==================== block 1
### Wire density map, block 1

(8 px per um) The die is cut into 10 by 10 equal tiles; white is low, dark blue is high, scaled to the fullest tile. Values are wire area over tile area, all layers added.
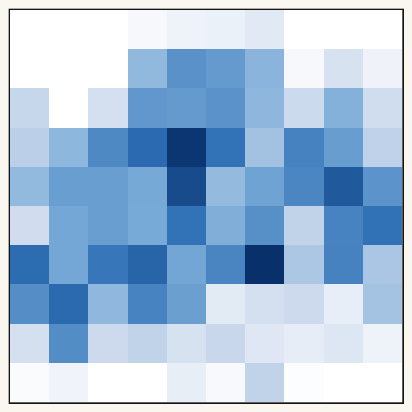

## config.mk

```make
export PLATFORM = sky130hd
export DESIGN_NAME = max_tracker
export DESIGN_NICKNAME = d
export VERILOG_FILES = /design/src/rtl/max_tracker.sv
export SDC_FILE = /design/constraint.sdc
export NUM_CORES = 1
export LEC_CHECK = 0
export ABC_AREA = 1
export CORE_MARGIN = 1
export CORE_UTILIZATION = 30
export CTS_BUF_LIST = sky130_fd_sc_hd__clkbuf_8 sky130_fd_sc_hd__clkbuf_16
export DETAILED_ROUTE_END_ITERATION = 8
export PLACE_DENSITY = 0.53
export SLEW_MARGIN = 20
export SYNTH_ARGS = -nofsm -noshare
export SYNTH_HDL_FRONTEND = slang
export SYNTH_SLANG_ARGS = --single-unit
```

## constraint.sdc

```tcl
create_clock -name clk -period 1.57 [get_ports clk]
set_clock_uncertainty 0.2 [all_clocks]
set_input_delay 0.314 -clock clk [delete_from_list [all_inputs] [get_ports clk]]
set_output_delay 0.314 -clock clk [all_outputs]
set_load 0.005 [all_outputs]
```

## src/rtl/max_tracker.sv

```systemverilog
// Windowed running-maximum tracker: captures the largest of WIN accepted samples and its position.
// Optional MAX_TRACKER_MIN_EN adds a matching running-minimum (min_val/min_idx).
module max_tracker #(
    parameter int WIDTH = 3,
    parameter int WIN   = 8,
    parameter int IDX_W = 3
) (
    input  logic             clk,
    input  logic             rst,
    input  logic             start,
    input  logic             in_valid,
    output logic             in_ready,
    input  logic [WIDTH-1:0] in_data,
    output logic [WIDTH-1:0] max_val,
    output logic [IDX_W-1:0] max_idx,
    output logic             new_max,
    output logic             done,
    output logic             busy,
    output logic [1:0]       state_dbg
`ifdef MAX_TRACKER_MIN_EN
    ,
    output logic [WIDTH-1:0] min_val,
    output logic [IDX_W-1:0] min_idx
`endif
);

    localparam logic [1:0] S_IDLE = 2'd0;
    localparam logic [1:0] S_RUN  = 2'd1;
    localparam logic [1:0] S_DONE = 2'd2;

    localparam logic [IDX_W-1:0] LAST = IDX_W'(WIN - 1);

    logic [1:0]       state;
    logic [IDX_W-1:0] count;
    logic             accept;

    // Handshake: a sample transfers on a cycle where in_valid and in_ready are both high.
    assign in_ready  = (state == S_RUN);
    assign busy      = (state != S_IDLE);
    assign accept    = in_valid && in_ready;
    assign state_dbg = state;

    always_ff @(posedge clk or posedge rst) begin
        if (rst) begin
            state   <= S_IDLE;
            count   <= '0;
            max_val <= '0;
            max_idx <= '0;
            new_max <= 1'b0;
            done    <= 1'b0;
        end else begin
            new_max <= 1'b0;
            done    <= 1'b0;
            case (state)
                S_IDLE: begin
                    if (start) begin
                        state <= S_RUN;
                        count <= '0;
                    end
                end
                S_RUN: begin
                    if (accept) begin
                        count <= count + 1'b1;
                        // Strict compare keeps the first occurrence on ties.
                        if ((count == '0) || (in_data > max_val)) begin
                            max_val <= in_data;
                            max_idx <= count;
                            new_max <= 1'b1;
                        end
                        if (count == LAST) begin
                            state <= S_DONE;
                            done  <= 1'b1;
                        end
                    end
                end
                S_DONE: state <= S_IDLE;
                default: state <= S_IDLE;
            endcase
        end
    end

`ifdef MAX_TRACKER_MIN_EN
    always_ff @(posedge clk or posedge rst) begin
        if (rst) begin
            min_val <= '0;
            min_idx <= '0;
        end else if (accept && ((count == '0) || (in_data < min_val))) begin
            min_val <= in_data;
            min_idx <= count;
        end
    end
`endif

endmodule

```

==================== block 2
File: src/rtl/wb_stream_fifo.sv
// wb_stream_fifo: Wishbone slave that buffers the 9-bit stream from the
// SPI-flash bridge and exposes it through DATA/STATUS/THRESH/CTRL registers.
// Optional build macro WB_STREAM_FIFO_TS_EN stores a 15-bit cycle timestamp
// with every word and returns it in DATA[30:16].
module wb_stream_fifo #(
  parameter int DEPTH_LOG2 = 4
) (
  input  logic        clk,
  input  logic        p_reset_n,
  input  logic [8:0]  st_o,
  input  logic        st_stb,
  output logic        st_busy,
  input  logic [14:0] adr_i,
  input  logic [31:0] dat_i,
  input  logic        we_i,
  input  logic        stb_i,
  output logic [31:0] dat_o,
  output logic        ack_o,
  output logic        irq
);

`ifdef WB_STREAM_FIFO_TS_EN
  localparam int ENTRY_W = 24;
`else
  localparam int ENTRY_W = 9;
`endif
  localparam int DEPTH = 1 << DEPTH_LOG2;
  localparam logic [DEPTH_LOG2:0] FULL_CNT = {1'b1, {DEPTH_LOG2{1'b0}}};

  logic [ENTRY_W-1:0]    mem [DEPTH];
  logic [DEPTH_LOG2-1:0] wr_ptr, rd_ptr;
  logic [DEPTH_LOG2:0]   count;
  logic [8:0]            count_ext;
  logic [8:0]            thresh;
  logic                  en, ovf, cond, cond_q;
  logic                  full, empty;
  logic                  access, bus_wr, bus_rd, push, pop, flush;
  logic [ENTRY_W-1:0]    entry, head;
  logic [14:0]           rd_ts;
  logic [31:0]           rdata;
  logic                  unused_bits;

  assign unused_bits = ^{adr_i[14:2], dat_i[31:9]};

  assign count_ext = 9'(count);
  assign full      = (count == FULL_CNT);
  assign empty     = (count == '0);
  assign st_busy   = en & full;

  // A new access starts only while no ack is outstanding, so a held strobe
  // yields one access every two cycles.
  assign access = stb_i & ~ack_o;
  assign bus_wr = access & we_i;
  assign bus_rd = access & ~we_i;
  assign push   = st_stb & en & ~full;
  assign pop    = bus_rd & (adr_i[1:0] == 2'd0) & ~empty;
  assign flush  = bus_wr & (adr_i[1:0] == 2'd3) & dat_i[1];
  assign head   = mem[rd_ptr];

`ifdef WB_STREAM_FIFO_TS_EN
  logic [14:0] ts_cnt;

  // Free-running cycle counter used as the per-word timestamp.
  always_ff @(posedge clk or negedge p_reset_n) begin
    if (!p_reset_n) ts_cnt <= '0;
    else            ts_cnt <= ts_cnt + 15'd1;
  end

  assign entry = {ts_cnt, st_o};
  assign rd_ts = head[23:9];
`else
  assign entry = st_o;
  assign rd_ts = 15'd0;
`endif

  // Storage array; contents need no reset since count gates every read.
  always_ff @(posedge clk) begin
    if (push) mem[wr_ptr] <= entry;
  end

  // Pointer and occupancy update; flush overrides a same-cycle push.
  always_ff @(posedge clk or negedge p_reset_n) begin
    if (!p_reset_n) begin
      wr_ptr <= '0;
      rd_ptr <= '0;
      count  <= '0;
    end else if (flush) begin
      wr_ptr <= '0;
      rd_ptr <= '0;
      count  <= '0;
    end else begin
      if (push) wr_ptr <= wr_ptr + 1'b1;
      if (pop)  rd_ptr <= rd_ptr + 1'b1;
      case ({push, pop})
        2'b10:   count <= count + 1'b1;
        2'b01:   count <= count - 1'b1;
        default: count <= count;
      endcase
    end
  end

  // Control registers and the sticky overflow flag (a new drop beats a clear).
  always_ff @(posedge clk or negedge p_reset_n) begin
    if (!p_reset_n) begin
      en     <= 1'b1;
      thresh <= '0;
      ovf    <= 1'b0;
    end else begin
      if (st_stb & en & full)
        ovf <= 1'b1;
      else if (bus_wr & (adr_i[1:0] == 2'd1) & dat_i[2])
        ovf <= 1'b0;
      if (bus_wr & (adr_i[1:0] == 2'd2)) thresh <= dat_i[8:0];
      if (bus_wr & (adr_i[1:0] == 2'd3)) en <= dat_i[0];
    end
  end

  // Register read multiplexer.
  always_comb begin
    rdata = '0;
    case (adr_i[1:0])
      2'd0: if (!empty) rdata = {1'b1, rd_ts, 7'b0, head[8:0]};
      2'd1: rdata = {16'b0, count_ext[7:0], 5'b0, ovf, full, empty};
      2'd2: rdata = {23'b0, thresh};
      2'd3: rdata = {31'b0, en};
      default: rdata = '0;
    endcase
  end

  // Bus response: ack one cycle after the access, read data held until the next read.
  always_ff @(posedge clk or negedge p_reset_n) begin
    if (!p_reset_n) begin
      ack_o <= 1'b0;
      dat_o <= '0;
    end else begin
      ack_o <= access;
      if (bus_rd) dat_o <= rdata;
    end
  end

  assign cond = en & (thresh != 9'd0) & (count_ext >= thresh);

  // Interrupt strobe on each rising edge of the threshold condition.
  always_ff @(posedge clk or negedge p_reset_n) begin
    if (!p_reset_n) begin
      cond_q <= 1'b0;
      irq    <= 1'b0;
    end else begin
      cond_q <= cond;
      irq    <= cond & ~cond_q;
    end
  end

endmodule
File: config.mk
export PLATFORM = sky130hd
export DESIGN_NAME = wb_stream_fifo
export DESIGN_NICKNAME = d
export VERILOG_FILES = /design/src/rtl/wb_stream_fifo.sv
export SDC_FILE = /design/constraint.sdc
export NUM_CORES = 1
export LEC_CHECK = 0
export CAP_MARGIN = 20
export CELL_PAD_IN_SITES_DETAIL_PLACEMENT = 0
export CELL_PAD_IN_SITES_GLOBAL_PLACEMENT = 1
export CORE_MARGIN = 5
export CORE_UTILIZATION = 47
export DETAILED_ROUTE_END_ITERATION = 12
export GPL_ROUTABILITY_DRIVEN = 0
export PLACE_DENSITY_LB_ADDON = 0.1
export RECOVER_POWER = 25
export SETUP_SLACK_MARGIN = 0.1
export SLEW_MARGIN = 20
export SYNTH_ARGS = -nofsm -noshare
export SYNTH_HDL_FRONTEND = slang
export SYNTH_SLANG_ARGS = --single-unit
File: constraint.sdc
create_clock -name clk -period 3.25 [get_ports clk]
set_input_delay 0.65 -clock clk [delete_from_list [all_inputs] [get_ports clk]]
set_output_delay 0.65 -clock clk [all_outputs]
set_load 0.02 [all_outputs]
==================== block 3
===== src/rtl/pipeline_hazard_ctrl_pkg.sv =====
// rtl/pipeline_hazard_ctrl_pkg.sv - shared encodings for the pipeline hazard controller
// Contents: controller state encoding, next-PC select codes, branch-code
// ranges, scoreboard entry layout and branch-code classification helpers.
package pipeline_hazard_ctrl_pkg;

   typedef enum logic [1:0] {
      ST_RUN   = 2'd0,
      ST_STALL = 2'd1,
      ST_FLUSH = 2'd2
   } ctrl_state_t;

   localparam logic [1:0] PC_SEL_SEQ = 2'd0;
   localparam logic [1:0] PC_SEL_JMP = 2'd1;
   localparam logic [1:0] PC_SEL_BR  = 2'd2;

   localparam logic [3:0] BR_A_LO = 4'd1;
   localparam logic [3:0] BR_A_HI = 4'd6;
   localparam logic [3:0] BR_B_LO = 4'd7;
   localparam logic [3:0] BR_B_HI = 4'd12;

   // One in-flight instruction: valid, writes A, writes B, is a load, is a branch.
   typedef struct packed {
      logic v;
      logic wa;
      logic wb;
      logic ld;
      logic brx;
   } sb_entry_t;

   function automatic logic br_tests_a(input logic [3:0] code);
      return (code >= BR_A_LO) && (code <= BR_A_HI);
   endfunction

   function automatic logic br_tests_b(input logic [3:0] code);
      return (code >= BR_B_LO) && (code <= BR_B_HI);
   endfunction

endpackage


===== src/rtl/pipeline_hazard_ctrl_scoreboard.sv =====
// rtl/pipeline_hazard_ctrl_scoreboard.sv - EX/MEM writer scoreboard and RAW match logic
// Ports:
//   clk, reset        clock, asynchronous active-high reset
//   issue             ID instruction enters EX this edge
//   id_entry          fields of the ID instruction
//   reads_a, reads_b  ID instruction reads register A / B
//   hazard            ID read collides with an in-flight writer
//   ex_brx            EX entry is a branch
module hazard_scoreboard
   import pipeline_hazard_ctrl_pkg::*;
#(
   parameter int FORWARDING = 1
) (
   input  logic      clk,
   input  logic      reset,
   input  logic      issue,
   input  sb_entry_t id_entry,
   input  logic      reads_a,
   input  logic      reads_b,
   output logic      hazard,
   output logic      ex_brx
);

   sb_entry_t ex_q;
   logic      mem_v;
   logic      mem_wa;
   logic      mem_wb;
   logic      ex_match;
   logic      mem_match;

   // MEM only needs to remember which registers are still pending.
   always_ff @(posedge clk or posedge reset) begin
      if (reset) begin
         ex_q   <= '0;
         mem_v  <= 1'b0;
         mem_wa <= 1'b0;
         mem_wb <= 1'b0;
      end else begin
         mem_v  <= ex_q.v;
         mem_wa <= ex_q.wa;
         mem_wb <= ex_q.wb;
         ex_q   <= issue ? id_entry : '0;
      end
   end

   assign ex_match  = ex_q.v & ((ex_q.wa & reads_a) | (ex_q.wb & reads_b));
   assign mem_match = mem_v & ((mem_wa & reads_a) | (mem_wb & reads_b));

   // With forwarding only a load in EX is too late; without it the writer
   // must have reached WB, which writes through to the register read.
   assign hazard = (FORWARDING != 0) ? (ex_match & ex_q.ld) : (ex_match | mem_match);
   assign ex_brx = ex_q.v & ex_q.brx;

endmodule


===== src/rtl/pipeline_hazard_ctrl.sv =====
// rtl/pipeline_hazard_ctrl.sv - stall/flush/next-PC sequencing for the 5-stage accumulator pipeline
// Ports:
//   clk, reset                          clock, asynchronous active-high reset
//   id_valid                            ID holds a valid instruction
//   id_write_to_a, id_write_to_b        decoder register write enables
//   id_mux_pre_alu_a, id_mux_pre_alu_b  decoder operand selects (0 = register)
//   id_write_back_mux                   1 = load
//   id_jump, id_branch_taken            decoder jump and branch code
//   ex_branch_cond                      branch in EX evaluated true
//   pc_stall, if_id_stall, id_ex_bubble, if_id_flush, pc_sel  pipeline controls
//   ctrl_state                          0 RUN, 1 STALL, 2 FLUSH
//   stall_cnt, flush_cnt                saturating event counters
module pipeline_hazard_ctrl
   import pipeline_hazard_ctrl_pkg::*;
#(
   parameter int FORWARDING = 1,
   parameter int CNT_W      = 16
) (
   input  logic             clk,
   input  logic             reset,
   input  logic             id_valid,
   input  logic             id_write_to_a,
   input  logic             id_write_to_b,
   input  logic             id_mux_pre_alu_a,
   input  logic             id_mux_pre_alu_b,
   input  logic             id_write_back_mux,
   input  logic             id_jump,
   input  logic [3:0]       id_branch_taken,
   input  logic             ex_branch_cond,
   output logic             pc_stall,
   output logic             if_id_stall,
   output logic             id_ex_bubble,
   output logic             if_id_flush,
   output logic [1:0]       pc_sel,
   output logic [1:0]       ctrl_state,
   output logic [CNT_W-1:0] stall_cnt,
   output logic [CNT_W-1:0] flush_cnt
);

   ctrl_state_t state;
   ctrl_state_t state_nxt;
   sb_entry_t   id_entry;
   logic        id_live;
   logic        no_branch;
   logic        reads_a;
   logic        reads_b;
   logic        hazard;
   logic        ex_brx;
   logic        kill;
   logic        jump;
   logic        issue;

   // The slot behind a jump or taken branch is dead; reset also silences ID
   // so every control output is low while reset is held.
   assign id_live   = id_valid & (state != ST_FLUSH) & ~reset;
   assign no_branch = (id_branch_taken == 4'd0);
   assign reads_a   = id_live & ((~id_mux_pre_alu_a & ~id_jump & no_branch) | br_tests_a(id_branch_taken));
   assign reads_b   = id_live & ((~id_mux_pre_alu_b & ~id_jump & no_branch) | br_tests_b(id_branch_taken));

   assign kill  = ex_brx & ex_branch_cond;
   assign jump  = id_live & id_jump;
   assign issue = id_live & ~hazard & ~kill;

   assign id_entry = '{v:   1'b1,
                       wa:  id_write_to_a,
                       wb:  id_write_to_b,
                       ld:  id_write_back_mux,
                       brx: br_tests_a(id_branch_taken) | br_tests_b(id_branch_taken)};

   hazard_scoreboard #(
      .FORWARDING (FORWARDING)
   ) u_scoreboard (
      .clk      (clk),
      .reset    (reset),
      .issue    (issue),
      .id_entry (id_entry),
      .reads_a  (reads_a),
      .reads_b  (reads_b),
      .hazard   (hazard),
      .ex_brx   (ex_brx)
   );

   // Priority: taken branch kills the stalled instruction, so no stall is raised.
   always_comb begin
      state_nxt    = ST_RUN;
      pc_stall     = 1'b0;
      if_id_stall  = 1'b0;
      id_ex_bubble = 1'b0;
      if_id_flush  = 1'b0;
      pc_sel       = PC_SEL_SEQ;
      if (kill) begin
         pc_sel       = PC_SEL_BR;
         if_id_flush  = 1'b1;
         id_ex_bubble = 1'b1;
         state_nxt    = ST_FLUSH;
      end else if (hazard) begin
         pc_stall     = 1'b1;
         if_id_stall  = 1'b1;
         id_ex_bubble = 1'b1;
         state_nxt    = ST_STALL;
      end else if (jump) begin
         pc_sel      = PC_SEL_JMP;
         if_id_flush = 1'b1;
         state_nxt   = ST_FLUSH;
      end
   end

   always_ff @(posedge clk or posedge reset) begin
      if (reset) begin
         state     <= ST_RUN;
         stall_cnt <= '0;
         flush_cnt <= '0;
      end else begin
         state <= state_nxt;
         if (pc_stall && (stall_cnt != {CNT_W{1'b1}}))
            stall_cnt <= stall_cnt + CNT_W'(1);
         if (if_id_flush && (flush_cnt != {CNT_W{1'b1}}))
            flush_cnt <= flush_cnt + CNT_W'(1);
      end
   end

   assign ctrl_state = state;

endmodule


===== config.mk =====
export PLATFORM = sky130hd
export DESIGN_NAME = pipeline_hazard_ctrl
export DESIGN_NICKNAME = d
export VERILOG_FILES = /design/src/rtl/pipeline_hazard_ctrl_pkg.sv /design/src/rtl/pipeline_hazard_ctrl_scoreboard.sv /design/src/rtl/pipeline_hazard_ctrl.sv
export SDC_FILE = /design/constraint.sdc
export NUM_CORES = 1
export LEC_CHECK = 0
export ABC_AREA = 1
export CORE_ASPECT_RATIO = 1.1
export CORE_UTILIZATION = 50
export CTS_CLUSTER_DIAMETER = 120
export DETAILED_ROUTE_END_ITERATION = 8
export GPL_ROUTABILITY_DRIVEN = 1
export PLACE_DENSITY = 0.8
export SLEW_MARGIN = 10
export SYNTH_ARGS = -nofsm -noshare
export SYNTH_HDL_FRONTEND = slang
export SYNTH_HIERARCHICAL = 1
export SYNTH_SLANG_ARGS = --single-unit

===== constraint.sdc =====
create_clock -name clk -period 2.42 [get_ports clk]
set_input_delay 0.605 -clock clk [delete_from_list [all_inputs] [get_ports clk]]
set_output_delay 0.605 -clock clk [all_outputs]
set_load 0.02 [all_outputs]

### Nets reached from selected ports, block 2

(3 px per um)
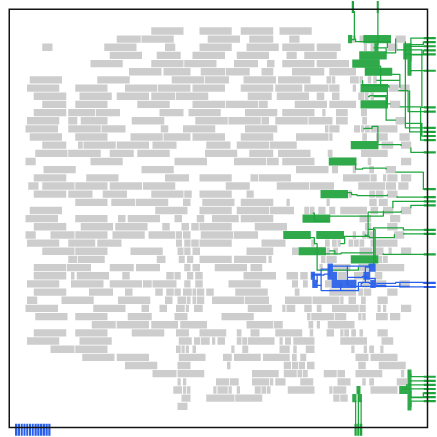
| color | port | bits | direction | edge | end cells | wire |
|---|---|---|---|---|---|---|
| blue | adr_i | 15 | input | 13 bottom, 2 right | 9 | 143 um |
| green | dat_o | 32 | output | 27 right, 3 bottom, 2 top | 32 | 641 um |
input/output buffers: 41
Boundary Pins: 96

### Gate families picked out, block 2

(3 px per um)
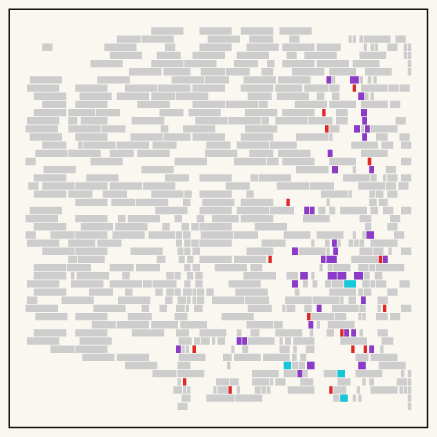
| color | family | cells | most used |
|---|---|---|---|
| cyan | non-inverting ao/oa cells | 4 | a21o_1 |
| red | inv cells | 16 | inv_1 |
| purple | aoi and oai cells | 37 | a21oi_1 |
most frequent logic cell in the layout: edfxtp_1
Layout Cells excl Fill: 774
fraction of area in multi-input gates: 24.2%

==> flow_metrics.py, block 2 <==
# Auto-generated metrics
metrics = {
    "clock_tree": {
        "clk_pin_slew_worst_paths_ns": 0.07,
    },
    "synthesis": {
        "yosys_warnings": 0,
        "yosys_cells": 470,
        "synthTopLogicFamily": "multiplexers",
        "ys_sh_simple_pct": 6.97,
    },
    "die": {
        "dieArea_sq_mm": 0.0193,
        "taps": 220,
    },
    "place": {
        "dpl.cell_count": 742,
    },
    "pwr": {
        "pg_comb_uw": 1400,
        "swShare_pct": 29.7,
        "clkPwrFrac_pct": 30.3,
        "vdd_ir_drop_max_v": 0.000429,
    },
    "outcome": {
        "outcome": "finished with violations",
        "violations": "max-capacitance violations, max-slew violations",
    },
    "critical_path": {
        "cp_top_family": "simple AND/OR/NAND/NOR gates",
        "r2r_start": "ack_o$_DFF_PN0_",
        "reg2reg_slack_ns": 0.74,
    },
    "global_route": {
        "busiest_layer": "met2",
        "grt.total_usage_pct": 18.3,
    },
    "detailed_routing": {
        "viasPerCell": 5.37,
    },
    "layout": {
        "nets": 613,
        "regMostFlops": "mem",
        "largest_reg_flops": 144,
    },
    "job": {
        "maxCapViolCount": 1,
    },
    "timing": {
        "slew_violations": 42,
    },
}
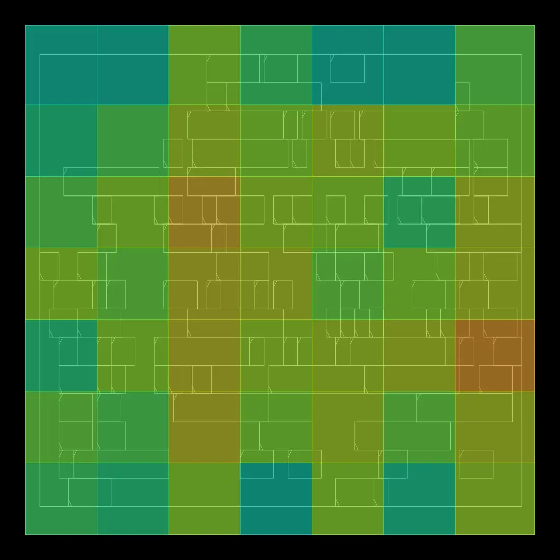
*Routing congestion, block 1*
GRT Max-Usage Layer: met2
met1 Usage GRT: 15.1%

Notes on 'Wire density map' of block 1 above:
fullest tile: 0.25
nearly empty tiles: 15%
mean over tiles: 0.090
GRT Util Overall: 12.6%
Wirelength per Cell: 10.2 um
via count: 581
drt total wl: 1370 um

==> flow_metrics.py, block 1 <==
# Auto-generated metrics
metrics = {
    "layout": {
        "nonClkBufAreaFrac_pct": 22.7,
        "final_cell_area_sq_mm": 0.00104,
        "most-common-layout-cells": "15 x nand2_1, 13 x dfrtp_1, 13 x dlygate4sd2_1",
        "final_common_cell": "nand2_1",
        "flops": 13,
        "final_cells": 134,
        "nets": 121,
    },
    "critical_path": {
        "cp_slowest_cell": "dfrtp_1",
        "cp.required_ns": 1.06,
        "r2r_start": "max_val[2]$_DFFE_PP0P_",
    },
    "place": {
        "dp_hpwl_um": 968,
    },
    "die": {
        "num_io_pins": 19,
        "dieArea_sq_mm": 0.00241,
        "die_w_um": 49.1,
        "core_area_sq_mm": 0.00202,
        "num_rows": 16,
    },
    "pwr": {
        "total_power_uw": 1820,
        "seqPwrFrac_pct": 30.2,
        "clkPwrFrac_pct": 16.5,
        "pg_comb_uw": 970,
    },
    "global_route": {
        "grt_pass1_vias": 523,
    },
    "clock_tree": {
        "clockBufferDepth": 2,
        "cts_tree": "yes",
        "root_buffer": "clkbuf_8",
    },
    "synthesis": {
        "yosys_warnings": 0,
        "synthTopLogicFamily": "simple AND/OR/NAND/NOR gates",
        "top_cell": "nand2_1",
        "synth_nets": 87,
        "synthMuxAreaShare_pct": 0,
        "postSynthAreaPerCell_sq_um": 8.98,
        "edf_count": 0,
        "syn_inst": 74,
    },
    "outcome": {
        "outcome": "finished clean",
    },
    "detailed_routing": {
        "drt-pass1-iter-count": 3,
        "drt-met1-wl_um": 634,
    },
    "timing": {
        "timing.final.crit_period_ns": 1.52,
    },
    "worst_hold_path": {
        "holdCritPathClass": "primary input to asynchronous set/reset pin",
    },
}
### Clock wires, drivers and flops, block 3

(6 px per um)
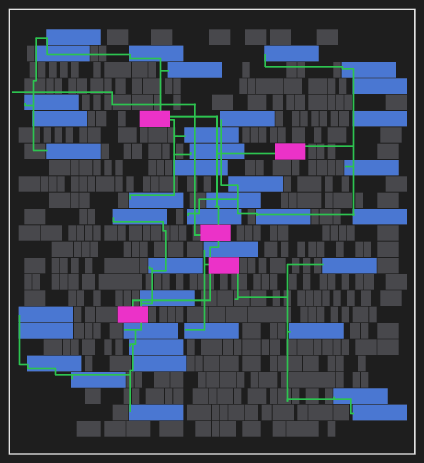
[green] clock wires | length: 477 um
[blue] flip-flops | count: 39
[magenta] clock-net drivers | count: 5
routed clock nets: 6
Power Clock: 406 uW
clock share of power: 28.9%
clk latency of the worst-skew pair: 0.28 ns
clock skew: 0.00500 ns

### Nets reached from selected ports, block 3

(6 px per um)
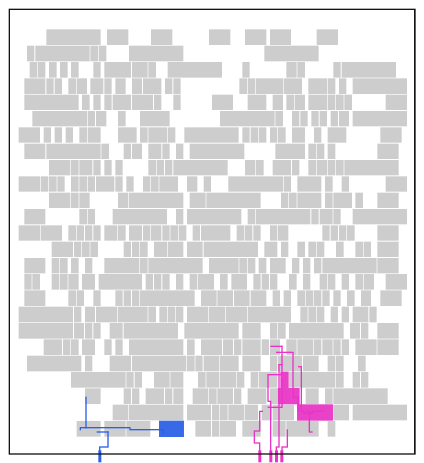
| color | port | bits | direction | edge | end cells | wire |
|---|---|---|---|---|---|---|
| magenta | id_branch_taken | 4 | input | bottom | 5 | 88.1 um |
| blue | if_id_stall | 1 | output | bottom | 1 | 26.7 um |
input/output buffers: 53
Boundary Pins: 54

==> flow_metrics.py, block 3 <==
# Auto-generated metrics
metrics = {
    "global_route": {
        "grt_pass1_wl_um": 9340,
    },
    "synthesis": {
        "top_cell_area_share_pct": 41.6,
        "yosys_warnings": 6,
        "synthTopLogicFamily": "simple AND/OR/NAND/NOR gates",
        "edf_count": 0,
        "synth-seq-cells": 39,
        "area_leaders": "dfrtp_1 42%, nand2_1 24%, nor2_1 6.2%, inv_1 5.8%, xnor2_1 5.2%",
        "yosys_area_sq_mm": 0.00235,
        "syn_inst": 343,
    },
    "layout": {
        "nNonClkInverters": 39,
        "largest_class": "combinational gates",
        "top_regs": "flush_cnt: 16 flops, stall_cnt: 16 flops, u_scoreboard/ex_q: 5 flops",
        "most-common-layout-cells": "149 x nand2_1, 39 x dfrtp_1, 38 x clkdlybuf4s50_1",
        "seq_share_pct": 30.3,
        "final_common_cell": "nand2_1",
        "final_cells": 474,
        "multi_input_comb_cells": 261,
        "comb_share_pct": 39.1,
        "clkCellAreaFrac_pct": 2.37,
    },
    "worst_hold_path": {
        "holdCritPathClass": "primary input to asynchronous set/reset pin",
    },
    "detailed_routing": {
        "wl_per_cell_um": 12.1,
        "top_layer_used": "met4",
        "wl_met2_um": 3010,
        "ant_nets": 0,
        "met3_length_um": 256,
    },
    "job": {
        "maxCapViolCount": 0,
    },
    "pwr": {
        "maxPowerGroup": "sequential cells",
        "vdd_ir_drop_max_v": 0.000373,
        "p_seq_uw": 732,
    },
    "die": {
        "core_area_sq_mm": 0.00441,
        "dieArea_sq_mm": 0.00498,
        "die_w_um": 67.3,
    },
    "critical_path": {
        "r2r_start": "ctrl_state[0]$_DFF_PP0_",
        "critical_path_arrival_ns": 1.81,
        "critPathCapture": "if_id_flush",
        "reg2reg_depth": 15,
        "r2r-end": "flush_cnt[6]$_DFFE_PP0P_",
    },
    "clock_tree": {
        "cts-htree-levels": 2,
        "clkSinkCount": 39,
        "tritoncts.num_buffers": 5,
    },
    "timing": {
        "fmax_mhz": 415,
        "hold_viol": 0,
        "timing.final.crit_period_ns": 2.41,
        "slew_violations": 0,
    },
    "outcome": {
        "outcome": "finished clean",
    },
}

==================== block 4
### Routing congestion, block 4

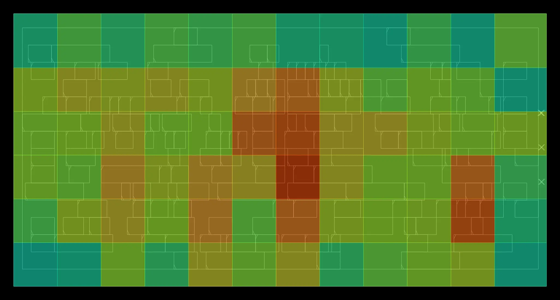

### src/rtl/fxp_accum_pkg.sv
// Shared types and width helpers for the fixed-point block accumulator.
package fxp_accum_pkg;

  typedef enum logic [0:0] {
    ST_ACCUM = 1'b0,
    ST_HOLD  = 1'b1
  } state_e;

  // Counter must hold the value N_SAMPLES itself, hence n+1.
  function automatic int cnt_width(input int n);
    return $clog2(n + 1);
  endfunction

  function automatic logic [63:0] sat_max(input int w);
    return (64'd1 << (w - 1)) - 64'd1;
  endfunction

  function automatic logic [63:0] sat_min(input int w);
    return 64'd1 << (w - 1);
  endfunction

endpackage

### src/rtl/fixed_point_accum_if.sv
// Sample input and block-sum output channels of the fixed-point accumulator.
interface fixed_point_accum_if #(
  parameter int I_P     = 4,
  parameter int F_P     = 4,
  parameter int ACC_I_P = 8
);
  localparam int SW = I_P + F_P;
  localparam int W  = ACC_I_P + F_P;

  // Both channels: a transfer happens on a rising edge where valid && ready;
  // the source holds payload stable while valid is high and ready is low.
  logic          in_valid;
  logic          in_ready;
  logic [SW-1:0] in_data;
  logic          in_ovf;
  logic          in_unf;
  logic          out_valid;
  logic          out_ready;
  logic [W-1:0]  out_data;
  logic          out_ovf;
  logic          out_unf;

  modport master (
    output in_valid, in_data, in_ovf, in_unf, out_ready,
    input  in_ready, out_valid, out_data, out_ovf, out_unf
  );

  modport slave (
    input  in_valid, in_data, in_ovf, in_unf, out_ready,
    output in_ready, out_valid, out_data, out_ovf, out_unf
  );
endinterface

### src/rtl/fxp_sat_add.sv
// W-bit signed adder with overflow flag; saturates when FXP_ACCUM_SAT_EN is
// defined, otherwise wraps modulo 2^W.
module fxp_sat_add
  import fxp_accum_pkg::*;
#(
  parameter int W = 12
) (
  input  logic [W-1:0] a_i,
  input  logic [W-1:0] b_i,
  output logic [W-1:0] sum_o,
  output logic         ovf_o
);

  logic [W:0] sum_ext;

  assign sum_ext = {a_i[W-1], a_i} + {b_i[W-1], b_i};
  assign ovf_o   = sum_ext[W] ^ sum_ext[W-1];

`ifdef FXP_ACCUM_SAT_EN
  localparam logic [W-1:0] SAT_MAX = W'(sat_max(W));
  localparam logic [W-1:0] SAT_MIN = W'(sat_min(W));

  // The true sign of the result is bit W; it picks the rail to clamp to.
  always_comb begin
    sum_o = sum_ext[W-1:0];
    if (ovf_o) begin
      sum_o = sum_ext[W] ? SAT_MIN : SAT_MAX;
    end
  end
`else
  assign sum_o = sum_ext[W-1:0];
`endif

endmodule

### src/rtl/fixed_point_accum.sv
// Accumulates N_SAMPLES signed fixed-point samples into one block sum with
// sticky overflow/underflow flags. Optional macro: FXP_ACCUM_SAT_EN.
module fixed_point_accum
  import fxp_accum_pkg::*;
#(
  parameter int I_P       = 4,
  parameter int F_P       = 4,
  parameter int ACC_I_P   = 8,
  parameter int N_SAMPLES = 8
) (
  input  logic                clk,
  input  logic                rst,
  input  logic                clear,
  fixed_point_accum_if.slave  bus,
  output state_e              dbg_state_o
);

  localparam int SW = I_P + F_P;
  localparam int W  = ACC_I_P + F_P;
  localparam int CW = cnt_width(N_SAMPLES);

  state_e         state_q, state_d;
  logic [W-1:0]   acc_q, acc_d;
  logic [CW-1:0]  cnt_q, cnt_d;
  logic           ovf_q, ovf_d;
  logic           unf_q, unf_d;

  logic [SW-1:0]  sample;
  logic [W-1:0]   sample_ext;
  logic [W-1:0]   add_sum;
  logic           add_ovf;
  logic           accept;

  assign sample     = bus.in_data;
  assign sample_ext = W'($signed(sample));
  assign accept     = bus.in_valid && (state_q == ST_ACCUM);

  fxp_sat_add #(.W(W)) u_add (
    .a_i   (acc_q),
    .b_i   (sample_ext),
    .sum_o (add_sum),
    .ovf_o (add_ovf)
  );

  // clear outranks both an accept and an output handshake in the same cycle.
  always_comb begin
    state_d = state_q;
    acc_d   = acc_q;
    cnt_d   = cnt_q;
    ovf_d   = ovf_q;
    unf_d   = unf_q;
    if (clear) begin
      state_d = ST_ACCUM;
      acc_d   = '0;
      cnt_d   = '0;
      ovf_d   = 1'b0;
      unf_d   = 1'b0;
    end else begin
      case (state_q)
        ST_ACCUM: begin
          if (accept) begin
            acc_d = add_sum;
            cnt_d = cnt_q + 1'b1;
            ovf_d = ovf_q | bus.in_ovf | add_ovf;
            unf_d = unf_q | bus.in_unf;
            if (cnt_q == CW'(N_SAMPLES - 1)) begin
              state_d = ST_HOLD;
            end
          end
        end
        ST_HOLD: begin
          if (bus.out_ready) begin
            state_d = ST_ACCUM;
            acc_d   = '0;
            cnt_d   = '0;
            ovf_d   = 1'b0;
            unf_d   = 1'b0;
          end
        end
        default: state_d = ST_ACCUM;
      endcase
    end
  end

  always_ff @(posedge clk or posedge rst) begin
    if (rst) begin
      state_q <= ST_ACCUM;
      acc_q   <= '0;
      cnt_q   <= '0;
      ovf_q   <= 1'b0;
      unf_q   <= 1'b0;
    end else begin
      state_q <= state_d;
      acc_q   <= acc_d;
      cnt_q   <= cnt_d;
      ovf_q   <= ovf_d;
      unf_q   <= unf_d;
    end
  end

  assign bus.in_ready  = (state_q == ST_ACCUM);
  assign bus.out_valid = (state_q == ST_HOLD);
  assign bus.out_data  = acc_q;
  assign bus.out_ovf   = ovf_q;
  assign bus.out_unf   = unf_q;
  assign dbg_state_o   = state_q;

endmodule

### src/flat_wrapper.sv
// flat-port wrapper written by rule: the top's interface ports become plain ports
module fixed_point_accum_flat import fxp_accum_pkg::*;
#(
  parameter int I_P       = 4,
  parameter int F_P       = 4,
  parameter int ACC_I_P   = 8,
  parameter int N_SAMPLES = 8
)
  (clk, rst, clear, dbg_state_o, bus_in_valid, bus_in_data, bus_in_ovf, bus_in_unf, bus_out_ready, bus_in_ready, bus_out_valid, bus_out_data, bus_out_ovf, bus_out_unf);
  fixed_point_accum_if #(.I_P(I_P), .F_P(F_P), .ACC_I_P(ACC_I_P)) bus_i ();
  input  logic clk;
  input  logic rst;
  input  logic clear;
  output state_e dbg_state_o;
  input wire logic [$bits(bus_i.in_valid)-1:0] bus_in_valid;
  input wire logic [$bits(bus_i.in_data)-1:0] bus_in_data;
  input wire logic [$bits(bus_i.in_ovf)-1:0] bus_in_ovf;
  input wire logic [$bits(bus_i.in_unf)-1:0] bus_in_unf;
  input wire logic [$bits(bus_i.out_ready)-1:0] bus_out_ready;
  output wire logic [$bits(bus_i.in_ready)-1:0] bus_in_ready;
  output wire logic [$bits(bus_i.out_valid)-1:0] bus_out_valid;
  output wire logic [$bits(bus_i.out_data)-1:0] bus_out_data;
  output wire logic [$bits(bus_i.out_ovf)-1:0] bus_out_ovf;
  output wire logic [$bits(bus_i.out_unf)-1:0] bus_out_unf;
  assign bus_i.in_valid = bus_in_valid;
  assign bus_i.in_data = bus_in_data;
  assign bus_i.in_ovf = bus_in_ovf;
  assign bus_i.in_unf = bus_in_unf;
  assign bus_i.out_ready = bus_out_ready;
  assign bus_in_ready = bus_i.in_ready;
  assign bus_out_valid = bus_i.out_valid;
  assign bus_out_data = bus_i.out_data;
  assign bus_out_ovf = bus_i.out_ovf;
  assign bus_out_unf = bus_i.out_unf;
  fixed_point_accum #(.I_P(I_P), .F_P(F_P), .ACC_I_P(ACC_I_P), .N_SAMPLES(N_SAMPLES)) u_core (.clk(clk), .rst(rst), .clear(clear), .bus(bus_i), .dbg_state_o(dbg_state_o));
endmodule
### config.mk
export PLATFORM = sky130hd
export DESIGN_NAME = fixed_point_accum_flat
export DESIGN_NICKNAME = d
export VERILOG_FILES = /design/src/rtl/fxp_accum_pkg.sv /design/src/rtl/fixed_point_accum_if.sv /design/src/rtl/fxp_sat_add.sv /design/src/rtl/fixed_point_accum.sv /design/src/flat_wrapper.sv
export SDC_FILE = /design/constraint.sdc
export NUM_CORES = 1
export LEC_CHECK = 0
export ABC_CLOCK_PERIOD_IN_PS = 6100
export CORE_ASPECT_RATIO = 0.5
export CORE_UTILIZATION = 40
export DETAILED_ROUTE_END_ITERATION = 7
export PLACE_DENSITY_LB_ADDON = 0.1
export SYNTH_ARGS = -nofsm -noshare
export SYNTH_HDL_FRONTEND = slang
export SYNTH_HIERARCHICAL = 1
export SYNTH_SLANG_ARGS = --single-unit
### constraint.sdc
create_clock -name clk -period 6.1 [get_ports clk]
set_clock_uncertainty 0.2 [all_clocks]
set_input_delay 1.22 -clock clk [delete_from_list [all_inputs] [get_ports clk]]
set_output_delay 1.22 -clock clk [all_outputs]
set_load 0.005 [all_outputs]
==================== block 5
## src/rtl/mips_mult_pipe.sv

```systemverilog
// mips_mult_pipe: four-stage pipelined 32x32 multiplier (P0..P3) with a
// write-back stage W that writes LO to a GPR and updates architectural HI/LO.
module mips_mult_pipe #(
  parameter int DATA_W     = 32,
  parameter int REG_ADDR_W = 5
) (
  input  logic                  clk,
  input  logic                  rst,
  input  logic                  mult_start_D,
  input  logic                  mult_signed_D,
  input  logic [DATA_W-1:0]     src_a_D,
  input  logic [DATA_W-1:0]     src_b_D,
  input  logic [REG_ADDR_W-1:0] reg_dest_addr_D,
  input  logic                  stall,
  input  logic                  flush,
  output logic [3:0]            mult_valid_P,
  output logic                  mult_start_P1,
  output logic [REG_ADDR_W-1:0] reg_dest_addr_mult,
  output logic                  mult_busy,
  output logic                  mult_wr_en_W,
  output logic [REG_ADDR_W-1:0] mult_wr_addr_W,
  output logic [DATA_W-1:0]     mult_wr_data_W,
  output logic [DATA_W-1:0]     hi_q,
  output logic [DATA_W-1:0]     lo_q
);

  localparam int HALF_W = DATA_W / 2;
  localparam int PROD_W = 2 * DATA_W;

  logic                  accept;

  // Per-stage state
  logic [3:0]            valid_q, valid_d;
  logic [3:0]            neg_q, neg_d;
  logic [REG_ADDR_W-1:0] dest_q [4];
  logic [REG_ADDR_W-1:0] dest_d [4];

  // P0 operand magnitudes
  logic [DATA_W-1:0]     mag_a_q, mag_a_d;
  logic [DATA_W-1:0]     mag_b_q, mag_b_d;

  // P1 partial products
  logic [DATA_W-1:0]     pp_ll_q, pp_ll_d;
  logic [DATA_W-1:0]     pp_lh_q, pp_lh_d;
  logic [DATA_W-1:0]     pp_hl_q, pp_hl_d;
  logic [DATA_W-1:0]     pp_hh_q, pp_hh_d;

  // P2 unsigned product, P3 signed-corrected product
  logic [PROD_W-1:0]     sum_q, sum_d;
  logic [PROD_W-1:0]     prod_q, prod_d;

  // W stage
  logic                  wr_en_q, wr_en_d;
  logic [REG_ADDR_W-1:0] wr_addr_q, wr_addr_d;
  logic [DATA_W-1:0]     wr_data_q, wr_data_d;
  logic [DATA_W-1:0]     hi_d, lo_d;
  logic [REG_ADDR_W-1:0] dest_mult_q, dest_mult_d;

  assign accept = mult_start_D & ~stall & ~rst;

  // Next-state for every stage; operands are zeroed when not accepted so
  // undriven Decode operands never leak into the datapath.
  always_comb begin
    valid_d     = '0;
    neg_d       = '0;
    mag_a_d     = '0;
    mag_b_d     = '0;
    dest_d[0]   = '0;
    dest_mult_d = dest_mult_q;

    if (accept) begin
      valid_d[0]  = 1'b1;
      neg_d[0]    = mult_signed_D & (src_a_D[DATA_W-1] ^ src_b_D[DATA_W-1]);
      mag_a_d     = (mult_signed_D & src_a_D[DATA_W-1]) ? (~src_a_D + 1'b1) : src_a_D;
      mag_b_d     = (mult_signed_D & src_b_D[DATA_W-1]) ? (~src_b_D + 1'b1) : src_b_D;
      dest_d[0]   = reg_dest_addr_D;
      dest_mult_d = reg_dest_addr_D;
    end

    valid_d[1] = valid_q[0] & ~flush;
    valid_d[2] = valid_q[1];
    valid_d[3] = valid_q[2];
    neg_d[3:1] = neg_q[2:0];
    dest_d[1]  = dest_q[0];
    dest_d[2]  = dest_q[1];
    dest_d[3]  = dest_q[2];

    pp_ll_d = mag_a_q[HALF_W-1:0]      * mag_b_q[HALF_W-1:0];
    pp_lh_d = mag_a_q[HALF_W-1:0]      * mag_b_q[DATA_W-1:HALF_W];
    pp_hl_d = mag_a_q[DATA_W-1:HALF_W] * mag_b_q[HALF_W-1:0];
    pp_hh_d = mag_a_q[DATA_W-1:HALF_W] * mag_b_q[DATA_W-1:HALF_W];

    sum_d = {{DATA_W{1'b0}}, pp_ll_q}
          + ({{DATA_W{1'b0}}, pp_lh_q} << HALF_W)
          + ({{DATA_W{1'b0}}, pp_hl_q} << HALF_W)
          + ({{DATA_W{1'b0}}, pp_hh_q} << DATA_W);

    prod_d = neg_q[2] ? (~sum_q + 1'b1) : sum_q;

    wr_en_d   = valid_q[3];
    wr_addr_d = dest_q[3];
    wr_data_d = prod_q[DATA_W-1:0];
    hi_d      = hi_q;
    lo_d      = lo_q;
    if (valid_q[3]) begin
      hi_d = prod_q[PROD_W-1:DATA_W];
      lo_d = prod_q[DATA_W-1:0];
    end
  end

  // Pipeline registers advance every cycle; reset discards everything in flight
  always_ff @(posedge clk) begin
    if (rst) begin
      valid_q     <= '0;
      neg_q       <= '0;
      for (int i = 0; i < 4; i++) dest_q[i] <= '0;
      mag_a_q     <= '0;
      mag_b_q     <= '0;
      pp_ll_q     <= '0;
      pp_lh_q     <= '0;
      pp_hl_q     <= '0;
      pp_hh_q     <= '0;
      sum_q       <= '0;
      prod_q      <= '0;
      wr_en_q     <= 1'b0;
      wr_addr_q   <= '0;
      wr_data_q   <= '0;
      hi_q        <= '0;
      lo_q        <= '0;
      dest_mult_q <= '0;
    end else begin
      valid_q     <= valid_d;
      neg_q       <= neg_d;
      for (int i = 0; i < 4; i++) dest_q[i] <= dest_d[i];
      mag_a_q     <= mag_a_d;
      mag_b_q     <= mag_b_d;
      pp_ll_q     <= pp_ll_d;
      pp_lh_q     <= pp_lh_d;
      pp_hl_q     <= pp_hl_d;
      pp_hh_q     <= pp_hh_d;
      sum_q       <= sum_d;
      prod_q      <= prod_d;
      wr_en_q     <= wr_en_d;
      wr_addr_q   <= wr_addr_d;
      wr_data_q   <= wr_data_d;
      hi_q        <= hi_d;
      lo_q        <= lo_d;
      dest_mult_q <= dest_mult_d;
    end
  end

  assign mult_valid_P       = valid_q;
  assign mult_start_P1      = valid_q[1];
  assign reg_dest_addr_mult = dest_mult_q;
  assign mult_busy          = (|valid_q) | wr_en_q;
  assign mult_wr_en_W       = wr_en_q;
  assign mult_wr_addr_W     = wr_addr_q;
  assign mult_wr_data_W     = wr_data_q;

endmodule
```

## config.mk

```make
export PLATFORM = sky130hd
export DESIGN_NAME = mips_mult_pipe
export DESIGN_NICKNAME = d
export VERILOG_FILES = /design/src/rtl/mips_mult_pipe.sv
export SDC_FILE = /design/constraint.sdc
export NUM_CORES = 2
export LEC_CHECK = 0
export ABC_AREA = 1
export CORE_UTILIZATION = 64
export CTS_CLUSTER_DIAMETER = 100
export DETAILED_ROUTE_END_ITERATION = 12
export PLACE_DENSITY = 0.86
export SLEW_MARGIN = 20
export SYNTH_ARGS = -nofsm -noshare
export SYNTH_HDL_FRONTEND = slang
export SYNTH_SLANG_ARGS = --single-unit
```

## constraint.sdc

```tcl
create_clock -name clk -period 5.6 [get_ports clk]
set_input_delay 0.84 -clock clk [delete_from_list [all_inputs] [get_ports clk]]
set_output_delay 0.84 -clock clk [all_outputs]
set_load 0.02 [all_outputs]
```

### Wire density map, block 4

(6 px per um) The die is cut into 17 by 9 equal tiles; white is low, dark blue is high, scaled to the fullest tile. Values are wire area over tile area, all layers added.
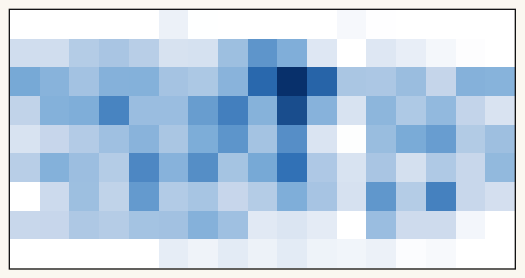
nearly empty tiles: 20%
mean over tiles: 0.13
densest ninth of the die: center
emptiest ninth of the die: upper right
fullest tile: 0.47
tiles over half the peak: 12%
via count: 1147
drt total wl: 2970 um
Wirelength per Cell: 14.4 um
GRT Util Overall: 18.6%

## Picture notes: 'Routing congestion' of block 4
met1 Usage GRT: 26.1%
global-route track usage on met3: 6.23%

==> flow_metrics.py, block 4 <==
# Auto-generated metrics
metrics = {
    "outcome": {
        "outcome": "finished with violations",
        "violations": "design-rule violations",
    },
    "critical_path": {
        "end_kind": "flip-flop",
        "crit_type": "primary input to flip-flop",
        "crit_buf_inv": 1,
    },
    "detailed_routing": {
        "met3_length_um": 223,
        "top_layer_used": "met4",
        "drcViolationCount": 7,
        "wl_met2_um": 1270,
    },
    "die": {
        "num_io_pins": 32,
        "num_rows": 14,
        "dieHeight_um": 43.0,
        "taps": 40,
    },
    "layout": {
        "num_antenna_cells": 0,
        "drive_gt1_share_pct": 7.23,
        "final_common_cell": "clkdlybuf4s50_1",
        "clkCellAreaFrac_pct": 2.68,
    },
    "synthesis": {
        "syn_inst": 135,
        "ys_seq_share_pct": 35.3,
    },
    "timing": {
        "setup_viol": 0,
        "fmax_mhz": 283,
        "hold_viol": 0,
        "slew_violations": 0,
        "worstMarginPinSlew_ns": 0.956,
        "slew_headroom_pct": 36.0,
    },
    "worst_hold_path": {
        "min_from": "u_core/bus.out_ovf$_DFFE_PP0P_",
    },
    "pwr": {
        "maxPowerGroup": "combinational cells",
        "total_power_uw": 396,
    },
    "clock_tree": {
        "clockBufferDepth": 2,
        "clock_latency_ns": 0.26,
    },
    "place": {
        "pre_cts_slack_ns": 2.32,
    },
}
### Nets reached from selected ports, block 5

(1.5 px per um)
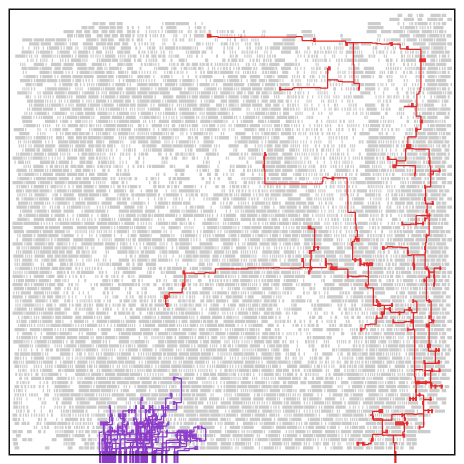
| color | port | bits | direction | edge | end cells | wire |
|---|---|---|---|---|---|---|
| red | rst | 1 | input | bottom | 129 | 1570 um |
| purple | src_b_D | 32 | input | bottom | 85 | 1360 um |
input/output buffers: 187
Boundary Pins: 188

### Wire density map, block 5

(1 px per um) The die is cut into 30 by 30 equal tiles; white is low, dark blue is high, scaled to the fullest tile. Values are wire area over tile area, all layers added.
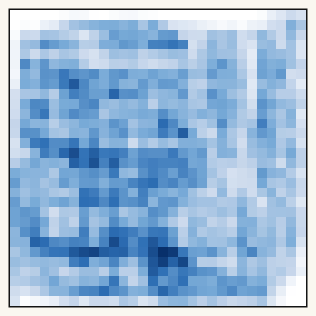
nearly empty tiles: 3.0%
fullest tile: 0.80
tiles over half the peak: 32%
Wirelength per Cell: 18.6 um
drt total wl: 169000 um
GRT Util Overall: 38.3%

==> flow_metrics.py, block 5 <==
# Auto-generated metrics
metrics = {
    "critical_path": {
        "crit_buf_inv": 10,
        "critical_path_arrival_ns": 6.07,
        "r2r_start": "mag_b_q[20]$_SDFF_PP0_",
        "crit_fanout": 12,
        "cp_top_family": "adder cells",
        "critPathLaunch": "mag_b_q[20]$_SDFF_PP0_",
        "startpoint_type": "flip-flop",
        "r2r-end": "pp_lh_q[24]$_SDFF_PP0_",
    },
    "die": {
        "initCoreUtil_pct": 64.8,
    },
    "pwr": {
        "total_power_uw": 8490,
        "p_int_uw": 6080,
        "power.leakage_uw": 0.0350,
        "pg_comb_uw": 1260,
        "p_seq_uw": 3350,
        "seqPwrFrac_pct": 39.5,
    },
    "layout": {
        "seq_share_pct": 14.5,
        "drive_gt1_share_pct": 7.30,
        "most-common-layout-cells": "1899 x nand2_1, 1873 x inv_1, 805 x fa_1",
        "area_growth_pct": 14.2,
    },
    "timing": {
        "setup_tns_ns": 0,
        "fin_ws_ns": 0.0359,
    },
    "place": {
        "dpl.cell_count": 8975,
        "dpl_cell_area_sq_mm": 0.0600,
        "gp_congestion": 0.993,
    },
    "clock_tree": {
        "tritoncts.num_buffers": 50,
        "ctsHoldBuffers": 0,
        "clock_latency_ns": 0.66,
        "clockBufferDepth": 3,
    },
    "global_route": {
        "met2_usage_pct": 62.7,
        "met3_usage_pct": 7.78,
    },
    "detailed_routing": {
        "drt-pass1-iter-count": 6,
        "top_layer_used": "met5",
        "drcViolationCount": 0,
    },
    "worst_hold_path": {
        "holdCritPathClass": "flip-flop to flip-flop",
    },
    "synthesis": {
        "yosys_cells": 7675,
        "ys_seq_share_pct": 16.4,
        "postSynthAreaPerCell_sq_um": 7.21,
        "yosys_area_sq_mm": 0.0553,
        "synthMuxAreaShare_pct": 0,
        "synthTopLogicFamily": "adder cells",
        "synth-seq-cells": 454,
    },
    "job": {
        "maxCapViolCount": 0,
    },
    "outcome": {
        "outcome": "finished clean",
    },
}

==> screenshots <==
Clock wires, drivers and flops.
(a)
(8 px per um)
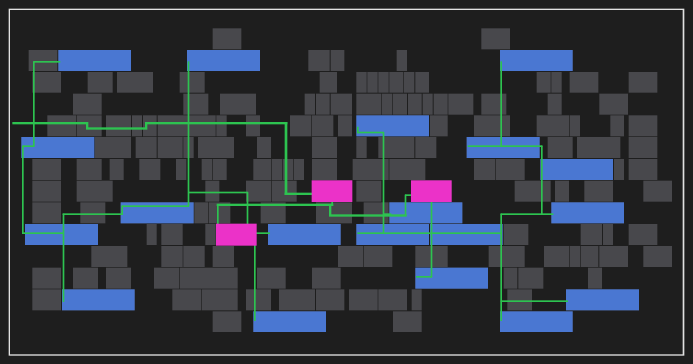
(b)
(1.5 px per um)
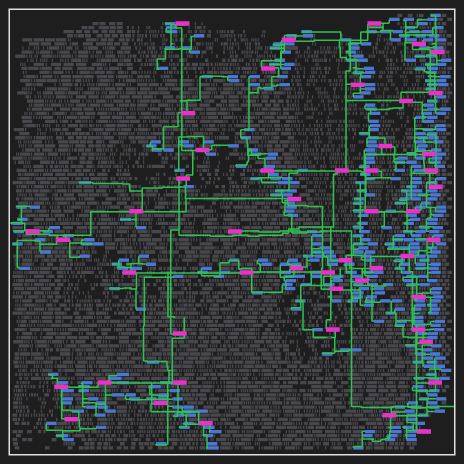
(a) -> block 4
(b) -> block 5

Key to (b):
[magenta] clock-net drivers | count: 50
[green] clock wires | length: 6250 um
[blue] flip-flops | count: 454
flops lie: widely spread


==================== block 6
[src/rtl/shift_cmd_fifo.sv]
// Command FIFO feeding the 8-bit barrel shifter: first-word-fall-through on the output side.
// Optional: define SHIFT_FIFO_OVF_EN to add the sticky ovf_flag backpressure debug output.

module shift_cmd_fifo_entry #(
    parameter int W = 12
) (
    input  logic         clk,
    input  logic         rst_n,
    input  logic         we,
    input  logic [W-1:0] d,
    output logic [W-1:0] q
);
    always_ff @(posedge clk or negedge rst_n) begin
        if (!rst_n)  q <= '0;
        else if (we) q <= d;
    end
endmodule

module shift_cmd_fifo #(
    parameter int WIDTH = 8,
    parameter int SHW   = 3,
    parameter int DEPTH = 4
) (
    input  logic                     clk,
    input  logic                     rst_n,
    input  logic                     in_valid,
    output logic                     in_ready,
    input  logic [WIDTH-1:0]         in_data,
    input  logic [SHW-1:0]           in_amt,
    input  logic                     in_lr,
    output logic                     out_valid,
    input  logic                     out_ready,
    output logic [WIDTH-1:0]         out_data,
    output logic [SHW-1:0]           out_amt,
    output logic                     out_lr,
    output logic [$clog2(DEPTH):0]   count
`ifdef SHIFT_FIFO_OVF_EN
    ,
    output logic                     ovf_flag
`endif
);
    typedef struct packed {
        logic [WIDTH-1:0] data;
        logic [SHW-1:0]   amt;
        logic             lr;
    } cmd_t;

    localparam int AW = $clog2(DEPTH);
    localparam int EW = $bits(cmd_t);
    localparam logic [AW-1:0] PTR_ONE  = AW'(1);
    localparam logic [AW:0]   CNT_ONE  = (AW+1)'(1);
    localparam logic [AW:0]   CNT_FULL = (AW+1)'(DEPTH);

    logic [AW-1:0]              wr_ptr, rd_ptr;
    logic [DEPTH-1:0][EW-1:0]   mem;
    logic [DEPTH-1:0]           we;
    logic                       full, empty, push, pop;
    cmd_t                       in_cmd, head;

    // Flags come from the registered count only, so a pop cannot open
    // in_ready in the same cycle.
    assign full      = (count == CNT_FULL);
    assign empty     = (count == '0);
    assign in_ready  = !full;
    assign out_valid = !empty;
    assign push      = in_valid && in_ready;
    assign pop       = out_valid && out_ready;

    assign in_cmd.data = in_data;
    assign in_cmd.amt  = in_amt;
    assign in_cmd.lr   = in_lr;

    genvar gi;
    generate
        for (gi = 0; gi < DEPTH; gi++) begin : g_ent
            assign we[gi] = push && (wr_ptr == AW'(gi));
            shift_cmd_fifo_entry #(.W(EW)) u_ent (
                .clk   (clk),
                .rst_n (rst_n),
                .we    (we[gi]),
                .d     (in_cmd),
                .q     (mem[gi])
            );
        end
    endgenerate

    // Head is zeroed while empty so the shifter never sees a stale entry.
    assign head     = empty ? cmd_t'('0) : cmd_t'(mem[rd_ptr]);
    assign out_data = head.data;
    assign out_amt  = head.amt;
    assign out_lr   = head.lr;

    always_ff @(posedge clk or negedge rst_n) begin
        if (!rst_n) begin
            wr_ptr <= '0;
            rd_ptr <= '0;
            count  <= '0;
        end else begin
            if (push) wr_ptr <= wr_ptr + PTR_ONE;
            if (pop)  rd_ptr <= rd_ptr + PTR_ONE;
            case ({push, pop})
                2'b10:   count <= count + CNT_ONE;
                2'b01:   count <= count - CNT_ONE;
                default: count <= count;
            endcase
        end
    end

`ifdef SHIFT_FIFO_OVF_EN
    always_ff @(posedge clk or negedge rst_n) begin
        if (!rst_n)                    ovf_flag <= 1'b0;
        else if (in_valid && !in_ready) ovf_flag <= 1'b1;
    end
`endif

endmodule

[config.mk]
export PLATFORM = sky130hd
export DESIGN_NAME = shift_cmd_fifo
export DESIGN_NICKNAME = d
export VERILOG_FILES = /design/src/rtl/shift_cmd_fifo.sv
export SDC_FILE = /design/constraint.sdc
export NUM_CORES = 1
export LEC_CHECK = 0
export CAP_MARGIN = 10
export CORE_ASPECT_RATIO = 1.4
export CORE_MARGIN = 2
export CORE_UTILIZATION = 28
export DETAILED_ROUTE_END_ITERATION = 7
export HOLD_SLACK_MARGIN = 0.03
export SLEW_MARGIN = 10
export SYNTH_ARGS = -nofsm -noshare
export SYNTH_HDL_FRONTEND = slang
export SYNTH_SLANG_ARGS = --single-unit
[constraint.sdc]
create_clock -name clk -period 2.62 [get_ports clk]
set_input_delay 0.655 -clock clk [delete_from_list [all_inputs] [get_ports clk]]
set_output_delay 0.655 -clock clk [all_outputs]
set_load 0.02 [all_outputs]
==================== block 7
==> config.mk <==
export PLATFORM = sky130hd
export DESIGN_NAME = dmem_arbiter
export DESIGN_NICKNAME = d
export VERILOG_FILES = /design/src/rtl/dmem_arbiter.sv
export SDC_FILE = /design/constraint.sdc
export NUM_CORES = 1
export LEC_CHECK = 0
export CORE_AREA = 5 5 112 114
export DETAILED_ROUTE_END_ITERATION = 6
export DIE_AREA = 0 0 117 119
export PLACE_DENSITY_LB_ADDON = 0.1
export RECOVER_POWER = 100
export SKIP_CTS_REPAIR_TIMING = 1
export SYNTH_ARGS = -nofsm -noshare
export SYNTH_HDL_FRONTEND = slang
export SYNTH_SLANG_ARGS = --single-unit
export TNS_END_PERCENT = 30
==> constraint.sdc <==
create_clock -name i_clk -period 2.6 [get_ports i_clk]
set_input_delay 0.52 -clock i_clk [delete_from_list [all_inputs] [get_ports i_clk]]
set_output_delay 0.52 -clock i_clk [all_outputs]
set_load 0.01 [all_outputs]
==> src/rtl/dmem_arbiter.sv <==
// Data-memory bus arbiter: CPU MEM stage (port 0) vs. DMA (port 1).
// CPU wins by default; a starvation counter forces DMA slots and a lock holds the bus for bursts.
module dmem_arbiter #(
  parameter int MAX_WAIT  = 4,
  parameter int BURST_MAX = 8
) (
  input  logic        i_clk,
  input  logic        i_reset,
  input  logic        i_cpu_rd,
  input  logic        i_cpu_wr,
  input  logic [31:0] i_cpu_addr,
  input  logic [31:0] i_cpu_wdata,
  output logic [31:0] o_cpu_rdata,
  output logic        o_cpu_wait,
  input  logic        i_dma_req,
  input  logic        i_dma_wr,
  input  logic        i_dma_lock,
  input  logic [31:0] i_dma_addr,
  input  logic [31:0] i_dma_wdata,
  output logic        o_dma_gnt,
  output logic [31:0] o_dma_rdata,
  output logic        o_dma_err,
  input  logic        i_dma_err_clr,
  output logic        o_mem_rd,
  output logic        o_mem_wr,
  output logic [31:0] o_mem_addr,
  output logic [31:0] o_mem_wdata,
  input  logic [31:0] i_mem_rdata
);

  typedef enum logic {S_CPU, S_DMA} state_t;

  state_t      r_state;
  logic [3:0]  r_starve_cnt;
  logic [7:0]  r_burst_cnt;
  logic        r_dma_err;

  logic        w_cpu_acc;
  logic        w_dma_ok;
  logic        w_force;
  logic        w_cpu_gnt;
  logic        w_dma_gnt;
  logic        w_burst_last;

  // Grants are combinational so every beat completes in the cycle it is presented.
  always_comb begin
    w_cpu_acc    = i_cpu_rd | i_cpu_wr;
    w_dma_ok     = (i_dma_addr[31:10] == 22'd0);
    w_force      = i_dma_req && (r_starve_cnt == 4'(MAX_WAIT));
    w_burst_last = ({1'b0, r_burst_cnt} + 9'd1) == 9'(BURST_MAX);
    w_cpu_gnt    = 1'b0;
    w_dma_gnt    = 1'b0;
    if (!i_reset) begin
      if (r_state == S_DMA)  w_dma_gnt = i_dma_req;
      else if (w_force)      w_dma_gnt = 1'b1;
      else if (w_cpu_acc)    w_cpu_gnt = 1'b1;
      else                   w_dma_gnt = i_dma_req;
    end
  end

  // Out-of-range DMA beats are granted but never reach the bus strobes.
  always_comb begin
    o_mem_rd    = 1'b0;
    o_mem_wr    = 1'b0;
    o_mem_addr  = 32'd0;
    o_mem_wdata = 32'd0;
    if (w_cpu_gnt) begin
      o_mem_rd    = i_cpu_rd;
      o_mem_wr    = i_cpu_wr;
      o_mem_addr  = i_cpu_addr;
      o_mem_wdata = i_cpu_wdata;
    end else if (w_dma_gnt) begin
      o_mem_rd    = w_dma_ok & ~i_dma_wr;
      o_mem_wr    = w_dma_ok &  i_dma_wr;
      o_mem_addr  = i_dma_addr;
      o_mem_wdata = i_dma_wdata;
    end
  end

  assign o_cpu_rdata = w_cpu_gnt ? i_mem_rdata : 32'd0;
  assign o_cpu_wait  = ~i_reset & w_cpu_acc & ~w_cpu_gnt;
  assign o_dma_gnt   = w_dma_gnt;
  assign o_dma_rdata = (w_dma_gnt & w_dma_ok) ? i_mem_rdata : 32'd0;
  assign o_dma_err   = r_dma_err & ~i_reset;

  always_ff @(posedge i_clk) begin
    if (i_reset) begin
      r_state      <= S_CPU;
      r_starve_cnt <= 4'd0;
      r_burst_cnt  <= 8'd0;
      r_dma_err    <= 1'b0;
    end else begin
      if (w_dma_gnt && !w_dma_ok) r_dma_err <= 1'b1;
      else if (i_dma_err_clr)     r_dma_err <= 1'b0;

      case (r_state)
        S_CPU: begin
          if (w_force) begin
            r_starve_cnt <= 4'd0;
          end else if (w_cpu_acc) begin
            if (!i_dma_req)                        r_starve_cnt <= 4'd0;
            else if (r_starve_cnt < 4'(MAX_WAIT))  r_starve_cnt <= r_starve_cnt + 4'd1;
          end else begin
            r_starve_cnt <= 4'd0;
          end
          if (w_dma_gnt && i_dma_lock && (BURST_MAX > 1)) begin
            r_state     <= S_DMA;
            r_burst_cnt <= 8'd1;
          end
        end
        S_DMA: begin
          if (!i_dma_req || !i_dma_lock || w_burst_last) begin
            r_state      <= S_CPU;
            r_burst_cnt  <= 8'd0;
            r_starve_cnt <= 4'd0;
          end else begin
            r_burst_cnt <= r_burst_cnt + 8'd1;
          end
        end
        default: begin
          r_state      <= S_CPU;
          r_burst_cnt  <= 8'd0;
          r_starve_cnt <= 4'd0;
        end
      endcase
    end
  end

endmodule

==================== block 8
### config.mk
export PLATFORM = sky130hd
export DESIGN_NAME = shift_arbiter_8_flat
export DESIGN_NICKNAME = d
export VERILOG_FILES = /design/src/rtl/shift_arbiter_8_if.sv /design/src/rtl/shift_arbiter_8.sv /design/src/flat_wrapper.sv
export SDC_FILE = /design/constraint.sdc
export NUM_CORES = 1
export LEC_CHECK = 0
export ABC_CLOCK_PERIOD_IN_PS = 1700
export CAP_MARGIN = 0
export CORE_MARGIN = 1.5
export CORE_UTILIZATION = 40
export DETAILED_ROUTE_END_ITERATION = 7
export PLACE_DENSITY = 0.71
export SYNTH_ARGS = -nofsm -noshare
export SYNTH_HDL_FRONTEND = slang
export SYNTH_SLANG_ARGS = --single-unit
### constraint.sdc
create_clock -name clk -period 1.7 [get_ports clk]
set_clock_uncertainty 0.2 [all_clocks]
set_input_delay 0.34 -clock clk [delete_from_list [all_inputs] [get_ports clk]]
set_output_delay 0.34 -clock clk [all_outputs]
set_load 0.005 [all_outputs]
### src/rtl/shift_arbiter_8_if.sv
// Request/response bundle between the two shifter clients and shift_arbiter_8.
// Lane i of each packed request field belongs to requester i.
interface shift_arbiter_8_if;
    logic [1:0]  req_valid;
    logic [1:0]  req_ready;
    logic [15:0] req_data;
    logic [1:0]  req_left;
    logic [5:0]  req_amt;
    logic [1:0]  req_rot;
    logic        rsp_valid;
    logic        rsp_ready;
    logic        rsp_id;
    logic [7:0]  rsp_data;

    modport master (
        output req_valid, req_data, req_left, req_amt, req_rot, rsp_ready,
        input  req_ready, rsp_valid, rsp_id, rsp_data
    );

    modport slave (
        input  req_valid, req_data, req_left, req_amt, req_rot, rsp_ready,
        output req_ready, rsp_valid, rsp_id, rsp_data
    );
endinterface

### src/rtl/shift_arbiter_8.sv
// Round-robin front end sharing one 8-bit logical shifter core between two requesters.
// Define SHIFT_ARB_ROTATE_EN to add circular rotate through a second core pass.

module shift_core_8 (
    input  logic [7:0] data,
    input  logic       left,
    input  logic [2:0] amt,
    output logic [7:0] result
);
    function automatic logic [7:0] rev8(input logic [7:0] v);
        logic [7:0] r;
        for (int i = 0; i < 8; i++) r[i] = v[7 - i];
        return r;
    endfunction

    logic [7:0] pre;
    logic [7:0] shifted;

    // Left shifts reuse the right shifter by mirroring the operand around it.
    always_comb begin
        pre     = left ? rev8(data) : data;
        shifted = pre >> amt;
        result  = left ? rev8(shifted) : shifted;
    end
endmodule

module shift_arbiter_8 #(
    parameter int DATA_W = 8,
    parameter int N_REQ  = 2
) (
    input  logic             clk,
    input  logic             rst_n,
    shift_arbiter_8_if.slave bus,
    output logic             busy
);
    typedef enum logic [1:0] {
        IDLE  = 2'd0,
        PASS1 = 2'd1,
        RESP  = 2'd2
`ifdef SHIFT_ARB_ROTATE_EN
        , PASS2 = 2'd3
`endif
    } state_t;

    state_t            state;
    state_t            next_state;
    logic [DATA_W-1:0] op_data;
    logic [DATA_W-1:0] acc;
    logic [DATA_W-1:0] core_out;
    logic [2:0]        op_amt;
    logic [2:0]        core_amt;
    logic              op_left;
    logic              op_id;
    logic              core_left;
    logic              last_grant;
    logic              grant;
    logic              accept;
    logic [N_REQ-1:0]  grant_vec;
`ifdef SHIFT_ARB_ROTATE_EN
    logic              op_rot;
`else
    logic              unused_rot;
    assign unused_rot = ^bus.req_rot;
`endif

    // A lone requester always wins; a tie goes to whoever was not served last.
    always_comb begin
        if (bus.req_valid == 2'b11) grant = ~last_grant;
        else                        grant = ~bus.req_valid[0];
        grant_vec = grant ? 2'b10 : 2'b01;
        accept    = |(bus.req_valid & bus.req_ready);
    end

    always_ff @(posedge clk or negedge rst_n) begin
        if (!rst_n) state <= IDLE;
        else        state <= next_state;
    end

    always_comb begin
        next_state = state;
        case (state)
            IDLE:  if (accept) next_state = PASS1;
`ifdef SHIFT_ARB_ROTATE_EN
            PASS1: next_state = op_rot ? PASS2 : RESP;
            PASS2: next_state = RESP;
`else
            PASS1: next_state = RESP;
`endif
            RESP:  if (bus.rsp_ready) next_state = IDLE;
            default: next_state = IDLE;
        endcase
    end

    // req_ready is masked by rst_n so nothing looks grantable while reset is held.
    always_comb begin
        bus.req_ready = '0;
        if (state == IDLE && (|bus.req_valid) && rst_n) bus.req_ready = grant_vec;
        bus.rsp_valid = (state == RESP);
        busy          = (state != IDLE);
    end

    always_comb begin
        core_left = op_left;
        core_amt  = op_amt;
`ifdef SHIFT_ARB_ROTATE_EN
        // Second half of a rotate: opposite direction by the complementary amount.
        if (state == PASS2) begin
            core_left = ~op_left;
            core_amt  = 3'd0 - op_amt;
        end
`endif
    end

    shift_core_8 u_core (
        .data   (op_data),
        .left   (core_left),
        .amt    (core_amt),
        .result (core_out)
    );

    always_ff @(posedge clk or negedge rst_n) begin
        if (!rst_n) begin
            op_data    <= '0;
            op_left    <= 1'b0;
            op_amt     <= 3'd0;
            op_id      <= 1'b0;
            acc        <= '0;
            last_grant <= 1'b1;
`ifdef SHIFT_ARB_ROTATE_EN
            op_rot     <= 1'b0;
`endif
        end else begin
            if (state == IDLE && accept) begin
                op_data <= grant ? bus.req_data[15:8] : bus.req_data[7:0];
                op_left <= grant ? bus.req_left[1]    : bus.req_left[0];
                op_amt  <= grant ? bus.req_amt[5:3]   : bus.req_amt[2:0];
                op_id   <= grant;
`ifdef SHIFT_ARB_ROTATE_EN
                op_rot  <= grant ? bus.req_rot[1]     : bus.req_rot[0];
`endif
            end
            if (state == PASS1) acc <= core_out;
`ifdef SHIFT_ARB_ROTATE_EN
            if (state == PASS2) acc <= acc | core_out;
`endif
            if (state == RESP && bus.rsp_ready) last_grant <= op_id;
        end
    end

    assign bus.rsp_data = acc;
    assign bus.rsp_id   = op_id;
endmodule

### src/flat_wrapper.sv
// flat-port wrapper written by rule: the top's interface ports become plain ports
module shift_arbiter_8_flat 
#(
    parameter int DATA_W = 8,
    parameter int N_REQ  = 2
)
  (clk, rst_n, busy, bus_req_valid, bus_req_data, bus_req_left, bus_req_amt, bus_req_rot, bus_rsp_ready, bus_req_ready, bus_rsp_valid, bus_rsp_id, bus_rsp_data);
  shift_arbiter_8_if bus_i ();
  input  logic clk;
  input  logic rst_n;
  output logic busy;
  input wire logic [$bits(bus_i.req_valid)-1:0] bus_req_valid;
  input wire logic [$bits(bus_i.req_data)-1:0] bus_req_data;
  input wire logic [$bits(bus_i.req_left)-1:0] bus_req_left;
  input wire logic [$bits(bus_i.req_amt)-1:0] bus_req_amt;
  input wire logic [$bits(bus_i.req_rot)-1:0] bus_req_rot;
  input wire logic [$bits(bus_i.rsp_ready)-1:0] bus_rsp_ready;
  output wire logic [$bits(bus_i.req_ready)-1:0] bus_req_ready;
  output wire logic [$bits(bus_i.rsp_valid)-1:0] bus_rsp_valid;
  output wire logic [$bits(bus_i.rsp_id)-1:0] bus_rsp_id;
  output wire logic [$bits(bus_i.rsp_data)-1:0] bus_rsp_data;
  assign bus_i.req_valid = bus_req_valid;
  assign bus_i.req_data = bus_req_data;
  assign bus_i.req_left = bus_req_left;
  assign bus_i.req_amt = bus_req_amt;
  assign bus_i.req_rot = bus_req_rot;
  assign bus_i.rsp_ready = bus_rsp_ready;
  assign bus_req_ready = bus_i.req_ready;
  assign bus_rsp_valid = bus_i.rsp_valid;
  assign bus_rsp_id = bus_i.rsp_id;
  assign bus_rsp_data = bus_i.rsp_data;
  shift_arbiter_8 #(.DATA_W(DATA_W), .N_REQ(N_REQ)) u_core (.clk(clk), .rst_n(rst_n), .bus(bus_i), .busy(busy));
endmodule
==================== block 9
### config.mk
export PLATFORM = sky130hd
export DESIGN_NAME = tap_controller_flat
export DESIGN_NICKNAME = d
export VERILOG_FILES = /design/src/rtl/tap_pkg.sv /design/src/rtl/tap_controller_if.sv /design/src/rtl/tap_fsm.sv /design/src/rtl/tap_controller.sv /design/src/flat_wrapper.sv
export SDC_FILE = /design/constraint.sdc
export NUM_CORES = 1
export LEC_CHECK = 0
export CAP_MARGIN = 20
export CORE_MARGIN = 4
export CORE_UTILIZATION = 35
export DETAILED_ROUTE_END_ITERATION = 10
export GPL_ROUTABILITY_DRIVEN = 0
export PLACE_DENSITY = 0.71
export SLEW_MARGIN = 20
export SYNTH_ARGS = -nofsm -noshare
export SYNTH_HDL_FRONTEND = slang
export SYNTH_HIERARCHICAL = 1
export SYNTH_SLANG_ARGS = --single-unit
### constraint.sdc
create_clock -name TCK -period 1.2 [get_ports TCK]
set_input_delay 0.24 -clock TCK [delete_from_list [all_inputs] [get_ports TCK]]
set_output_delay 0.24 -clock TCK [all_outputs]
set_load 0.1 [all_outputs]
### src/rtl/tap_pkg.sv
// Shared TAP definitions: IEEE 1149.1 state codes, default opcodes and the
// next-state rule used by tap_fsm.
package tap_pkg;

   typedef enum logic [3:0] {
      EX2_DR   = 4'h0,
      EX1_DR   = 4'h1,
      SH_DR    = 4'h2,
      PAUSE_DR = 4'h3,
      SEL_IR   = 4'h4,
      UPD_DR   = 4'h5,
      CAP_DR   = 4'h6,
      SEL_DR   = 4'h7,
      EX2_IR   = 4'h8,
      EX1_IR   = 4'h9,
      SH_IR    = 4'hA,
      PAUSE_IR = 4'hB,
      RTI      = 4'hC,
      UPD_IR   = 4'hD,
      CAP_IR   = 4'hE,
      TLR      = 4'hF
   } tap_state_e;

   localparam int                       DEF_IR_LENGTH     = 5;
   localparam logic [DEF_IR_LENGTH-1:0] DEF_DR_OPCODE     = 5'b00010;
   localparam logic [DEF_IR_LENGTH-1:0] DEF_BYPASS_OPCODE = '1;

   function automatic tap_state_e tap_next(input tap_state_e s, input logic tms);
      tap_state_e n;
      case (s)
         TLR:      n = tms ? TLR      : RTI;
         RTI:      n = tms ? SEL_DR   : RTI;
         SEL_DR:   n = tms ? SEL_IR   : CAP_DR;
         CAP_DR:   n = tms ? EX1_DR   : SH_DR;
         SH_DR:    n = tms ? EX1_DR   : SH_DR;
         EX1_DR:   n = tms ? UPD_DR   : PAUSE_DR;
         PAUSE_DR: n = tms ? EX2_DR   : PAUSE_DR;
         EX2_DR:   n = tms ? UPD_DR   : SH_DR;
         UPD_DR:   n = tms ? SEL_DR   : RTI;
         SEL_IR:   n = tms ? TLR      : CAP_IR;
         CAP_IR:   n = tms ? EX1_IR   : SH_IR;
         SH_IR:    n = tms ? EX1_IR   : SH_IR;
         EX1_IR:   n = tms ? UPD_IR   : PAUSE_IR;
         PAUSE_IR: n = tms ? EX2_IR   : PAUSE_IR;
         EX2_IR:   n = tms ? UPD_IR   : SH_IR;
         UPD_IR:   n = tms ? SEL_DR   : RTI;
         default:  n = TLR;
      endcase
      return n;
   endfunction

endpackage

### src/rtl/tap_controller_if.sv
// JTAG pin and register-block signals of the TAP controller; master is the
// controller's view, slave the pins/register-block side.
interface tap_controller_if #(
   parameter int IR_LENGTH = tap_pkg::DEF_IR_LENGTH
);
   logic                 TMS;
   logic                 TDI;
   logic [IR_LENGTH-1:0] IR_IN;
   logic                 IR_TDO;
   logic                 DR_TDO;
   logic [3:0]           TAP_STATE;
   logic                 CAPTURE_IR;
   logic                 SHIFT_IR;
   logic                 UPDATE_IR;
   logic                 CAPTURE_DR;
   logic                 SHIFT_DR;
   logic                 UPDATE_DR;
   logic                 TDR_SELECT;
   logic                 TDO;
   logic                 TDO_EN;

   modport master (
      input  TMS, TDI, IR_IN, IR_TDO, DR_TDO,
      output TAP_STATE, CAPTURE_IR, SHIFT_IR, UPDATE_IR,
             CAPTURE_DR, SHIFT_DR, UPDATE_DR, TDR_SELECT, TDO, TDO_EN
   );

   modport slave (
      output TMS, TDI, IR_IN, IR_TDO, DR_TDO,
      input  TAP_STATE, CAPTURE_IR, SHIFT_IR, UPDATE_IR,
             CAPTURE_DR, SHIFT_DR, UPDATE_DR, TDR_SELECT, TDO, TDO_EN
   );
endinterface

### src/rtl/tap_fsm.sv
// 16-state TAP state machine; strobes are registered from the next state so
// they are exact Moore decodes of the state register and clear with it.
module tap_fsm
   import tap_pkg::*;
(
   input  logic       clk,
   input  logic       rst,
   input  logic       tms,
   output tap_state_e state,
   output logic       cap_ir,
   output logic       sh_ir,
   output logic       upd_ir,
   output logic       cap_dr,
   output logic       sh_dr,
   output logic       upd_dr
);

   tap_state_e nxt;

   assign nxt = tap_next(state, tms);

   always_ff @(posedge clk or posedge rst) begin
      if (rst) begin
         state  <= TLR;
         cap_ir <= 1'b0;
         sh_ir  <= 1'b0;
         upd_ir <= 1'b0;
         cap_dr <= 1'b0;
         sh_dr  <= 1'b0;
         upd_dr <= 1'b0;
      end else begin
         state  <= nxt;
         cap_ir <= (nxt == CAP_IR);
         sh_ir  <= (nxt == SH_IR);
         upd_ir <= (nxt == UPD_IR);
         cap_dr <= (nxt == CAP_DR);
         sh_dr  <= (nxt == SH_DR);
         upd_dr <= (nxt == UPD_DR);
      end
   end

endmodule

### src/rtl/tap_controller.sv
// JTAG TAP controller: FSM, instruction decode, bypass bit and falling-edge TDO.
// Build option TAP_BYPASS_EN adds the bypass register and instruction decode.
module tap_controller
   import tap_pkg::*;
#(
   parameter int                   IR_LENGTH     = DEF_IR_LENGTH,
   parameter logic [IR_LENGTH-1:0] DR_OPCODE     = IR_LENGTH'(DEF_DR_OPCODE)
`ifdef TAP_BYPASS_EN
   ,
   parameter logic [IR_LENGTH-1:0] BYPASS_OPCODE = {IR_LENGTH{1'b1}}
`endif
) (
   input  logic             TCK,
   input  logic             TRST,
   tap_controller_if.master jtag
);

   tap_state_e state;
   logic       cap_ir, sh_ir, upd_ir, cap_dr, sh_dr, upd_dr;
   logic       tdr_select;
   logic       dr_src;
   logic       tdo_p1, tdo_en_p1;

   tap_fsm u_fsm (
      .clk    (TCK),
      .rst    (TRST),
      .tms    (jtag.TMS),
      .state  (state),
      .cap_ir (cap_ir),
      .sh_ir  (sh_ir),
      .upd_ir (upd_ir),
      .cap_dr (cap_dr),
      .sh_dr  (sh_dr),
      .upd_dr (upd_dr)
   );

`ifdef TAP_BYPASS_EN
   logic                 ir_valid;
   logic                 bypass_q;
   logic [IR_LENGTH-1:0] instr;

   // IR_IN comes from an unreset update stage: trust it only after an UPD_IR
   always_ff @(posedge TCK or posedge TRST) begin
      if (TRST)
         ir_valid <= 1'b0;
      else if (state == TLR)
         ir_valid <= 1'b0;
      else if (state == UPD_IR)
         ir_valid <= 1'b1;
   end

   // the TLR term covers the first TLR cycle before the flag has cleared
   assign instr      = (ir_valid && (state != TLR)) ? jtag.IR_IN : BYPASS_OPCODE;
   assign tdr_select = (instr == DR_OPCODE);

   always_ff @(posedge TCK or posedge TRST) begin
      if (TRST)
         bypass_q <= 1'b0;
      else if (!tdr_select) begin
         if (state == CAP_DR)
            bypass_q <= 1'b0;
         else if (state == SH_DR)
            bypass_q <= jtag.TDI;
      end
   end

   assign dr_src = tdr_select ? jtag.DR_TDO : bypass_q;
`else
   logic unused_pins;

   assign tdr_select  = 1'b1;
   assign dr_src      = jtag.DR_TDO;
   assign unused_pins = ^{jtag.TDI, jtag.IR_IN, DR_OPCODE};
`endif

   // TDO retiming stage: launched on the falling edge
   always_ff @(negedge TCK or posedge TRST) begin
      if (TRST) begin
         tdo_p1    <= 1'b0;
         tdo_en_p1 <= 1'b0;
      end else if (state == SH_IR) begin
         tdo_p1    <= jtag.IR_TDO;
         tdo_en_p1 <= 1'b1;
      end else if (state == SH_DR) begin
         tdo_p1    <= dr_src;
         tdo_en_p1 <= 1'b1;
      end else begin
         tdo_p1    <= 1'b0;
         tdo_en_p1 <= 1'b0;
      end
   end

   assign jtag.TAP_STATE  = state;
   assign jtag.CAPTURE_IR = cap_ir;
   assign jtag.SHIFT_IR   = sh_ir;
   assign jtag.UPDATE_IR  = upd_ir;
   assign jtag.CAPTURE_DR = cap_dr;
   assign jtag.SHIFT_DR   = sh_dr;
   assign jtag.UPDATE_DR  = upd_dr;
   assign jtag.TDR_SELECT = tdr_select;
   assign jtag.TDO        = tdo_p1;
   assign jtag.TDO_EN     = tdo_en_p1;

endmodule
### src/flat_wrapper.sv
// flat-port wrapper written by rule: the top's interface ports become plain ports
module tap_controller_flat import tap_pkg::*;
#(
   parameter int                   IR_LENGTH     = DEF_IR_LENGTH,
   parameter logic [IR_LENGTH-1:0] DR_OPCODE     = IR_LENGTH'(DEF_DR_OPCODE)

)
  (TCK, TRST, jtag_TMS, jtag_TDI, jtag_IR_IN, jtag_IR_TDO, jtag_DR_TDO, jtag_TAP_STATE, jtag_CAPTURE_IR, jtag_SHIFT_IR, jtag_UPDATE_IR, jtag_CAPTURE_DR, jtag_SHIFT_DR, jtag_UPDATE_DR, jtag_TDR_SELECT, jtag_TDO, jtag_TDO_EN);
  tap_controller_if #(.IR_LENGTH(IR_LENGTH)) jtag_i ();
  input  logic TCK;
  input  logic TRST;
  input wire logic [$bits(jtag_i.TMS)-1:0] jtag_TMS;
  input wire logic [$bits(jtag_i.TDI)-1:0] jtag_TDI;
  input wire logic [$bits(jtag_i.IR_IN)-1:0] jtag_IR_IN;
  input wire logic [$bits(jtag_i.IR_TDO)-1:0] jtag_IR_TDO;
  input wire logic [$bits(jtag_i.DR_TDO)-1:0] jtag_DR_TDO;
  output wire logic [$bits(jtag_i.TAP_STATE)-1:0] jtag_TAP_STATE;
  output wire logic [$bits(jtag_i.CAPTURE_IR)-1:0] jtag_CAPTURE_IR;
  output wire logic [$bits(jtag_i.SHIFT_IR)-1:0] jtag_SHIFT_IR;
  output wire logic [$bits(jtag_i.UPDATE_IR)-1:0] jtag_UPDATE_IR;
  output wire logic [$bits(jtag_i.CAPTURE_DR)-1:0] jtag_CAPTURE_DR;
  output wire logic [$bits(jtag_i.SHIFT_DR)-1:0] jtag_SHIFT_DR;
  output wire logic [$bits(jtag_i.UPDATE_DR)-1:0] jtag_UPDATE_DR;
  output wire logic [$bits(jtag_i.TDR_SELECT)-1:0] jtag_TDR_SELECT;
  output wire logic [$bits(jtag_i.TDO)-1:0] jtag_TDO;
  output wire logic [$bits(jtag_i.TDO_EN)-1:0] jtag_TDO_EN;
  assign jtag_i.TMS = jtag_TMS;
  assign jtag_i.TDI = jtag_TDI;
  assign jtag_i.IR_IN = jtag_IR_IN;
  assign jtag_i.IR_TDO = jtag_IR_TDO;
  assign jtag_i.DR_TDO = jtag_DR_TDO;
  assign jtag_TAP_STATE = jtag_i.TAP_STATE;
  assign jtag_CAPTURE_IR = jtag_i.CAPTURE_IR;
  assign jtag_SHIFT_IR = jtag_i.SHIFT_IR;
  assign jtag_UPDATE_IR = jtag_i.UPDATE_IR;
  assign jtag_CAPTURE_DR = jtag_i.CAPTURE_DR;
  assign jtag_SHIFT_DR = jtag_i.SHIFT_DR;
  assign jtag_UPDATE_DR = jtag_i.UPDATE_DR;
  assign jtag_TDR_SELECT = jtag_i.TDR_SELECT;
  assign jtag_TDO = jtag_i.TDO;
  assign jtag_TDO_EN = jtag_i.TDO_EN;
  tap_controller #(.IR_LENGTH(IR_LENGTH), .DR_OPCODE(DR_OPCODE)) u_core (.TCK(TCK), .TRST(TRST), .jtag(jtag_i));
endmodule
### Routing congestion, block 6

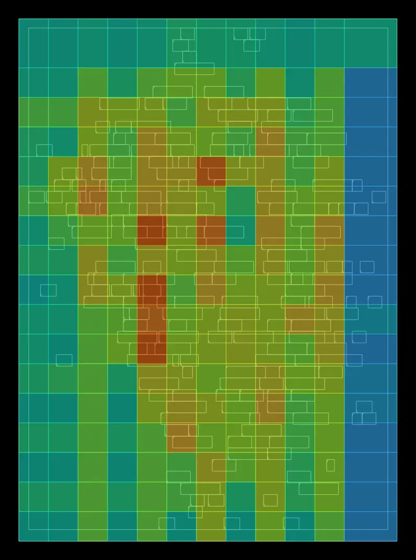
met2 Track Usage GR: 17.7%
global-route track usage on met3: 2.71%
Wirelength per Cell: 15.8 um
post-layout util: 34.1%
GRT Max-Usage Layer: met2

==> flow_metrics.py, block 6 <==
# Auto-generated metrics
metrics = {
    "layout": {
        "nets": 223,
        "final_cell_area_sq_mm": 0.00334,
        "largest_class": "sequential cells",
        "regArea_sq_mm": 0.00138,
        "final_cells": 335,
        "drive_gt1_share_pct": 39.0,
        "clockBufferCount": 6,
        "seq_share_pct": 41.2,
    },
    "detailed_routing": {
        "top_layer_used": "met4",
        "num_vias": 1432,
        "drt-pass1-iter-count": 4,
        "wl_met2_um": 2640,
        "met3_length_um": 197,
        "drcViolationCount": 0,
    },
    "place": {
        "io_buffers": 32,
        "dpl.cell_count": 329,
    },
    "critical_path": {
        "reg2reg_depth": 9,
        "crit_buf_inv": 2,
        "reg2reg_slack_ns": 0.30,
        "critPathLaunch": "count[0]$_DFFE_PN0P_",
        "critPathCapture": "in_ready",
    },
    "synthesis": {
        "synthAoiAreaFrac_pct": 0,
        "top_cell_area_share_pct": 49.6,
        "ys_sh_adder_pct": 2.97,
        "synth_area_sq_mm": 0.00278,
        "synthTopLogicFamily": "multiplexers",
        "yosys_warnings": 0,
        "synthMuxAreaShare_pct": 35.4,
    },
    "global_route": {
        "antenna_found_initial": 0,
    },
    "worst_hold_path": {
        "holdCritPathClass": "primary input to asynchronous set/reset pin",
    },
    "clock_tree": {
        "cts_tree": "yes",
        "postCtsSetupBuffers": 0,
        "root_buffer": "clkbuf_16",
    },
    "timing": {
        "slew_violations": 0,
        "rsz0062_at_grt": "no",
    },
    "die": {
        "num_rows": 43,
        "initCoreUtil_pct": 28.4,
        "dieArea_sq_mm": 0.0107,
    },
    "pwr": {
        "p_sw_uw": 1510,
        "swShare_pct": 32.9,
        "pg_comb_uw": 2410,
        "total_power_uw": 4580,
    },
    "outcome": {
        "outcome": "finished clean",
    },
}
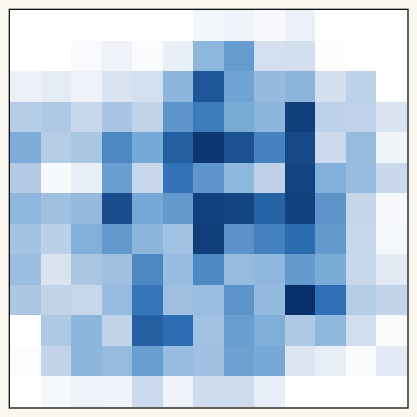
*Wire density map, block 8*
(6 px per um) The die is cut into 13 by 13 equal tiles; white is low, dark blue is high, scaled to the fullest tile. Values are wire area over tile area, all layers added.
fullest tile: 0.43
tiles over half the peak: 26%
emptiest ninth of the die: upper left
via count: 1535
drt total wl: 4280 um
Wirelength per Cell: 15.0 um
GRT Util Overall: 20.4%

==> flow_metrics.py, block 8 <==
# Auto-generated metrics
metrics = {
    "outcome": {
        "outcome": "finished with violations",
        "violations": "negative setup slack",
    },
    "clock_tree": {
        "clk_pin_slew_worst_paths_ns": 0.10,
        "cts-htree-levels": 1,
    },
    "detailed_routing": {
        "ant_nets": 0,
        "met3_length_um": 181,
    },
    "timing": {
        "setup_viol": 23,
        "fin_ws_ns": -0.343,
        "rsz0062_at_grt": "yes",
    },
    "place": {
        "io_buffers": 41,
        "dpl.cell_count": 263,
    },
    "global_route": {
        "grt_pass1_wl_um": 6960,
        "met1_usage_pct": 25.9,
        "grt_max_degree": 25,
    },
    "pwr": {
        "powerDensity_mw_per_mm2": 1660,
        "p_sw_uw": 1640,
    },
    "die": {
        "dieHeight_um": 66.2,
    },
    "synthesis": {
        "ys_sh_adder_pct": 0,
        "synthArstFlopShare_pct": 100,
        "area_leaders": "dfrtp_1 36%, mux2i_1 13%, mux4_2 5.6%, nor2_1 5.2%, a21oi_1 4.1%",
        "yosys_cells": 159,
        "ys_seq_share_pct": 37.7,
        "synthMuxAreaShare_pct": 21.9,
    },
    "layout": {
        "comb_area_sq_mm": 0.00105,
        "drive_gt1_share_pct": 43.3,
    },
    "critical_path": {
        "crit_cells": 5,
    },
}
### Routing congestion, block 9

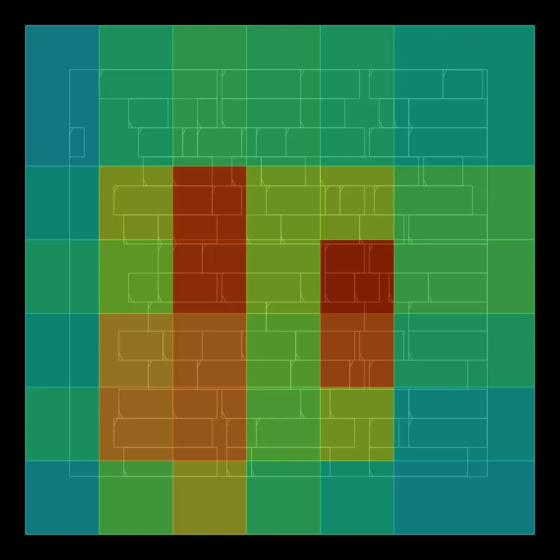
met2 Track Usage GR: 31.0%
Wirelength per Cell: 17.6 um

==> flow_metrics.py, block 9 <==
# Auto-generated metrics
metrics = {
    "detailed_routing": {
        "routed_wl_um": 1720,
    },
    "layout": {
        "comb_area_sq_um": 299,
        "drive_gt1_share_pct": 65.9,
        "area_growth_pct": 113,
        "flops": 12,
        "nonClkBufAreaFrac_pct": 42.1,
    },
    "outcome": {
        "outcome": "finished with violations",
        "violations": "negative setup slack",
    },
    "critical_path": {
        "worstPathCellList": "buf_12",
        "critical_path_arrival_ns": 1.51,
        "crit_cells": 1,
        "end_kind": "output port",
    },
    "global_route": {
        "met3_usage_pct": 0.752,
        "grt_pass1_vias": 531,
        "grt_overflow": 0,
        "grt_pass1_wl_um": 2460,
    },
    "pwr": {
        "powerDensity_mw_per_mm2": 3330,
        "p_seq_uw": 738,
        "power.leakage_uw": 0.000533,
    },
    "job": {
        "maxCapViolCount": 0,
    },
    "synthesis": {
        "yosys_area_sq_um": 551,
    },
    "timing": {
        "setup_viol": 17,
        "fin_ws_ns": -0.551,
    },
}
### Gate families picked out, block 7

(3 px per um)
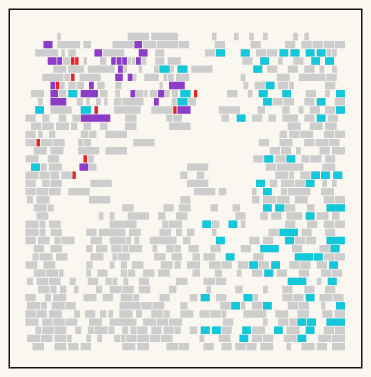
| color | family | cells | most used |
|---|---|---|---|
| purple | aoi and oai cells | 25 | a21oi_1 |
| cyan | non-inverting ao/oa cells | 72 | a22o_1 |
| red | inv cells | 10 | inv_1 |
fraction of area in multi-input gates: 30.1%
most frequent logic cell in the layout: clkdlybuf4s50_1

==> flow_metrics.py, block 7 <==
# Auto-generated metrics
metrics = {
    "outcome": {
        "outcome": "finished with violations",
        "violations": "negative setup slack",
    },
    "layout": {
        "nets": 769,
        "multi_input_comb_cells": 209,
        "drive_gt1_share_pct": 36.2,
        "nonClkBufAreaFrac_pct": 60.0,
        "nNonClkInverters": 10,
        "area_growth_pct": 199,
        "fin_util_pct": 52.8,
    },
    "synthesis": {
        "synthArstFlopShare_pct": 0,
        "ys_sh_simple_pct": 32.4,
    },
    "critical_path": {
        "r2r-end": "r_starve_cnt[0]$_SDFFE_PP0P_",
        "crit_top_cell": "buf_6",
        "worstPathCellList": "dlymetal6s2s_1 > nor4_2 > buf_4 > nand4_1 > nor4_4 > buf_6 > buf_12 > clkbuf_16 > and3_4 > buf_6",
        "crit_fanout": 7,
        "cp_slowest_cell": "nor4_4",
        "crit_type": "primary input to output port",
        "critPathCapture": "o_dma_rdata[21]",
        "crit_cells": 10,
        "reg2reg_slack_ns": 0.51,
        "crit_buf_inv": 6,
        "end_kind": "output port",
    },
    "pwr": {
        "powerDensity_mw_per_mm2": 220,
        "power.leakage_uw": 0.00324,
        "p_int_uw": 912,
        "swShare_pct": 30.7,
    },
    "detailed_routing": {
        "met3_length_um": 2760,
        "top_layer_used": "met5",
        "drt-met1-wl_um": 6830,
    },
    "job": {
        "maxCapViolCount": 0,
    },
    "timing": {
        "worstMarginPinSlew_ns": 0.384,
        "slew_violations": 0,
        "setup_viol": 46,
        "fin_ws_ns": -0.122,
    },
    "clock_tree": {
        "clkSinkCount": 14,
        "tritoncts.num_buffers": 3,
        "cts_tree": "yes",
    },
    "worst_hold_path": {
        "whs_path_depth": 1,
        "min_from": "r_burst_cnt[7]$_SDFFE_PP0P_",
    },
    "place": {
        "pre_cts_slack_ns": -0.953,
        "dpl_cell_area_sq_mm": 0.00544,
    },
    "global_route": {
        "grt_pass1_wl_um": 23500,
        "grt_overflow": 0,
        "grt_max_degree": 38,
    },
    "die": {
        "core_area_sq_mm": 0.0113,
    },
}

==================== block 10
### Routing congestion, block 10

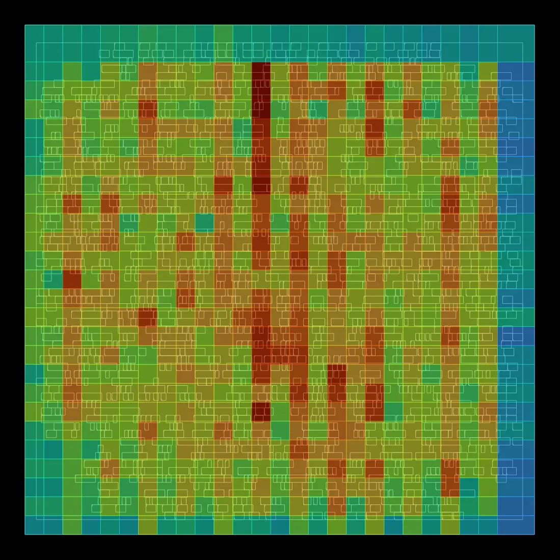

File: src/rtl/imm_gen_stage_if.sv
// imm_gen_stage_if: fetch-side and decode-side handshake bundle of the immediate-generation stage.
interface imm_gen_stage_if #(parameter int XLEN = 32);
    logic            flush;
    logic            in_valid;
    logic            in_ready;
    logic [31:0]     in_instr;
    logic [XLEN-1:0] in_pc;
    logic            out_valid;
    logic            out_ready;
    logic [31:0]     out_instr;
    logic [XLEN-1:0] out_pc;
    logic [XLEN-1:0] out_imm;
    logic [2:0]      out_imm_type;
    logic [XLEN-1:0] out_target;
    logic            out_illegal;
    modport master (
        output flush, in_valid, in_instr, in_pc, out_ready,
        input  in_ready, out_valid, out_instr, out_pc, out_imm, out_imm_type, out_target, out_illegal
    );
    modport slave (
        input  flush, in_valid, in_instr, in_pc, out_ready,
        output in_ready, out_valid, out_instr, out_pc, out_imm, out_imm_type, out_target, out_illegal
    );
endinterface

File: src/rtl/imm_gen_stage.sv
// imm_gen_stage: registered RV32/RV64 immediate generator with PC-relative target and optional skid buffer.
module imm_gen_stage #(
    parameter int XLEN = 32,
    parameter bit SKID = 1'b1
) (
    input logic clk,
    input logic rst,
    imm_gen_stage_if.slave bus
);
    localparam logic [2:0] T_NONE = 3'd0;
    localparam logic [2:0] T_I    = 3'd1;
    localparam logic [2:0] T_S    = 3'd2;
    localparam logic [2:0] T_B    = 3'd3;
    localparam logic [2:0] T_U    = 3'd4;
    localparam logic [2:0] T_J    = 3'd5;
    localparam logic [2:0] T_SH   = 3'd6;
    localparam bit         RV64   = (XLEN == 64);

    typedef struct packed {
        logic [31:0]     instr;
        logic [XLEN-1:0] pc;
        logic [XLEN-1:0] imm;
        logic [2:0]      typ;
        logic [XLEN-1:0] target;
        logic            illegal;
    } entry_t;

    entry_t          dec, out_q, out_d, skid_q, skid_d;
    logic            out_valid_q, out_valid_d, skid_valid_q, skid_valid_d;
    logic [31:0]     i;
    logic [6:0]      op;
    logic            op_imm, op_imm32, shamt, rel, ill;
    logic [2:0]      typ;
    logic [31:0]     imm32;
    logic [XLEN-1:0] shamt_imm;
    logic            in_ready, in_fire, out_adv;

    assign i         = bus.in_instr;
    assign op        = i[6:0];
    assign op_imm    = op == 7'b0010011;
    assign op_imm32  = RV64 && op == 7'b0011011;
    assign shamt     = (op_imm || op_imm32) && i[13:12] == 2'b01;
    assign shamt_imm = (RV64 && op_imm) ? XLEN'(i[25:20]) : XLEN'(i[24:20]);
    assign rel       = typ == T_B || typ == T_J || op == 7'b0010111;

    // Immediates are assembled as 32-bit signed values and widened once, so RV64 sign-fills bits 63:32.
    always_comb begin
        typ   = T_NONE;
        ill   = 1'b0;
        imm32 = '0;
        case (op)
            7'b0010011, 7'b0000011, 7'b1100111, 7'b0001111: begin
                typ   = T_I;
                imm32 = {{20{i[31]}}, i[31:20]};
            end
            7'b0011011: begin
                typ   = RV64 ? T_I : T_NONE;
                imm32 = RV64 ? {{20{i[31]}}, i[31:20]} : '0;
                ill   = !RV64;
            end
            7'b0100011: begin
                typ   = T_S;
                imm32 = {{20{i[31]}}, i[31:25], i[11:7]};
            end
            7'b1100011: begin
                typ   = T_B;
                imm32 = {{19{i[31]}}, i[31], i[7], i[30:25], i[11:8], 1'b0};
            end
            7'b0110111, 7'b0010111: begin
                typ   = T_U;
                imm32 = {i[31:12], 12'h000};
            end
            7'b1101111: begin
                typ   = T_J;
                imm32 = {{11{i[31]}}, i[31], i[19:12], i[20], i[30:21], 1'b0};
            end
            7'b0110011, 7'b1110011: begin
            end
            7'b0111011: ill = !RV64;
            default:    ill = 1'b1;
        endcase
    end

    always_comb begin
        dec         = '0;
        dec.instr   = i;
        dec.pc      = bus.in_pc;
        dec.typ     = shamt ? T_SH : typ;
        dec.illegal = ill;
        dec.imm     = shamt ? shamt_imm : XLEN'($signed(imm32));
        dec.target  = rel ? bus.in_pc + dec.imm : '0;
    end

    assign in_ready = SKID ? !skid_valid_q : (!out_valid_q || bus.out_ready);
    assign in_fire  = bus.in_valid && in_ready;
    assign out_adv  = !out_valid_q || bus.out_ready;

    // The skid slot only fills while the output is stalled, so the in_ready register gating is enough to keep order.
    always_comb begin
        out_d        = out_q;
        out_valid_d  = out_valid_q;
        skid_d       = skid_q;
        skid_valid_d = skid_valid_q;
        if (bus.flush) begin
            out_valid_d  = 1'b0;
            skid_valid_d = 1'b0;
        end else if (out_adv) begin
            out_valid_d  = skid_valid_q || in_fire;
            out_d        = skid_valid_q ? skid_q : in_fire ? dec : out_q;
            skid_valid_d = 1'b0;
        end else if (in_fire) begin
            skid_d       = dec;
            skid_valid_d = 1'b1;
        end
    end

    always_ff @(posedge clk) begin
        if (rst) begin
            out_q        <= '0;
            out_valid_q  <= 1'b0;
            skid_q       <= '0;
            skid_valid_q <= 1'b0;
        end else begin
            out_q        <= out_d;
            out_valid_q  <= out_valid_d;
            skid_q       <= skid_d;
            skid_valid_q <= skid_valid_d;
        end
    end

    assign bus.in_ready     = in_ready;
    assign bus.out_valid    = out_valid_q;
    assign bus.out_instr    = out_q.instr;
    assign bus.out_pc       = out_q.pc;
    assign bus.out_imm      = out_q.imm;
    assign bus.out_imm_type = out_q.typ;
    assign bus.out_target   = out_q.target;
    assign bus.out_illegal  = out_q.illegal;
endmodule

File: src/flat_wrapper.sv
// flat-port wrapper written by rule: the top's interface ports become plain ports
module imm_gen_stage_flat 
#(
    parameter int XLEN = 32,
    parameter bit SKID = 1'b1
)
  (clk, rst, bus_flush, bus_in_valid, bus_in_instr, bus_in_pc, bus_out_ready, bus_in_ready, bus_out_valid, bus_out_instr, bus_out_pc, bus_out_imm, bus_out_imm_type, bus_out_target, bus_out_illegal);
  imm_gen_stage_if #(.XLEN(XLEN)) bus_i ();
  input logic clk;
  input logic rst;
  input wire logic [$bits(bus_i.flush)-1:0] bus_flush;
  input wire logic [$bits(bus_i.in_valid)-1:0] bus_in_valid;
  input wire logic [$bits(bus_i.in_instr)-1:0] bus_in_instr;
  input wire logic [$bits(bus_i.in_pc)-1:0] bus_in_pc;
  input wire logic [$bits(bus_i.out_ready)-1:0] bus_out_ready;
  output wire logic [$bits(bus_i.in_ready)-1:0] bus_in_ready;
  output wire logic [$bits(bus_i.out_valid)-1:0] bus_out_valid;
  output wire logic [$bits(bus_i.out_instr)-1:0] bus_out_instr;
  output wire logic [$bits(bus_i.out_pc)-1:0] bus_out_pc;
  output wire logic [$bits(bus_i.out_imm)-1:0] bus_out_imm;
  output wire logic [$bits(bus_i.out_imm_type)-1:0] bus_out_imm_type;
  output wire logic [$bits(bus_i.out_target)-1:0] bus_out_target;
  output wire logic [$bits(bus_i.out_illegal)-1:0] bus_out_illegal;
  assign bus_i.flush = bus_flush;
  assign bus_i.in_valid = bus_in_valid;
  assign bus_i.in_instr = bus_in_instr;
  assign bus_i.in_pc = bus_in_pc;
  assign bus_i.out_ready = bus_out_ready;
  assign bus_in_ready = bus_i.in_ready;
  assign bus_out_valid = bus_i.out_valid;
  assign bus_out_instr = bus_i.out_instr;
  assign bus_out_pc = bus_i.out_pc;
  assign bus_out_imm = bus_i.out_imm;
  assign bus_out_imm_type = bus_i.out_imm_type;
  assign bus_out_target = bus_i.out_target;
  assign bus_out_illegal = bus_i.out_illegal;
  imm_gen_stage #(.XLEN(XLEN), .SKID(SKID)) u_core (.clk(clk), .rst(rst), .bus(bus_i));
endmodule
File: config.mk
export PLATFORM = sky130hd
export DESIGN_NAME = imm_gen_stage_flat
export DESIGN_NICKNAME = d
export VERILOG_FILES = /design/src/rtl/imm_gen_stage_if.sv /design/src/rtl/imm_gen_stage.sv /design/src/flat_wrapper.sv
export SDC_FILE = /design/constraint.sdc
export NUM_CORES = 1
export LEC_CHECK = 0
export CELL_PAD_IN_SITES_DETAIL_PLACEMENT = 0
export CELL_PAD_IN_SITES_GLOBAL_PLACEMENT = 1
export CORE_MARGIN = 4
export CORE_UTILIZATION = 40
export DETAILED_ROUTE_END_ITERATION = 8
export GPL_ROUTABILITY_DRIVEN = 0
export PLACE_DENSITY_LB_ADDON = 0.1
export SYNTH_ARGS = -nofsm -noshare
export SYNTH_HDL_FRONTEND = slang
export SYNTH_SLANG_ARGS = --single-unit
File: constraint.sdc
create_clock -name clk -period 6.7 [get_ports clk]
set_clock_uncertainty 0.1 [all_clocks]
set_input_delay 1.34 -clock clk [delete_from_list [all_inputs] [get_ports clk]]
set_output_delay 1.34 -clock clk [all_outputs]
set_load 0.02 [all_outputs]
==================== block 11
[config.mk]
export PLATFORM = sky130hd
export DESIGN_NAME = regfile_wb_arbiter_flat
export DESIGN_NICKNAME = d
export VERILOG_FILES = /design/src/rtl/regfile_wb_arbiter_pkg.sv /design/src/rtl/regfile_wb_arbiter_if.sv /design/src/rtl/regfile_wb_arbiter_wb_fifo.sv /design/src/rtl/regfile_wb_arbiter.sv /design/src/flat_wrapper.sv
export SDC_FILE = /design/constraint.sdc
export NUM_CORES = 1
export LEC_CHECK = 0
export CAP_MARGIN = 5
export CELL_PAD_IN_SITES_DETAIL_PLACEMENT = 0
export CELL_PAD_IN_SITES_GLOBAL_PLACEMENT = 2
export CORE_MARGIN = 4
export CORE_UTILIZATION = 30
export DETAILED_ROUTE_END_ITERATION = 16
export PLACE_DENSITY = 0.78
export SYNTH_ARGS = -nofsm -noshare
export SYNTH_HDL_FRONTEND = slang
export SYNTH_SLANG_ARGS = --single-unit
export TNS_END_PERCENT = 30
[constraint.sdc]
create_clock -name clk_i -period 2.65 [get_ports clk_i]
set_input_delay 0.53 -clock clk_i [delete_from_list [all_inputs] [get_ports clk_i]]
set_output_delay 0.53 -clock clk_i [all_outputs]
set_load 0.03 [all_outputs]
[src/rtl/regfile_wb_arbiter_pkg.sv]
// rtl/regfile_wb_arbiter_pkg.sv - shared types for the regfile write-back front end
// Purpose: write-back request payload, source tag and width constants.
// Ports:   none (package).
package regfile_pkg;

  localparam int XLEN   = 32;
  localparam int REG_AW = 5;
  localparam int NREG   = 32;

  typedef struct packed {
    logic [REG_AW-1:0] rd;
    logic [XLEN-1:0]   data;
  } wb_req_t;

  typedef enum logic {
    SRC_ALU = 1'b0,
    SRC_LSU = 1'b1
  } wb_src_t;

endpackage

[src/rtl/regfile_wb_arbiter_if.sv]
// rtl/regfile_wb_arbiter_if.sv - issue/ALU/LSU/regfile-write bundle of the write-back arbiter
// Purpose: groups every bus signal of regfile_wb_arbiter.
// Ports:   issue_* (pending marking), alu_* and lsu_* result handshakes,
//          rd_* regfile write port, pending_o scoreboard.
//          slave modport = arbiter side, master modport = environment side.
interface regfile_wb_arbiter_if #(
  parameter int XLEN = regfile_pkg::XLEN,
  parameter int NREG = regfile_pkg::NREG
);

  logic                          issue_valid_i;
  logic [regfile_pkg::REG_AW-1:0] issue_rd_i;
  logic                          alu_valid_i;
  logic                          alu_ready_o;
  logic [regfile_pkg::REG_AW-1:0] alu_rd_i;
  logic [XLEN-1:0]               alu_data_i;
  logic                          lsu_valid_i;
  logic                          lsu_ready_o;
  logic [regfile_pkg::REG_AW-1:0] lsu_rd_i;
  logic [XLEN-1:0]               lsu_data_i;
  logic                          rd_wren_o;
  logic [regfile_pkg::REG_AW-1:0] rd_addr_o;
  logic [XLEN-1:0]               rd_data_o;
  logic [NREG-1:0]               pending_o;

  modport slave (
    input  issue_valid_i, issue_rd_i,
    input  alu_valid_i, alu_rd_i, alu_data_i,
    output alu_ready_o,
    input  lsu_valid_i, lsu_rd_i, lsu_data_i,
    output lsu_ready_o,
    output rd_wren_o, rd_addr_o, rd_data_o, pending_o
  );

  modport master (
    output issue_valid_i, issue_rd_i,
    output alu_valid_i, alu_rd_i, alu_data_i,
    input  alu_ready_o,
    output lsu_valid_i, lsu_rd_i, lsu_data_i,
    input  lsu_ready_o,
    input  rd_wren_o, rd_addr_o, rd_data_o, pending_o
  );

endinterface

[src/rtl/regfile_wb_arbiter_wb_fifo.sv]
// rtl/regfile_wb_arbiter_wb_fifo.sv - synchronous FIFO of write-back requests
// Purpose: in-order buffer for LSU results, no bypass from push to pop.
// Ports:   clk_i, rst_ni (async, active low), push_i/push_data_i,
//          pop_i/pop_data_o (head), full_o, empty_o, count_o.
module wb_fifo
  import regfile_pkg::*;
#(
  parameter  int DEPTH = 2,
  localparam int PTR_W = (DEPTH > 1) ? $clog2(DEPTH) : 1,
  localparam int CNT_W = $clog2(DEPTH + 1)
) (
  input  logic             clk_i,
  input  logic             rst_ni,
  input  logic             push_i,
  input  wb_req_t          push_data_i,
  input  logic             pop_i,
  output wb_req_t          pop_data_o,
  output logic             full_o,
  output logic             empty_o,
  output logic [CNT_W-1:0] count_o
);

  wb_req_t          mem_q [DEPTH];
  logic [PTR_W-1:0] wr_ptr_q, wr_ptr_d;
  logic [PTR_W-1:0] rd_ptr_q, rd_ptr_d;
  logic [CNT_W-1:0] count_q, count_d;
  logic             do_push, do_pop;

  assign full_o     = (count_q == CNT_W'(DEPTH));
  assign empty_o    = (count_q == '0);
  assign count_o    = count_q;
  assign pop_data_o = mem_q[rd_ptr_q];

  // Guarded on the registered state so a pop never frees room for a same-cycle push.
  assign do_push = push_i && !full_o;
  assign do_pop  = pop_i && !empty_o;

  always_comb begin
    wr_ptr_d = wr_ptr_q;
    rd_ptr_d = rd_ptr_q;
    count_d  = count_q;
    if (do_push) wr_ptr_d = wr_ptr_q + PTR_W'(1);
    if (do_pop)  rd_ptr_d = rd_ptr_q + PTR_W'(1);
    case ({do_push, do_pop})
      2'b10:   count_d = count_q + CNT_W'(1);
      2'b01:   count_d = count_q - CNT_W'(1);
      default: count_d = count_q;
    endcase
  end

  always_ff @(posedge clk_i or negedge rst_ni) begin
    if (!rst_ni) begin
      wr_ptr_q <= '0;
      rd_ptr_q <= '0;
      count_q  <= '0;
    end else begin
      wr_ptr_q <= wr_ptr_d;
      rd_ptr_q <= rd_ptr_d;
      count_q  <= count_d;
    end
  end

  // Storage needs no reset: entries are only read while counted as valid.
  always_ff @(posedge clk_i) begin
    if (do_push) mem_q[wr_ptr_q] <= push_data_i;
  end

endmodule

[src/rtl/regfile_wb_arbiter.sv]
// rtl/regfile_wb_arbiter.sv - merges ALU and LSU results into the single regfile write port
// Purpose: arbitration with bounded LSU starvation, registered write port,
//          pending-load scoreboard for issue stalls.
// Ports:   clk_i, rst_ni (async, active low), bus (slave modport):
//          issue_*, alu_* / lsu_* handshakes, rd_wren/addr/data_o, pending_o.
module regfile_wb_arbiter
  import regfile_pkg::wb_req_t;
  import regfile_pkg::wb_src_t;
  import regfile_pkg::SRC_ALU;
  import regfile_pkg::SRC_LSU;
  import regfile_pkg::REG_AW;
#(
  parameter int XLEN         = 32,
  parameter int NREG         = 32,
  parameter int FIFO_DEPTH   = 2,
  parameter int STARVE_LIMIT = 4
) (
  input logic                 clk_i,
  input logic                 rst_ni,
  regfile_wb_arbiter_if.slave bus
);

  localparam int CNT_W = $clog2(FIFO_DEPTH + 1);
  localparam int ST_W  = $clog2(STARVE_LIMIT + 1);

  wb_req_t          push_req, head_req;
  logic             fifo_full, fifo_empty;
  logic [CNT_W-1:0] fifo_count;
  logic             fifo_push, fifo_pop;
  logic             alu_ready, lsu_ready, alu_win;

  logic              wren_q, wren_d;
  logic [REG_AW-1:0] addr_q, addr_d;
  logic [XLEN-1:0]   data_q, data_d;
  wb_src_t           src_q, src_d;
  logic [ST_W-1:0]   starve_q, starve_d;
  logic [NREG-1:0]   pending_q, pending_d;

  assign push_req = '{rd: bus.lsu_rd_i, data: bus.lsu_data_i};

  wb_fifo #(.DEPTH(FIFO_DEPTH)) u_fifo (
    .clk_i       (clk_i),
    .rst_ni      (rst_ni),
    .push_i      (fifo_push),
    .push_data_i (push_req),
    .pop_i       (fifo_pop),
    .pop_data_o  (head_req),
    .full_o      (fifo_full),
    .empty_o     (fifo_empty),
    .count_o     (fifo_count)
  );

  // Both readies are held low while reset is asserted.
  assign lsu_ready = rst_ni && (fifo_count < CNT_W'(FIFO_DEPTH));
  assign alu_ready = rst_ni && !(!fifo_empty && (starve_q == ST_W'(STARVE_LIMIT)));
  assign alu_win   = bus.alu_valid_i && alu_ready;

  // x0 loads complete the handshake but are dropped here.
  assign fifo_push = bus.lsu_valid_i && lsu_ready && !fifo_full && (bus.lsu_rd_i != '0);
  assign fifo_pop  = rst_ni && !alu_win && !fifo_empty;

  always_comb begin
    wren_d = 1'b0;
    addr_d = addr_q;
    data_d = data_q;
    src_d  = src_q;
    if (alu_win) begin
      src_d = SRC_ALU;
      if (bus.alu_rd_i != '0) begin
        wren_d = 1'b1;
        addr_d = bus.alu_rd_i;
        data_d = bus.alu_data_i;
      end
    end else if (fifo_pop) begin
      src_d  = SRC_LSU;
      wren_d = 1'b1;
      addr_d = head_req.rd;
      data_d = head_req.data;
    end
  end

  // A non-empty FIFO that is not popped has necessarily lost to the ALU.
  always_comb begin
    starve_d = starve_q;
    if (fifo_empty || fifo_pop) begin
      starve_d = '0;
    end else if (starve_q != ST_W'(STARVE_LIMIT)) begin
      starve_d = starve_q + ST_W'(1);
    end
  end

  // Clear on the edge ending the LSU write cycle; a same-edge issue re-sets the bit.
  always_comb begin
    pending_d = pending_q;
    if (wren_q && (src_q == SRC_LSU)) pending_d[addr_q] = 1'b0;
    if (bus.issue_valid_i && (bus.issue_rd_i != '0)) pending_d[bus.issue_rd_i] = 1'b1;
    pending_d[0] = 1'b0;
  end

  always_ff @(posedge clk_i or negedge rst_ni) begin
    if (!rst_ni) begin
      wren_q    <= 1'b0;
      addr_q    <= '0;
      data_q    <= '0;
      src_q     <= SRC_ALU;
      starve_q  <= '0;
      pending_q <= '0;
    end else begin
      wren_q    <= wren_d;
      addr_q    <= addr_d;
      data_q    <= data_d;
      src_q     <= src_d;
      starve_q  <= starve_d;
      pending_q <= pending_d;
    end
  end

  assign bus.alu_ready_o = alu_ready;
  assign bus.lsu_ready_o = lsu_ready;
  assign bus.rd_wren_o   = wren_q;
  assign bus.rd_addr_o   = addr_q;
  assign bus.rd_data_o   = data_q;
  assign bus.pending_o   = pending_q;

endmodule
[src/flat_wrapper.sv]
// flat-port wrapper written by rule: the top's interface ports become plain ports
module regfile_wb_arbiter_flat import regfile_pkg::wb_req_t; import regfile_pkg::wb_src_t; import regfile_pkg::SRC_ALU; import regfile_pkg::SRC_LSU; import regfile_pkg::REG_AW;
#(
  parameter int XLEN         = 32,
  parameter int NREG         = 32,
  parameter int FIFO_DEPTH   = 2,
  parameter int STARVE_LIMIT = 4
)
  (clk_i, rst_ni, bus_issue_valid_i, bus_issue_rd_i, bus_alu_valid_i, bus_alu_rd_i, bus_alu_data_i, bus_alu_ready_o, bus_lsu_valid_i, bus_lsu_rd_i, bus_lsu_data_i, bus_lsu_ready_o, bus_rd_wren_o, bus_rd_addr_o, bus_rd_data_o, bus_pending_o);
  regfile_wb_arbiter_if #(.XLEN(XLEN), .NREG(NREG)) bus_i ();
  input logic clk_i;
  input logic rst_ni;
  input wire logic [$bits(bus_i.issue_valid_i)-1:0] bus_issue_valid_i;
  input wire logic [$bits(bus_i.issue_rd_i)-1:0] bus_issue_rd_i;
  input wire logic [$bits(bus_i.alu_valid_i)-1:0] bus_alu_valid_i;
  input wire logic [$bits(bus_i.alu_rd_i)-1:0] bus_alu_rd_i;
  input wire logic [$bits(bus_i.alu_data_i)-1:0] bus_alu_data_i;
  output wire logic [$bits(bus_i.alu_ready_o)-1:0] bus_alu_ready_o;
  input wire logic [$bits(bus_i.lsu_valid_i)-1:0] bus_lsu_valid_i;
  input wire logic [$bits(bus_i.lsu_rd_i)-1:0] bus_lsu_rd_i;
  input wire logic [$bits(bus_i.lsu_data_i)-1:0] bus_lsu_data_i;
  output wire logic [$bits(bus_i.lsu_ready_o)-1:0] bus_lsu_ready_o;
  output wire logic [$bits(bus_i.rd_wren_o)-1:0] bus_rd_wren_o;
  output wire logic [$bits(bus_i.rd_addr_o)-1:0] bus_rd_addr_o;
  output wire logic [$bits(bus_i.rd_data_o)-1:0] bus_rd_data_o;
  output wire logic [$bits(bus_i.pending_o)-1:0] bus_pending_o;
  assign bus_i.issue_valid_i = bus_issue_valid_i;
  assign bus_i.issue_rd_i = bus_issue_rd_i;
  assign bus_i.alu_valid_i = bus_alu_valid_i;
  assign bus_i.alu_rd_i = bus_alu_rd_i;
  assign bus_i.alu_data_i = bus_alu_data_i;
  assign bus_alu_ready_o = bus_i.alu_ready_o;
  assign bus_i.lsu_valid_i = bus_lsu_valid_i;
  assign bus_i.lsu_rd_i = bus_lsu_rd_i;
  assign bus_i.lsu_data_i = bus_lsu_data_i;
  assign bus_lsu_ready_o = bus_i.lsu_ready_o;
  assign bus_rd_wren_o = bus_i.rd_wren_o;
  assign bus_rd_addr_o = bus_i.rd_addr_o;
  assign bus_rd_data_o = bus_i.rd_data_o;
  assign bus_pending_o = bus_i.pending_o;
  regfile_wb_arbiter #(.XLEN(XLEN), .NREG(NREG), .FIFO_DEPTH(FIFO_DEPTH), .STARVE_LIMIT(STARVE_LIMIT)) u_core (.clk_i(clk_i), .rst_ni(rst_ni), .bus(bus_i));
endmodule
==================== block 12
[src/rtl/icache_pkg.sv]
// ============================================================================
// Module      : icache_pkg
// Description : Shared types and default geometry for the instruction cache.
// Revision    : 1.0 - initial release
// ============================================================================
`default_nettype none

package icache_pkg;

  typedef enum logic [1:0] {
    IDLE = 2'd0,
    REQ  = 2'd1,
    FILL = 2'd2
  } icache_state_e;

  localparam int unsigned ICACHE_SETS           = 16;
  localparam int unsigned ICACHE_WORDS_PER_LINE = 4;

endpackage

`default_nettype wire

[src/rtl/icache_if.sv]
// ============================================================================
// Module      : icache_if
// Description : Refill request/response bus between the icache and memory.
// Revision    : 1.0 - initial release
// ============================================================================
`default_nettype none

interface icache_if;
  logic        mem_req_v_o;
  logic [31:0] mem_addr_o;
  logic        mem_req_ready_i;
  logic        mem_resp_v_i;
  logic [31:0] mem_resp_data_i;

  modport master (
    output mem_req_v_o,
    output mem_addr_o,
    input  mem_req_ready_i,
    input  mem_resp_v_i,
    input  mem_resp_data_i
  );

  modport slave (
    input  mem_req_v_o,
    input  mem_addr_o,
    output mem_req_ready_i,
    output mem_resp_v_i,
    output mem_resp_data_i
  );
endinterface

`default_nettype wire

[src/rtl/icache_ctl.sv]
// ============================================================================
// Module      : icache_ctl
// Description : Miss/refill FSM, beat counter, drop flag and handshake outputs.
// Revision    : 1.0 - initial release
// ============================================================================
`default_nettype none

module icache_ctl
  import icache_pkg::*;
#(
  parameter int unsigned WORDS_PER_LINE = ICACHE_WORDS_PER_LINE,
  parameter int unsigned BW             = $clog2(WORDS_PER_LINE)
) (
  input  logic          clk_i,
  input  logic          rst_i,
  input  logic          flush_i,
  input  logic          raw_hit_i,
  input  logic          mem_req_ready_i,
  input  logic          mem_resp_v_i,
  output logic          hit_o,
  output logic          stall_o,
  output logic          mem_req_v_o,
  output logic          latch_o,
  output logic          fill_we_o,
  output logic          fill_last_o,
  output logic          install_valid_o,
  output logic [BW-1:0] beat_o
);

  localparam logic [BW-1:0] LAST_BEAT = BW'(WORDS_PER_LINE - 1);

  icache_state_e state_q, state_d;
  logic [BW-1:0] beat_q, beat_d;
  logic          drop_q, drop_d;
  logic          hit;

  always_comb begin
    state_d         = state_q;
    beat_d          = beat_q;
    drop_d          = drop_q;
    hit             = 1'b0;
    mem_req_v_o     = 1'b0;
    latch_o         = 1'b0;
    fill_we_o       = 1'b0;
    fill_last_o     = 1'b0;
    install_valid_o = !drop_q && !flush_i;
    unique case (state_q)
      IDLE: begin
        hit = raw_hit_i && !flush_i;
        if (!hit) begin
          latch_o = 1'b1;
          drop_d  = 1'b0;
          state_d = REQ;
        end
      end
      REQ: begin
        mem_req_v_o = 1'b1;
        if (flush_i) drop_d = 1'b1;
        if (mem_req_ready_i) begin
          beat_d  = '0;
          state_d = FILL;
        end
      end
      FILL: begin
        // A flush mid-refill still lets the line finish, but it lands invalid.
        if (flush_i) drop_d = 1'b1;
        if (mem_resp_v_i) begin
          fill_we_o = 1'b1;
          beat_d    = beat_q + BW'(1);
          if (beat_q == LAST_BEAT) begin
            fill_last_o = 1'b1;
            state_d     = IDLE;
          end
        end
      end
      default: state_d = IDLE;
    endcase
  end

  always_ff @(posedge clk_i) begin
    if (rst_i) begin
      state_q <= IDLE;
      beat_q  <= '0;
      drop_q  <= 1'b0;
    end else begin
      state_q <= state_d;
      beat_q  <= beat_d;
      drop_q  <= drop_d;
    end
  end

  assign hit_o   = hit;
  assign stall_o = !hit;
  assign beat_o  = beat_q;

endmodule

`default_nettype wire

[src/rtl/icache_dp.sv]
// ============================================================================
// Module      : icache_dp
// Description : Valid/tag/data storage, lookup compare, word mux, line address.
// Revision    : 1.0 - initial release
// ============================================================================
`default_nettype none

module icache_dp
  import icache_pkg::*;
#(
  parameter int unsigned SETS           = ICACHE_SETS,
  parameter int unsigned WORDS_PER_LINE = ICACHE_WORDS_PER_LINE,
  parameter int unsigned BW             = $clog2(WORDS_PER_LINE)
) (
  input  logic          clk_i,
  input  logic          rst_i,
  input  logic [31:0]   imem_addr_i,
  input  logic          flush_i,
  input  logic          hit_i,
  input  logic          latch_i,
  input  logic          fill_we_i,
  input  logic          fill_last_i,
  input  logic          install_valid_i,
  input  logic [BW-1:0] beat_i,
  input  logic          req_v_i,
  input  logic [31:0]   mem_resp_data_i,
  output logic          raw_hit_o,
  output logic [31:0]   imem_data_o,
  output logic [31:0]   mem_addr_o
);

  localparam int unsigned IB     = $clog2(SETS);
  localparam int unsigned IDX_LO = 2 + BW;
  localparam int unsigned TAG_LO = IDX_LO + IB;
  localparam int unsigned TB     = 32 - TAG_LO;

  logic [SETS-1:0] valid_q, valid_d;
  logic [TB-1:0]   tag_q  [SETS];
  logic [TB-1:0]   tag_d  [SETS];
  logic [31:0]     data_q [SETS][WORDS_PER_LINE];
  logic [31:0]     data_d [SETS][WORDS_PER_LINE];
  logic [31:0]     line_addr_q, line_addr_d;

  logic [IB-1:0]   idx, fill_idx;
  logic [BW-1:0]   word_sel;
  logic [TB-1:0]   tag_in, fill_tag;
  logic            unused_addr;

  assign idx         = imem_addr_i[TAG_LO-1:IDX_LO];
  assign word_sel    = imem_addr_i[IDX_LO-1:2];
  assign tag_in      = imem_addr_i[31:TAG_LO];
  assign fill_idx    = line_addr_q[TAG_LO-1:IDX_LO];
  assign fill_tag    = line_addr_q[31:TAG_LO];
  assign unused_addr = ^imem_addr_i[1:0];

  assign raw_hit_o   = valid_q[idx] && (tag_q[idx] == tag_in);
  assign imem_data_o = hit_i ? data_q[idx][word_sel] : 32'd0;
  assign mem_addr_o  = req_v_i ? line_addr_q : 32'd0;

  always_comb begin
    valid_d     = valid_q;
    tag_d       = tag_q;
    data_d      = data_q;
    line_addr_d = line_addr_q;
    if (latch_i) line_addr_d = {imem_addr_i[31:IDX_LO], {IDX_LO{1'b0}}};
    if (fill_we_i) data_d[fill_idx][beat_i] = mem_resp_data_i;
    if (fill_last_i) begin
      tag_d[fill_idx]   = fill_tag;
      valid_d[fill_idx] = install_valid_i;
    end
    if (flush_i) valid_d = '0;
  end

  always_ff @(posedge clk_i) begin
    if (rst_i) begin
      valid_q     <= '0;
      line_addr_q <= '0;
    end else begin
      valid_q     <= valid_d;
      line_addr_q <= line_addr_d;
    end
  end

  // Tag and data are qualified by valid, so they carry no reset.
  always_ff @(posedge clk_i) begin
    tag_q  <= tag_d;
    data_q <= data_d;
  end

endmodule

`default_nettype wire

[src/rtl/icache.sv]
// ============================================================================
// Module      : icache
// Description : Direct-mapped read-only instruction cache (control + datapath).
// Revision    : 1.0 - initial release
// ============================================================================
`default_nettype none

module icache
  import icache_pkg::*;
#(
  parameter int unsigned SETS           = ICACHE_SETS,
  parameter int unsigned WORDS_PER_LINE = ICACHE_WORDS_PER_LINE
) (
  input  logic        clk_i,
  input  logic        rst_i,
  input  logic [31:0] imem_addr_i,
  output logic [31:0] imem_data_o,
  output logic        imem_stall_o,
  input  logic        flush_i,
  icache_if.master    mem
);

  localparam int unsigned BW = $clog2(WORDS_PER_LINE);

  logic          raw_hit, hit, req_v, latch, fill_we, fill_last, install_valid;
  logic [BW-1:0] beat;
  logic [31:0]   mem_addr;

  icache_ctl #(
    .WORDS_PER_LINE (WORDS_PER_LINE),
    .BW             (BW)
  ) u_ctl (
    .clk_i           (clk_i),
    .rst_i           (rst_i),
    .flush_i         (flush_i),
    .raw_hit_i       (raw_hit),
    .mem_req_ready_i (mem.mem_req_ready_i),
    .mem_resp_v_i    (mem.mem_resp_v_i),
    .hit_o           (hit),
    .stall_o         (imem_stall_o),
    .mem_req_v_o     (req_v),
    .latch_o         (latch),
    .fill_we_o       (fill_we),
    .fill_last_o     (fill_last),
    .install_valid_o (install_valid),
    .beat_o          (beat)
  );

  icache_dp #(
    .SETS           (SETS),
    .WORDS_PER_LINE (WORDS_PER_LINE),
    .BW             (BW)
  ) u_dp (
    .clk_i           (clk_i),
    .rst_i           (rst_i),
    .imem_addr_i     (imem_addr_i),
    .flush_i         (flush_i),
    .hit_i           (hit),
    .latch_i         (latch),
    .fill_we_i       (fill_we),
    .fill_last_i     (fill_last),
    .install_valid_i (install_valid),
    .beat_i          (beat),
    .req_v_i         (req_v),
    .mem_resp_data_i (mem.mem_resp_data_i),
    .raw_hit_o       (raw_hit),
    .imem_data_o     (imem_data_o),
    .mem_addr_o      (mem_addr)
  );

  assign mem.mem_req_v_o = req_v;
  assign mem.mem_addr_o  = mem_addr;

endmodule

`default_nettype wire

[src/flat_wrapper.sv]
// flat-port wrapper written by rule: the top's interface ports become plain ports
module icache_flat import icache_pkg::*;
#(
  parameter int unsigned SETS           = ICACHE_SETS,
  parameter int unsigned WORDS_PER_LINE = ICACHE_WORDS_PER_LINE
)
  (clk_i, rst_i, imem_addr_i, imem_data_o, imem_stall_o, flush_i, mem_mem_req_v_o, mem_mem_addr_o, mem_mem_req_ready_i, mem_mem_resp_v_i, mem_mem_resp_data_i);
  icache_if mem_i ();
  input  logic clk_i;
  input  logic rst_i;
  input  logic [31:0] imem_addr_i;
  output logic [31:0] imem_data_o;
  output logic imem_stall_o;
  input  logic flush_i;
  output wire logic [$bits(mem_i.mem_req_v_o)-1:0] mem_mem_req_v_o;
  output wire logic [$bits(mem_i.mem_addr_o)-1:0] mem_mem_addr_o;
  input wire logic [$bits(mem_i.mem_req_ready_i)-1:0] mem_mem_req_ready_i;
  input wire logic [$bits(mem_i.mem_resp_v_i)-1:0] mem_mem_resp_v_i;
  input wire logic [$bits(mem_i.mem_resp_data_i)-1:0] mem_mem_resp_data_i;
  assign mem_mem_req_v_o = mem_i.mem_req_v_o;
  assign mem_mem_addr_o = mem_i.mem_addr_o;
  assign mem_i.mem_req_ready_i = mem_mem_req_ready_i;
  assign mem_i.mem_resp_v_i = mem_mem_resp_v_i;
  assign mem_i.mem_resp_data_i = mem_mem_resp_data_i;
  icache #(.SETS(SETS), .WORDS_PER_LINE(WORDS_PER_LINE)) u_core (.clk_i(clk_i), .rst_i(rst_i), .imem_addr_i(imem_addr_i), .imem_data_o(imem_data_o), .imem_stall_o(imem_stall_o), .flush_i(flush_i), .mem(mem_i));
endmodule
[config.mk]
export PLATFORM = sky130hd
export DESIGN_NAME = icache_flat
export DESIGN_NICKNAME = d
export VERILOG_FILES = /design/src/rtl/icache_pkg.sv /design/src/rtl/icache_if.sv /design/src/rtl/icache_ctl.sv /design/src/rtl/icache_dp.sv /design/src/rtl/icache.sv /design/src/flat_wrapper.sv
export SDC_FILE = /design/constraint.sdc
export NUM_CORES = 2
export LEC_CHECK = 0
export CORE_MARGIN = 2
export CORE_UTILIZATION = 60
export CTS_CLUSTER_DIAMETER = 150
export DETAILED_ROUTE_END_ITERATION = 8
export PLACE_DENSITY = 0.79
export SLEW_MARGIN = 15
export SYNTH_ARGS = -nofsm -noshare
export SYNTH_HDL_FRONTEND = slang
export SYNTH_HIERARCHICAL = 1
export SYNTH_SLANG_ARGS = --single-unit
[constraint.sdc]
create_clock -name clk_i -period 6.1 [get_ports clk_i]
set_input_delay 0.915 -clock clk_i [delete_from_list [all_inputs] [get_ports clk_i]]
set_output_delay 0.915 -clock clk_i [all_outputs]
set_load 0.03 [all_outputs]
### Nets reached from selected ports, block 10

(2 px per um)
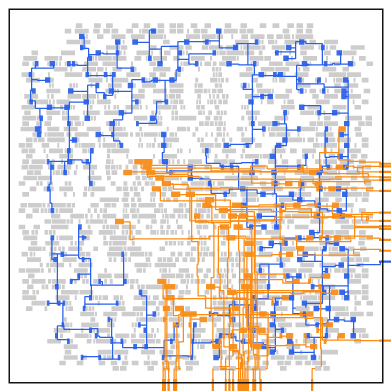
| color | port | bits | direction | edge | end cells | wire |
|---|---|---|---|---|---|---|
| blue | rst | 1 | input | right | 244 | 2330 um |
| orange | bus_in_pc | 32 | input | 19 bottom, 13 right | 97 | 3510 um |
Boundary Pins: 203
input/output buffers: 202

## Picture notes: 'Routing congestion' of block 10
global-route track usage on met3: 2.89%
GRT Max-Usage Layer: met2

==> flow_metrics.py, block 10 <==
# Auto-generated metrics
metrics = {
    "synthesis": {
        "area_leaders": "dfxtp_1 42%, nand2_1 8.2%, a21oi_1 7.8%, mux2i_1 6.4%, a211oi_1 6.3%",
        "ys_seq_share_pct": 42.0,
    },
    "pwr": {
        "p_clk_uw": 1630,
        "p_sw_uw": 977,
        "power.leakage_uw": 0.00568,
        "p_int_uw": 2800,
        "clkPwrFrac_pct": 43.2,
    },
    "timing": {
        "setup_tns_ns": 0,
        "period_used_pct": 83.9,
    },
    "outcome": {
        "outcome": "finished clean",
    },
    "clock_tree": {
        "postCtsSetupBuffers": 0,
        "ctsHoldBuffers": 0,
    },
    "layout": {
        "most-common-layout-cells": "278 x nand2_1, 265 x dfxtp_1, 201 x clkdlybuf4s50_1",
    },
    "die": {
        "num_rows": 64,
    },
    "critical_path": {
        "crit_fanout": 8,
    },
    "global_route": {
        "grt_max_degree": 191,
    },
    "detailed_routing": {
        "routed_wl_um": 41200,
    },
    "worst_hold_path": {
        "whs_path_depth": 2,
    },
}
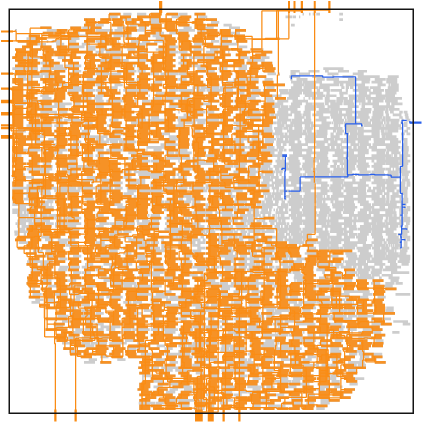
*Nets reached from selected ports, block 12*
(1 px per um)
| color | port | bits | direction | edge | end cells | wire |
|---|---|---|---|---|---|---|
| blue | mem_mem_req_v_o | 1 | output | right | 1 | 542 um |
| orange | mem_mem_resp_data_i | 32 | input | 13 bottom, 12 left, 7 top | 2048 | 22.6 mm |
input/output buffers: 128
Boundary Pins: 135

==> flow_metrics.py, block 12 <==
# Auto-generated metrics
metrics = {
    "critical_path": {
        "cp.required_ns": 5.18,
        "critPathLaunch": "imem_addr_i[7]",
        "crit_type": "primary input to output port",
        "cp_top_family": "simple AND/OR/NAND/NOR gates",
    },
    "synthesis": {
        "syn_inst": 3929,
        "synthAoiAreaFrac_pct": 0.546,
        "ys_sh_simple_pct": 1.30,
        "yosysUniqueCellTypes": 53,
    },
    "pwr": {
        "pg_comb_uw": 2050,
        "seqPwrFrac_pct": 54.0,
    },
    "detailed_routing": {
        "wl_met2_um": 127000,
        "ant_nets": 0,
        "met3_length_um": 33400,
    },
    "outcome": {
        "violations": "negative setup slack",
        "outcome": "finished with violations",
    },
    "clock_tree": {
        "clockBufferDepth": 3,
        "ctsHoldBuffers": 0,
    },
    "layout": {
        "largest_class": "sequential cells",
        "nets": 4317,
        "comb_area_sq_mm": 0.0209,
        "seq_share_pct": 68.6,
        "top_regs": "u_core/u_dp/data_q: 2048 flops, u_core/u_dp/tag_q: 384 flops, u_core/u_dp/line_addr_q: 28 flops",
        "nonClkBufAreaFrac_pct": 2.72,
    },
    "place": {
        "dpl_cell_area_sq_mm": 0.100,
    },
    "timing": {
        "setup_viol": 2,
        "fin_ws_ns": -0.0513,
    },
    "die": {
        "core_area_sq_mm": 0.158,
    },
    "global_route": {
        "grt_overflow": 0,
    },
}
### Gate families picked out, block 11

(2 px per um)
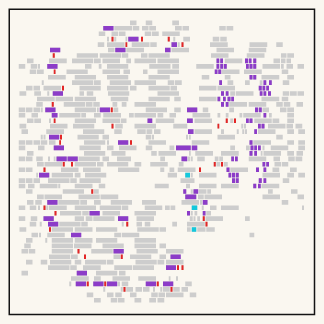
| color | family | cells | most used |
|---|---|---|---|
| purple | aoi and oai cells | 107 | o21ai_0 |
| cyan | non-inverting ao/oa cells | 3 | a21o_1 |
| red | inv cells | 41 | inv_1 |
fraction of area in multi-input gates: 20.5%
Layout Cells excl Fill: 906

### Nets reached from selected ports, block 11

(3 px per um)
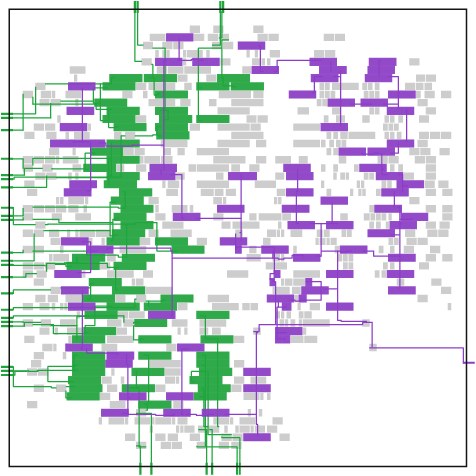
| color | port | bits | direction | edge | end cells | wire |
|---|---|---|---|---|---|---|
| green | bus_lsu_data_i | 32 | input | 22 left, 6 bottom, 4 top | 64 | 1420 um |
| purple | rst_ni | 1 | input | right | 85 | 916 um |
input/output buffers: 154
Boundary Pins: 156

==> flow_metrics.py, block 11 <==
# Auto-generated metrics
metrics = {
    "critical_path": {
        "startpoint_type": "flip-flop",
        "r2r-end": "u_core.bus.rd_data_o[1]$_DFFE_PN0P_",
        "critPathLaunch": "u_core.starve_q[0]$_DFFE_PN0P_",
        "critical_path_arrival_ns": 1.74,
        "crit_cells": 5,
    },
    "layout": {
        "multi_input_comb_cells": 240,
        "fin_util_pct": 43.2,
        "nNonClkInverters": 41,
        "seq_share_pct": 47.4,
        "nonClkBufAreaFrac_pct": 19.9,
        "final_cell_area_sq_mm": 0.00876,
    },
    "pwr": {
        "p_sw_uw": 3540,
        "vdd_ir_drop_max_v": 0.000444,
        "seqPwrFrac_pct": 36.8,
    },
    "synthesis": {
        "synthMuxAreaShare_pct": 5.96,
        "edf_count": 74,
        "largest_area_cell": "edfxtp_1",
        "synthAoiAreaFrac_pct": 14.6,
    },
    "global_route": {
        "antenna_found_initial": 0,
    },
    "place": {
        "pre_cts_slack_ns": 0.0743,
    },
    "clock_tree": {
        "root_buffer": "clkbuf_16",
    },
    "outcome": {
        "outcome": "finished clean",
    },
    "timing": {
        "rsz0062_at_grt": "no",
        "hold_viol": 0,
    },
    "die": {
        "dieArea_sq_mm": 0.0231,
    },
}


## Gallery

Routing congestion.
Plate I
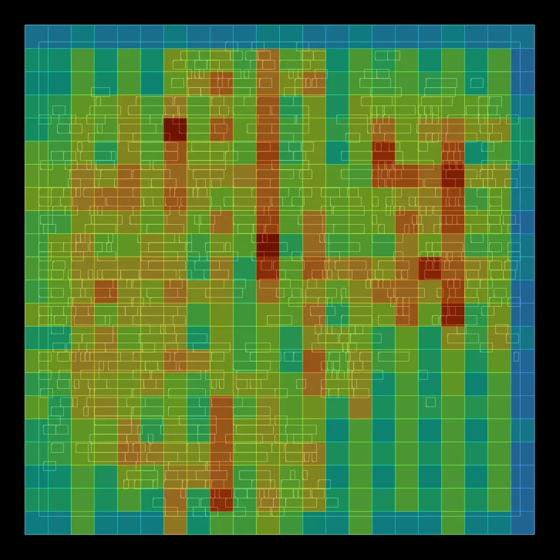
Plate II
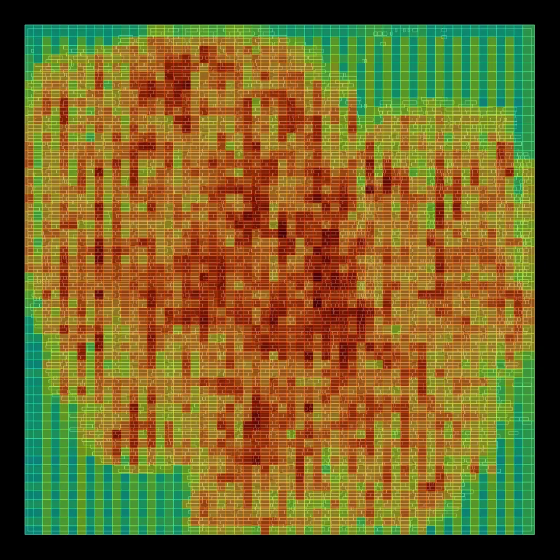
Plate III
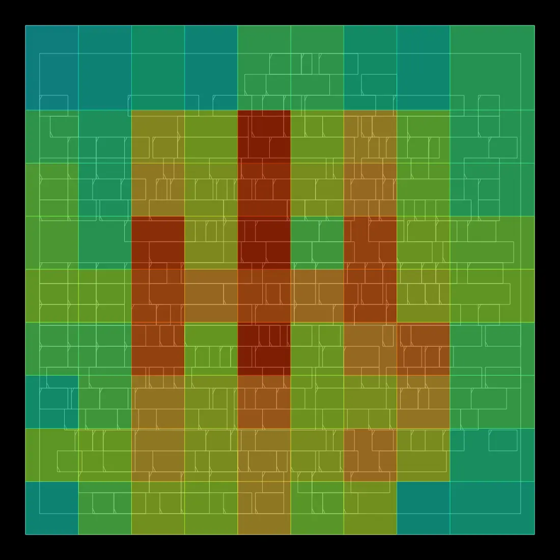
Plate IV
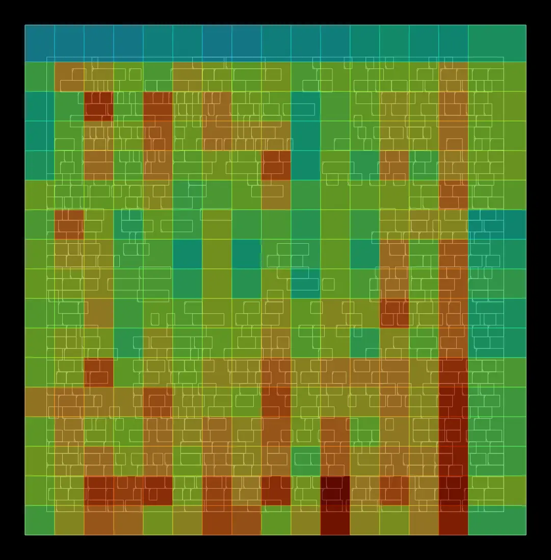
Plate V
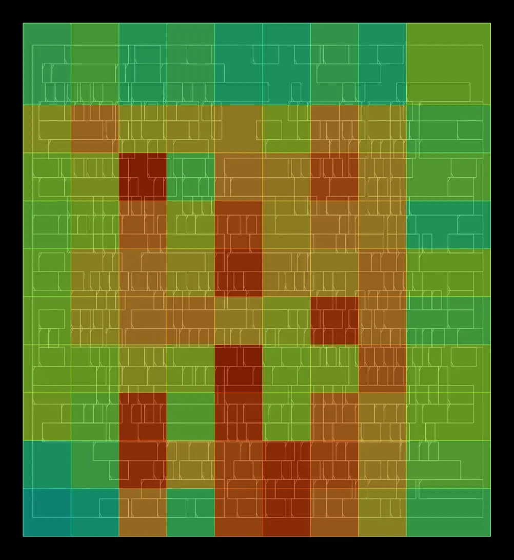
Plate VI
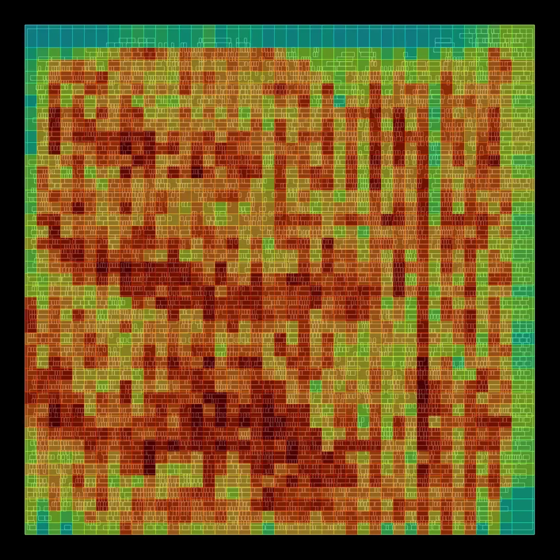
For block 11, see Plate I.
For block 12, see Plate II.
For block 8, see Plate III.
For block 7, see Plate IV.
For block 5, see Plate VI.
For block 3, see Plate V.


==> screenshots <==
Gate families picked out.
panel A
(6 px per um)
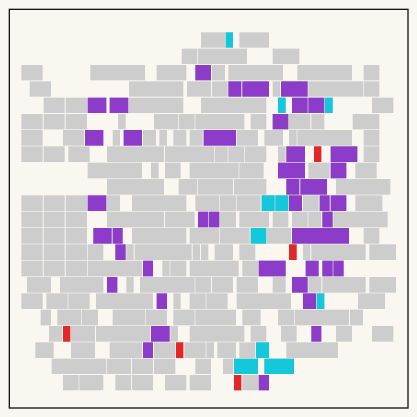
panel B
(6 px per um)
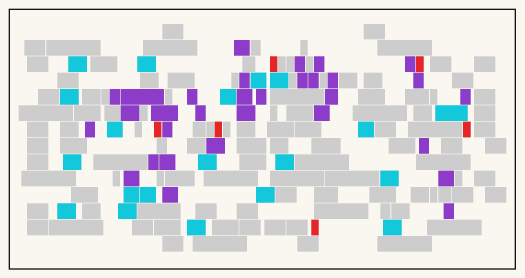
panel C
(3 px per um)
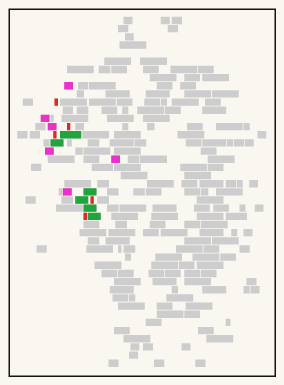
panel D
(2 px per um)
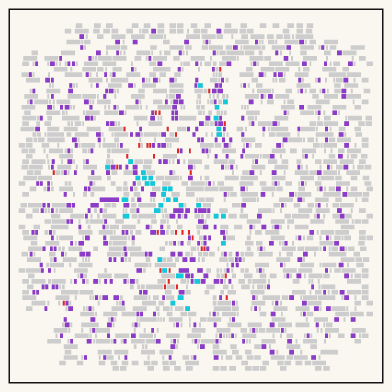
panel E
(8 px per um)
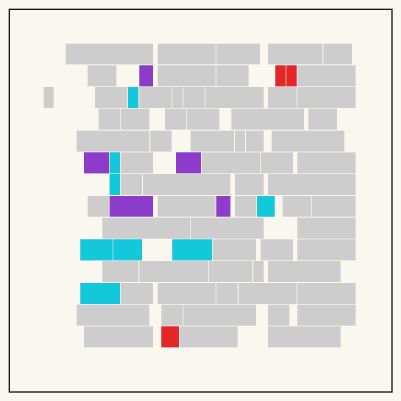
panel F
(8 px per um)
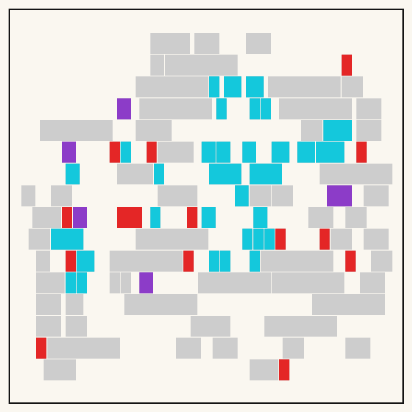
Of these, largest die: panel D
Of these, most cells: panel D
block 10: panel D
block 1: panel F
block 6: panel C
block 4: panel B
block 9: panel E
block 8: panel A

Key to panel E:
| color | family | cells |
|---|---|---|
| purple | aoi and oai cells | 5 |
| cyan | nand cells | 8 |
| red | inv cells | 3 |

Power is estimated from default activity; no workload was simulated.
